# ---- queue_flow_ctrl ----
$ cat config.mk
export PLATFORM = sky130hd
export DESIGN_NAME = queue_flow_ctrl
export DESIGN_NICKNAME = d
export VERILOG_FILES = /design/src/rtl/queue_flow_ctrl.sv
export SDC_FILE = /design/constraint.sdc
export NUM_CORES = 1
export LEC_CHECK = 0
export ABC_CLOCK_PERIOD_IN_PS = 1800
export CORE_MARGIN = 2
export CORE_UTILIZATION = 28
export DETAILED_ROUTE_END_ITERATION = 10
export PLACE_DENSITY = 0.53
export RECOVER_POWER = 25
export SLEW_MARGIN = 15
export SYNTH_ARGS = -nofsm -noshare
export SYNTH_HDL_FRONTEND = slang
export SYNTH_SLANG_ARGS = --single-unit
$ cat constraint.sdc
create_clock -name clock -period 1.8 [get_ports clock]
set_input_delay 0.18 -clock clock [delete_from_list [all_inputs] [get_ports clock]]
set_output_delay 0.18 -clock clock [all_outputs]
set_load 0.02 [all_outputs]
$ cat src/rtl/queue_flow_ctrl.sv
// queue_flow_ctrl: push/pop handshake front-end producing increment/decrement pulses for an occupancy counter.
// Optional statistics counters enabled by QUEUE_FLOW_CTRL_STATS_EN. Revision 1.0
`default_nettype none

module queue_flow_ctrl #(
   parameter int unsigned SETTLE_CYCLES = 2,
   parameter int unsigned STAT_WIDTH    = 16
) (
   input  logic                  clock,
   input  logic                  reset,
   input  logic                  push_valid,
   output logic                  push_ready,
   input  logic                  pop_valid,
   output logic                  pop_ready,
   input  logic                  cnt_full,
   input  logic                  cnt_empty,
   output logic                  increment,
   output logic                  decrement,
   output logic                  busy,
   output logic                  overflow_err,
   output logic                  underflow_err,
`ifdef QUEUE_FLOW_CTRL_STATS_EN
   output logic [STAT_WIDTH-1:0] push_count,
   output logic [STAT_WIDTH-1:0] pop_count,
`endif
   input  logic                  err_clear
);

   typedef enum logic [1:0] {
      ST_IDLE   = 2'd0,
      ST_PULSE  = 2'd1,
      ST_SETTLE = 2'd2
   } state_t;

   state_t     state_q, state_d;
   logic [3:0] settle_cnt_q, settle_cnt_d;
   logic       rr_prefer_pop_q, rr_prefer_pop_d;
   logic       increment_q, increment_d;
   logic       decrement_q, decrement_d;
   logic       busy_q, busy_d;
   logic       overflow_err_q, overflow_err_d;
   logic       underflow_err_q, underflow_err_d;

   logic is_idle, push_elig, pop_elig, grant_pop, grant_push;
   logic push_fire, pop_fire;

   assign is_idle    = (state_q == ST_IDLE);
   assign push_elig  = push_valid && !cnt_full;
   assign pop_elig   = pop_valid && !cnt_empty;
   assign grant_pop  = pop_elig && (!push_elig || rr_prefer_pop_q);
   assign grant_push = push_elig && !grant_pop;
   assign push_ready = !reset && is_idle && grant_push;
   assign pop_ready  = !reset && is_idle && grant_pop;
   assign push_fire  = push_valid && push_ready;
   assign pop_fire   = pop_valid && pop_ready;

   always_comb begin
      state_d         = state_q;
      settle_cnt_d    = settle_cnt_q;
      rr_prefer_pop_d = rr_prefer_pop_q;
      increment_d     = 1'b0;
      decrement_d     = 1'b0;
      case (state_q)
         ST_IDLE: begin
            if (push_fire || pop_fire) begin
               state_d         = ST_PULSE;
               increment_d     = push_fire;
               decrement_d     = pop_fire;
               rr_prefer_pop_d = push_fire;
            end
         end
         ST_PULSE: begin
            state_d      = ST_SETTLE;
            settle_cnt_d = 4'(SETTLE_CYCLES - 1);
         end
         ST_SETTLE: begin
            if (settle_cnt_q == 4'd0) begin
               state_d = ST_IDLE;
            end else begin
               settle_cnt_d = settle_cnt_q - 4'd1;
            end
         end
         default: state_d = ST_IDLE;
      endcase
      busy_d = (state_d != ST_IDLE);
      // A new error in the same cycle as err_clear must survive the clear.
      overflow_err_d  = (is_idle && push_valid && cnt_full) || (overflow_err_q && !err_clear);
      underflow_err_d = (is_idle && pop_valid && cnt_empty) || (underflow_err_q && !err_clear);
   end

   always_ff @(posedge clock) begin
      if (reset) begin
         state_q         <= ST_IDLE;
         settle_cnt_q    <= 4'd0;
         rr_prefer_pop_q <= 1'b0;
         increment_q     <= 1'b0;
         decrement_q     <= 1'b0;
         busy_q          <= 1'b0;
         overflow_err_q  <= 1'b0;
         underflow_err_q <= 1'b0;
      end else begin
         state_q         <= state_d;
         settle_cnt_q    <= settle_cnt_d;
         rr_prefer_pop_q <= rr_prefer_pop_d;
         increment_q     <= increment_d;
         decrement_q     <= decrement_d;
         busy_q          <= busy_d;
         overflow_err_q  <= overflow_err_d;
         underflow_err_q <= underflow_err_d;
      end
   end

   assign increment     = increment_q;
   assign decrement     = decrement_q;
   assign busy          = busy_q;
   assign overflow_err  = overflow_err_q;
   assign underflow_err = underflow_err_q;

`ifdef QUEUE_FLOW_CTRL_STATS_EN
   logic [STAT_WIDTH-1:0] push_count_q, push_count_d;
   logic [STAT_WIDTH-1:0] pop_count_q, pop_count_d;

   // Saturating counters: hold at all-ones rather than wrapping.
   always_comb begin
      push_count_d = push_count_q;
      pop_count_d  = pop_count_q;
      if (push_fire && (push_count_q != {STAT_WIDTH{1'b1}})) begin
         push_count_d = push_count_q + 1'b1;
      end
      if (pop_fire && (pop_count_q != {STAT_WIDTH{1'b1}})) begin
         pop_count_d = pop_count_q + 1'b1;
      end
   end

   always_ff @(posedge clock) begin
      if (reset) begin
         push_count_q <= '0;
         pop_count_q  <= '0;
      end else begin
         push_count_q <= push_count_d;
         pop_count_q  <= pop_count_d;
      end
   end

   assign push_count = push_count_q;
   assign pop_count  = pop_count_q;
`endif

endmodule

`default_nettype wire
# ---- pulse_stretch_multi ----
===== config.mk =====
export PLATFORM = sky130hd
export DESIGN_NAME = pulse_stretch_multi
export DESIGN_NICKNAME = d
export VERILOG_FILES = /design/src/rtl/pulse_stretch_pkg.sv /design/src/rtl/pulse_stretch_n.sv /design/src/rtl/pulse_stretch_multi.sv
export SDC_FILE = /design/constraint.sdc
export NUM_CORES = 1
export LEC_CHECK = 0
export CAP_MARGIN = 20
export CORE_UTILIZATION = 55
export CTS_CLUSTER_DIAMETER = 40
export CTS_CLUSTER_SIZE = 28
export DETAILED_ROUTE_END_ITERATION = 10
export PLACE_DENSITY = 0.71
export SYNTH_ARGS = -nofsm -noshare
export SYNTH_HDL_FRONTEND = slang
export SYNTH_SLANG_ARGS = --single-unit

===== constraint.sdc =====
create_clock -name clk -period 4.5 [get_ports clk]
set_input_delay 1.125 -clock clk [delete_from_list [all_inputs] [get_ports clk]]
set_output_delay 1.125 -clock clk [all_outputs]
set_load 0.1 [all_outputs]

===== src/rtl/pulse_stretch_pkg.sv =====
// Shared types and helpers for the multi-channel pulse stretcher.
package pulse_stretch_pkg;

    typedef enum logic [1:0] {
        IDLE   = 2'd0,
        ACTIVE = 2'd1,
        GUARD  = 2'd2
    } ps_state_e;

    // Width of the per-channel tick counter: wide enough to hold the larger
    // of the hold and guard lengths.
    function automatic int cnt_width(input int hold, input int guard);
        int m;
        m = (hold > guard) ? hold : guard;
        return $clog2(m + 1);
    endfunction

endpackage


===== src/rtl/pulse_stretch_n.sv =====
// One stretcher channel: rising-edge detect, IDLE/ACTIVE/GUARD FSM,
// tick counter and a single pending-event flag for events seen in GUARD.
//
// state  | meaning
// IDLE   | output low, waiting for a rising edge on trigger
// ACTIVE | output high, counting hold ticks (optionally retriggerable)
// GUARD  | output low but busy, enforcing the minimum gap; remembers one event
module pulse_stretch_n
    import pulse_stretch_pkg::*;
#(
    parameter int HOLD_TICKS  = 4,
    parameter int GUARD_TICKS = 2,
    parameter int RETRIGGER   = 1
) (
    input  logic clk,
    input  logic reset,
    input  logic tick,
    input  logic trigger,
    output logic result,
    output logic busy
);

    localparam int CW = cnt_width(HOLD_TICKS, GUARD_TICKS);
    localparam logic [CW-1:0] HOLD_LAST  = CW'(HOLD_TICKS - 1);
    localparam logic [CW-1:0] GUARD_LAST = (GUARD_TICKS > 0) ? CW'(GUARD_TICKS - 1) : '0;

    ps_state_e     state, state_nxt;
    logic [CW-1:0] cnt, cnt_nxt;
    logic          pending, pending_nxt;
    logic          prev;
    logic          evt;

    assign evt = trigger & ~prev;

    // Next-state, counter and pending-flag logic.
    always_comb begin
        state_nxt   = state;
        cnt_nxt     = cnt;
        pending_nxt = pending;
        case (state)
            IDLE: begin
                if (evt) begin
                    state_nxt = ACTIVE;
                    cnt_nxt   = '0;
                end
            end
            ACTIVE: begin
                // A retrigger outranks a final tick landing on the same clock.
                if (evt && (RETRIGGER != 0)) begin
                    cnt_nxt = '0;
                end else if (tick) begin
                    if (cnt == HOLD_LAST) begin
                        cnt_nxt   = '0;
                        state_nxt = (GUARD_TICKS == 0) ? IDLE : GUARD;
                    end else begin
                        cnt_nxt = cnt + 1'b1;
                    end
                end
            end
            GUARD: begin
                if (tick && (cnt == GUARD_LAST)) begin
                    cnt_nxt     = '0;
                    pending_nxt = 1'b0;
                    state_nxt   = (pending || evt) ? ACTIVE : IDLE;
                end else begin
                    if (tick) cnt_nxt = cnt + 1'b1;
                    if (evt) pending_nxt = 1'b1;
                end
            end
            default: begin
                state_nxt   = IDLE;
                cnt_nxt     = '0;
                pending_nxt = 1'b0;
            end
        endcase
    end

    // State, counter, edge register and registered output decodes.
    always_ff @(posedge clk or negedge reset) begin
        if (!reset) begin
            state   <= IDLE;
            cnt     <= '0;
            pending <= 1'b0;
            prev    <= 1'b0;
            result  <= 1'b0;
            busy    <= 1'b0;
        end else begin
            state   <= state_nxt;
            cnt     <= cnt_nxt;
            pending <= pending_nxt;
            prev    <= trigger;
            result  <= (state_nxt == ACTIVE);
            busy    <= (state_nxt != IDLE);
        end
    end

endmodule


===== src/rtl/pulse_stretch_multi.sv =====
// N-channel pulse stretcher: shared tick prescaler plus one independent
// stretcher channel per trigger bit.
module pulse_stretch_multi
    import pulse_stretch_pkg::*;
#(
    parameter int num_bits    = 8,
    parameter int PRESCALE_W  = 8,
    parameter int HOLD_TICKS  = 4,
    parameter int GUARD_TICKS = 2,
    parameter int RETRIGGER   = 1
) (
    input  logic                clk,
    input  logic                reset,
    input  logic [num_bits-1:0] trigger,
    output logic [num_bits-1:0] result,
    output logic [num_bits-1:0] busy
);

    logic [PRESCALE_W-1:0] presc;
    logic                  tick;

    assign tick = &presc;

    // Free-running prescaler; tick marks the all-ones count.
    always_ff @(posedge clk or negedge reset) begin
        if (!reset) presc <= '0;
        else        presc <= presc + 1'b1;
    end

    for (genvar i = 0; i < num_bits; i++) begin : g_ch
        pulse_stretch_n #(
            .HOLD_TICKS (HOLD_TICKS),
            .GUARD_TICKS(GUARD_TICKS),
            .RETRIGGER  (RETRIGGER)
        ) u_ch (
            .clk    (clk),
            .reset  (reset),
            .tick   (tick),
            .trigger(trigger[i]),
            .result (result[i]),
            .busy   (busy[i])
        );
    end

endmodule


==> queue_flow_ctrl/power_grid.png <==
Pins as bars on the die edge. Tap cells in grey.
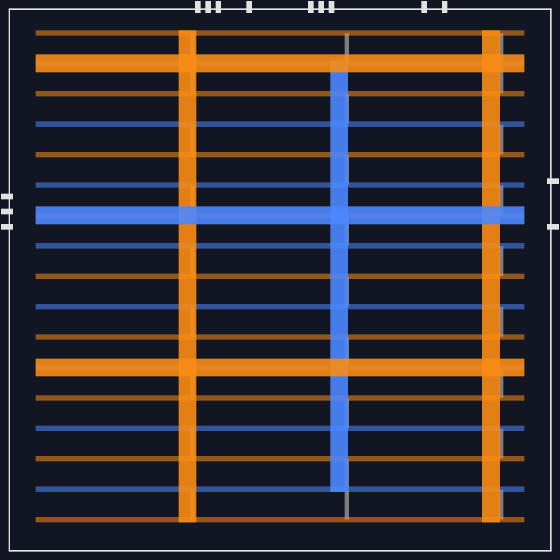
[VDD] blue
[VSS] orange
signal pins: 14
met4 straps: 3
rows: 16
met1 rails: 17
worst vdd ir: 0.0003299 V
DIE WIDTH: 48.29 um
core area: 0.001902 mm^2
die height: 48.29 um

==> impl_metrics.toml, queue_flow_ctrl <==
# generated from flow reports
[run_status]
status = "complete, no violations"

[layout]
logic_area_um2 = 281.5
finish.utilization_pct = 41.25
largest_register = "settle_cnt_q"
mostFrequentLayoutCells = "12 x dfxtp_1, 11 x clkdlybuf4s50_1, 7 x buf_4"
biggestCellCategory = "multi-input combinational cells"
finalNetCount = 92

[critical_path]
cpLargestDelayFamily = "buffers and inverters"
crit_start = "state_q[1]$_SDFF_PP0_"
worstPathArrival_ns = 1.47
critPathLaunchType = "flip-flop"

[global_route]
grt_pass1_vias = 461
grt_max_degree = 11

[die]
floorplan.core_util_pct = 28.88
pin_count = 14

[routing]
wl_per_cell_um = 11.29

[hold_path]
hold-path-cell-count = 1
hold_class = "reg2reg"

[synth]
synth.distinct_cells = 29
edf_count = 0
ys.flop_type = "dfxtp_1"

[placed_design]
place_ws_ns = -0.1985
dp_cells = 106

[power]
switching_share_pct = 27.20
total_power_uw = 599.1

[cts]
cts_buffers = 3
cts_setup_buffers = 0
cts_resized = 2
cts_tree = "yes"
root_buffer = "clkbuf_4"

[sta]
slew_viol_final = 0
rsz0062_at_grt = "no"
[queue_flow_ctrl: kinds of logic after synthesis]
logic type               count (synthesis)  synth area share (%)
AND/OR/NAND/NOR                         20                 21.87
AND-OR/OR-AND                           18                 25.06
flip-flops                              12                 43.74
buffers and inverters                    7                 5.008
multiplexers                             1                 2.050
adder cells (fa/ha/maj)                  1                 2.278
[queue_flow_ctrl: synth_stat cells (all sizes together), types with 2 or more instances]
cell / instances / area [um^2]
nor3: 4 / 25.02
nor2b: 4 / 25.02
nand2b: 2 / 12.51
nor2: 3 / 11.26
nand2: 2 / 7.510
dfxtp: 12 / 240.2
inv: 5 / 18.76
a21boi: 2 / 15.01
a21oi: 4 / 20.02
o311a: 2 / 20.02
or3b: 2 / 17.52
a32o: 2 / 20.02
[queue_flow_ctrl: power groups by stage]
stage               sequential (uW)  combinational [uW]  clock, uW
finish                          297                 141        162
global route                    299                 155        177
CTS                             297                 143        171
detailed placement              303                 144          0
global placement                303                 142          0
floorplan                       311                70.4          0
==> pulse_stretch_multi/placement_by_type.png <==
Bar = 20 um. Fill, decap, tap and diode cells in grey.
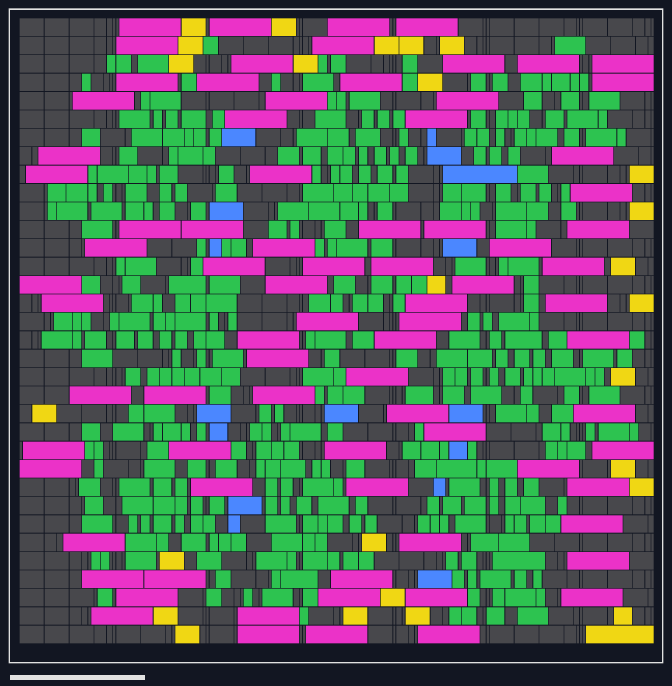
[remaining buffers and delay cells] yellow | cells: 27 | share of their area: 5.4%
[clock drivers and dummy loads] blue | cells: 16 | share of their area: 3.6%
[sequential cells] magenta | cells: 80 | share of their area: 38%
[combinational and other logic] green | cells: 391 | share of their area: 53%
cell area after layout: 0.005340 mm^2
Seq area share: 37.49%
num rows: 34
core area: 0.008678 mm^2
final core occ: 61.53%

==> impl_metrics.toml, pulse_stretch_multi <==
# generated from flow reports
[critical_path]
worstPathArrival_ns = 1.82
end_kind = "output pin"
crit_start = "g_ch[4].u_ch.result$_DFF_PN0_"
worstSetupPathType = "reg2out"
worst-path-buf-inv = 1

[layout]
drive_gt1_share_pct = 5.642
logic_area_mm2 = 0.002541
num-fill-cells = 750
mostFrequentLayoutCells = "80 x dfrtp_1, 65 x ha_1, 51 x inv_1, 39 x nand2_1"

[cts]
cts_setup_buffers = 0
cts_buffers = 9
clock_path_buffers = 2
clkTransAtPathRegs_ns = 0.08
cts_tree = "yes"

[synth]
syn-instance-count = 495
synthesis.nets = 570
top_cell = "dfrtp_1"
yosysSeqAreaShare_pct = 40.87
synth_chip_area_mm2 = 0.004898

[sta]
rsz0062_at_grt = "no"
worst_pin_slew_ns = 0.9828
slew_headroom_pct = 34.27
fin_skew_ns = 0.01198
slew_viol_final = 0

[power]
p_switching_uw = 1083
clockPowerShare_pct = 20.3

[global_route]
grt_use_met2_pct = 36.17
antenna_found_initial = 0
grt_max_degree = 81
track_usage_pct = 21.97
met3_usage_pct = 3.365

[die]
die_w_um = 96.38
die-area_mm2 = 0.009288

[routing]
wl_mm = 9.068

[hold_path]
hold_class = "reg2reg"

[placed_design]
place_area_mm2 = 0.005125
gp_congestion = 0.8839

[run_status]
status = "complete, no violations"
## pulse_stretch_multi: power by group through the flow
stage               clock [uW]  combinational, uW  sequential (uW)
floorplan                    0                908              947
global placement             0               1030              962
detailed placement           0               1060              971
CTS                        532               1060              958
global route               559               1170              977
finish                     516               1070              957
## pulse_stretch_multi: final cells by class
type	instances	share of cell area, %
multi-input combinational	340	47.59
sequential	80	37.49
timing repair buffer	27	5.295
inverter	51	3.585
tap	108	2.530
clock buffer	10	2.390
clock inverter	6	1.125
## pulse_stretch_multi: logic make-up after synthesis
logic type | synth area share (%)
adder cells (fa/ha/maj) | 16.60
buffers and inverters | 7.254
flip-flops | 40.87
AND-OR/OR-AND | 17.78
AND/OR/NAND/NOR | 16.42
XOR/XNOR | 1.073
## pulse_stretch_multi: sequential cells by signal, indices dropped and copies added (netlist names)
signal and count:
g_ch.u_ch.busy 8, g_ch.u_ch.cnt 24, g_ch.u_ch.pending 8, g_ch.u_ch.prev 8
g_ch.u_ch.result 8, g_ch.u_ch.state 16, presc 8

# ---- fifo_wr_arbiter ----
==> fifo_wr_arbiter/layer_met2.png <==
Bar = 20 um.
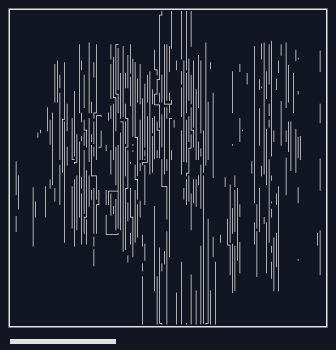

[src/rtl/fifo_arb_pkg.sv]
// Shared state encoding and size limits for the FIFO write-side arbiter.
package fifo_arb_pkg;

    localparam int MAX_N_REQ = 16;

    typedef enum logic {
        IDLE  = 1'b0,
        BURST = 1'b1
    } arb_state_e;

endpackage

[src/rtl/fifo_wr_arbiter_rr_pick.sv]
// Combinational round-robin pick: first requester after last_id, wrapping at N_REQ.
module rr_pick
    import fifo_arb_pkg::*;
#(
    parameter int N_REQ = 4
) (
    input  logic [N_REQ-1:0]         req,
    input  logic [$clog2(N_REQ)-1:0] last_id,
    output logic                     found,
    output logic [$clog2(N_REQ)-1:0] id
);

    localparam int ID_W = $clog2(N_REQ);

    logic [ID_W-1:0] cand;

    // Walk from the farthest candidate back toward last_id+1 so the nearest one wins.
    always_comb begin
        found = 1'b0;
        id    = '0;
        cand  = '0;
        for (int i = N_REQ; i >= 1; i--) begin
            cand = ID_W'((int'(last_id) + i) % N_REQ);
            if (req[cand]) begin
                found = 1'b1;
                id    = cand;
            end
        end
    end

endmodule

[src/rtl/fifo_wr_arbiter.sv]
// Round-robin arbiter funnelling N_REQ burst sources into one async FIFO write port.
// Define FIFO_WR_ARB_STATS_EN to add per-requester accepted-beat counters (beat_cnt).
module fifo_wr_arbiter
    import fifo_arb_pkg::*;
#(
    parameter type data_t    = logic [7:0],
    parameter int  N_REQ     = 4,
    parameter int  MAX_BURST = 8
) (
    input  logic                     wclk,
    input  logic                     wrst,
    input  logic [N_REQ-1:0]         req_valid,
    input  logic [N_REQ-1:0]         req_last,
    input  data_t                    req_data [N_REQ],
    output logic [N_REQ-1:0]         req_ready,
    input  logic                     wfull,
    output logic                     winc,
    output data_t                    wdata,
    output logic                     grant_valid,
    output logic [$clog2(N_REQ)-1:0] grant_id
`ifdef FIFO_WR_ARB_STATS_EN
    ,
    output logic [31:0]              beat_cnt [N_REQ]
`endif
);

    localparam int ID_W  = $clog2(N_REQ);
    localparam int CNT_W = $clog2(MAX_BURST + 1);
    localparam logic [CNT_W-1:0] CNT_END = CNT_W'(MAX_BURST - 1);
    localparam logic [ID_W-1:0]  ID_LAST = ID_W'(N_REQ - 1);

    if (N_REQ < 2 || N_REQ > MAX_N_REQ || MAX_BURST < 1 || MAX_BURST > 256) begin : g_bad_params
        $error("fifo_wr_arbiter: N_REQ or MAX_BURST out of range");
    end

    arb_state_e       state_q, state_d;
    logic [ID_W-1:0]  grant_id_q, grant_id_d;
    logic [ID_W-1:0]  last_id_q, last_id_d;
    logic [CNT_W-1:0] cnt_q, cnt_d;
    logic             grant_valid_q, grant_valid_d;
    logic             pick_found;
    logic [ID_W-1:0]  pick_id;
    logic             in_burst;
    logic             cur_valid;
    logic             cur_last;
    logic             accept;

    rr_pick #(.N_REQ(N_REQ)) u_rr_pick (
        .req     (req_valid),
        .last_id (last_id_q),
        .found   (pick_found),
        .id      (pick_id)
    );

    assign cur_valid = req_valid[grant_id_q];
    assign cur_last  = req_last[grant_id_q];
    // Reset gates the handshake directly so nothing is written while wrst is high.
    assign in_burst  = (state_q == BURST) && !wrst;
    assign accept    = in_burst && cur_valid && !wfull;

    always_comb begin
        req_ready = '0;
        if (in_burst) begin
            req_ready[grant_id_q] = !wfull;
        end
    end

    assign winc        = accept;
    assign wdata       = req_data[grant_id_q];
    assign grant_valid = grant_valid_q;
    assign grant_id    = grant_id_q;

    always_comb begin
        state_d       = state_q;
        grant_id_d    = grant_id_q;
        last_id_d     = last_id_q;
        cnt_d         = cnt_q;
        grant_valid_d = grant_valid_q;
        case (state_q)
            IDLE: begin
                if (pick_found) begin
                    state_d       = BURST;
                    grant_id_d    = pick_id;
                    cnt_d         = '0;
                    grant_valid_d = 1'b1;
                end
            end
            BURST: begin
                // A requester that goes quiet gives up the rest of its burst.
                if (!cur_valid) begin
                    state_d       = IDLE;
                    last_id_d     = grant_id_q;
                    grant_valid_d = 1'b0;
                end else if (!wfull) begin
                    if (cur_last || cnt_q == CNT_END) begin
                        state_d       = IDLE;
                        last_id_d     = grant_id_q;
                        grant_valid_d = 1'b0;
                        cnt_d         = '0;
                    end else begin
                        cnt_d = cnt_q + 1'b1;
                    end
                end
            end
            default: begin
                state_d       = IDLE;
                grant_valid_d = 1'b0;
            end
        endcase
    end

    always_ff @(posedge wclk) begin
        if (wrst) begin
            state_q       <= IDLE;
            grant_id_q    <= '0;
            last_id_q     <= ID_LAST;
            cnt_q         <= '0;
            grant_valid_q <= 1'b0;
        end else begin
            state_q       <= state_d;
            grant_id_q    <= grant_id_d;
            last_id_q     <= last_id_d;
            cnt_q         <= cnt_d;
            grant_valid_q <= grant_valid_d;
        end
    end

`ifdef FIFO_WR_ARB_STATS_EN
    logic [31:0] beat_cnt_q [N_REQ];
    logic [31:0] beat_cnt_d [N_REQ];

    always_comb begin
        for (int i = 0; i < N_REQ; i++) begin
            beat_cnt_d[i] = beat_cnt_q[i];
            if (accept && grant_id_q == ID_W'(i)) begin
                beat_cnt_d[i] = beat_cnt_q[i] + 32'd1;
            end
        end
    end

    always_ff @(posedge wclk) begin
        for (int i = 0; i < N_REQ; i++) begin
            beat_cnt_q[i] <= wrst ? 32'd0 : beat_cnt_d[i];
        end
    end

    assign beat_cnt = beat_cnt_q;
`endif

endmodule

[config.mk]
export PLATFORM = sky130hd
export DESIGN_NAME = fifo_wr_arbiter
export DESIGN_NICKNAME = d
export VERILOG_FILES = /design/src/rtl/fifo_arb_pkg.sv /design/src/rtl/fifo_wr_arbiter_rr_pick.sv /design/src/rtl/fifo_wr_arbiter.sv
export SDC_FILE = /design/constraint.sdc
export NUM_CORES = 1
export LEC_CHECK = 0
export CAP_MARGIN = 10
export CORE_MARGIN = 4
export CORE_UTILIZATION = 31
export DETAILED_ROUTE_END_ITERATION = 10
export PLACE_DENSITY = 0.82
export SKIP_LAST_GASP = 1
export SLEW_MARGIN = 10
export SYNTH_ARGS = -nofsm -noshare
export SYNTH_HDL_FRONTEND = slang
export SYNTH_SLANG_ARGS = --single-unit
[constraint.sdc]
create_clock -name wclk -period 1.8 [get_ports wclk]
set_clock_uncertainty 0.1 [all_clocks]
set_input_delay 0.45 -clock wclk [delete_from_list [all_inputs] [get_ports wclk]]
set_output_delay 0.45 -clock wclk [all_outputs]
set_load 0.05 [all_outputs]
# ---- snes_autojoy ----
<file path="src/rtl/snes_autojoy.sv">
// Controller port engine: auto-joypad read at vblank plus manual CPU latch/clock pass-through.
// Define AUTOJOY_MULTITAP_EN to sample the D1 lines into JOY3/JOY4; otherwise those read zero.
module snes_autojoy #(
  parameter int LATCH_TICKS = 12,
  parameter int HALF_TICKS  = 12
) (
  input  logic        CLK,
  input  logic        RST_N,
  input  logic        CE,
  input  logic        AUTO_EN,
  input  logic        VBLANK_START,
  input  logic        CPU_LATCH,
  input  logic        CPU_RD0,
  input  logic        CPU_RD1,
  input  logic [1:0]  PORT0_DI,
  input  logic [1:0]  PORT1_DI,
  output logic        PORT_LATCH,
  output logic        PORT0_CLK,
  output logic        PORT1_CLK,
  output logic [15:0] JOY1,
  output logic [15:0] JOY2,
  output logic [15:0] JOY3,
  output logic [15:0] JOY4,
  output logic        BUSY
);

  typedef enum logic [2:0] {
    S_IDLE, S_LATCH, S_SAMPLE, S_CLK_LO, S_CLK_HI, S_COMMIT
  } state_t;

  localparam logic [7:0] LAST_LATCH = 8'(LATCH_TICKS - 1);
  localparam logic [7:0] LAST_HALF  = 8'(HALF_TICKS - 1);

  state_t      state_q, state_d;
  logic [7:0]  tick_q, tick_d;
  logic [3:0]  bit_q, bit_d;
  logic        auto_latch_q, auto_latch_d;
  logic        auto_clk_q, auto_clk_d;
  logic        busy_q, busy_d;
  logic        port_latch_q, port_latch_d;
  logic        port0_clk_q, port0_clk_d;
  logic        port1_clk_q, port1_clk_d;
  logic [15:0] sh1_q, sh1_d, sh2_q, sh2_d;
  logic [15:0] joy1_q, joy1_d, joy2_q, joy2_d;
`ifdef AUTOJOY_MULTITAP_EN
  logic [15:0] sh3_q, sh3_d, sh4_q, sh4_d;
  logic [15:0] joy3_q, joy3_d, joy4_q, joy4_d;
`else
  logic        unused_d1;
  assign unused_d1 = ^{PORT0_DI[1], PORT1_DI[1]};
`endif

  always_comb begin
    state_d      = state_q;
    tick_d       = tick_q;
    bit_d        = bit_q;
    auto_latch_d = auto_latch_q;
    auto_clk_d   = auto_clk_q;
    busy_d       = busy_q;
    sh1_d        = sh1_q;
    sh2_d        = sh2_q;
    joy1_d       = joy1_q;
    joy2_d       = joy2_q;
`ifdef AUTOJOY_MULTITAP_EN
    sh3_d        = sh3_q;
    sh4_d        = sh4_q;
    joy3_d       = joy3_q;
    joy4_d       = joy4_q;
`endif
    unique case (state_q)
      S_IDLE: begin
        if (CE && VBLANK_START && AUTO_EN) begin
          state_d      = S_LATCH;
          busy_d       = 1'b1;
          auto_latch_d = 1'b1;
          tick_d       = 8'd0;
          sh1_d        = 16'h0000;
          sh2_d        = 16'h0000;
`ifdef AUTOJOY_MULTITAP_EN
          sh3_d        = 16'h0000;
          sh4_d        = 16'h0000;
`endif
        end
      end
      S_LATCH: begin
        if (CE) begin
          if (tick_q == LAST_LATCH) begin
            state_d      = S_SAMPLE;
            tick_d       = 8'd0;
            bit_d        = 4'd0;
            auto_latch_d = 1'b0;
          end else begin
            tick_d = tick_q + 8'd1;
          end
        end
      end
      S_SAMPLE: begin
        // Pad data is active-low; store 1 = pressed, first bit ends up in the MSB.
        if (CE) begin
          sh1_d      = {sh1_q[14:0], ~PORT0_DI[0]};
          sh2_d      = {sh2_q[14:0], ~PORT1_DI[0]};
`ifdef AUTOJOY_MULTITAP_EN
          sh3_d      = {sh3_q[14:0], ~PORT0_DI[1]};
          sh4_d      = {sh4_q[14:0], ~PORT1_DI[1]};
`endif
          auto_clk_d = 1'b0;
          state_d    = S_CLK_LO;
        end
      end
      S_CLK_LO: begin
        if (CE) begin
          if (tick_q == LAST_HALF) begin
            state_d    = S_CLK_HI;
            tick_d     = 8'd0;
            auto_clk_d = 1'b1;
          end else begin
            tick_d = tick_q + 8'd1;
          end
        end
      end
      S_CLK_HI: begin
        if (CE) begin
          if (tick_q == LAST_HALF) begin
            tick_d = 8'd0;
            if (bit_q == 4'd15) begin
              state_d = S_COMMIT;
            end else begin
              bit_d   = bit_q + 4'd1;
              state_d = S_SAMPLE;
            end
          end else begin
            tick_d = tick_q + 8'd1;
          end
        end
      end
      S_COMMIT: begin
        // All result registers update together so software never sees a mixed frame.
        joy1_d  = sh1_q;
        joy2_d  = sh2_q;
`ifdef AUTOJOY_MULTITAP_EN
        joy3_d  = sh3_q;
        joy4_d  = sh4_q;
`endif
        busy_d  = 1'b0;
        state_d = S_IDLE;
      end
      default: state_d = S_IDLE;
    endcase

    port_latch_d = auto_latch_d | CPU_LATCH;
    port0_clk_d  = auto_clk_d & ~CPU_RD0;
    port1_clk_d  = auto_clk_d & ~CPU_RD1;
  end

  always_ff @(posedge CLK or negedge RST_N) begin
    if (!RST_N) begin
      state_q      <= S_IDLE;
      tick_q       <= 8'd0;
      bit_q        <= 4'd0;
      auto_latch_q <= 1'b0;
      auto_clk_q   <= 1'b1;
      busy_q       <= 1'b0;
      port_latch_q <= 1'b0;
      port0_clk_q  <= 1'b1;
      port1_clk_q  <= 1'b1;
      sh1_q        <= 16'h0000;
      sh2_q        <= 16'h0000;
      joy1_q       <= 16'h0000;
      joy2_q       <= 16'h0000;
`ifdef AUTOJOY_MULTITAP_EN
      sh3_q        <= 16'h0000;
      sh4_q        <= 16'h0000;
      joy3_q       <= 16'h0000;
      joy4_q       <= 16'h0000;
`endif
    end else begin
      state_q      <= state_d;
      tick_q       <= tick_d;
      bit_q        <= bit_d;
      auto_latch_q <= auto_latch_d;
      auto_clk_q   <= auto_clk_d;
      busy_q       <= busy_d;
      port_latch_q <= port_latch_d;
      port0_clk_q  <= port0_clk_d;
      port1_clk_q  <= port1_clk_d;
      sh1_q        <= sh1_d;
      sh2_q        <= sh2_d;
      joy1_q       <= joy1_d;
      joy2_q       <= joy2_d;
`ifdef AUTOJOY_MULTITAP_EN
      sh3_q        <= sh3_d;
      sh4_q        <= sh4_d;
      joy3_q       <= joy3_d;
      joy4_q       <= joy4_d;
`endif
    end
  end

  assign PORT_LATCH = port_latch_q;
  assign PORT0_CLK  = port0_clk_q;
  assign PORT1_CLK  = port1_clk_q;
  assign BUSY       = busy_q;
  assign JOY1       = joy1_q;
  assign JOY2       = joy2_q;
`ifdef AUTOJOY_MULTITAP_EN
  assign JOY3       = joy3_q;
  assign JOY4       = joy4_q;
`else
  assign JOY3       = 16'h0000;
  assign JOY4       = 16'h0000;
`endif

endmodule
</file>
<file path="config.mk">
export PLATFORM = sky130hd
export DESIGN_NAME = snes_autojoy
export DESIGN_NICKNAME = d
export VERILOG_FILES = /design/src/rtl/snes_autojoy.sv
export SDC_FILE = /design/constraint.sdc
export NUM_CORES = 1
export LEC_CHECK = 0
export ABC_CLOCK_PERIOD_IN_PS = 2000
export CAP_MARGIN = 40
export CORE_MARGIN = 2
export CORE_UTILIZATION = 45
export DETAILED_ROUTE_END_ITERATION = 7
export PLACE_DENSITY_LB_ADDON = 0.3
export SLEW_MARGIN = 20
export SYNTH_ARGS = -nofsm -noshare
export SYNTH_HDL_FRONTEND = slang
export SYNTH_SLANG_ARGS = --single-unit
</file>
<file path="constraint.sdc">
create_clock -name CLK -period 2 [get_ports CLK]
set_clock_uncertainty 0.1 [all_clocks]
set_input_delay 0.4 -clock CLK [delete_from_list [all_inputs] [get_ports CLK]]
set_output_delay 0.4 -clock CLK [all_outputs]
set_load 0.01 [all_outputs]
</file>

## Gallery

Placement view.
Plate I
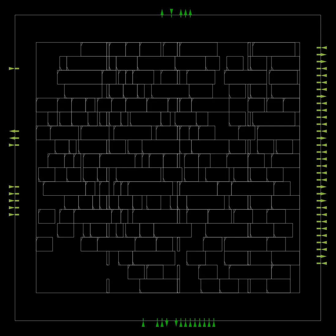
Plate II
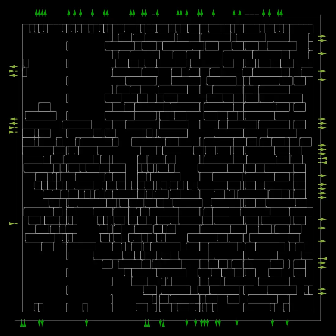
| picture | from |
|---|---|
| Plate I | fifo_wr_arbiter |
| Plate II | snes_autojoy |
- most cells: Plate II
- highest utilization: Plate I

==> snes_autojoy/layer_met2.png <==
Bar = 20 um.
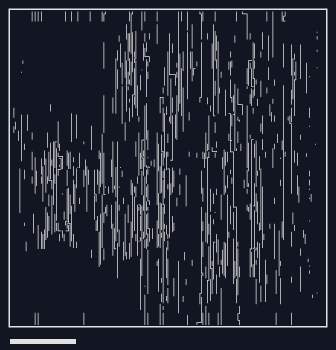
share of all routed wire: 48%
main direction: vertical
nets with wire on the layer: 340
wire length on this layer: 3270 um
vias post-DR: 2436
M2 GR Usage: 23.77%

==> snes_autojoy/clk_routes.png <==
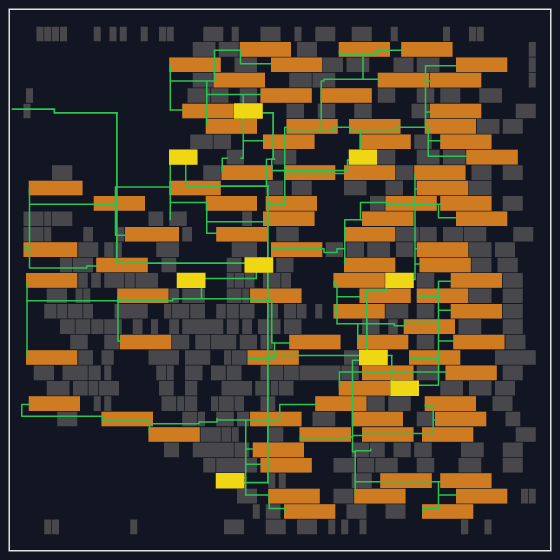
[clock drivers] yellow | count: 9
[clock wires] green | length: 997 um
[flip-flops] orange | count: 85
routed clock nets: 10
Clk. pwr: 1130 uW
worst skew pair latency: 0.36 ns
Clk pwr share: 24.6%

==> impl_metrics.toml, snes_autojoy <==
# generated from flow reports
[global_route]
top_usage_layer = "met2"
track_usage_pct = 15.69
grt_max_degree = 45
antenna_found_initial = 0
grt_use_met1_pct = 21.74

[layout]
num-fill-cells = 691
logic_area_mm2 = 0.001424
biggestCellCategory = "flip-flops and latches"
layout-area-overhead-vs-synth_pct = 21.33
finalInstanceArea_mm2 = 0.004556
register_area_mm2 = 0.002131
finish.utilization_pct = 56.01

[synth]
yosysTopAreaCellShare_pct = 54.65
netlist_area_mm2 = 0.003755
yosysTopAreaCell = "dfrtp_1"
ys.flops = 85
topCellsByArea = "dfrtp_1 55%, mux2_2 10%, a22o_1 7.2%, buf_4 6.4%, dfstp_2 2.1%"
yosysWarningCount = 0

[critical_path]
worstPathArrival_ns = 1.41
crit_chain = "clkdlybuf4s50_1"
cp_max_fo = 1
rr_startpoint = "tick_q[0]$_DFFE_PN0P_"
r2r_cells = 6
max_stage_delay_ns = 0.53

[cts]
cts_setup_buffers = 0
cts_tree = "yes"
clock_path_buffers = 2
clkTransAtPathRegs_ns = 0.09

[power]
switching_share_pct = 32.73
power.internal_uw = 3108
powerSeq_uw = 2140
power_density_mw_per_mm2 = 1014

[sta]
fmax_mhz = 522.8

[run_status]
status = "complete, no violations"

[placed_design]
place_area_mm2 = 0.004343
dp.final_hpwl_mm = 4.502

[die]
die-area_mm2 = 0.009091
[snes_autojoy: stage by stage]
step           TNS [ns]  std cells  worst slack (ns)
2_1_floorplan         0        326            0.2374
3_3_place_gp     -4.318        450           -0.1384
3_5_place_dp     -5.452        450           -0.1827
4_1_cts               0        467           0.06113
5_1_grt               0        469          0.003911
6_report              0        469           0.08720
[snes_autojoy: metal layers]
layer  share of wire [%]  vias up
li1                    -     1136
met1                  45     1227
met2                  48       63
met3                 4.9       10
met4                 1.5        0
met5                   0        -
[snes_autojoy: logic make-up (layout without fill, tap and decap cells)]
family / count (synthesis) / in the layout / share of synthesized area, %
adder cells (fa/ha/maj): 2 / 2 / 0.6663
AND/OR/NAND/NOR: 57 / 57 / 8.731
flip-flops: 85 / 85 / 56.75
multiplexers: 35 / 35 / 10.50
other: 1 / 32 / 0.09987
AND-OR/OR-AND: 65 / 65 / 14.53
buffers and inverters: 50 / 88 / 8.730
[snes_autojoy: synth_stat cells, drive strengths merged (4+ instances only)]
library cell / instances
dfrtp: 82
buf: 43
a22o: 36
mux2: 35
nor2: 16
o21ai: 8
nand2: 7
o2bb2ai: 6
a21oi: 5
nand3: 5
nor3: 5
a21o: 4
inv: 4
==> fifo_wr_arbiter/placement_by_type.png <==
Bar = 20 um. Fill, decap, tap and diode cells in grey.
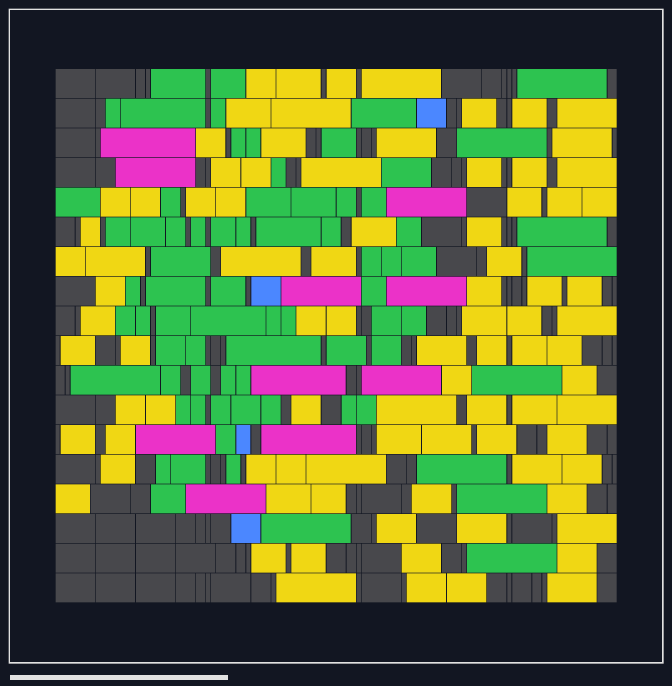
[combinational and other logic] green | cells: 73 | share of their area: 38%
[remaining buffers and delay cells] yellow | cells: 87 | share of their area: 49%
[clock drivers and dummy loads] blue | cells: 4 | share of their area: 1.4%
[sequential cells] magenta | cells: 10 | share of their area: 11%
final core occ: 74.80%
Seq area share: 11.21%
num rows: 18

About fifo_wr_arbiter/layer_met2.png:
longest straight run: 29.6 um
main direction: vertical
vias post-DR: 1105
Routed WL: 3.499 mm

==> impl_metrics.toml, fifo_wr_arbiter <==
# generated from flow reports
[power]
cellLeakagePower_uw = 0.0008371
p_clk_uw = 183
power.internal_uw = 692.0

[die]
die-area_mm2 = 0.003572
floorplan.core_util_pct = 32.94

[placed_design]
gp_congestion = 0.8462
place_area_mm2 = 0.001655

[run_status]
status = "finished, violations left"
violations = "setup timing"

[critical_path]
max_stage_delay_ns = 0.53
cpLargestDelayFamily = "multiplexers"
worst-path-buf-inv = 1

[layout]
finalNetCount = 219
layout_top_cell = "dlygate4sd2_1"
num-fill-cells = 167
layout.comb_gates.multi_input = 67

[sta]
slew_viol_final = 0
setup_viol = 21
fmax_mhz = 483.1
layout_setup_ws_ns = -0.2701

[cts]
cts_buffers = 3

[job]
maxCapViolations = 0

[global_route]
grt_overflow_total = 0
grt_pass1_vias = 1173
fifo_wr_arbiter: layer usage:
layer	global-route usage [%]	part of all wire (%)
met1	18.47	35
met2	34.88	53
met3	4.320	10
met4	10.76	1.9
met5	0	0
fifo_wr_arbiter: synthesized netlist by cell type, types with 2 or more instances:
cell,number
dfxtp_1,10
mux4_2,10
nand2_1,7
nor2_1,7
a21oi_1,6
inv_1,6
nand3_1,4
o21ai_0,4
o221ai_1,3
and2_1,2
and3_1,2
clkbuf_1,2
nand2b_1,2
nor2b_1,2
or4_1,2
fifo_wr_arbiter: worst paths after layout:
| kind | start | endpoint | slack, ns | cells past startpoint |
|---|---|---|---|---|
| worst min register to register | cnt_q[3]$_SDFFE_PP0P_ | cnt_q[3]$_SDFFE_PP0P_ | 0.40 | 1 |
| worst min-delay path | cnt_q[3]$_SDFFE_PP0P_ | cnt_q[3]$_SDFFE_PP0P_ | 0.40 | 1 |
| worst max register to register | grant_id[0]$_SDFFE_PP0P_ | cnt_q[3]$_SDFFE_PP0P_ | -0.16 | 7 |
| worst max-delay path | grant_id[0]$_SDFFE_PP0P_ | winc | -0.27 | 3 |

# ---- frame_buffer_ctrl ----
<file path="src/rtl/frame_buffer_ctrl.sv">
// rtl/frame_buffer_ctrl.sv - triple-buffer slot sequencer for the DVI frame store (statistics counters under FB_STATS_EN)
module frame_buffer_ctrl #(
    parameter int x      = 1920,
    parameter int y      = 1080,
    parameter int CNT_W  = 16,
    parameter int ADDR_W = 23
) (
    input  logic              clk,
    input  logic              reset,
    input  logic              endOfWrite,
    input  logic              endOfRead,
    output logic              ableToWrite,
    output logic              ableToRead,
    output logic [1:0]        writeIdx,
    output logic [1:0]        readIdx,
    output logic [ADDR_W-1:0] writeBase,
    output logic [ADDR_W-1:0] readBase,
    output logic              newFrame,
    output logic [CNT_W-1:0]  droppedFrames,
    output logic [CNT_W-1:0]  repeatedFrames
);

    typedef enum logic [1:0] {
        ST_RST  = 2'd0,
        ST_IDLE = 2'd1,
        ST_RUN  = 2'd2
    } state_t;

    localparam logic [ADDR_W-1:0] FRAME_SIZE = ADDR_W'(x * y);

    function automatic logic [ADDR_W-1:0] base_of(input logic [1:0] idx);
        case (idx)
            2'd0:    base_of = '0;
            2'd1:    base_of = FRAME_SIZE;
            default: base_of = FRAME_SIZE + FRAME_SIZE;
        endcase
    endfunction

    state_t      state, state_n;
    logic [1:0]  r, w, p;
    logic [1:0]  r_n, w_n, p_n;
    logic        pv, pv_n;
    logic        nf_n;
    logic        in_w, in_r, prev_w, prev_r;
    logic        ew, er;

    // Inputs are captured on one edge and acted on at the next, so a level
    // present at reset release still reads as a fresh rising edge.
    assign ew = in_w & ~prev_w;
    assign er = in_r & ~prev_r;

    // Input capture and edge-detect history.
    always_ff @(posedge clk or posedge reset) begin
        if (reset) begin
            in_w   <= 1'b0;
            in_r   <= 1'b0;
            prev_w <= 1'b0;
            prev_r <= 1'b0;
        end else begin
            in_w   <= endOfWrite;
            in_r   <= endOfRead;
            prev_w <= in_w;
            prev_r <= in_r;
        end
    end

    // FSM state register.
    always_ff @(posedge clk or posedge reset) begin
        if (reset) state <= ST_RST;
        else       state <= state_n;
    end

    // Next-state and slot rotation; r, w, p stay a permutation of {0,1,2}.
    always_comb begin
        state_n = state;
        r_n     = r;
        w_n     = w;
        p_n     = p;
        pv_n    = pv;
        nf_n    = 1'b0;
        case (state)
            ST_RST: state_n = ST_IDLE;
            ST_IDLE: begin
                if (ew) begin
                    r_n     = w;
                    w_n     = p;
                    p_n     = r;
                    pv_n    = 1'b0;
                    nf_n    = 1'b1;
                    state_n = ST_RUN;
                end
            end
            ST_RUN: begin
                if (ew && er) begin
                    // Reader takes the just-finished frame; any stale pending frame is dropped.
                    r_n  = w;
                    w_n  = p;
                    p_n  = r;
                    pv_n = 1'b0;
                    nf_n = 1'b1;
                end else if (ew) begin
                    w_n  = p;
                    p_n  = w;
                    pv_n = 1'b1;
                end else if (er && pv) begin
                    r_n  = p;
                    p_n  = r;
                    pv_n = 1'b0;
                    nf_n = 1'b1;
                end
            end
            default: state_n = ST_RST;
        endcase
    end

    // Slot, base address and pulse registers, all updated together.
    always_ff @(posedge clk or posedge reset) begin
        if (reset) begin
            r         <= 2'd0;
            w         <= 2'd1;
            p         <= 2'd2;
            pv        <= 1'b0;
            readBase  <= '0;
            writeBase <= FRAME_SIZE;
            newFrame  <= 1'b0;
        end else begin
            r         <= r_n;
            w         <= w_n;
            p         <= p_n;
            pv        <= pv_n;
            readBase  <= base_of(r_n);
            writeBase <= base_of(w_n);
            newFrame  <= nf_n;
        end
    end

    assign readIdx     = r;
    assign writeIdx    = w;
    assign ableToWrite = (state != ST_RST);
    assign ableToRead  = (state == ST_RUN);

`ifdef FB_STATS_EN
    logic             drop_inc, rep_inc;
    logic [CNT_W-1:0] drop_cnt, rep_cnt;

    assign drop_inc = (state == ST_RUN) && ew && pv;
    assign rep_inc  = (state == ST_RUN) && er && !ew && !pv;

    // Saturating statistics counters.
    always_ff @(posedge clk or posedge reset) begin
        if (reset) begin
            drop_cnt <= '0;
            rep_cnt  <= '0;
        end else begin
            if (drop_inc && (drop_cnt != {CNT_W{1'b1}})) drop_cnt <= drop_cnt + 1'b1;
            if (rep_inc && (rep_cnt != {CNT_W{1'b1}}))   rep_cnt  <= rep_cnt + 1'b1;
        end
    end

    assign droppedFrames  = drop_cnt;
    assign repeatedFrames = rep_cnt;
`else
    assign droppedFrames  = '0;
    assign repeatedFrames = '0;
`endif

endmodule

</file>
<file path="config.mk">
export PLATFORM = sky130hd
export DESIGN_NAME = frame_buffer_ctrl
export DESIGN_NICKNAME = d
export VERILOG_FILES = /design/src/rtl/frame_buffer_ctrl.sv
export SDC_FILE = /design/constraint.sdc
export NUM_CORES = 1
export LEC_CHECK = 0
export CORE_ASPECT_RATIO = 0.5
export CORE_MARGIN = 8
export CORE_UTILIZATION = 34
export DETAILED_ROUTE_END_ITERATION = 6
export PLACE_DENSITY = 0.84
export SLEW_MARGIN = 10
export SYNTH_ARGS = -nofsm -noshare
export SYNTH_HDL_FRONTEND = slang
export SYNTH_SLANG_ARGS = --single-unit
</file>
<file path="constraint.sdc">
create_clock -name clk -period 1.83 [get_ports clk]
set_input_delay 0.366 -clock clk [delete_from_list [all_inputs] [get_ports clk]]
set_output_delay 0.366 -clock clk [all_outputs]
set_load 0.01 [all_outputs]
</file>
# ---- multi_lifo_controller ----
--- src/rtl/multi_lifo_controller.sv ---
// multi_lifo_controller
//   Manages CHANNELS independent LIFO stacks of DEPTH words each, all held in
//   one external memory. Channel c owns memory addresses {c, index}. Each
//   stack has a pointer (0..DEPTH) whose value is also the stack occupancy.
//
// Ports
//   clock, reset          : clock, synchronous active-high reset
//   write_enable/channel/data : push request, target stack and data
//   read_enable/channel   : pop request; read_channel also selects the peek
//   read_data             : top of read_channel stack (zero-latency peek)
//   flush                 : per-channel empty request
//   full, empty, level    : per-channel status, decoded from the pointers
//   overflow, underflow   : one-cycle pulses for a dropped push or pop
//   memory_*              : external memory port; memory_read_data is
//                           combinational
module multi_lifo_controller #(
    parameter int WIDTH        = 8,
    parameter int DEPTH        = 4,
    parameter int CHANNELS     = 4,
    parameter int DEPTH_LOG2   = $clog2(DEPTH),
    parameter int CHANNEL_LOG2 = $clog2(CHANNELS),
    parameter int ADDR         = CHANNEL_LOG2 + DEPTH_LOG2
) (
    input  logic                               clock,
    input  logic                               reset,
    input  logic                               write_enable,
    input  logic [CHANNEL_LOG2-1:0]            write_channel,
    input  logic [WIDTH-1:0]                   write_data,
    input  logic                               read_enable,
    input  logic [CHANNEL_LOG2-1:0]            read_channel,
    output logic [WIDTH-1:0]                   read_data,
    input  logic [CHANNELS-1:0]                flush,
    output logic [CHANNELS-1:0]                full,
    output logic [CHANNELS-1:0]                empty,
    output logic [CHANNELS*(DEPTH_LOG2+1)-1:0] level,
    output logic                               overflow,
    output logic                               underflow,
    output logic                               memory_clock,
    output logic                               memory_write_enable,
    output logic [ADDR-1:0]                    memory_write_address,
    output logic [WIDTH-1:0]                   memory_write_data,
    output logic                               memory_read_enable,
    output logic [ADDR-1:0]                    memory_read_address,
    input  logic [WIDTH-1:0]                   memory_read_data
);

    localparam int PW = DEPTH_LOG2 + 1;

    logic [PW-1:0] pointer [CHANNELS];

    logic [PW-1:0] wr_ptr, wr_ptr_m1, rd_ptr, rd_ptr_m1;
    logic          wr_full, wr_empty, rd_empty, same_channel;
    logic          wr_req, rd_req, replace, push_ok, pop_ok;
    logic          overflow_d, underflow_d;

    always_comb begin
        full  = '0;
        empty = '0;
        level = '0;
        for (int unsigned c = 0; c < CHANNELS; c++) begin
            full[c]            = (pointer[c] == PW'(DEPTH));
            empty[c]           = (pointer[c] == '0);
            level[c*PW +: PW]  = pointer[c];
        end
    end

    always_comb begin
        wr_ptr       = pointer[write_channel];
        rd_ptr       = pointer[read_channel];
        wr_ptr_m1    = wr_ptr - PW'(1);
        rd_ptr_m1    = rd_ptr - PW'(1);
        wr_full      = full[write_channel];
        wr_empty     = empty[write_channel];
        rd_empty     = empty[read_channel];
        same_channel = (write_channel == read_channel);

        // A flushed channel silently ignores its requests.
        wr_req = write_enable && !flush[write_channel];
        rd_req = read_enable  && !flush[read_channel];

        // Same-channel push+pop on a non-empty stack overwrites the top in
        // place; a full stack is non-empty, so this also rescues that push.
        replace = wr_req && rd_req && same_channel && !wr_empty;
        push_ok = wr_req && !replace && !wr_full;
        pop_ok  = rd_req && !replace && !rd_empty;

        overflow_d  = wr_req && !replace && wr_full;
        underflow_d = rd_req && rd_empty;
    end

    assign memory_clock         = clock;
    assign memory_write_enable  = (push_ok || replace) && !reset;
    assign memory_write_address = {write_channel,
                                   replace ? wr_ptr_m1[DEPTH_LOG2-1:0]
                                           : wr_ptr[DEPTH_LOG2-1:0]};
    assign memory_write_data    = write_data;
    assign memory_read_enable   = !rd_empty;
    assign memory_read_address  = {read_channel, rd_ptr_m1[DEPTH_LOG2-1:0]};
    assign read_data            = memory_read_data;

    always_ff @(posedge clock) begin
        if (reset) begin
            for (int unsigned c = 0; c < CHANNELS; c++) begin
                pointer[c] <= '0;
            end
            overflow  <= 1'b0;
            underflow <= 1'b0;
        end else begin
            overflow  <= overflow_d;
            underflow <= underflow_d;
            for (int unsigned c = 0; c < CHANNELS; c++) begin
                if (flush[c]) begin
                    pointer[c] <= '0;
                end else if (push_ok && write_channel == CHANNEL_LOG2'(c)) begin
                    pointer[c] <= pointer[c] + PW'(1);
                end else if (pop_ok && read_channel == CHANNEL_LOG2'(c)) begin
                    pointer[c] <= pointer[c] - PW'(1);
                end
            end
        end
    end

endmodule
--- config.mk ---
export PLATFORM = sky130hd
export DESIGN_NAME = multi_lifo_controller
export DESIGN_NICKNAME = d
export VERILOG_FILES = /design/src/rtl/multi_lifo_controller.sv
export SDC_FILE = /design/constraint.sdc
export NUM_CORES = 1
export LEC_CHECK = 0
export ABC_AREA = 0
export CORE_MARGIN = 3
export CORE_UTILIZATION = 41
export DETAILED_ROUTE_END_ITERATION = 12
export MAX_ROUTING_LAYER = met4
export PLACE_DENSITY_LB_ADDON = 0.15
export SETUP_SLACK_MARGIN = 0.15
export SLEW_MARGIN = 0
export SYNTH_ARGS = -nofsm -noshare
export SYNTH_HDL_FRONTEND = slang
export SYNTH_SLANG_ARGS = --single-unit
export TNS_END_PERCENT = 100
--- constraint.sdc ---
create_clock -name clock -period 3.1 [get_ports clock]
set_input_delay 0.465 -clock clock [delete_from_list [all_inputs] [get_ports clock]]
set_output_delay 0.465 -clock clock [all_outputs]
set_load 0.02 [all_outputs]

==> gallery <==
Placement view.
panel A
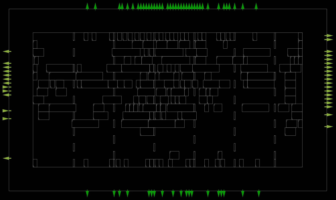
panel B
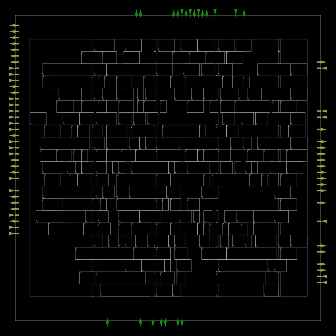
panel B: multi_lifo_controller
panel A: frame_buffer_ctrl

==> frame_buffer_ctrl/layer_met2.png <==
Bar = 20 um.
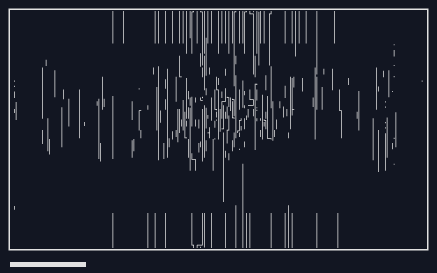
nets with wire on the layer: 162
main direction: vertical
wire length on this layer: 1430 um
share of all routed wire: 48%

==> impl_metrics.toml, frame_buffer_ctrl <==
# generated from flow reports
[layout]
drive_gt1_share_pct = 12.43
logic_area_um2 = 625.6
seq_share_pct = 30.16
final-clk-cell-share_pct = 2.828
layout.comb_gates.multi_input = 111

[job]
warning_count = 29

[placed_design]
dp_cells = 230
gp_congestion = 0.8930

[power]
power_density_mw_per_mm2 = 1067
power.group.top = "combinational logic"
cellLeakagePower_uw = 0.0007808
powerComb_uw = 839
p_clk_uw = 298

[synth]
edf_count = 0
top_cell = "buf_4"
common_cells = "74 x buf_4, 15 x dfrtp_1, 9 x nor2_1"
xor_area_share_pct = 0

[run_status]
status = "complete, no violations"

[cts]
clkTransAtPathRegs_ns = 0.07
cts_tree = "yes"

[routing]
wl_mm = 2.969

[sta]
fin_hold_ws_ns = 0.4175
==> frame_buffer_ctrl: worst max-delay path by stage <==
stage / from / slack (ns) / endpoint / depth (start not counted)
floorplan: state[1]$_DFFE_PP0P_ / 0.12 / p[0]$_DFFE_PP0P_ / 6
detailed placement: state[1]$_DFFE_PP0P_ / 0.08 / readBase[20]$_DFF_PP0_ / 6
CTS: state[1]$_DFFE_PP0P_ / 0.07 / readBase[20]$_DFF_PP0_ / 6
global placement: state[0]$_DFFE_PP0P_ / 0.13 / writeBase[15]$_DFF_PP1_ / 6
global route: state[0]$_DFFE_PP0P_ / 0.01 / writeBase[15]$_DFF_PP1_ / 6
finish: writeIdx[0]$_DFF_PP1_ / 0.08 / writeIdx[0] / 1
==> frame_buffer_ctrl: state kept, by name (all words and copies together) (netlist names) <==
register   count
state          2
in_w           1
in_r           1
prev_w         1
pv             1
prev_r         1
p              2
newFrame       1
readIdx        2
readBase       2
writeIdx       2
writeBase      3
==> frame_buffer_ctrl: layer usage <==
layer  share of wire [%]  track usage (%)  wire length [um]  up-vias
met5                   0                0                 0        -
met4                0.47            2.030                14        0
met1                  36            10.17              1070      422
met2                  48            13.53              1426       56
li1                    -                -                 -      423
met3                  15            4.218               457        2
==> multi_lifo_controller/power_grid.png <==
Pins as bars on the die edge. Tap cells in grey.
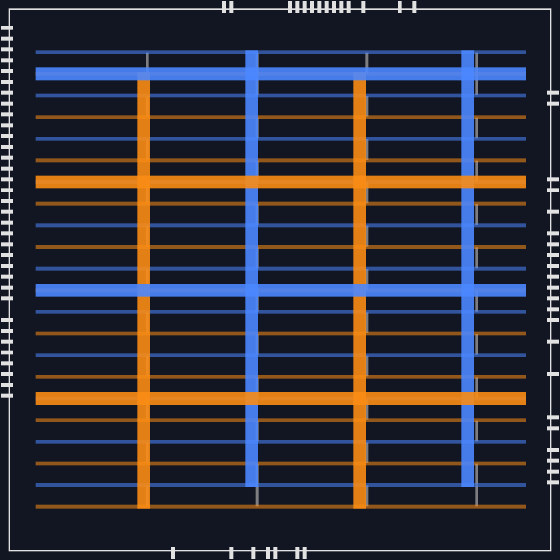
[VDD] blue
[VSS] orange
met5 straps: 4
signal pins: 77
met1 rails: 22
met4 straps: 4

==> multi_lifo_controller/layer_met2.png <==
Bar = 20 um.
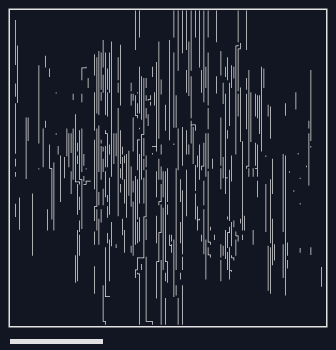
longest straight run: 29.9 um
share of all routed wire: 48%
main direction: vertical
Routed WL: 4.197 mm
M2 GR Usage: 31.96%
vias post-DR: 1411

==> impl_metrics.toml, multi_lifo_controller <==
# generated from flow reports
[power]
peakVddDrop_v = 0.0003996
power_frac_comb_pct = 34.9
power.group.top = "the clock network"
powerSeq_uw = 225
p_clk_uw = 306

[synth]
ys.flops = 14
top_cell = "buf_4"
async_flop_share_pct = 0
yosysTopAreaCell = "edfxtp_1"
ys.flop_type = "edfxtp_1"
synth.avg_cell_area_um2 = 9.452
synthesis.nets = 206
edf_count = 12

[critical_path]
max_stage_delay_ns = 0.55
rr_startpoint = "pointer[2][1]$_SDFFCE_PN0P_"

[die]
pin_count = 77
die-area_mm2 = 0.004605

[routing]
drc = 0
drtIter0Drc = 59
first_pass_iters = 4
dr_wl_met3_um = 254

[layout]
fin_cells = 268
layout.comb_gates.multi_input = 108
clkbuf_count = 7
logic_area_um2 = 919.6
num-fill-cells = 305
finalInstanceArea_mm2 = 0.002197
antenna_cells = 0
layout-area-overhead-vs-synth_pct = 40.03
drive_gt1_share_pct = 23.87

[run_status]
status = "complete, no violations"

[cts]
cts_tree = "yes"
postCtsHoldBufs = 0

[placed_design]
io_buffers = 44
place_area_mm2 = 0.002081

[sta]
setup_viol = 0
fmax_mhz = 354.9
fin_tns_setup_ns = 0
-- multi_lifo_controller: critical path: cells and delay by family --
family / cells / cell delay [ns]
compound gates: 2 / 0.39
buf+inv: 3 / 1.06
mux: 1 / 0.36
simple gates: 1 / 0.07
-- multi_lifo_controller: logic make-up (layout without fill, tap and decap cells) --
family / after synthesis / in the layout / synth area share [%]
buffers and inverters: 44 / 100 / 15.87
xor gates and xnor gates: 13 / 13 / 7.257
adders and majority gates: 12 / 12 / 9.569
DFF: 14 / 14 / 25.52
muxes: 10 / 10 / 12.92
AOI/OAI and AO/OA: 16 / 16 / 8.852
and+or+nand+nor: 57 / 57 / 20.02
-- multi_lifo_controller: final timing paths --
kind                                                     to  slack, ns  depth (start not counted)
worst max-delay path                    memory_write_enable       0.28                          7
worst min-delay path            pointer[0][0]$_SDFFCE_PN0P_       0.70                          2
worst max register to register  pointer[2][0]$_SDFFCE_PN0P_       0.44                          9
worst min register to register  pointer[0][0]$_SDFFCE_PN0P_       0.70                          2
-- multi_lifo_controller: flip-flops by register name (all words and copies together) (netlist names) --
name / cells
overflow: 1
pointer: 12
underflow: 1

# ---- seven_segment_scan ----
==> seven_segment_scan/power_grid.png <==
Pins as bars on the die edge. Tap cells in grey.
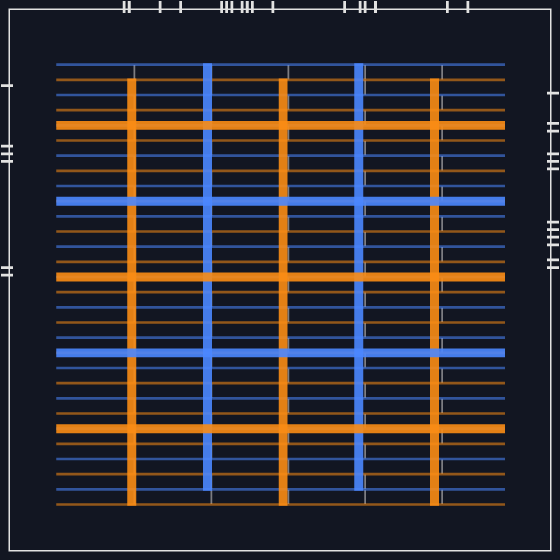

<file path="config.mk">
export PLATFORM = sky130hd
export DESIGN_NAME = seven_segment_scan
export DESIGN_NICKNAME = d
export VERILOG_FILES = /design/src/rtl/seven_segment_scan.sv
export SDC_FILE = /design/constraint.sdc
export NUM_CORES = 1
export LEC_CHECK = 0
export ABC_AREA = 1
export CORE_MARGIN = 8
export CORE_UTILIZATION = 62
export CTS_CLUSTER_DIAMETER = 50
export CTS_CLUSTER_SIZE = 25
export DETAILED_ROUTE_END_ITERATION = 10
export PLACE_DENSITY = 0.83
export SLEW_MARGIN = 30
export SYNTH_ARGS = -nofsm -noshare
export SYNTH_HDL_FRONTEND = slang
export SYNTH_SLANG_ARGS = --single-unit
</file>
<file path="constraint.sdc">
create_clock -name clk -period 3.2 [get_ports clk]
set_input_delay 0.64 -clock clk [delete_from_list [all_inputs] [get_ports clk]]
set_output_delay 0.64 -clock clk [all_outputs]
set_load 0.005 [all_outputs]
</file>
<file path="src/rtl/seven_segment_scan.sv">
// rtl/seven_segment_scan.sv - frame-coherent common-anode 7-seg scanner; optional LEADING_ZERO_BLANK_EN
module seven_segment_scan #(
    parameter int NUMBER_OF_DIGITS            = 4,
    parameter int NUMBER_OF_BITS_PER_DIGIT    = 4,
    parameter int BOARD_CLOCK_FREQUENCY_IN_HZ = 100_000_000,
    parameter int SCAN_FREQUENCY_IN_HZ        = 1_000,
    parameter int BLINK_FREQUENCY_IN_HZ       = 2
) (
    input  logic                                                 clk,
    input  logic                                                 rst,
    input  logic [NUMBER_OF_DIGITS*NUMBER_OF_BITS_PER_DIGIT-1:0] number,
    input  logic [NUMBER_OF_DIGITS-1:0]                          blink_mask,
    input  logic                                                 enable,
    output logic [NUMBER_OF_DIGITS-1:0]                          an,
    output logic [6:0]                                           seg,
    output logic                                                 frame_start
);

    localparam int DW           = NUMBER_OF_BITS_PER_DIGIT;
    localparam int NUM_W        = NUMBER_OF_DIGITS * DW;
    localparam int SCAN_DIVIDE  = BOARD_CLOCK_FREQUENCY_IN_HZ / SCAN_FREQUENCY_IN_HZ;
    localparam int BLINK_DIVIDE = BOARD_CLOCK_FREQUENCY_IN_HZ / (2 * BLINK_FREQUENCY_IN_HZ);
    localparam int SCAN_W       = (SCAN_DIVIDE > 1) ? $clog2(SCAN_DIVIDE) : 1;
    localparam int BLINK_W      = (BLINK_DIVIDE > 1) ? $clog2(BLINK_DIVIDE) : 1;
    localparam int IDX_W        = (NUMBER_OF_DIGITS > 1) ? $clog2(NUMBER_OF_DIGITS) : 1;

    logic [SCAN_W-1:0]           scan_cnt;
    logic [BLINK_W-1:0]          blink_cnt;
    logic                        blink_phase;
    logic [IDX_W-1:0]            idx;
    logic [NUM_W-1:0]            shadow_number;
    logic [NUMBER_OF_DIGITS-1:0] shadow_mask;
    logic                        load_pending;

    logic                        scan_tick;
    logic                        blink_tick;
    logic                        idx_last;
    logic                        load;
    logic [DW-1:0]               cur_digit;
    logic                        cur_mask;
    logic                        cur_lz;
    logic [NUMBER_OF_DIGITS-1:0] an_next;
    logic [NUMBER_OF_DIGITS-1:0] lz_blank;
    logic                        blank;

    assign scan_tick  = (scan_cnt == SCAN_W'(SCAN_DIVIDE - 1));
    assign blink_tick = (blink_cnt == BLINK_W'(BLINK_DIVIDE - 1));
    assign idx_last   = (idx == IDX_W'(NUMBER_OF_DIGITS - 1));
    assign load       = load_pending || (scan_tick && idx_last);

    // Active-low {g,f,e,d,c,b,a}; non-decimal codes show a dash.
    function automatic logic [6:0] decode(input logic [DW-1:0] d);
        case (int'(d))
            0:       decode = 7'h40;
            1:       decode = 7'h79;
            2:       decode = 7'h24;
            3:       decode = 7'h30;
            4:       decode = 7'h19;
            5:       decode = 7'h12;
            6:       decode = 7'h02;
            7:       decode = 7'h78;
            8:       decode = 7'h00;
            9:       decode = 7'h10;
            default: decode = 7'h3F;
        endcase
    endfunction

    // Slot prescaler, digit index and once-per-frame snapshot of the digit bus.
    always_ff @(posedge clk) begin
        if (rst) begin
            scan_cnt      <= '0;
            idx           <= '0;
            shadow_number <= '0;
            shadow_mask   <= '0;
            load_pending  <= 1'b1;
            frame_start   <= 1'b0;
        end else begin
            scan_cnt <= scan_tick ? '0 : scan_cnt + SCAN_W'(1);
            if (scan_tick) begin
                idx <= idx_last ? '0 : idx + IDX_W'(1);
            end
            if (load) begin
                shadow_number <= number;
                shadow_mask   <= blink_mask;
            end
            load_pending <= 1'b0;
            frame_start  <= load;
        end
    end

    // Free-running blink half-period counter, independent of the scan.
    always_ff @(posedge clk) begin
        if (rst) begin
            blink_cnt   <= '0;
            blink_phase <= 1'b0;
        end else begin
            blink_cnt <= blink_tick ? '0 : blink_cnt + BLINK_W'(1);
            if (blink_tick) begin
                blink_phase <= ~blink_phase;
            end
        end
    end

`ifdef LEADING_ZERO_BLANK_EN
    logic zeros_above;

    // Digit k>=1 goes dark while it and every more-significant shadow digit are zero.
    always_comb begin
        lz_blank    = '0;
        zeros_above = 1'b1;
        for (int k = NUMBER_OF_DIGITS - 1; k >= 1; k--) begin
            zeros_above = zeros_above & (shadow_number[k*DW +: DW] == '0);
            lz_blank[k] = zeros_above;
        end
    end
`else
    // Leading zeros are displayed like any other digit.
    always_comb begin
        lz_blank = '0;
    end
`endif

    // Select the shadow digit, its blink bit and its anode for the current slot.
    always_comb begin
        cur_digit = '0;
        cur_mask  = 1'b0;
        cur_lz    = 1'b0;
        an_next   = '1;
        for (int k = 0; k < NUMBER_OF_DIGITS; k++) begin
            if (idx == IDX_W'(k)) begin
                cur_digit  = shadow_number[k*DW +: DW];
                cur_mask   = shadow_mask[k];
                cur_lz     = lz_blank[k];
                an_next[k] = 1'b0;
            end
        end
        blank = !enable || (cur_mask && blink_phase) || cur_lz;
    end

    // Registered drive lines; a blanked slot turns every anode and segment off.
    always_ff @(posedge clk) begin
        if (rst) begin
            an  <= '1;
            seg <= 7'h7F;
        end else if (blank) begin
            an  <= '1;
            seg <= 7'h7F;
        end else begin
            an  <= an_next;
            seg <= decode(cur_digit);
        end
    end

endmodule

</file>
# ---- reg_wb_arbiter_flat ----
$ cat config.mk
export PLATFORM = sky130hd
export DESIGN_NAME = reg_wb_arbiter_flat
export DESIGN_NICKNAME = d
export VERILOG_FILES = /design/src/rtl/reg_wb_arbiter_pkg.sv /design/src/rtl/reg_wb_arbiter_if.sv /design/src/rtl/reg_wb_arbiter_rr_arbiter.sv /design/src/rtl/reg_wb_arbiter.sv /design/src/flat_wrapper.sv
export SDC_FILE = /design/constraint.sdc
export NUM_CORES = 1
export LEC_CHECK = 0
export ABC_CLOCK_PERIOD_IN_PS = 4400
export CORE_MARGIN = 10
export CORE_UTILIZATION = 42
export CTS_CLUSTER_DIAMETER = 50
export CTS_CLUSTER_SIZE = 12
export DETAILED_ROUTE_END_ITERATION = 6
export HOLD_SLACK_MARGIN = 0.08
export PLACE_DENSITY = 0.87
export SYNTH_ARGS = -nofsm -noshare
export SYNTH_HDL_FRONTEND = slang
export SYNTH_SLANG_ARGS = --single-unit
$ cat constraint.sdc
create_clock -name clk -period 4.4 [get_ports clk]
set_input_delay 0.88 -clock clk [delete_from_list [all_inputs] [get_ports clk]]
set_output_delay 0.88 -clock clk [all_outputs]
set_load 0.01 [all_outputs]
$ cat src/rtl/reg_wb_arbiter_pkg.sv
// rtl/reg_wb_arbiter_pkg.sv - register-file geometry and write-back FSM state type
package reg_file_pkg;

    localparam int REGISTER_WIDTH  = 32;
    localparam int REG_INDEX_WIDTH = 5;
    localparam int REGISTER_COUNT  = 1 << REG_INDEX_WIDTH;

    typedef enum logic {
        INIT = 1'b0,
        RUN  = 1'b1
    } wb_state_t;

endpackage

$ cat src/rtl/reg_wb_arbiter_if.sv
// rtl/reg_wb_arbiter_if.sv - write-back request bus and register-file write port
interface reg_wb_arbiter_if
    import reg_file_pkg::*;
#(
    parameter int REQ_COUNT       = 3,
    parameter int REGISTER_WIDTH  = reg_file_pkg::REGISTER_WIDTH,
    parameter int REG_INDEX_WIDTH = reg_file_pkg::REG_INDEX_WIDTH
);
    logic [REQ_COUNT-1:0]                 req_valid;
    logic [REQ_COUNT*REG_INDEX_WIDTH-1:0] req_index;
    logic [REQ_COUNT*REGISTER_WIDTH-1:0]  req_data;
    logic [REQ_COUNT-1:0]                 req_ready;
    logic                                 wr_en;
    logic [REG_INDEX_WIDTH-1:0]           wr_reg_index;
    logic [REGISTER_WIDTH-1:0]            wr_reg_data;
    logic                                 init_done;

    modport master (
        output req_valid, req_index, req_data,
        input  req_ready, wr_en, wr_reg_index, wr_reg_data, init_done
    );

    modport slave (
        input  req_valid, req_index, req_data,
        output req_ready, wr_en, wr_reg_index, wr_reg_data, init_done
    );

endinterface

$ cat src/rtl/reg_wb_arbiter_rr_arbiter.sv
// rtl/reg_wb_arbiter_rr_arbiter.sv - N-way combinational round-robin grant
module rr_arbiter #(
    parameter int N  = 3,
    parameter int IW = (N > 1) ? $clog2(N) : 1
) (
    input  logic [N-1:0]  req,
    input  logic [IW-1:0] ptr,
    output logic [N-1:0]  grant,
    output logic [IW-1:0] grant_idx,
    output logic          grant_valid
);

    logic [N-1:0] hi_req;

    // Requests at or above ptr win first; otherwise wrap to the lowest request.
    always_comb begin
        grant       = '0;
        grant_idx   = '0;
        grant_valid = 1'b0;
        hi_req      = '0;
        for (int i = 0; i < N; i++) begin
            hi_req[i] = req[i] && (i >= int'(ptr));
        end
        for (int i = 0; i < N; i++) begin
            if (!grant_valid && hi_req[i]) begin
                grant_valid = 1'b1;
                grant_idx   = IW'(i);
                grant[i]    = 1'b1;
            end
        end
        for (int i = 0; i < N; i++) begin
            if (!grant_valid && req[i]) begin
                grant_valid = 1'b1;
                grant_idx   = IW'(i);
                grant[i]    = 1'b1;
            end
        end
    end

endmodule

$ cat src/rtl/reg_wb_arbiter.sv
// rtl/reg_wb_arbiter.sv - register-file write-port owner: zero-fill init, then round-robin write-back
module reg_wb_arbiter
    import reg_file_pkg::*;
#(
    parameter int REQ_COUNT       = 3,
    parameter int REGISTER_WIDTH  = reg_file_pkg::REGISTER_WIDTH,
    parameter int REG_INDEX_WIDTH = reg_file_pkg::REG_INDEX_WIDTH,
    parameter int REGISTER_COUNT  = reg_file_pkg::REGISTER_COUNT
) (
    input  logic             clk,
    input  logic             rst_n,
    reg_wb_arbiter_if.slave  bus
);

    localparam int PTR_W = $clog2(REQ_COUNT);

    wb_state_t                  state;
    wb_state_t                  state_next;
    logic [REG_INDEX_WIDTH-1:0] init_idx;
    logic [PTR_W-1:0]           rr_ptr;
    logic [REQ_COUNT-1:0]       grant;
    logic [PTR_W-1:0]           grant_idx;
    logic                       grant_valid;
    logic                       transfer;
    logic                       init_last;
    logic [REG_INDEX_WIDTH-1:0] sel_index;
    logic [REGISTER_WIDTH-1:0]  sel_data;

    rr_arbiter #(
        .N  (REQ_COUNT),
        .IW (PTR_W)
    ) u_rr_arbiter (
        .req         (bus.req_valid),
        .ptr         (rr_ptr),
        .grant       (grant),
        .grant_idx   (grant_idx),
        .grant_valid (grant_valid)
    );

    assign init_last = (init_idx == REG_INDEX_WIDTH'(REGISTER_COUNT - 1));
    assign sel_index = bus.req_index[int'(grant_idx)*REG_INDEX_WIDTH +: REG_INDEX_WIDTH];
    assign sel_data  = bus.req_data[int'(grant_idx)*REGISTER_WIDTH +: REGISTER_WIDTH];

    always_ff @(posedge clk or negedge rst_n) begin
        if (!rst_n) begin
            state <= INIT;
        end else begin
            state <= state_next;
        end
    end

    always_comb begin
        state_next    = state;
        bus.req_ready = '0;
        transfer      = 1'b0;
        case (state)
            INIT: begin
                if (init_last) begin
                    state_next = RUN;
                end
            end
            RUN: begin
                bus.req_ready = grant;
                transfer      = grant_valid;
            end
        endcase
    end

    // Register 0 is hardwired zero: its writes are accepted but never enabled.
    always_ff @(posedge clk or negedge rst_n) begin
        if (!rst_n) begin
            bus.wr_en        <= 1'b0;
            bus.wr_reg_index <= '0;
            bus.wr_reg_data  <= '0;
            bus.init_done    <= 1'b0;
            init_idx         <= REG_INDEX_WIDTH'(1);
            rr_ptr           <= '0;
        end else begin
            bus.wr_en <= 1'b0;
            case (state)
                INIT: begin
                    bus.wr_en        <= 1'b1;
                    bus.wr_reg_index <= init_idx;
                    bus.wr_reg_data  <= '0;
                    init_idx         <= init_idx + 1'b1;
                    if (init_last) begin
                        bus.init_done <= 1'b1;
                    end
                end
                RUN: begin
                    if (transfer) begin
                        bus.wr_en        <= (sel_index != '0);
                        bus.wr_reg_index <= sel_index;
                        bus.wr_reg_data  <= sel_data;
                        rr_ptr           <= (grant_idx == PTR_W'(REQ_COUNT - 1)) ? '0
                                                                                  : grant_idx + 1'b1;
                    end
                end
            endcase
        end
    end

endmodule

$ cat src/flat_wrapper.sv
// flat-port wrapper written by rule: the top's interface ports become plain ports
module reg_wb_arbiter_flat import reg_file_pkg::*;
#(
    parameter int REQ_COUNT       = 3,
    parameter int REGISTER_WIDTH  = reg_file_pkg::REGISTER_WIDTH,
    parameter int REG_INDEX_WIDTH = reg_file_pkg::REG_INDEX_WIDTH,
    parameter int REGISTER_COUNT  = reg_file_pkg::REGISTER_COUNT
)
  (clk, rst_n, bus_req_valid, bus_req_index, bus_req_data, bus_req_ready, bus_wr_en, bus_wr_reg_index, bus_wr_reg_data, bus_init_done);
  reg_wb_arbiter_if #(.REQ_COUNT(REQ_COUNT), .REGISTER_WIDTH(REGISTER_WIDTH), .REG_INDEX_WIDTH(REG_INDEX_WIDTH)) bus_i ();
  input  logic clk;
  input  logic rst_n;
  input wire logic [$bits(bus_i.req_valid)-1:0] bus_req_valid;
  input wire logic [$bits(bus_i.req_index)-1:0] bus_req_index;
  input wire logic [$bits(bus_i.req_data)-1:0] bus_req_data;
  output wire logic [$bits(bus_i.req_ready)-1:0] bus_req_ready;
  output wire logic [$bits(bus_i.wr_en)-1:0] bus_wr_en;
  output wire logic [$bits(bus_i.wr_reg_index)-1:0] bus_wr_reg_index;
  output wire logic [$bits(bus_i.wr_reg_data)-1:0] bus_wr_reg_data;
  output wire logic [$bits(bus_i.init_done)-1:0] bus_init_done;
  assign bus_i.req_valid = bus_req_valid;
  assign bus_i.req_index = bus_req_index;
  assign bus_i.req_data = bus_req_data;
  assign bus_req_ready = bus_i.req_ready;
  assign bus_wr_en = bus_i.wr_en;
  assign bus_wr_reg_index = bus_i.wr_reg_index;
  assign bus_wr_reg_data = bus_i.wr_reg_data;
  assign bus_init_done = bus_i.init_done;
  reg_wb_arbiter #(.REQ_COUNT(REQ_COUNT), .REGISTER_WIDTH(REGISTER_WIDTH), .REG_INDEX_WIDTH(REG_INDEX_WIDTH), .REGISTER_COUNT(REGISTER_COUNT)) u_core (.clk(clk), .rst_n(rst_n), .bus(bus_i));
endmodule
# ---- regfile_mp ----
<file path="config.mk">
export PLATFORM = sky130hd
export DESIGN_NAME = regfile_mp
export DESIGN_NICKNAME = d
export VERILOG_FILES = /design/src/rtl/regfile_mp.sv
export SDC_FILE = /design/constraint.sdc
export NUM_CORES = 2
export LEC_CHECK = 0
export ABC_AREA = 1
export CORE_ASPECT_RATIO = 2
export CORE_MARGIN = 3
export CORE_UTILIZATION = 30
export DETAILED_ROUTE_END_ITERATION = 7
export PLACE_DENSITY = 0.55
export SLEW_MARGIN = 0
export SYNTH_ARGS = -nofsm -noshare
export SYNTH_HDL_FRONTEND = slang
export SYNTH_SLANG_ARGS = --single-unit
export TNS_END_PERCENT = 20
</file>
<file path="constraint.sdc">
create_clock -name clk -period 2.5 [get_ports clk]
set_input_delay 0.5 -clock clk [delete_from_list [all_inputs] [get_ports clk]]
set_output_delay 0.5 -clock clk [all_outputs]
set_load 0.01 [all_outputs]
</file>
<file path="src/rtl/regfile_mp.sv">
// regfile_mp: parametrised multi-port register file for the RV32 core.
// Several write ports (highest index wins on a collision), several independent
// read ports with per-port enables, and one clock of read latency in both
// read modes. An asynchronous active-low reset clears all state.
module regfile_mp #(
    parameter int XLEN     = 32,
    parameter int NREGS    = 32,
    parameter int AW       = 5,
    parameter int NRD      = 2,
    parameter int NWR      = 1,
    parameter int ZERO_REG = 1,
    parameter int RD_MODE  = 0,
    parameter int BYPASS   = 1
) (
    input  logic                  clk,
    input  logic                  rst_n,
    input  logic [NRD-1:0]        rd_en,
    input  logic [NRD*AW-1:0]     rd_addr,
    output logic [NRD*XLEN-1:0]   rd_data,
    input  logic [NWR-1:0]        wr_en,
    input  logic [NWR*AW-1:0]     wr_addr,
    input  logic [NWR*XLEN-1:0]   wr_data
);

    // Architectural state. Register 0 stays a flop even when hardwired to
    // zero: it is reset to 0 and its write strobe is never raised.
    logic [XLEN-1:0] regs [NREGS];

    // Resolved write for this edge, one entry per register. Shared by the
    // register update and by the bypass path so both see the same winner.
    logic [NREGS-1:0] wr_hit;
    logic [XLEN-1:0]  wr_val [NREGS];

    // Write decode: later (higher-index) ports overwrite earlier ones.
    always_comb begin
        wr_hit = '0;
        for (int r = 0; r < NREGS; r++) begin
            wr_val[r] = '0;
        end
        for (int j = 0; j < NWR; j++) begin
            if (wr_en[j] &&
                !(ZERO_REG != 0 && wr_addr[j*AW +: AW] == '0)) begin
                wr_hit[wr_addr[j*AW +: AW]] = 1'b1;
                wr_val[wr_addr[j*AW +: AW]] = wr_data[j*XLEN +: XLEN];
            end
        end
    end

    // Register array update; reset clears every register.
    always_ff @(posedge clk or negedge rst_n) begin
        if (!rst_n) begin
            for (int r = 0; r < NREGS; r++) begin
                regs[r] <= '0;
            end
        end else begin
            for (int r = 0; r < NREGS; r++) begin
                if (wr_hit[r]) begin
                    regs[r] <= wr_val[r];
                end
            end
        end
    end

    genvar gi;
    generate
        for (gi = 0; gi < NRD; gi++) begin : g_rd
            if (RD_MODE == 0) begin : g_addr_mode
                logic [AW-1:0] addr_reg;

                // Capture the read address; the array is read after the edge,
                // so writes landing on this address stay visible.
                always_ff @(posedge clk or negedge rst_n) begin
                    if (!rst_n) begin
                        addr_reg <= '0;
                    end else if (rd_en[gi]) begin
                        addr_reg <= rd_addr[gi*AW +: AW];
                    end
                end

                assign rd_data[gi*XLEN +: XLEN] = regs[addr_reg];
            end else begin : g_snap_mode
                logic [AW-1:0]   addr_now;
                logic [XLEN-1:0] snap_next;
                logic [XLEN-1:0] snap_reg;

                assign addr_now = rd_addr[gi*AW +: AW];

                // Snapshot source: the winning same-edge write when forwarding
                // is enabled, otherwise the value held before this edge.
                always_comb begin
                    snap_next = regs[addr_now];
                    if (BYPASS != 0 && wr_hit[addr_now]) begin
                        snap_next = wr_val[addr_now];
                    end
                end

                // Snapshot register: only an enabled capture changes it.
                always_ff @(posedge clk or negedge rst_n) begin
                    if (!rst_n) begin
                        snap_reg <= '0;
                    end else if (rd_en[gi]) begin
                        snap_reg <= snap_next;
                    end
                end

                assign rd_data[gi*XLEN +: XLEN] = snap_reg;
            end
        end
    endgenerate

endmodule

</file>
# ---- led_blink_code ----
**src/rtl/led_blink_code_pkg.sv**
```systemverilog
// Shared types and elaboration helpers for the LED blink-code block.
package led_blink_code_pkg;

  typedef enum logic [1:0] {
    S_IDLE,
    S_ON,
    S_OFF,
    S_GAP
  } blink_state_t;

  function automatic int max3(input int a, input int b, input int c);
    int m;
    m = (a > b) ? a : b;
    return (m > c) ? m : c;
  endfunction

endpackage

```
**src/rtl/led_blink_code_rise_strobe.sv**
```systemverilog
// One-clock strobe on each rising edge of a same-domain slow square wave.
module led_blink_code_rise_strobe (
  input  logic clock,
  input  logic reset_n,
  input  logic level_i,
  output logic strobe_o
);

  logic level_q;

  // Resetting to 1 keeps a level already high at reset release from strobing.
  always_ff @(posedge clock or negedge reset_n) begin
    if (!reset_n) level_q <= 1'b1;
    else          level_q <= level_i;
  end

  assign strobe_o = level_i & ~level_q;

endmodule

```
**src/rtl/led_blink_code.sv**
```systemverilog
// Blinks a status LED code_i times, then holds it dark for a long gap.
module led_blink_code
  import led_blink_code_pkg::*;
#(
  parameter int CODE_BITS = 4,
  parameter int ON_TICKS  = 1,
  parameter int OFF_TICKS = 1,
  parameter int GAP_TICKS = 4
) (
  input  logic                 clock,
  input  logic                 reset_n,
  input  logic                 tick_i,
  input  logic [CODE_BITS-1:0] code_i,
  input  logic                 load_i,
  output logic                 busy_o,
  output logic                 led_o,
  output logic                 done_o
);

  localparam int PHASE_W = $clog2(max3(ON_TICKS, OFF_TICKS, GAP_TICKS) + 1);
  localparam logic [PHASE_W-1:0] ON_END  = PHASE_W'(ON_TICKS);
  localparam logic [PHASE_W-1:0] OFF_END = PHASE_W'(OFF_TICKS);
  localparam logic [PHASE_W-1:0] GAP_END = PHASE_W'(GAP_TICKS);

  if (CODE_BITS < 1 || ON_TICKS < 1 || OFF_TICKS < 1 || GAP_TICKS < 1) begin : g_param_err
    $error("led_blink_code: CODE_BITS and all TICKS parameters must be >= 1");
  end

  blink_state_t         state;
  logic [CODE_BITS-1:0] remaining;
  logic [CODE_BITS-1:0] remaining_dec;
  logic [PHASE_W-1:0]   phase;
  logic [PHASE_W-1:0]   phase_inc;
  logic                 phase_end;
  logic                 strobe;

  led_blink_code_rise_strobe u_rise (
    .clock    (clock),
    .reset_n  (reset_n),
    .level_i  (tick_i),
    .strobe_o (strobe)
  );

  assign phase_inc     = phase + PHASE_W'(1);
  assign remaining_dec = remaining - CODE_BITS'(1);
  assign busy_o        = (state != S_IDLE);

  always_comb begin
    phase_end = 1'b0;
    unique case (state)
      S_ON:    phase_end = (phase_inc == ON_END);
      S_OFF:   phase_end = (phase_inc == OFF_END);
      S_GAP:   phase_end = (phase_inc == GAP_END);
      default: phase_end = 1'b0;
    endcase
  end

  always_ff @(posedge clock or negedge reset_n) begin
    if (!reset_n) begin
      state     <= S_IDLE;
      remaining <= '0;
      phase     <= '0;
      led_o     <= 1'b0;
      done_o    <= 1'b0;
    end else begin
      done_o <= 1'b0;
      unique case (state)
        S_IDLE: begin
          if (load_i) begin
            remaining <= code_i;
            phase     <= '0;
            if (code_i != '0) begin
              state <= S_ON;
              led_o <= 1'b1;
            end else begin
              state <= S_GAP;
            end
          end
        end
        S_ON: begin
          if (strobe) begin
            if (phase_end) begin
              phase     <= '0;
              remaining <= remaining_dec;
              led_o     <= 1'b0;
              state     <= (remaining_dec != '0) ? S_OFF : S_GAP;
            end else begin
              phase <= phase_inc;
            end
          end
        end
        S_OFF: begin
          if (strobe) begin
            if (phase_end) begin
              phase <= '0;
              led_o <= 1'b1;
              state <= S_ON;
            end else begin
              phase <= phase_inc;
            end
          end
        end
        S_GAP: begin
          if (strobe) begin
            if (phase_end) begin
              phase  <= '0;
              done_o <= 1'b1;
              state  <= S_IDLE;
            end else begin
              phase <= phase_inc;
            end
          end
        end
        default: state <= S_IDLE;
      endcase
    end
  end

endmodule
```
**config.mk**
```make
export PLATFORM = sky130hd
export DESIGN_NAME = led_blink_code
export DESIGN_NICKNAME = d
export VERILOG_FILES = /design/src/rtl/led_blink_code_pkg.sv /design/src/rtl/led_blink_code_rise_strobe.sv /design/src/rtl/led_blink_code.sv
export SDC_FILE = /design/constraint.sdc
export NUM_CORES = 1
export LEC_CHECK = 0
export CAP_MARGIN = 25
export CORE_MARGIN = 2
export CORE_UTILIZATION = 32
export CTS_CLUSTER_SIZE = 28
export DETAILED_ROUTE_END_ITERATION = 10
export PLACE_DENSITY = 0.59
export SLEW_MARGIN = 20
export SYNTH_ARGS = -nofsm -noshare
export SYNTH_HDL_FRONTEND = slang
export SYNTH_SLANG_ARGS = --single-unit
```
**constraint.sdc**
```tcl
create_clock -name clock -period 4.9 [get_ports clock]
set_clock_uncertainty 0.05 [all_clocks]
set_input_delay 1.47 -clock clock [delete_from_list [all_inputs] [get_ports clock]]
set_output_delay 1.47 -clock clock [all_outputs]
set_load 0.03 [all_outputs]
```
# ---- fetch_decode_reg ----
==> config.mk <==
export PLATFORM = sky130hd
export DESIGN_NAME = fetch_decode_reg
export DESIGN_NICKNAME = d
export VERILOG_FILES = /design/src/rtl/fetch_decode_reg.sv
export SDC_FILE = /design/constraint.sdc
export NUM_CORES = 1
export LEC_CHECK = 0
export ABC_AREA = 0
export CAP_MARGIN = 25
export CORE_MARGIN = 5
export CORE_UTILIZATION = 48
export DETAILED_ROUTE_END_ITERATION = 7
export PLACE_DENSITY = 0.81
export SLEW_MARGIN = 15
export SYNTH_ARGS = -nofsm -noshare
export SYNTH_HDL_FRONTEND = slang
export SYNTH_SLANG_ARGS = --single-unit
export TNS_END_PERCENT = 5
==> constraint.sdc <==
create_clock -name clk -period 5.9 [get_ports clk]
set_input_delay 0.885 -clock clk [delete_from_list [all_inputs] [get_ports clk]]
set_output_delay 0.885 -clock clk [all_outputs]
set_load 0.05 [all_outputs]
==> src/rtl/fetch_decode_reg.sv <==
// IF/ID pipeline register with a valid/ready handshake and a one-entry skid buffer.
// Holds {pc, instr} for decode and splits the held instruction into its fields.
module fetch_decode_reg #(
    parameter int unsigned PC_W      = 32,
    parameter logic [31:0] NOP_INSTR = 32'h0
) (
    input  logic            clk,
    input  logic            rst,
    input  logic            flush,
    input  logic            in_valid,
    output logic            in_ready,
    input  logic [PC_W-1:0] pc_in,
    input  logic [31:0]     instr_in,
    output logic            out_valid,
    input  logic            out_ready,
    output logic [PC_W-1:0] pc_out,
    output logic [31:0]     instr_out,
    output logic [4:0]      opcode,
    output logic [3:0]      rd,
    output logic [3:0]      rs1,
    output logic [3:0]      rs2,
    output logic [26:0]     imm_raw,
    output logic [1:0]      ext_sel
);

    logic            m_valid;
    logic [PC_W-1:0] m_pc;
    logic [31:0]     m_instr;
    logic            s_valid;
    logic [PC_W-1:0] s_pc;
    logic [31:0]     s_instr;

    logic accept;
    logic drain;

    assign accept = in_valid & in_ready;
    assign drain  = m_valid & out_ready;

    // Main (output) entry: refills from skid first so ordering is preserved.
    always_ff @(posedge clk or posedge rst) begin
        if (rst) begin
            m_valid <= 1'b0;
            m_pc    <= '0;
            m_instr <= NOP_INSTR;
        end else if (flush) begin
            m_valid <= 1'b0;
            m_pc    <= '0;
            m_instr <= NOP_INSTR;
        end else if (!m_valid || drain) begin
            if (s_valid) begin
                m_valid <= 1'b1;
                m_pc    <= s_pc;
                m_instr <= s_instr;
            end else if (accept) begin
                m_valid <= 1'b1;
                m_pc    <= pc_in;
                m_instr <= instr_in;
            end else begin
                m_valid <= 1'b0;
                m_pc    <= '0;
                m_instr <= NOP_INSTR;
            end
        end
    end

    // Skid entry: catches an accepted word whenever the main entry cannot take it.
    always_ff @(posedge clk or posedge rst) begin
        if (rst) begin
            s_valid <= 1'b0;
            s_pc    <= '0;
            s_instr <= NOP_INSTR;
        end else if (flush) begin
            s_valid <= 1'b0;
        end else if (!m_valid || drain) begin
            if (s_valid && accept) begin
                s_pc    <= pc_in;
                s_instr <= instr_in;
            end else if (s_valid) begin
                s_valid <= 1'b0;
            end
        end else if (accept) begin
            s_valid <= 1'b1;
            s_pc    <= pc_in;
            s_instr <= instr_in;
        end
    end

    assign in_ready  = !s_valid;
    assign out_valid = m_valid;
    assign pc_out    = m_pc;
    assign instr_out = m_instr;

    assign opcode  = instr_out[31:27];
    assign imm_raw = instr_out[26:0];
    assign ext_sel = instr_out[31:30];
    assign rd      = instr_out[11:8];
    assign rs1     = instr_out[7:4];
    assign rs2     = instr_out[3:0];

endmodule


==> gallery <==
Routed clock nets over the placement.
picture 1
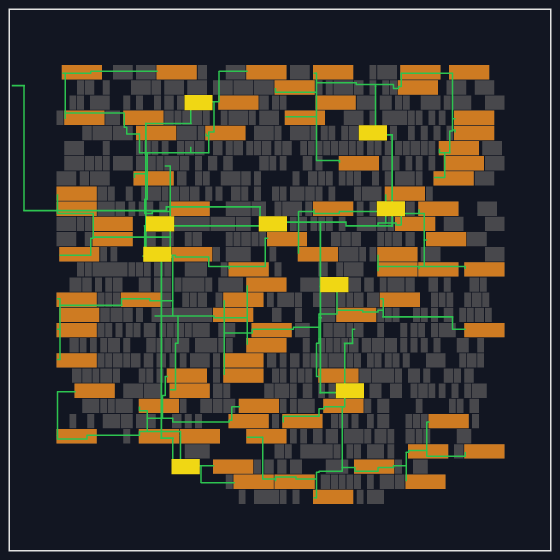
picture 2
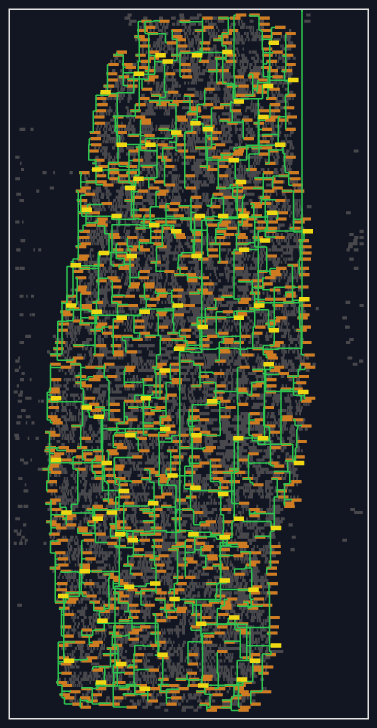
picture 3
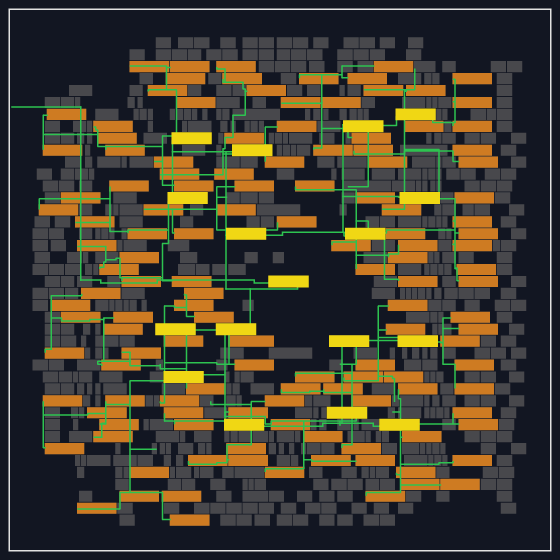
picture 4
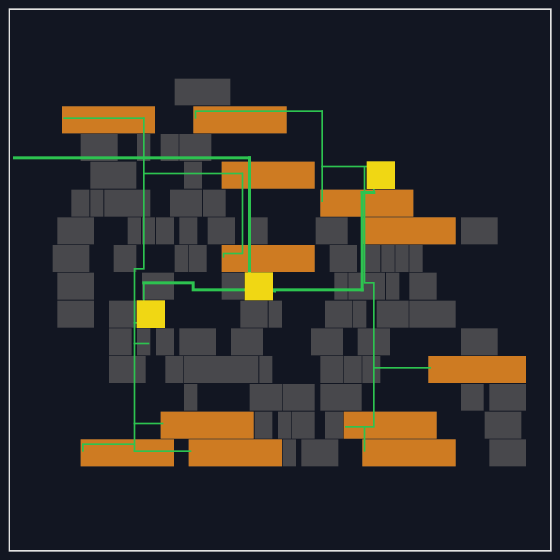
picture 5
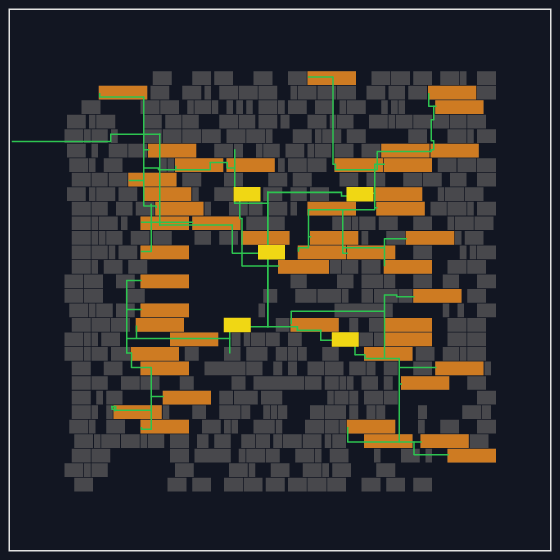
picture 4 -> led_blink_code
picture 1 -> seven_segment_scan
picture 3 -> fetch_decode_reg
picture 2 -> regfile_mp
picture 5 -> reg_wb_arbiter_flat
Of these, most sequential cells: picture 2

==> regfile_mp/power_grid.png <==
Pins as bars on the die edge. Tap cells in grey.
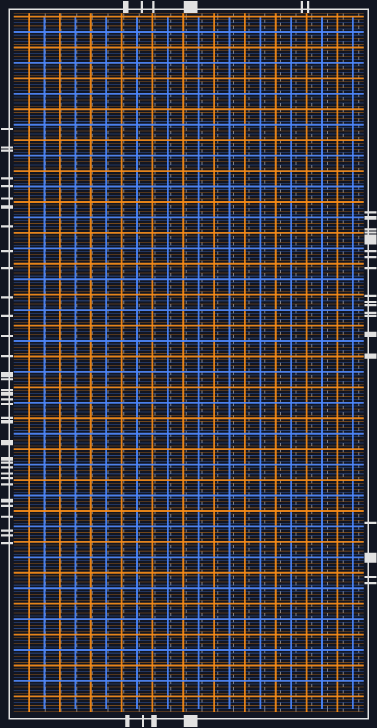
[VSS] orange
[VDD] blue
met5 straps: 45
tap cells: 2508

==> regfile_mp/layer_met2.png <==
Bar = 100 um.
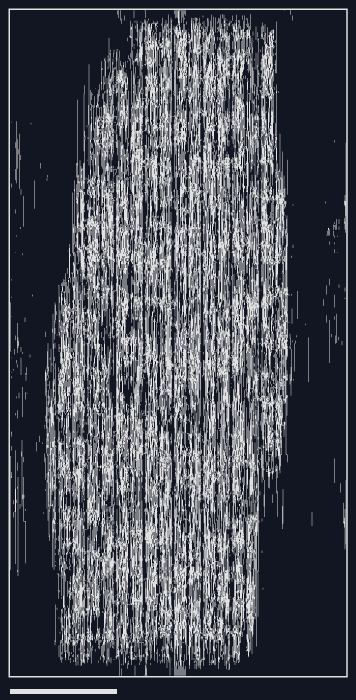
share of all routed wire: 47%
nets with wire on the layer: 6186
Routed WL: 263.1 mm
vias post-DR: 60690
M2 GR Usage: 42.54%

==> impl_metrics.toml, regfile_mp <==
# generated from flow reports
[run_status]
status = "finished, violations left"
violations = "setup timing"

[sta]
slew_headroom_pct = 20.79
layout_setup_ws_ns = -0.7285
setup_viol = 64
hold_viol_final = 0
worst_pin_slew_ns = 1.176
finalCritPeriodShare_pct = 129.1

[synth]
compound_area_share_pct = 8.959
common_cells = "3852 x nand2_1, 1544 x nand3_1, 1034 x dfrtp_1"
edf_count = 0
ys_top_logic_family = "simple AND/OR/NAND/NOR gates"
synth_chip_area_mm2 = 0.05715
synth.avg_cell_area_um2 = 6.874
xor_area_share_pct = 0

[routing]
wl_met1_mm = 97.05
wl_per_cell_um = 23.92
dr_wl_met3_mm = 21.85

[cts]
clkLatencyLatePin_ns = 0.71
clock_sinks = 1034
clkTransAtPathRegs_ns = 0.07

[power]
switching_share_pct = 34.97

[placed_design]
place_ws_ns = -0.4540

[critical_path]
worstSetupPathType = "reg2out"

[global_route]
antenna_found_initial = 5
grt_pass1_vias = 58310

[layout]
num-fill-cells = 19520
buf_share_pct = 15.04

[die]
core_area_mm2 = 0.1895
-- regfile_mp: metrics by stage --
step                TNS [ns]  cells
floorplan                  0   8314
global placement      -20.70  10660
detailed placement    -20.88  10660
CTS                   -43.16  10950
global route          -46.09  10990
finish                -39.19  11000
-- regfile_mp: worst max-delay path: stages (launching register included) --
cell     delay [ns]
dfrtp_4        0.58
inv_16         0.15
buf_16         0.18
buf_12         0.15
buf_16         0.14
buf_12         0.14
nand2_4        0.04
nand3_2        0.06
nand3_2        0.07
nand2_1        0.07
nand2_1        0.05
nand2_1        0.09
nand2_2        0.08
nand2_4        0.11
buf_6          0.10
-- regfile_mp: cell families after synthesis --
logic type,Yosys count
simple gates,5462
buf+inv,816
compound gates,1002
flops,1034
-- regfile_mp: layout by cell type, fill, tap and decap left out, drive strengths merged --
cell type	count
clkbuf	153
dlygate4sd3	1
clkinv	24
diode	6
clkinvlp	9
dfrtp	1034
a21oi	32
nor2	34
o21ai	970
nand2	3861
clkdlybuf4s15	1
inv	64
bufinv	12
buf	663
clkdlybuf4s50	49
nand3	1563
nor3	4
bufbuf	10
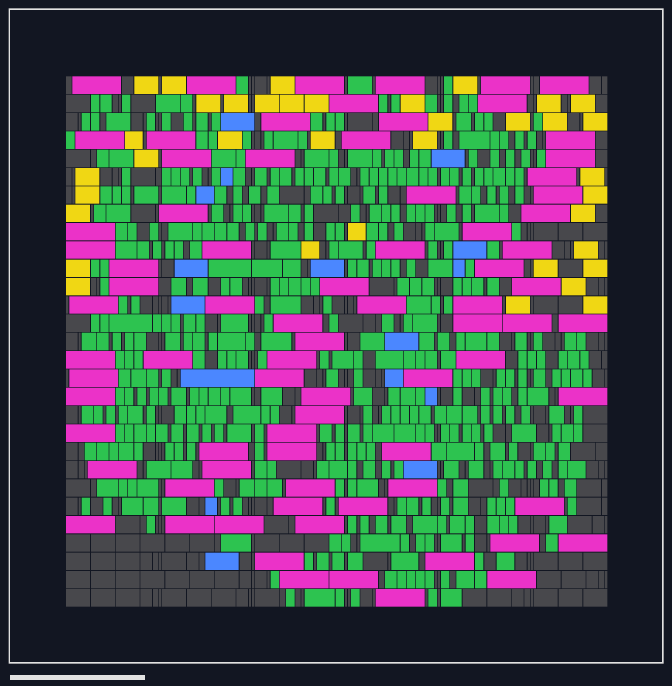
(seven_segment_scan/placement_by_type.png)
Bar = 20 um. Fill, decap, tap and diode cells in grey.
[combinational and other logic] green | cells: 474 | share of their area: 53%
[remaining buffers and delay cells] yellow | cells: 37 | share of their area: 8.1%
[sequential cells] magenta | cells: 78 | share of their area: 35%
[clock drivers and dummy loads] blue | cells: 16 | share of their area: 4.2%

About seven_segment_scan/power_grid.png:
[VSS] orange
[VDD] blue
met4 straps: 5
rows: 29
met1 rails: 30
met5 straps: 5
tap cells: 77
DIE WIDTH: 96.85 um
die height: 96.85 um
worst vdd ir: 0.0003697 V

==> impl_metrics.toml, seven_segment_scan <==
# generated from flow reports
[critical_path]
r2r_end = "shadow_number[0]$_SDFFE_PP0P_"
rr_startpoint = "scan_cnt[0]$_SDFF_PP0_"
cpMaxStageDelayCell = "nand3_4"
crit_path_end = "shadow_number[0]$_SDFFE_PP0P_"

[run_status]
status = "complete, no violations"

[placed_design]
place_ws_ns = 1.116
gp_congestion = 0.8979

[routing]
first_pass_iters = 5
wl_met1_mm = 4.207
wl_mm = 9.094
vias = 3663

[synth]
synth.avg_cell_area_um2 = 7.148
yosysSeqAreaShare_pct = 38.53

[layout]
fin_cells = 682
drive_gt1_share_pct = 11.57

[cts]
htree_levels = 3
clock_sinks = 78
root_buffer = "clkbuf_8"
cts_tree = "yes"

[sta]
fin_tns_setup_ns = 0
hold_viol_final = 0

[hold_path]
min_to = "scan_cnt[0]$_SDFF_PP0_"

[power]
powerComb_uw = 168
power_frac_comb_pct = 8.8
p_clk_uw = 729
power_density_mw_per_mm2 = 417.4

[global_route]
track_usage_pct = 19.07
grt_pass1_wl_mm = 15.39
-- seven_segment_scan: layout make-up --
class	instances	area, um^2
multi-input combinational	399	2093
fill	520	1765
sequential	78	1562
timing repair buffer	37	362.8
inverter	75	281.5
clock buffer	9	123.9
tap	77	96.34
clock inverter	7	65.06
-- seven_segment_scan: logic make-up after synthesis --
family                     count (synthesis)  synth area share (%)
AOI/OAI and AO/OA                         55                 6.885
and+or+nand+nor                          321                 39.15
adders and majority gates                  7                 2.161
buffers and inverters                     90                 9.818
xor gates and xnor gates                  16                 3.458
DFF                                       78                 38.53
-- seven_segment_scan: registers in the layout (all words and copies together) (netlist names) --
signal / flops
an: 4
blink_cnt: 25
scan_cnt: 17
shadow_mask: 4
seg: 7
shadow_number: 16
blink_phase: 1
idx: 2
frame_start: 1
load_pending: 1
-- seven_segment_scan: worst max-delay path: cells and delay by family, from the launching register on --
kind,cells,cell delay (ns)
DFF,1,0.36
adders and majority gates,1,0.20
and+or+nand+nor,6,1.02
AOI/OAI and AO/OA,1,0.36
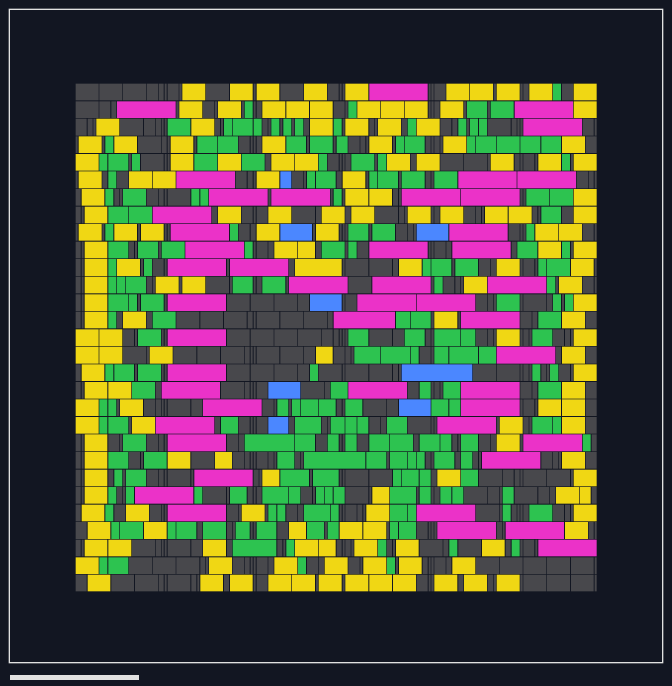
(reg_wb_arbiter_flat/placement_by_type.png)
Bar = 20 um. Fill, decap, tap and diode cells in grey.
[sequential cells] magenta | cells: 47 | share of their area: 27%
[remaining buffers and delay cells] yellow | cells: 165 | share of their area: 38%
[combinational and other logic] green | cells: 208 | share of their area: 33%
[clock drivers and dummy loads] blue | cells: 8 | share of their area: 2.6%

==> impl_metrics.toml, reg_wb_arbiter_flat <==
# generated from flow reports
[sta]
worst_pin_slew_ns = 1.015
hold_viol_final = 0
slew_headroom_pct = 32.31
min_period_ns = 3.925

[routing]
ant_nets = 0

[layout]
buffers = 165
inv_count = 7
finalNetCount = 545
ff_count = 47

[critical_path]
rrSetupSlack_ns = 1.89
cpLargestDelayFamily = "buffers and inverters"
worst-path-buf-inv = 3
critPathRequiredTime_ns = 3.52
crit_cells = 6

[power]
seq_power_share_pct = 39.5
power_density_mw_per_mm2 = 302.9
total_power_uw = 1347

[synth]
xor_area_share_pct = 0.9502
synth_chip_area_mm2 = 0.002765

[cts]
root_buffer = "clkbuf_8"

[die]
dieHeight_um = 101.1

[run_status]
status = "complete, no violations"

[global_route]
track_usage_pct = 18.30
## reg_wb_arbiter_flat: synthesized netlist by cell type (2+ instances only)
cell	number	share of area, %
a21oi_1	9	1.6
xnor2_1	3	0.95
clkbuf_1	3	0.41
mux2_2	2	0.81
nor2_4	2	0.81
a22oi_1	5	1.4
buf_8	3	1.6
buf_6	4	1.6
o21ai_0	4	0.72
o21ai_1	4	0.72
o32ai_1	4	1.3
inv_2	2	0.27
dfrtp_1	46	42
nor2b_1	2	0.45
o31ai_1	4	1.1
nand3b_1	4	1.1
a21oi_2	30	9.5
a221o_1	32	12
nand2_1	73	9.9
buf_4	3	0.81
nor2_1	2	0.27
buf_2	10	1.8
a21o_1	3	0.81
inv_1	5	0.68
ha_1	2	0.90
## reg_wb_arbiter_flat: routing by layer
metal  vias up  track usage (%)  routed length (um)  share of wire (%)
met5         -                0                   0                  0
met4         0            2.680                  70               0.70
met3         8            6.467                 783                7.9
met2       108            33.30                5167                 52
met1      1339            20.35                3909                 39
li1       1324                -                   -                  -
==> fetch_decode_reg/layer_met2.png <==
Bar = 20 um.
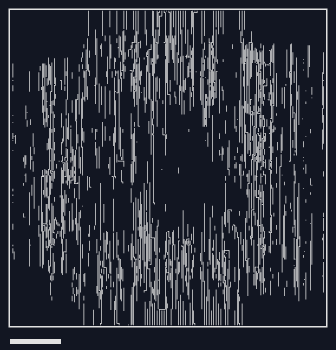
wire length on this layer: 7030 um
share of all routed wire: 48%
longest straight run: 43.5 um
M2 GR Usage: 31.23%
vias post-DR: 4388
Routed WL: 14.58 mm

==> fetch_decode_reg/power_grid.png <==
Pins as bars on the die edge. Tap cells in grey.
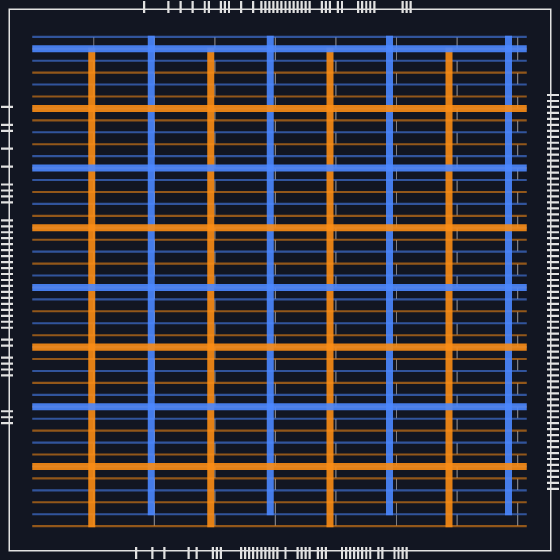
[VSS] orange
[VDD] blue
tap cells: 172
signal pins: 181
met5 straps: 8
rows: 41
met4 straps: 8

==> impl_metrics.toml, fetch_decode_reg <==
# generated from flow reports
[sta]
min_period_ns = 3.148

[critical_path]
cpMaxStageDelayCell = "clkdlybuf4s50_1"
crit_start = "s_valid$_DFFE_PP0P_"
max_stage_delay_ns = 0.79
worstPathArrival_ns = 2.26

[synth]
syn-instance-count = 540
synth_chip_area_mm2 = 0.006137
ys_cells = 540
synth.avg_cell_area_um2 = 11.37

[layout]
ff_count = 130
buffers = 186
num-fill-cells = 938
drive_gt1_share_pct = 14.58

[global_route]
antenna_found_initial = 0
grt_use_met1_pct = 26.08
grt_pass1_wl_mm = 23.25
met3_usage_pct = 6.221

[hold_path]
hold_class = "reg2reg"
hold-path-cell-count = 1

[cts]
cts_resized = 0
cts_buffers = 17
clkLatencyLatePin_ns = 0.41

[placed_design]
dp.final_hpwl_mm = 9.226
io_buffers = 180

[power]
peakVddDrop_v = 0.0001576
clockPowerShare_pct = 39.6

[routing]
met2_length_mm = 7.031
drtIter0Drc = 414
ant_nets = 0

[die]
die_w_um = 123.1

[run_status]
status = "complete, no violations"
## fetch_decode_reg: cells in the final DEF (no fill, tap or decap), drive strengths merged
cell,synthesis,layout
a21oi,1,1
a22o,67,67
buf,69,7
bufinv,0,3
clkbuf,17,20
clkdlybuf4s50,0,179
clkinv,0,7
clkinvlp,0,1
dfrtp,130,130
inv,3,4
mux2,64,64
nand2,123,123
nor2,1,1
nor2b,2,2
nor3b,1,1
o21ai,61,61
o21bai,1,1
## fetch_decode_reg: per-stage QoR
step                setup WS (ns)  power (uW)  cells  util (%)
finish                      2.753        2733    844     66.13
global route                2.659        2844    844     66.13
CTS                         2.578        2750    842     65.69
global placement            2.740        1637    810     60.82
floorplan                   1.546        1495    540         -
detailed placement          2.605        1660    810     60.82
## fetch_decode_reg: logic make-up (layout without fill, tap and decap cells)
family                 Yosys count  in the layout  share of synthesized area [%]
and+or+nand+nor                127            127                          8.155
muxes                           64             64                          14.80
buffers and inverters           89            221                          9.297
DFF                            130            130                          53.01
AOI/OAI and AO/OA              130            130                          14.74
## fetch_decode_reg: registers in the layout, summed over array words and instances (netlist names)
register	cells
instr_out	32
out_valid	1
pc_out	32
s_instr	32
s_pc	32
s_valid	1
==> led_blink_code/layer_met2.png <==
Bar = 20 um.
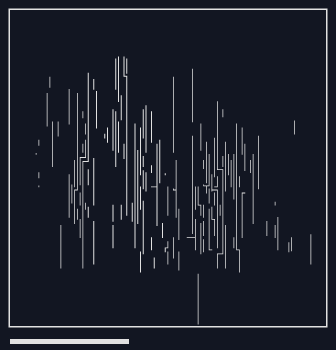
share of all routed wire: 45%
longest straight run: 23.3 um

==> led_blink_code/power_grid.png <==
Pins as bars on the die edge. Tap cells in grey.
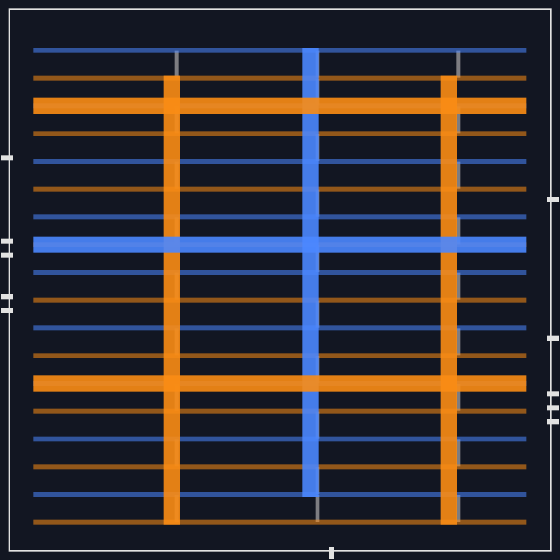
[VSS] orange
[VDD] blue
tap cells: 28
met1 rails: 18
rows: 17
met5 straps: 3
met4 straps: 3

==> impl_metrics.toml, led_blink_code <==
# generated from flow reports
[die]
core_area_mm2 = 0.002233
die-area_mm2 = 0.002800

[global_route]
grt_pass1_vias = 575
grt_max_degree = 16
track_usage_pct = 13.22
grt_use_met1_pct = 16.34

[power]
total_power_uw = 450.0
switching_share_pct = 40.86
clockPowerShare_pct = 15.1
peakVddDrop_v = 0.0002299

[critical_path]
cpLargestDelayFamily = "buffers and inverters"
critPathRequiredTime_ns = 3.38
crit_cells = 3
worstSetupPathType = "reg2out"

[routing]
first_pass_iters = 4
drtIter0Drc = 3
vias = 606
ant_nets = 0
routed_via_density = 5.179
wl_met1_um = 713

[placed_design]
io_buffers = 10
dp.final_hpwl_mm = 1.070
place_ws_ns = 1.461

[layout]
buf_share_pct = 11.20
inv_count = 5
layout.comb_gates.multi_input = 58
buffers = 10
fin_cells = 117
antenna_cells = 0

[synth]
xor_area_share_pct = 4.575
yosysSeqAreaShare_pct = 39.38
ys_cells = 79
synthesis.nets = 90
synthMuxAreaShare_pct = 4.575

[run_status]
status = "complete, no violations"

[sta]
rsz0062_at_grt = "no"
fin_tns_setup_ns = 0

[hold_path]
hold_class = "reg2reg"

[cts]
clock_path_buffers = 2
postCtsHoldBufs = 0
clkLatencyLatePin_ns = 0.28
==> led_blink_code: synth_stat cells (all sizes together) <==
cell type	n	area (um^2)
buf	2	26.27
dfstp	1	26.28
nand3	2	10.01
a22oi	1	7.510
xor2	1	8.760
a31oi	2	12.51
a21oi	7	35.03
o22a	1	10.01
ha	3	37.54
a22o	2	17.52
nand2b	1	6.260
nor3	2	10.01
clkbuf	2	7.510
a211o	2	18.77
o21ai	3	15.01
or3b	1	8.760
o22ai	1	6.260
xnor2	3	26.28
nor4	1	6.260
inv	5	18.77
o41ai	1	8.760
a211oi	3	35.03
o31ai	1	7.510
mux2i	2	20.02
nor3b	1	7.510
dfrtp	11	275.3
a21o	1	7.510
nor2	6	22.52
mux2	1	15.01
or3	1	11.26
nand4	2	12.51
nand2	5	18.77
and2b	1	8.760
==> led_blink_code: flip-flops by register name, summed over array words and instances, names as in the netlist <==
signal / cells
u_rise.level_q: 1
led_o: 1
phase: 3
done_o: 1
remaining: 4
state: 2

# ---- ac97_link_tx ----
[src/rtl/ac97_pkg.sv]
// Shared AC-link constants, slot geometry and link FSM states.
package ac97_pkg;

    localparam int FRAME_BITS = 256;
    localparam int TAG_BITS   = 16;
    localparam int SLOT_BITS  = 20;

    // Tag bit positions within slot 0 (bit 15 is sent first).
    localparam int TAG_VALID = 15;
    localparam int TAG_SLOT1 = 14;
    localparam int TAG_SLOT2 = 13;
    localparam int TAG_PCM0  = 12;

    typedef enum logic [1:0] {
        RST_LOW,
        WAKE,
        RUN
    } link_state_t;

    // First frame bit of slot n (n = 1..12).
    function automatic int slot_off(input int n);
        return TAG_BITS + SLOT_BITS * (n - 1);
    endfunction

    // Frame vectors hold the first transmitted bit in the MSB.
    function automatic int slot_msb(input int n);
        return FRAME_BITS - 1 - slot_off(n);
    endfunction

endpackage

[src/rtl/ac97_frame_ser.sv]
// Frame serializer: loads a 256-bit frame and shifts it out MSB first with SYNC
// registered on the same edge as SDATA_OUT.
module ac97_frame_ser
    import ac97_pkg::*;
(
    input  logic                  clock,
    input  logic                  reset,
    input  logic                  active,
    input  logic                  load,
    input  logic [FRAME_BITS-1:0] frame,
    output logic                  sync,
    output logic                  sdout,
    output logic                  frame_end
);

    logic [FRAME_BITS-1:0] shreg;
    logic [7:0]            bit_cnt;

    always_ff @(posedge clock) begin
        if (reset || !(active || load)) begin
            shreg   <= '0;
            bit_cnt <= '0;
            sync    <= 1'b0;
            sdout   <= 1'b0;
        end else if (load) begin
            shreg   <= {frame[FRAME_BITS-2:0], 1'b0};
            bit_cnt <= '0;
            sync    <= 1'b1;
            sdout   <= frame[FRAME_BITS-1];
        end else begin
            shreg   <= {shreg[FRAME_BITS-2:0], 1'b0};
            bit_cnt <= bit_cnt + 8'd1;
            sync    <= (bit_cnt + 8'd1) < 8'(TAG_BITS);
            sdout   <= shreg[FRAME_BITS-1];
        end
    end

    assign frame_end = active && (bit_cnt == 8'hFF);

endmodule

[src/rtl/ac97_link_tx.sv]
// AC-link output controller: codec reset/wake sequencing, command and PCM
// handshakes, and frame assembly. Define UNDERRUN_HOLD_EN to repeat the last samples on underrun.
module ac97_link_tx
    import ac97_pkg::*;
#(
    parameter int SAMPLE_W    = 20,
    parameter int NUM_CH      = 2,
    parameter int RST_CYCLES  = 500,
    parameter int WAKE_CYCLES = 256
) (
    input  logic                       clock,
    input  logic                       reset,
    output logic                       ac97_rst_n,
    output logic                       sync,
    output logic                       sdout,
    input  logic                       cmd_valid,
    output logic                       cmd_ready,
    input  logic [6:0]                 cmd_addr,
    input  logic [15:0]                cmd_data,
    input  logic                       pcm_valid,
    output logic                       pcm_ready,
    input  logic [NUM_CH*SAMPLE_W-1:0] pcm_data,
    output logic                       underrun,
    output logic                       link_up
);

    localparam int TAG_BASE = FRAME_BITS - TAG_BITS;

    link_state_t state, state_nxt;
    logic [15:0] cnt, cnt_nxt;
    logic        frame0, frame_end, load, pcm_tag;
    logic [FRAME_BITS-1:0]      frame;
    logic [NUM_CH*SAMPLE_W-1:0] pcm_src;
    logic [SLOT_BITS-1:0]       slot_val;

    always_ff @(posedge clock) begin
        if (reset) begin
            state <= RST_LOW;
            cnt   <= '0;
        end else begin
            state <= state_nxt;
            cnt   <= cnt_nxt;
        end
    end

    always_comb begin
        state_nxt  = state;
        cnt_nxt    = cnt + 16'd1;
        ac97_rst_n = 1'b1;
        link_up    = 1'b0;
        frame0     = 1'b0;
        case (state)
            RST_LOW: begin
                ac97_rst_n = 1'b0;
                if (cnt == 16'(RST_CYCLES - 1)) begin
                    state_nxt = WAKE;
                    cnt_nxt   = '0;
                end
            end
            WAKE: begin
                // Frame 0 is loaded here so its bit 0 lines up with RUN entry.
                if (cnt == 16'(WAKE_CYCLES - 1)) begin
                    frame0    = 1'b1;
                    state_nxt = RUN;
                    cnt_nxt   = '0;
                end
            end
            RUN: begin
                link_up = 1'b1;
                cnt_nxt = '0;
            end
            default: begin
                state_nxt = RST_LOW;
                cnt_nxt   = '0;
            end
        endcase
    end

    assign cmd_ready = frame_end && cmd_valid;
    assign pcm_ready = frame_end && pcm_valid;
    assign underrun  = frame_end && !pcm_valid;
    assign load      = frame0 || frame_end;

`ifdef UNDERRUN_HOLD_EN
    logic [NUM_CH*SAMPLE_W-1:0] pcm_last;

    always_ff @(posedge clock) begin
        if (reset)
            pcm_last <= '0;
        else if (pcm_ready)
            pcm_last <= pcm_data;
    end

    assign pcm_src = pcm_ready ? pcm_data : pcm_last;
    assign pcm_tag = 1'b1;
`else
    assign pcm_src = pcm_ready ? pcm_data : '0;
    assign pcm_tag = pcm_ready;
`endif

    always_comb begin
        frame    = '0;
        slot_val = '0;
        frame[TAG_BASE + TAG_VALID] = 1'b1;
        if (cmd_ready) begin
            frame[TAG_BASE + TAG_SLOT1] = 1'b1;
            frame[TAG_BASE + TAG_SLOT2] = 1'b1;
            frame[slot_msb(1) -: SLOT_BITS] = {1'b0, cmd_addr, 12'h000};
            frame[slot_msb(2) -: SLOT_BITS] = {cmd_data, 4'h0};
        end
        for (int k = 0; k < NUM_CH; k++) begin
            slot_val = '0;
            slot_val[SLOT_BITS-1 -: SAMPLE_W] = pcm_src[k*SAMPLE_W +: SAMPLE_W];
            frame[TAG_BASE + TAG_PCM0 - k]      = pcm_tag;
            frame[slot_msb(3 + k) -: SLOT_BITS] = slot_val;
        end
    end

    ac97_frame_ser u_ser (
        .clock     (clock),
        .reset     (reset),
        .active    (link_up),
        .load      (load),
        .frame     (frame),
        .sync      (sync),
        .sdout     (sdout),
        .frame_end (frame_end)
    );

endmodule
[config.mk]
export PLATFORM = sky130hd
export DESIGN_NAME = ac97_link_tx
export DESIGN_NICKNAME = d
export VERILOG_FILES = /design/src/rtl/ac97_pkg.sv /design/src/rtl/ac97_frame_ser.sv /design/src/rtl/ac97_link_tx.sv
export SDC_FILE = /design/constraint.sdc
export NUM_CORES = 1
export LEC_CHECK = 0
export CAP_MARGIN = 40
export CORE_UTILIZATION = 46
export CTS_CLUSTER_SIZE = 12
export DETAILED_ROUTE_END_ITERATION = 8
export PLACE_DENSITY = 0.76
export SYNTH_ARGS = -nofsm -noshare
export SYNTH_HDL_FRONTEND = slang
export SYNTH_SLANG_ARGS = --single-unit
[constraint.sdc]
create_clock -name clock -period 1.65 [get_ports clock]
set_input_delay 0.165 -clock clock [delete_from_list [all_inputs] [get_ports clock]]
set_output_delay 0.165 -clock clock [all_outputs]
set_load 0.005 [all_outputs]
# ---- spi_target ----
`src/rtl/spi_target.sv`:
```
// spi_target: SPI mode 0 target (peripheral side), MSB first, 8-bit frames,
// on the native PicoRV32 memory bus. SCK, CS_N and MOSI are oversampled
// in the clk domain.
//
// Optional build macro: SPI_TARGET_RXFIFO_EN
//   defined   -> 4-entry RX FIFO
//   undefined -> single RX holding register
//
// Ports
//   clk, reset          system clock, synchronous active-high reset
//   mem_valid/addr/wdata/wstrb/ready/rdata   PicoRV32 native bus target
//                       0x0 RX pop / TX write, 0x4 status (W1C), 0x8 fill
//   sck, cs_n, mosi     asynchronous SPI pins from the controller
//   miso, miso_oe       SPI data to the controller and its pad enable
//
// state     | meaning
// ----------+-------------------------------------------------------------
// ST_IDLE   | deselected; miso_oe low, bit counter held at zero
// ST_SELECT | one cycle after CS_N falls; loads the first TX byte
// ST_SHIFT  | selected; SCK rise samples MOSI, SCK fall advances MISO
module spi_target (
   input  logic        clk,
   input  logic        reset,
   input  logic        mem_valid,
   input  logic [31:0] mem_addr,
   input  logic [31:0] mem_wdata,
   input  logic [3:0]  mem_wstrb,
   output logic        mem_ready,
   output logic [31:0] mem_rdata,
   input  logic        sck,
   input  logic        cs_n,
   input  logic        mosi,
   output logic        miso,
   output logic        miso_oe
);

   typedef enum logic [1:0] {ST_IDLE, ST_SELECT, ST_SHIFT} state_t;

   state_t      state_q, state_d;
   logic [2:0]  sck_q, cs_q;
   logic [1:0]  mosi_q;
   logic [2:0]  bit_cnt;
   logic [7:0]  rx_shift, tx_shift, tx_hold, fill;
   logic        tx_full, overrun, underrun;
   logic        load_tx, shift_tx, rx_edge;
   logic        rx_valid, rx_full;
   logic [7:0]  rx_head;
   logic [31:0] rdata_mux;

   // Two flops of synchronisation; the third flop only feeds edge detection.
   always_ff @(posedge clk) begin
      if (reset) begin
         sck_q  <= 3'b000;
         cs_q   <= 3'b111;
         mosi_q <= 2'b00;
      end else begin
         sck_q  <= {sck_q[1:0], sck};
         cs_q   <= {cs_q[1:0], cs_n};
         mosi_q <= {mosi_q[0], mosi};
      end
   end

   logic sck_rise, sck_fall, cs_fall, cs_rise, mosi_sync;
   assign sck_rise  = sck_q[1] & ~sck_q[2];
   assign sck_fall  = ~sck_q[1] & sck_q[2];
   assign cs_fall   = ~cs_q[1] & cs_q[2];
   assign cs_rise   = cs_q[1] & ~cs_q[2];
   assign mosi_sync = mosi_q[1];

   logic selected;
   assign selected = (state_q != ST_IDLE);

   always_comb begin
      state_d  = state_q;
      load_tx  = 1'b0;
      shift_tx = 1'b0;
      rx_edge  = 1'b0;
      case (state_q)
         ST_IDLE: begin
            if (cs_fall) state_d = ST_SELECT;
         end
         ST_SELECT: begin
            if (cs_rise) begin
               state_d = ST_IDLE;
            end else begin
               state_d = ST_SHIFT;
               load_tx = 1'b1;
               rx_edge = sck_rise;
            end
         end
         ST_SHIFT: begin
            if (cs_rise) begin
               state_d = ST_IDLE;
            end else begin
               rx_edge = sck_rise;
               if (sck_fall) begin
                  if (bit_cnt == 3'd0) load_tx  = 1'b1;
                  else                 shift_tx = 1'b1;
               end
            end
         end
         default: state_d = ST_IDLE;
      endcase
   end

   // Bus decode
   logic accept, is_wr, a_data, a_stat, a_fill;
   logic cpu_pop, wr_tx, wr_stat, wr_fill;
   assign accept  = mem_valid & ~mem_ready;
   assign is_wr   = |mem_wstrb;
   assign a_data  = (mem_addr[3:0] == 4'h0);
   assign a_stat  = (mem_addr[3:0] == 4'h4);
   assign a_fill  = (mem_addr[3:0] == 4'h8);
   assign cpu_pop = accept & ~is_wr & a_data & rx_valid;
   assign wr_tx   = accept & is_wr & a_data & ~tx_full;
   assign wr_stat = accept & is_wr & a_stat;
   assign wr_fill = accept & is_wr & a_fill;

   logic unused_bus;
   assign unused_bus = ^{mem_addr[31:4], mem_wdata[31:8]};

   logic [7:0] rx_byte, tx_next;
   logic       rx_push, push_ok, push_drop;
   assign rx_byte   = {rx_shift[6:0], mosi_sync};
   assign rx_push   = rx_edge & (bit_cnt == 3'd7);
   // A pop in the same cycle frees the slot the push needs.
   assign push_ok   = rx_push & (~rx_full | cpu_pop);
   assign push_drop = rx_push & ~push_ok;
   assign tx_next   = tx_full ? tx_hold : fill;

`ifdef SPI_TARGET_RXFIFO_EN
   logic [7:0] fifo_mem [0:3];
   logic [1:0] wr_ptr, rd_ptr;
   logic [2:0] count;
   assign rx_valid = (count != 3'd0);
   assign rx_full  = (count == 3'd4);
   assign rx_head  = fifo_mem[rd_ptr];
   always_ff @(posedge clk) begin
      if (reset) begin
         wr_ptr <= 2'd0;
         rd_ptr <= 2'd0;
         count  <= 3'd0;
      end else begin
         if (push_ok) begin
            fifo_mem[wr_ptr] <= rx_byte;
            wr_ptr           <= wr_ptr + 2'd1;
         end
         if (cpu_pop) rd_ptr <= rd_ptr + 2'd1;
         count <= count + {2'b00, push_ok} - {2'b00, cpu_pop};
      end
   end
`else
   logic [7:0] rx_hold;
   logic       rx_hold_vld;
   assign rx_valid = rx_hold_vld;
   assign rx_full  = rx_hold_vld;
   assign rx_head  = rx_hold;
   always_ff @(posedge clk) begin
      if (reset) begin
         rx_hold     <= 8'h00;
         rx_hold_vld <= 1'b0;
      end else if (push_ok) begin
         rx_hold     <= rx_byte;
         rx_hold_vld <= 1'b1;
      end else if (cpu_pop) begin
         rx_hold_vld <= 1'b0;
      end
   end
`endif

   always_comb begin
      rdata_mux = 32'h0;
      if (!is_wr) begin
         case (mem_addr[3:0])
            4'h0:    rdata_mux = {24'h0, rx_valid ? rx_head : 8'h00};
            4'h4:    rdata_mux = {27'h0, underrun, selected, overrun, tx_full, rx_valid};
            4'h8:    rdata_mux = {24'h0, fill};
            default: rdata_mux = 32'h0;
         endcase
      end
   end

   always_ff @(posedge clk) begin
      if (reset) begin
         state_q   <= ST_IDLE;
         bit_cnt   <= 3'd0;
         rx_shift  <= 8'h00;
         tx_shift  <= 8'h00;
         tx_hold   <= 8'h00;
         tx_full   <= 1'b0;
         overrun   <= 1'b0;
         underrun  <= 1'b0;
         fill      <= 8'hFF;
         miso      <= 1'b1;
         miso_oe   <= 1'b0;
         mem_ready <= 1'b0;
         mem_rdata <= 32'h0;
      end else begin
         state_q <= state_d;

         if (state_d == ST_IDLE) begin
            bit_cnt <= 3'd0;
            miso_oe <= 1'b0;
         end else begin
            if (load_tx) miso_oe <= 1'b1;
            if (rx_edge) begin
               rx_shift <= rx_byte;
               bit_cnt  <= bit_cnt + 3'd1;
            end
         end

         if (load_tx) begin
            tx_shift <= tx_next;
            miso     <= tx_next[7];
         end else if (shift_tx) begin
            tx_shift <= {tx_shift[6:0], 1'b1};
            miso     <= tx_shift[6];
         end

         // A load uses the holding state from before this cycle's write.
         if (wr_tx) begin
            tx_hold <= mem_wdata[7:0];
            tx_full <= 1'b1;
         end else if (load_tx) begin
            tx_full <= 1'b0;
         end

         if (push_drop)                   overrun <= 1'b1;
         else if (wr_stat && mem_wdata[2]) overrun <= 1'b0;

         if (load_tx && !tx_full)          underrun <= 1'b1;
         else if (wr_stat && mem_wdata[4]) underrun <= 1'b0;

         if (wr_fill) fill <= mem_wdata[7:0];

         mem_ready <= accept;
         mem_rdata <= accept ? rdata_mux : 32'h0;
      end
   end

endmodule

```
`config.mk`:
```
export PLATFORM = sky130hd
export DESIGN_NAME = spi_target
export DESIGN_NICKNAME = d
export VERILOG_FILES = /design/src/rtl/spi_target.sv
export SDC_FILE = /design/constraint.sdc
export NUM_CORES = 1
export LEC_CHECK = 0
export ABC_AREA = 1
export ABC_CLOCK_PERIOD_IN_PS = 3300
export CORE_ASPECT_RATIO = 0.5
export CORE_MARGIN = 2
export CORE_UTILIZATION = 49
export DETAILED_ROUTE_END_ITERATION = 8
export PLACE_DENSITY = 0.84
export SLEW_MARGIN = 20
export SYNTH_ARGS = -nofsm -noshare
export SYNTH_HDL_FRONTEND = slang
export SYNTH_SLANG_ARGS = --single-unit
```
`constraint.sdc`:
```
create_clock -name clk -period 3.3 [get_ports clk]
set_input_delay 0.825 -clock clk [delete_from_list [all_inputs] [get_ports clk]]
set_output_delay 0.825 -clock clk [all_outputs]
set_load 0.01 [all_outputs]
```
# ---- icache ----
**src/rtl/icache_pkg.sv**
```systemverilog
// rtl/icache_pkg.sv - shared constants, address/frame types and FSM state for the L1 instruction cache
package icache_pkg;

  localparam int ICACHE_SETS  = 16;
  localparam int ICACHE_IDX_W = $clog2(ICACHE_SETS);
  localparam int ICACHE_TAG_W = 32 - ICACHE_IDX_W - 2;

  // Fetch address split into tag / frame index / ignored byte offset.
  typedef struct packed {
    logic [ICACHE_TAG_W-1:0] tag;
    logic [ICACHE_IDX_W-1:0] idx;
    logic [1:0]              bytoff;
  } icachef_t;

  // One cache frame: a single instruction word plus its tag and valid bit.
  typedef struct packed {
    logic                    valid;
    logic [ICACHE_TAG_W-1:0] tag;
    logic [31:0]             data;
  } icache_frame_t;

  typedef enum logic {
    IDLE = 1'b0,
    FILL = 1'b1
  } icache_state_t;

  // Split a fetch address using the default geometry.
  function automatic icachef_t icache_split(input logic [31:0] addr);
    return icachef_t'(addr);
  endfunction

endpackage

```
**src/rtl/icache.sv**
```systemverilog
// rtl/icache.sv - direct-mapped read-only L1 instruction cache; ICACHE_STATS_EN enables hit/miss counters
module icache
  import icache_pkg::*;
#(
  parameter int SETS     = ICACHE_SETS,
  parameter int PC_ALIGN = 2
) (
  input  logic        CLK,
  input  logic        nRST,
  input  logic        imemREN,
  input  logic [31:0] imemaddr,
  output logic [31:0] imemload,
  output logic        ihit,
  output logic        iREN,
  output logic [31:0] iaddr,
  input  logic [31:0] iload,
  input  logic        iwait,
  output logic [31:0] hit_count,
  output logic [31:0] miss_count
);

  localparam int IDX_W = $clog2(SETS);
  localparam int TAG_W = 32 - IDX_W - PC_ALIGN;

  logic [IDX_W-1:0] idx;
  logic [TAG_W-1:0] tag;
  logic             unused_bytoff;

  icache_state_t    state_q, state_d;
  logic [SETS-1:0]  valid_q, valid_d;
  logic [TAG_W-1:0] tag_q  [SETS];
  logic [31:0]      data_q [SETS];

  logic hit;
  logic miss;
  logic fill_done;

  assign idx           = imemaddr[PC_ALIGN +: IDX_W];
  assign tag           = imemaddr[31 -: TAG_W];
  assign unused_bytoff = ^imemaddr[PC_ALIGN-1:0];

  assign hit = imemREN & valid_q[idx] & (tag_q[idx] == tag);

  // Fetch-side and memory-side outputs: hits are only reported from IDLE, fills only requested in FILL.
  always_comb begin
    ihit     = 1'b0;
    imemload = 32'd0;
    iREN     = 1'b0;
    iaddr    = 32'd0;
    if (state_q == IDLE) begin
      ihit = hit;
      if (hit) begin
        imemload = data_q[idx];
      end
    end else begin
      iREN  = 1'b1;
      iaddr = {imemaddr[31:PC_ALIGN], {PC_ALIGN{1'b0}}};
    end
  end

  // Next state: a miss starts a fill; a fill ends when memory answers or the fetch is withdrawn.
  always_comb begin
    state_d   = state_q;
    valid_d   = valid_q;
    miss      = 1'b0;
    fill_done = 1'b0;
    case (state_q)
      IDLE: begin
        if (imemREN && !hit) begin
          miss    = 1'b1;
          state_d = FILL;
        end
      end
      FILL: begin
        if (!iwait) begin
          fill_done    = 1'b1;
          valid_d[idx] = 1'b1;
          state_d      = IDLE;
        end else if (!imemREN) begin
          state_d = IDLE;
        end
      end
      default: state_d = IDLE;
    endcase
  end

  // FSM state and valid bits; reset invalidates every frame and aborts any fill in flight.
  always_ff @(posedge CLK or negedge nRST) begin
    if (!nRST) begin
      state_q <= IDLE;
      valid_q <= '0;
    end else begin
      state_q <= state_d;
      valid_q <= valid_d;
    end
  end

  // Frame payload capture; only qualified by valid, so it needs no reset.
  always_ff @(posedge CLK) begin
    if (fill_done) begin
      tag_q[idx]  <= tag;
      data_q[idx] <= iload;
    end
  end

`ifdef ICACHE_STATS_EN
  logic [31:0] hit_count_q, hit_count_d;
  logic [31:0] miss_count_q, miss_count_d;

  // Free-running wrap-around hit/miss statistics.
  always_comb begin
    hit_count_d  = hit_count_q + {31'd0, ihit};
    miss_count_d = miss_count_q + {31'd0, miss};
  end

  // Statistics registers.
  always_ff @(posedge CLK or negedge nRST) begin
    if (!nRST) begin
      hit_count_q  <= 32'd0;
      miss_count_q <= 32'd0;
    end else begin
      hit_count_q  <= hit_count_d;
      miss_count_q <= miss_count_d;
    end
  end

  assign hit_count  = hit_count_q;
  assign miss_count = miss_count_q;
`else
  logic unused_miss;

  assign unused_miss = miss;
  assign hit_count   = 32'd0;
  assign miss_count  = 32'd0;
`endif

endmodule

```
**config.mk**
```make
export PLATFORM = sky130hd
export DESIGN_NAME = icache
export DESIGN_NICKNAME = d
export VERILOG_FILES = /design/src/rtl/icache_pkg.sv /design/src/rtl/icache.sv
export SDC_FILE = /design/constraint.sdc
export NUM_CORES = 1
export LEC_CHECK = 0
export ABC_AREA = 0
export CAP_MARGIN = 0
export CORE_MARGIN = 2
export CORE_UTILIZATION = 59
export CTS_CLUSTER_DIAMETER = 60
export DETAILED_ROUTE_END_ITERATION = 8
export GPL_ROUTABILITY_DRIVEN = 0
export GPL_TIMING_DRIVEN = 0
export MAX_ROUTING_LAYER = met4
export PLACE_DENSITY = 0.88
export SYNTH_ARGS = -nofsm -noshare
export SYNTH_HDL_FRONTEND = slang
export SYNTH_SLANG_ARGS = --single-unit
```
**constraint.sdc**
```tcl
create_clock -name CLK -period 9.9 [get_ports CLK]
set_clock_uncertainty 0.05 [all_clocks]
set_input_delay 1.98 -clock CLK [delete_from_list [all_inputs] [get_ports CLK]]
set_output_delay 1.98 -clock CLK [all_outputs]
set_load 0.01 [all_outputs]
```
# ---- explode_sequencer ----
**src/rtl/explode_sequencer.sv**
```systemverilog
// Game-over animation sequencer: steps an explosion / red flash / END-text index,
// holding each position for FRAME_TICKS cycles, then holds the END screen until restart.
module explode_sequencer #(
    parameter int unsigned FRAME_TICKS = 25000000
) (
    input  logic       clk,
    input  logic       reset,
    input  logic       collide,
    input  logic       restart,
    output logic [3:0] position,
    output logic       frame_strobe,
    output logic       busy,
    output logic       done
);

    localparam int unsigned      CNT_W    = (FRAME_TICKS > 1) ? $clog2(FRAME_TICKS) : 1;
    localparam logic [CNT_W-1:0] CNT_LAST = CNT_W'(FRAME_TICKS - 1);
    localparam logic [3:0]       POS_LAST = 4'd15;

    typedef enum logic [1:0] {
        ST_IDLE    = 2'd0,
        ST_EXPLODE = 2'd1,
        ST_FLASH   = 2'd2,
        ST_ENDSCR  = 2'd3
    } state_t;

    state_t           r_state;
    logic [CNT_W-1:0] r_cnt;
    logic [3:0]       r_pos;
    logic             r_strobe;
    logic             r_busy;
    logic             r_done;

    state_t           w_state_nxt;
    logic [CNT_W-1:0] w_cnt_nxt;
    logic [3:0]       w_pos_nxt;

    // Animation phase owning a given position index.
    function automatic state_t state_of(input logic [3:0] pos);
        if (pos == 4'd0) begin
            return ST_IDLE;
        end else if (pos <= 4'd4) begin
            return ST_EXPLODE;
        end else if (pos == 4'd5) begin
            return ST_FLASH;
        end else begin
            return ST_ENDSCR;
        end
    endfunction

    // Next state / counter / position; restart overrides any pending advance.
    always_comb begin
        w_state_nxt = r_state;
        w_cnt_nxt   = r_cnt;
        w_pos_nxt   = r_pos;
        case (r_state)
            ST_IDLE: begin
                w_cnt_nxt = '0;
                if (restart) begin
                    w_pos_nxt = 4'd0;
                end else if (collide) begin
                    w_state_nxt = ST_EXPLODE;
                    w_pos_nxt   = 4'd1;
                end else begin
                    w_pos_nxt = 4'd0;
                end
            end
            ST_EXPLODE, ST_FLASH, ST_ENDSCR: begin
                if (restart) begin
                    w_state_nxt = ST_IDLE;
                    w_cnt_nxt   = '0;
                    w_pos_nxt   = 4'd0;
                end else if (r_pos == POS_LAST) begin
                    w_cnt_nxt = '0;
                end else if (r_cnt == CNT_LAST) begin
                    w_cnt_nxt   = '0;
                    w_pos_nxt   = r_pos + 4'd1;
                    w_state_nxt = state_of(r_pos + 4'd1);
                end else begin
                    w_cnt_nxt = r_cnt + CNT_W'(1);
                end
            end
            default: begin
                w_state_nxt = ST_IDLE;
                w_cnt_nxt   = '0;
                w_pos_nxt   = 4'd0;
            end
        endcase
    end

    // State register; strobe and status flags are registered alongside position.
    always_ff @(posedge clk or posedge reset) begin
        if (reset) begin
            r_state  <= ST_IDLE;
            r_cnt    <= '0;
            r_pos    <= 4'd0;
            r_strobe <= 1'b0;
            r_busy   <= 1'b0;
            r_done   <= 1'b0;
        end else begin
            r_state  <= w_state_nxt;
            r_cnt    <= w_cnt_nxt;
            r_pos    <= w_pos_nxt;
            r_strobe <= (w_pos_nxt != r_pos);
            r_busy   <= (w_pos_nxt != 4'd0) && (w_pos_nxt != POS_LAST);
            r_done   <= (w_pos_nxt == POS_LAST);
        end
    end

    assign position     = r_pos;
    assign frame_strobe = r_strobe;
    assign busy         = r_busy;
    assign done         = r_done;

endmodule

```
**config.mk**
```make
export PLATFORM = sky130hd
export DESIGN_NAME = explode_sequencer
export DESIGN_NICKNAME = d
export VERILOG_FILES = /design/src/rtl/explode_sequencer.sv
export SDC_FILE = /design/constraint.sdc
export NUM_CORES = 1
export LEC_CHECK = 0
export CAP_MARGIN = 20
export CORE_MARGIN = 1.5
export CORE_UTILIZATION = 63
export DETAILED_ROUTE_END_ITERATION = 16
export GPL_ROUTABILITY_DRIVEN = 0
export PLACE_DENSITY_LB_ADDON = 0.08
export SETUP_SLACK_MARGIN = 0.02
export SLEW_MARGIN = 15
export SYNTH_ARGS = -nofsm -noshare
export SYNTH_HDL_FRONTEND = slang
export SYNTH_SLANG_ARGS = --single-unit
```
**constraint.sdc**
```tcl
create_clock -name clk -period 3.7 [get_ports clk]
set_clock_uncertainty 0.05 [all_clocks]
set_input_delay 0.555 -clock clk [delete_from_list [all_inputs] [get_ports clk]]
set_output_delay 0.555 -clock clk [all_outputs]
set_load 0.005 [all_outputs]
```
==> ac97_link_tx/placement.png <==
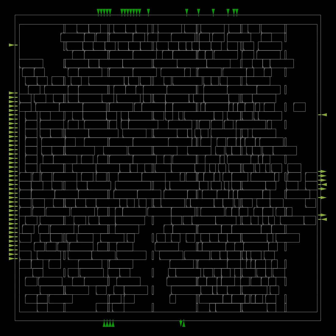
num rows: 33
final core occ: 70.84%
tap cells: 105
FF+latch count: 123
final cell count without fillers: 578

==> ac97_link_tx/placement_by_type.png <==
Bar = 20 um. Fill, decap, tap and diode cells in grey.
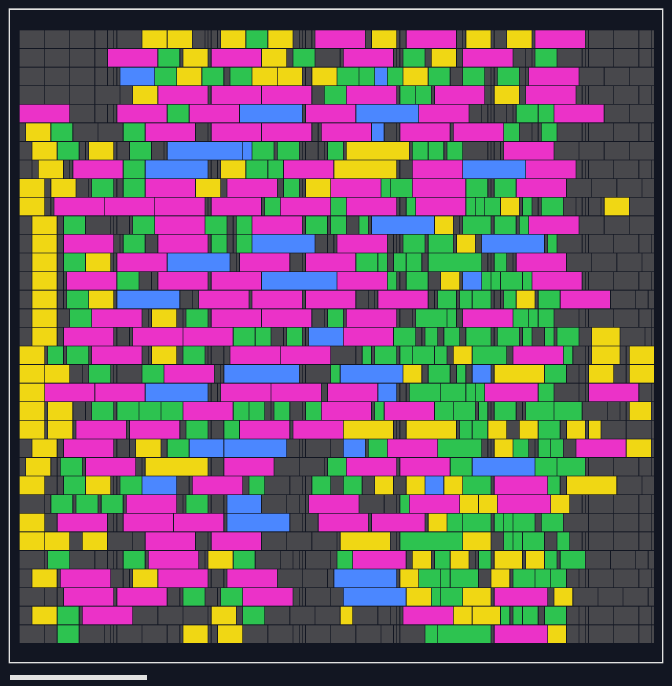
[clock drivers and dummy loads] blue | cells: 32 | share of their area: 11%
[remaining buffers and delay cells] yellow | cells: 111 | share of their area: 20%
[combinational and other logic] green | cells: 207 | share of their area: 27%
[sequential cells] magenta | cells: 123 | share of their area: 43%

==> impl_metrics.toml, ac97_link_tx <==
# generated from flow reports
[sta]
setup_viol = 22
min_period_ns = 1.770
hold_viol_final = 0
layout_setup_ws_ns = -0.1201

[cts]
cts_tree = "yes"
root_buffer = "clkbuf_8"
clock_path_buffers = 2

[layout]
mostFrequentLayoutCells = "115 x dfxtp_1, 68 x clkdlybuf4s50_1, 62 x a22o_1, 30 x and2_1"

[routing]
wl_met1_mm = 3.929
wl_per_cell_um = 15.10

[global_route]
grt_pass1_vias = 2871
met3_usage_pct = 7.656

[critical_path]
max_stage_delay_ns = 0.54

[synth]
synth.distinct_cells = 38
synthAdderAreaFrac_pct = 0.9355

[placed_design]
dp_cells = 538

[run_status]
violations = "setup timing"
status = "finished, violations left"

[power]
power_frac_comb_pct = 2.9
ac97_link_tx: final timing paths:
path,start,endpoint,slack (ns),depth (start not counted)
max,cnt[12]$_SDFF_PP0_,cnt[2]$_SDFF_PP0_,-0.12,6
min,pcm_data[20],u_ser.shreg[161]$_SDFF_PP0_,0.22,2
max reg2reg,cnt[12]$_SDFF_PP0_,cnt[2]$_SDFF_PP0_,-0.12,6
min reg2reg,u_ser.shreg[253]$_SDFF_PP0_,u_ser.shreg[254]$_SDFF_PP0_,0.42,1
ac97_link_tx: sequential cells by signal, indices dropped and copies added (netlist names):
| signal | cells |
|---|---|
| state | 2 |
| u_ser.shreg | 95 |
| u_ser.sdout | 1 |
| u_ser.sync | 1 |
| u_ser.bit_cnt | 8 |
| cnt | 16 |
ac97_link_tx: repair_timing:
item / in CTS / in global routing
gates cloned: 0 / 3
setup buffers: 5 / 0
hold endpoints to repair: 0 / 0
pin swaps: 8 / 5
setup endpoints to repair: 53 / 64
gates resized: 45 / 7
ac97_link_tx: cell type report:
cell class	instances	area (um^2)
well taps	105	131.4
multi-input cells	205	1545
fillers	567	2432
clock buffers	22	473.0
clock inverters	10	138.9
flip-flops and latches	123	2472
inverters	2	10.01
repair buffers	111	1137
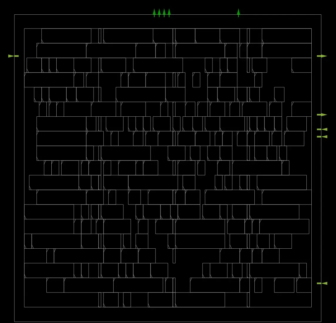
(explode_sequencer/placement.png)
final core occ: 73.05%
final cell count without fillers: 240

==> explode_sequencer/layer_met2.png <==
Bar = 20 um.
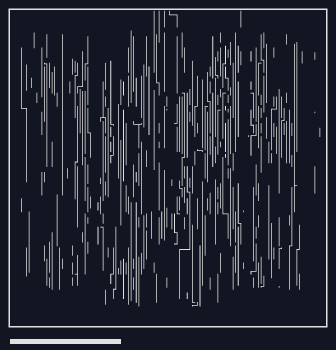
wire length on this layer: 1780 um
longest straight run: 30.3 um
main direction: vertical
nets with wire on the layer: 187

==> impl_metrics.toml, explode_sequencer <==
# generated from flow reports
[global_route]
grt_pass1_vias = 1424
antenna_found_initial = 0
grt_max_degree = 35
track_usage_pct = 25.48

[layout]
finalNetCount = 215
buffers = 11
combAreaFraction_pct = 45.09
largest_register = "r_cnt"
clkbuf_count = 7
buf_share_pct = 5.342

[synth]
simple_gate_share_pct = 27.59
synthesis.nets = 203
ys.flop_type = "dfrtp_1"
yosysSeqAreaShare_pct = 46.32
ys.flops = 34
xor_area_share_pct = 10.97
netlist_area_mm2 = 0.001837

[critical_path]
crit_chain = "ha_1 > and3_1 > nand3_1 > nand3_1 > a21oi_1"
rrSetupSlack_ns = 1.33
worst-path-buf-inv = 0
rr_startpoint = "r_cnt[0]$_DFF_PP0_"
critPathRequiredTime_ns = 3.89
critPathLaunchType = "flip-flop"
max_stage_delay_ns = 0.69

[run_status]
status = "complete, no violations"

[sta]
min_period_ns = 2.369
fmax_mhz = 422.2
slew_headroom_pct = 36.10
layout_setup_ws_ns = 1.331
fin_hold_ws_ns = 0.4619

[die]
nWellTaps = 31
die_w_um = 57.00

[power]
power.group.top = "registers"
total_power_uw = 635.1
switching_share_pct = 23.89
powerSeq_uw = 379
power.internal_uw = 483.4
peakVddDrop_v = 0.0003705

[routing]
wl_mm = 3.613
wl_per_cell_um = 15.05

[hold_path]
min-delay-start = "r_cnt[0]$_DFF_PP0_"
hold-path-cell-count = 1

[placed_design]
place_area_mm2 = 0.001954
explode_sequencer: worst reg2reg max path: cells and delay by family, from the launching register on:
| kind | cells | cell delay, ns |
|---|---|---|
| AOI/OAI and AO/OA | 1 | 0.39 |
| adders and majority gates | 1 | 0.28 |
| DFF | 1 | 0.43 |
| and+or+nand+nor | 3 | 1.14 |
explode_sequencer: cells in the final DEF (no fill, tap or decap), types with 2 or more instances in the layout:
cell type / n
nor2_1: 35
dfrtp_1: 34
inv_1: 12
nand2_1: 12
nand3_1: 12
xnor2_1: 12
xor2_1: 11
clkdlybuf4s50_1: 10
and4_1: 6
nor3_1: 5
clkbuf_4: 5
and3_1: 4
o21ai_0: 4
a21oi_1: 4
nor4_2: 3
or3_1: 3
ha_1: 3
a41oi_1: 2
nand4_1: 2
a31oi_1: 2
o21ai_1: 2
or3_4: 2
o31ai_1: 2
explode_sequencer: layer usage:
layer / share of wire [%] / up-vias / GRT usage, %
met1: 46 / 689 / 33.18
met4: 1.3 / 0 / 10.63
li1: - / 705 / -
met2: 49 / 23 / 40.89
met3: 3.4 / 7 / 6.576
met5: 0 / - / 0
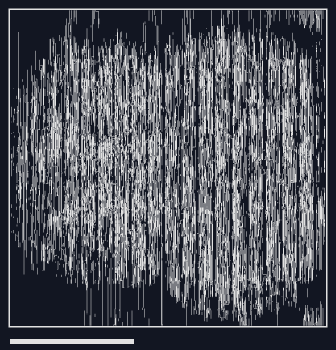
(icache/layer_met2.png)
Bar = 100 um.
share of all routed wire: 52%
main direction: vertical
vias post-DR: 19720
Routed WL: 101.5 mm

==> icache/placement.png <==
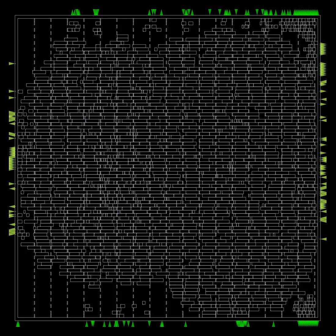
Seq area share: 64.43%
layout filler cell count: 3538
final core occ: 69.86%
num rows: 92

==> impl_metrics.toml, icache <==
# generated from flow reports
[layout]
finalNetCount = 2055
final-clk-cell-share_pct = 7.101
clkbuf_count = 109
logic_area_mm2 = 0.008458
antenna_cells = 5

[die]
nWellTaps = 846
die_w_um = 255.7

[cts]
postCtsHoldBufs = 0

[run_status]
status = "complete, no violations"

[synth]
ys_top_logic_family = "multiplexers"
top_cell = "edfxtp_1"
yosysSeqAreaShare_pct = 75.72
topCellsByArea = "edfxtp_1 75%, mux4_2 16%, buf_4 1.6%, dfrtp_1 1.1%, mux2i_1 1.1%"
ys.flop_type = "edfxtp_1"
async_flop_share_pct = 1.799
edf_count = 928
yosysTopAreaCell = "edfxtp_1"

[routing]
wl_per_cell_um = 34.84

[sta]
finalCritPeriodShare_pct = 91.04
fin_hold_ws_ns = 0.4196

[power]
cellLeakagePower_uw = 0.01431
power_density_mw_per_mm2 = 196.7

[critical_path]
worstPathArrival_ns = 6.98
rrSetupSlack_ns = 6.76
worstSetupPathType = "in2out"
critPathLaunchType = "input port"

[job]
warning_count = 28

[hold_path]
hold_class = "reg2reg"
-- icache: per-layer routing --
layer	up-vias	track usage, %	share of wire (%)
li1	7524	-	-
met1	10170	38.91	32
met2	1685	54.60	52
met3	346	6.803	11
met4	0	13.52	4.7
met5	-	-	0
-- icache: critical path, stage by stage --
cell and delay [ns]:
clkbuf_1 0.39, clkbuf_1 0.59, clkbuf_1 0.67, clkbuf_1 0.87
nand4_1 0.34, o31ai_1 0.22, and3b_1 0.51, clkbuf_1 0.47
and4_1 0.36, clkdlybuf4s50_1 0.56
-- icache: metrics by stage --
step	instances	area (um^2)
4_1_cts	2908	43900
3_5_place_dp	2740	40780
5_1_grt	2913	43910
6_report	2913	43910
3_3_place_gp	2705	39920
2_1_floorplan	1734	37610
-- icache: sequential cells by signal (all words and copies together), names as in the netlist --
signal / count
data_q: 512
state_q: 1
valid_q: 16
tag_q: 416
-- icache: report_power, final --
group          total, uW  internal, uW  switching [uW]
combinational        523           225             298
clock               3660          2140            1520
sequential          4450          4430            18.4
-- icache: logic make-up after synthesis --
kind of cell    count (synthesis)
flops                         945
compound gates                 54
xor+xnor                       33
other cells                     1
simple gates                  167
buf+inv                       159
mux                           310
==> spi_target/clk_routes.png <==
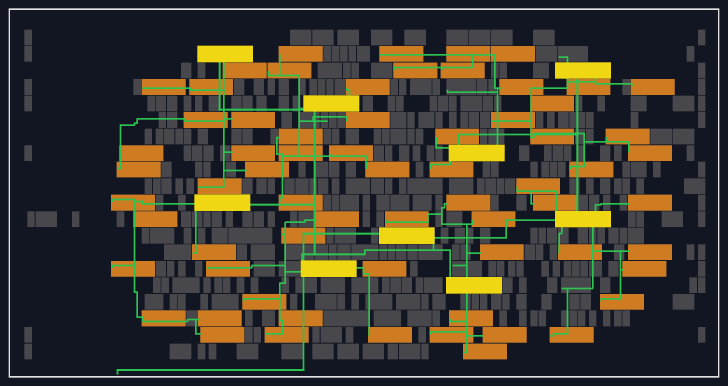
[clock wires] green | length: 828 um
[clock drivers] yellow | count: 9
[flip-flops] orange | count: 66
routed clock nets: 10
Clk. pwr: 936 uW
Clk pwr share: 49.4%
clk_skew: 0.003715 ns

==> spi_target/placement_by_type.png <==
Bar = 20 um. Fill, decap, tap and diode cells in grey.
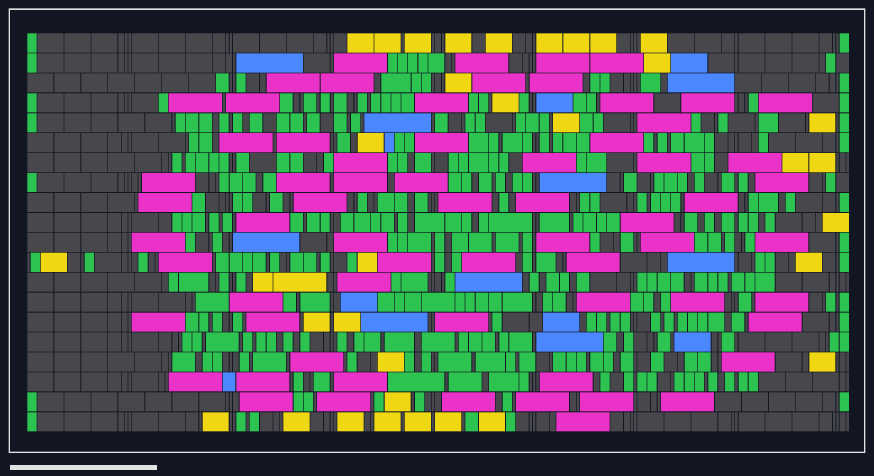
[clock drivers and dummy loads] blue | cells: 16 | share of their area: 8.4%
[combinational and other logic] green | cells: 336 | share of their area: 45%
[sequential cells] magenta | cells: 66 | share of their area: 37%
[remaining buffers and delay cells] yellow | cells: 35 | share of their area: 9.9%
Seq area share: 35.62%
cell area after layout: 0.003710 mm^2
core area: 0.006106 mm^2
num rows: 20
final core occ: 60.76%

==> impl_metrics.toml, spi_target <==
# generated from flow reports
[run_status]
status = "complete, no violations"

[sta]
fin_hold_ws_ns = 0.4001
finalCritPeriodShare_pct = 64.03
slew_viol_final = 0
rsz0062_at_grt = "no"
fin_tns_setup_ns = 0

[die]
floorplan.core_util_pct = 50.82
dieHeight_um = 60.27

[global_route]
antenna_found_initial = 0

[critical_path]
r2r_cells = 6
r2r_end = "rx_shift[1]$_SDFFE_PP0P_"
rr_startpoint = "state_q[1]$_SDFF_PP0_"
crit_start = "mem_valid"
worst-path-buf-inv = 3

[synth]
yosysSeqAreaShare_pct = 42.58
topCellsByArea = "dfxtp_1 43%, nand2_1 9.8%, nor2_1 6.5%, buf_4 6.3%, inv_1 5.7%"
common_cells = "81 x nand2_1, 66 x dfxtp_1, 54 x nor2_1"
synthMuxAreaShare_pct = 0
compound_area_share_pct = 12.10
synth_chip_area_mm2 = 0.003103
ys_cells = 414
async_flop_share_pct = 0
synth.avg_cell_area_um2 = 7.495
yosysWarningCount = 0

[hold_path]
hold_class = "reg2reg"

[layout]
num-fill-cells = 539
mostFrequentLayoutCells = "81 x nand2_1, 66 x dfxtp_1, 54 x nor2_1, 47 x inv_1, 32 x clkdlybuf4s50_1"
buf_share_pct = 9.578
register_area_mm2 = 0.001321
layout_top_cell = "nand2_1"
clkbuf_count = 15
fin_cells = 541
layout.comb_gates.multi_input = 285

[power]
power_density_mw_per_mm2 = 510.2
total_power_uw = 1893

[placed_design]
io_buffers = 32

[cts]
clkTransAtPathRegs_ns = 0.05
cts_resized = 0
cts_setup_buffers = 0
cts_tree = "yes"
root_buffer = "clkbuf_16"

[job]
maxCapViolations = 0
warning_count = 82

[routing]
wl_per_cell_um = 11.40
-- spi_target: state kept, by name, summed over array words and instances (netlist names), 2 cells and up --
| register | count |
|---|---|
| cs_q | 3 |
| sck_q | 3 |
| rx_head | 8 |
| tx_shift | 7 |
| mosi_q | 2 |
| fill | 8 |
| state_q | 2 |
| rx_shift | 7 |
| mem_rdata | 8 |
| tx_hold | 8 |
| bit_cnt | 3 |
-- spi_target: cell families after synthesis --
logic type | Yosys count
simple gates | 188
fa+ha+maj | 7
buf+inv | 86
other cells | 1
compound gates | 66
flops | 66
-- spi_target: tightest hold or removal path, delay by kind of cell, from the launching register on --
family / cells / cell delay, ns
and+or+nand+nor: 1 / 0.03
buffers and inverters: 1 / 0.04
DFF: 1 / 0.29
-- spi_target: power breakdown --
part	switching, uW	total [uW]	internal (uW)	leakage (uW)
Sequential	8.35	819	811	0.000534
Clock	326	936	610	0.000152
Combinational	85.4	138	52.3	0.000893
Total	420	1890	1470	0.00158
-- spi_target: metal layers --
metal  vias to the layer above  part of all wire, %  global-route usage (%)
met4                         0                  1.6                   6.723
met3                        12                  6.9                   7.505
met5                         -                    0                       0
li1                       1336                    -                       -
met1                      1169                   47                   25.40
met2                        88                   45                   30.98

==> screenshots <==
Floorplan with the power grid.
Pins as bars on the die edge. Tap cells in grey.
(a)
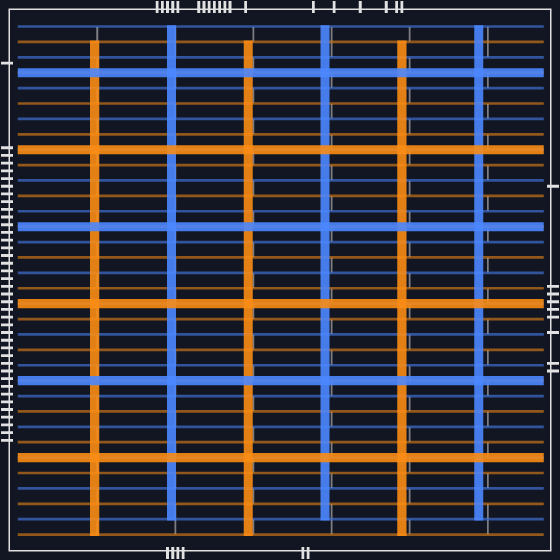
(b)
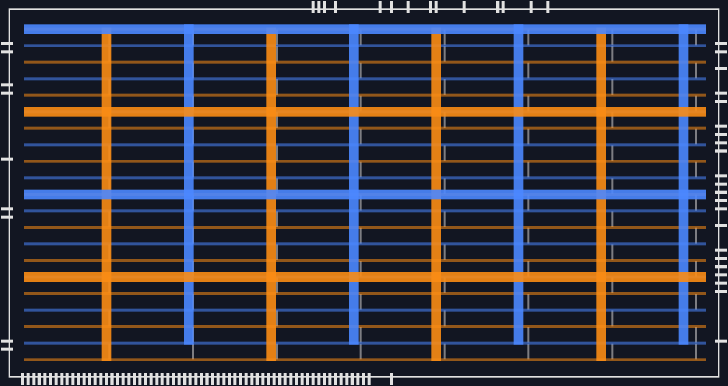
(c)
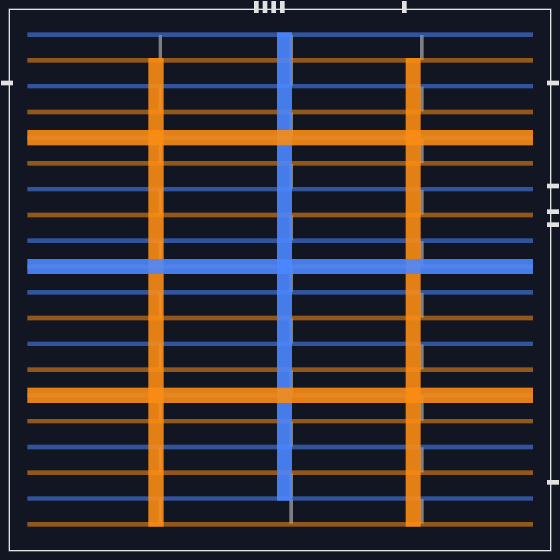
(d)
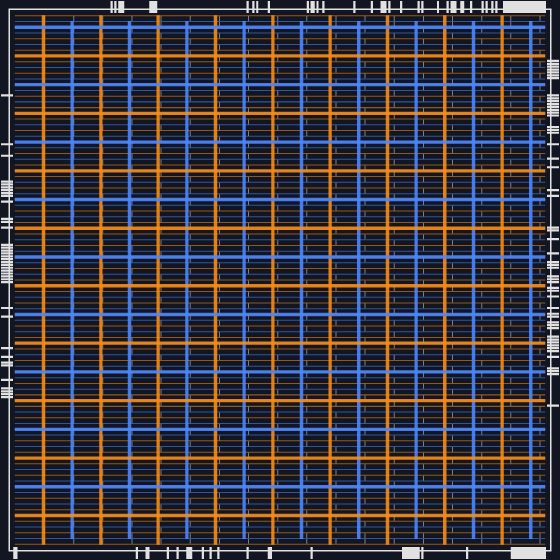
Of these, largest die: (d)
Of these, most pins: (d)
(a): ac97_link_tx
(c): explode_sequencer
(b): spi_target
(d): icache



## Gallery

The metal 2 layer.
shot_01.png
Bar = 20 um.
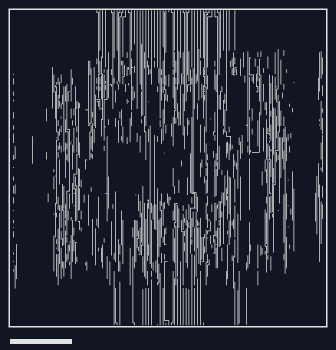
shot_02.png
Bar = 20 um.
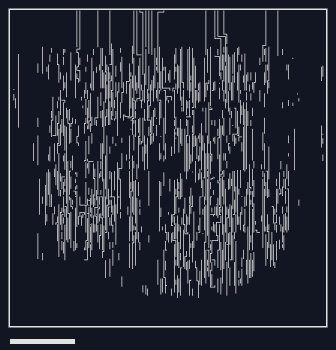
shot_03.png
Bar = 20 um.
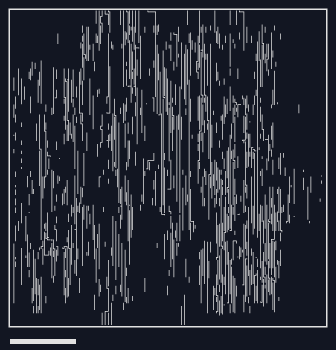
shot_04.png
Bar = 20 um.
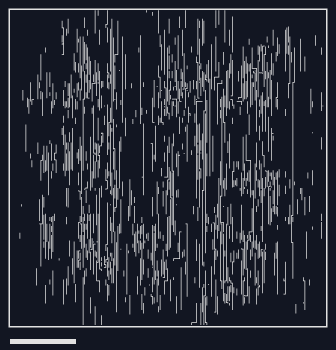
shot_05.png
Bar = 10 um.
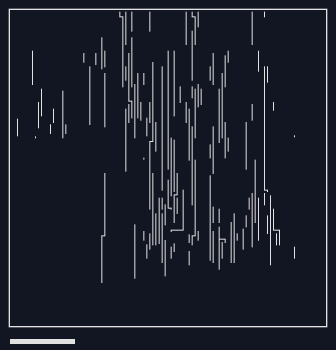
shot_06.png
Bar = 20 um.
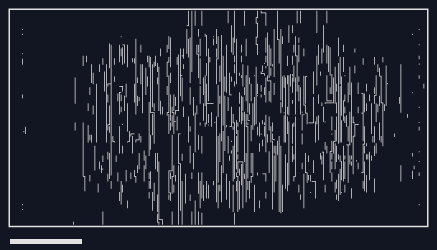
- smallest die: shot_05.png
seven_segment_scan is shot_02.png.
queue_flow_ctrl is shot_05.png.
reg_wb_arbiter_flat is shot_01.png.
ac97_link_tx is shot_03.png.
pulse_stretch_multi is shot_04.png.
spi_target is shot_06.png.


## Gallery

Cells coloured by class.
image #1
Bar = 100 um. Fill, decap, tap and diode cells in grey.
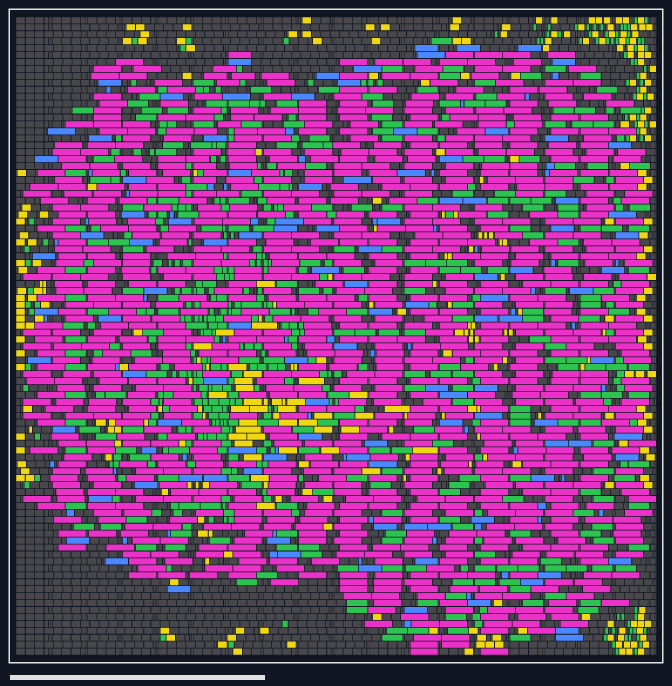
image #2
Bar = 20 um. Fill, decap, tap and diode cells in grey.
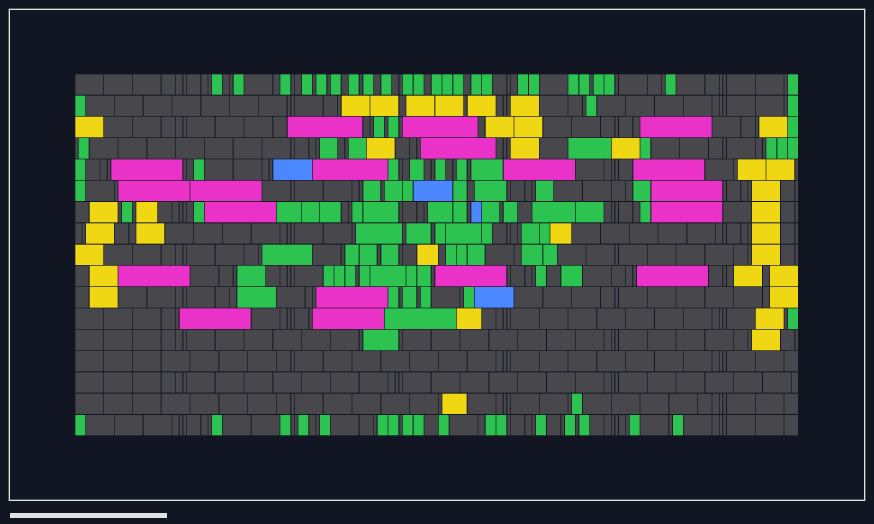
image #3
Bar = 20 um. Fill, decap, tap and diode cells in grey.
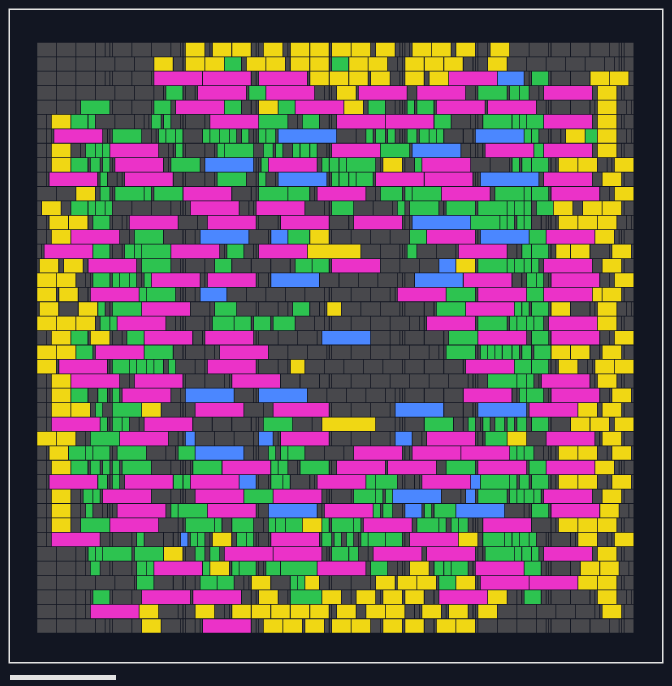
image #4
Bar = 20 um. Fill, decap, tap and diode cells in grey.
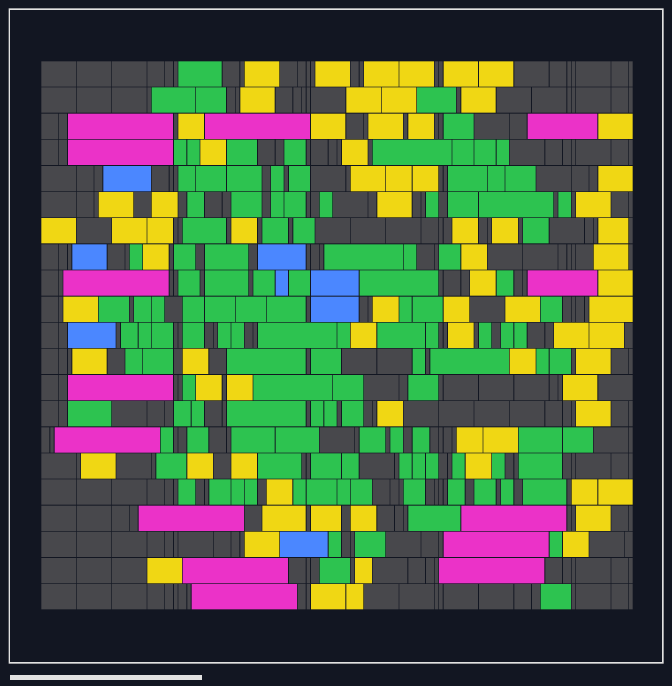
image #5
Bar = 20 um. Fill, decap, tap and diode cells in grey.
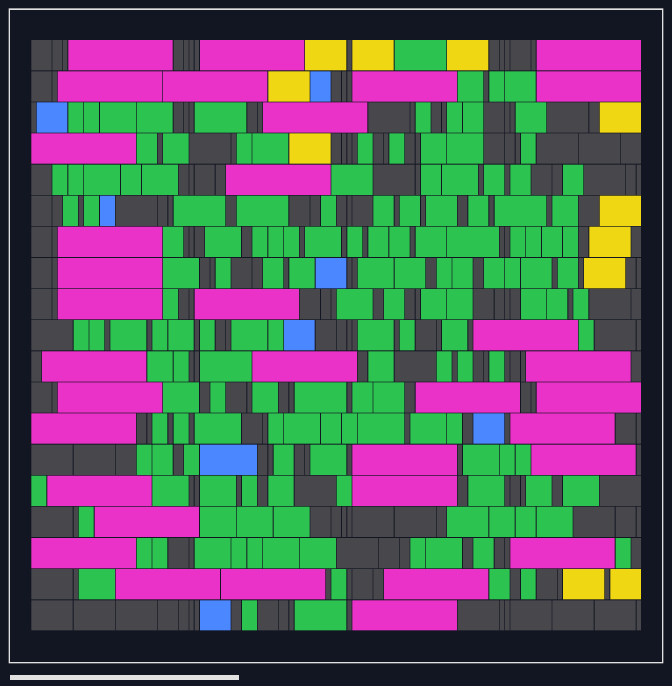
image #6
Bar = 20 um. Fill, decap, tap and diode cells in grey.
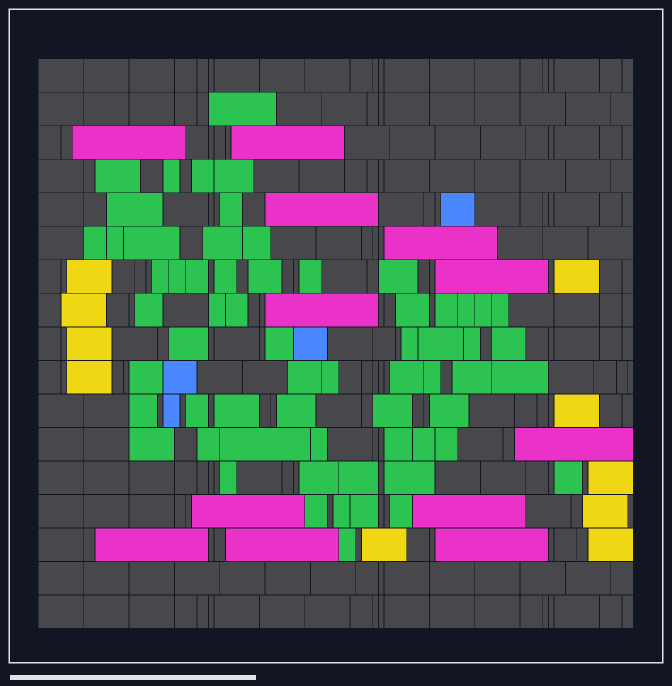
image #6: led_blink_code
image #1: icache
image #5: explode_sequencer
image #4: multi_lifo_controller
image #2: frame_buffer_ctrl
image #3: fetch_decode_reg

Power is estimated from default activity; no workload was simulated.
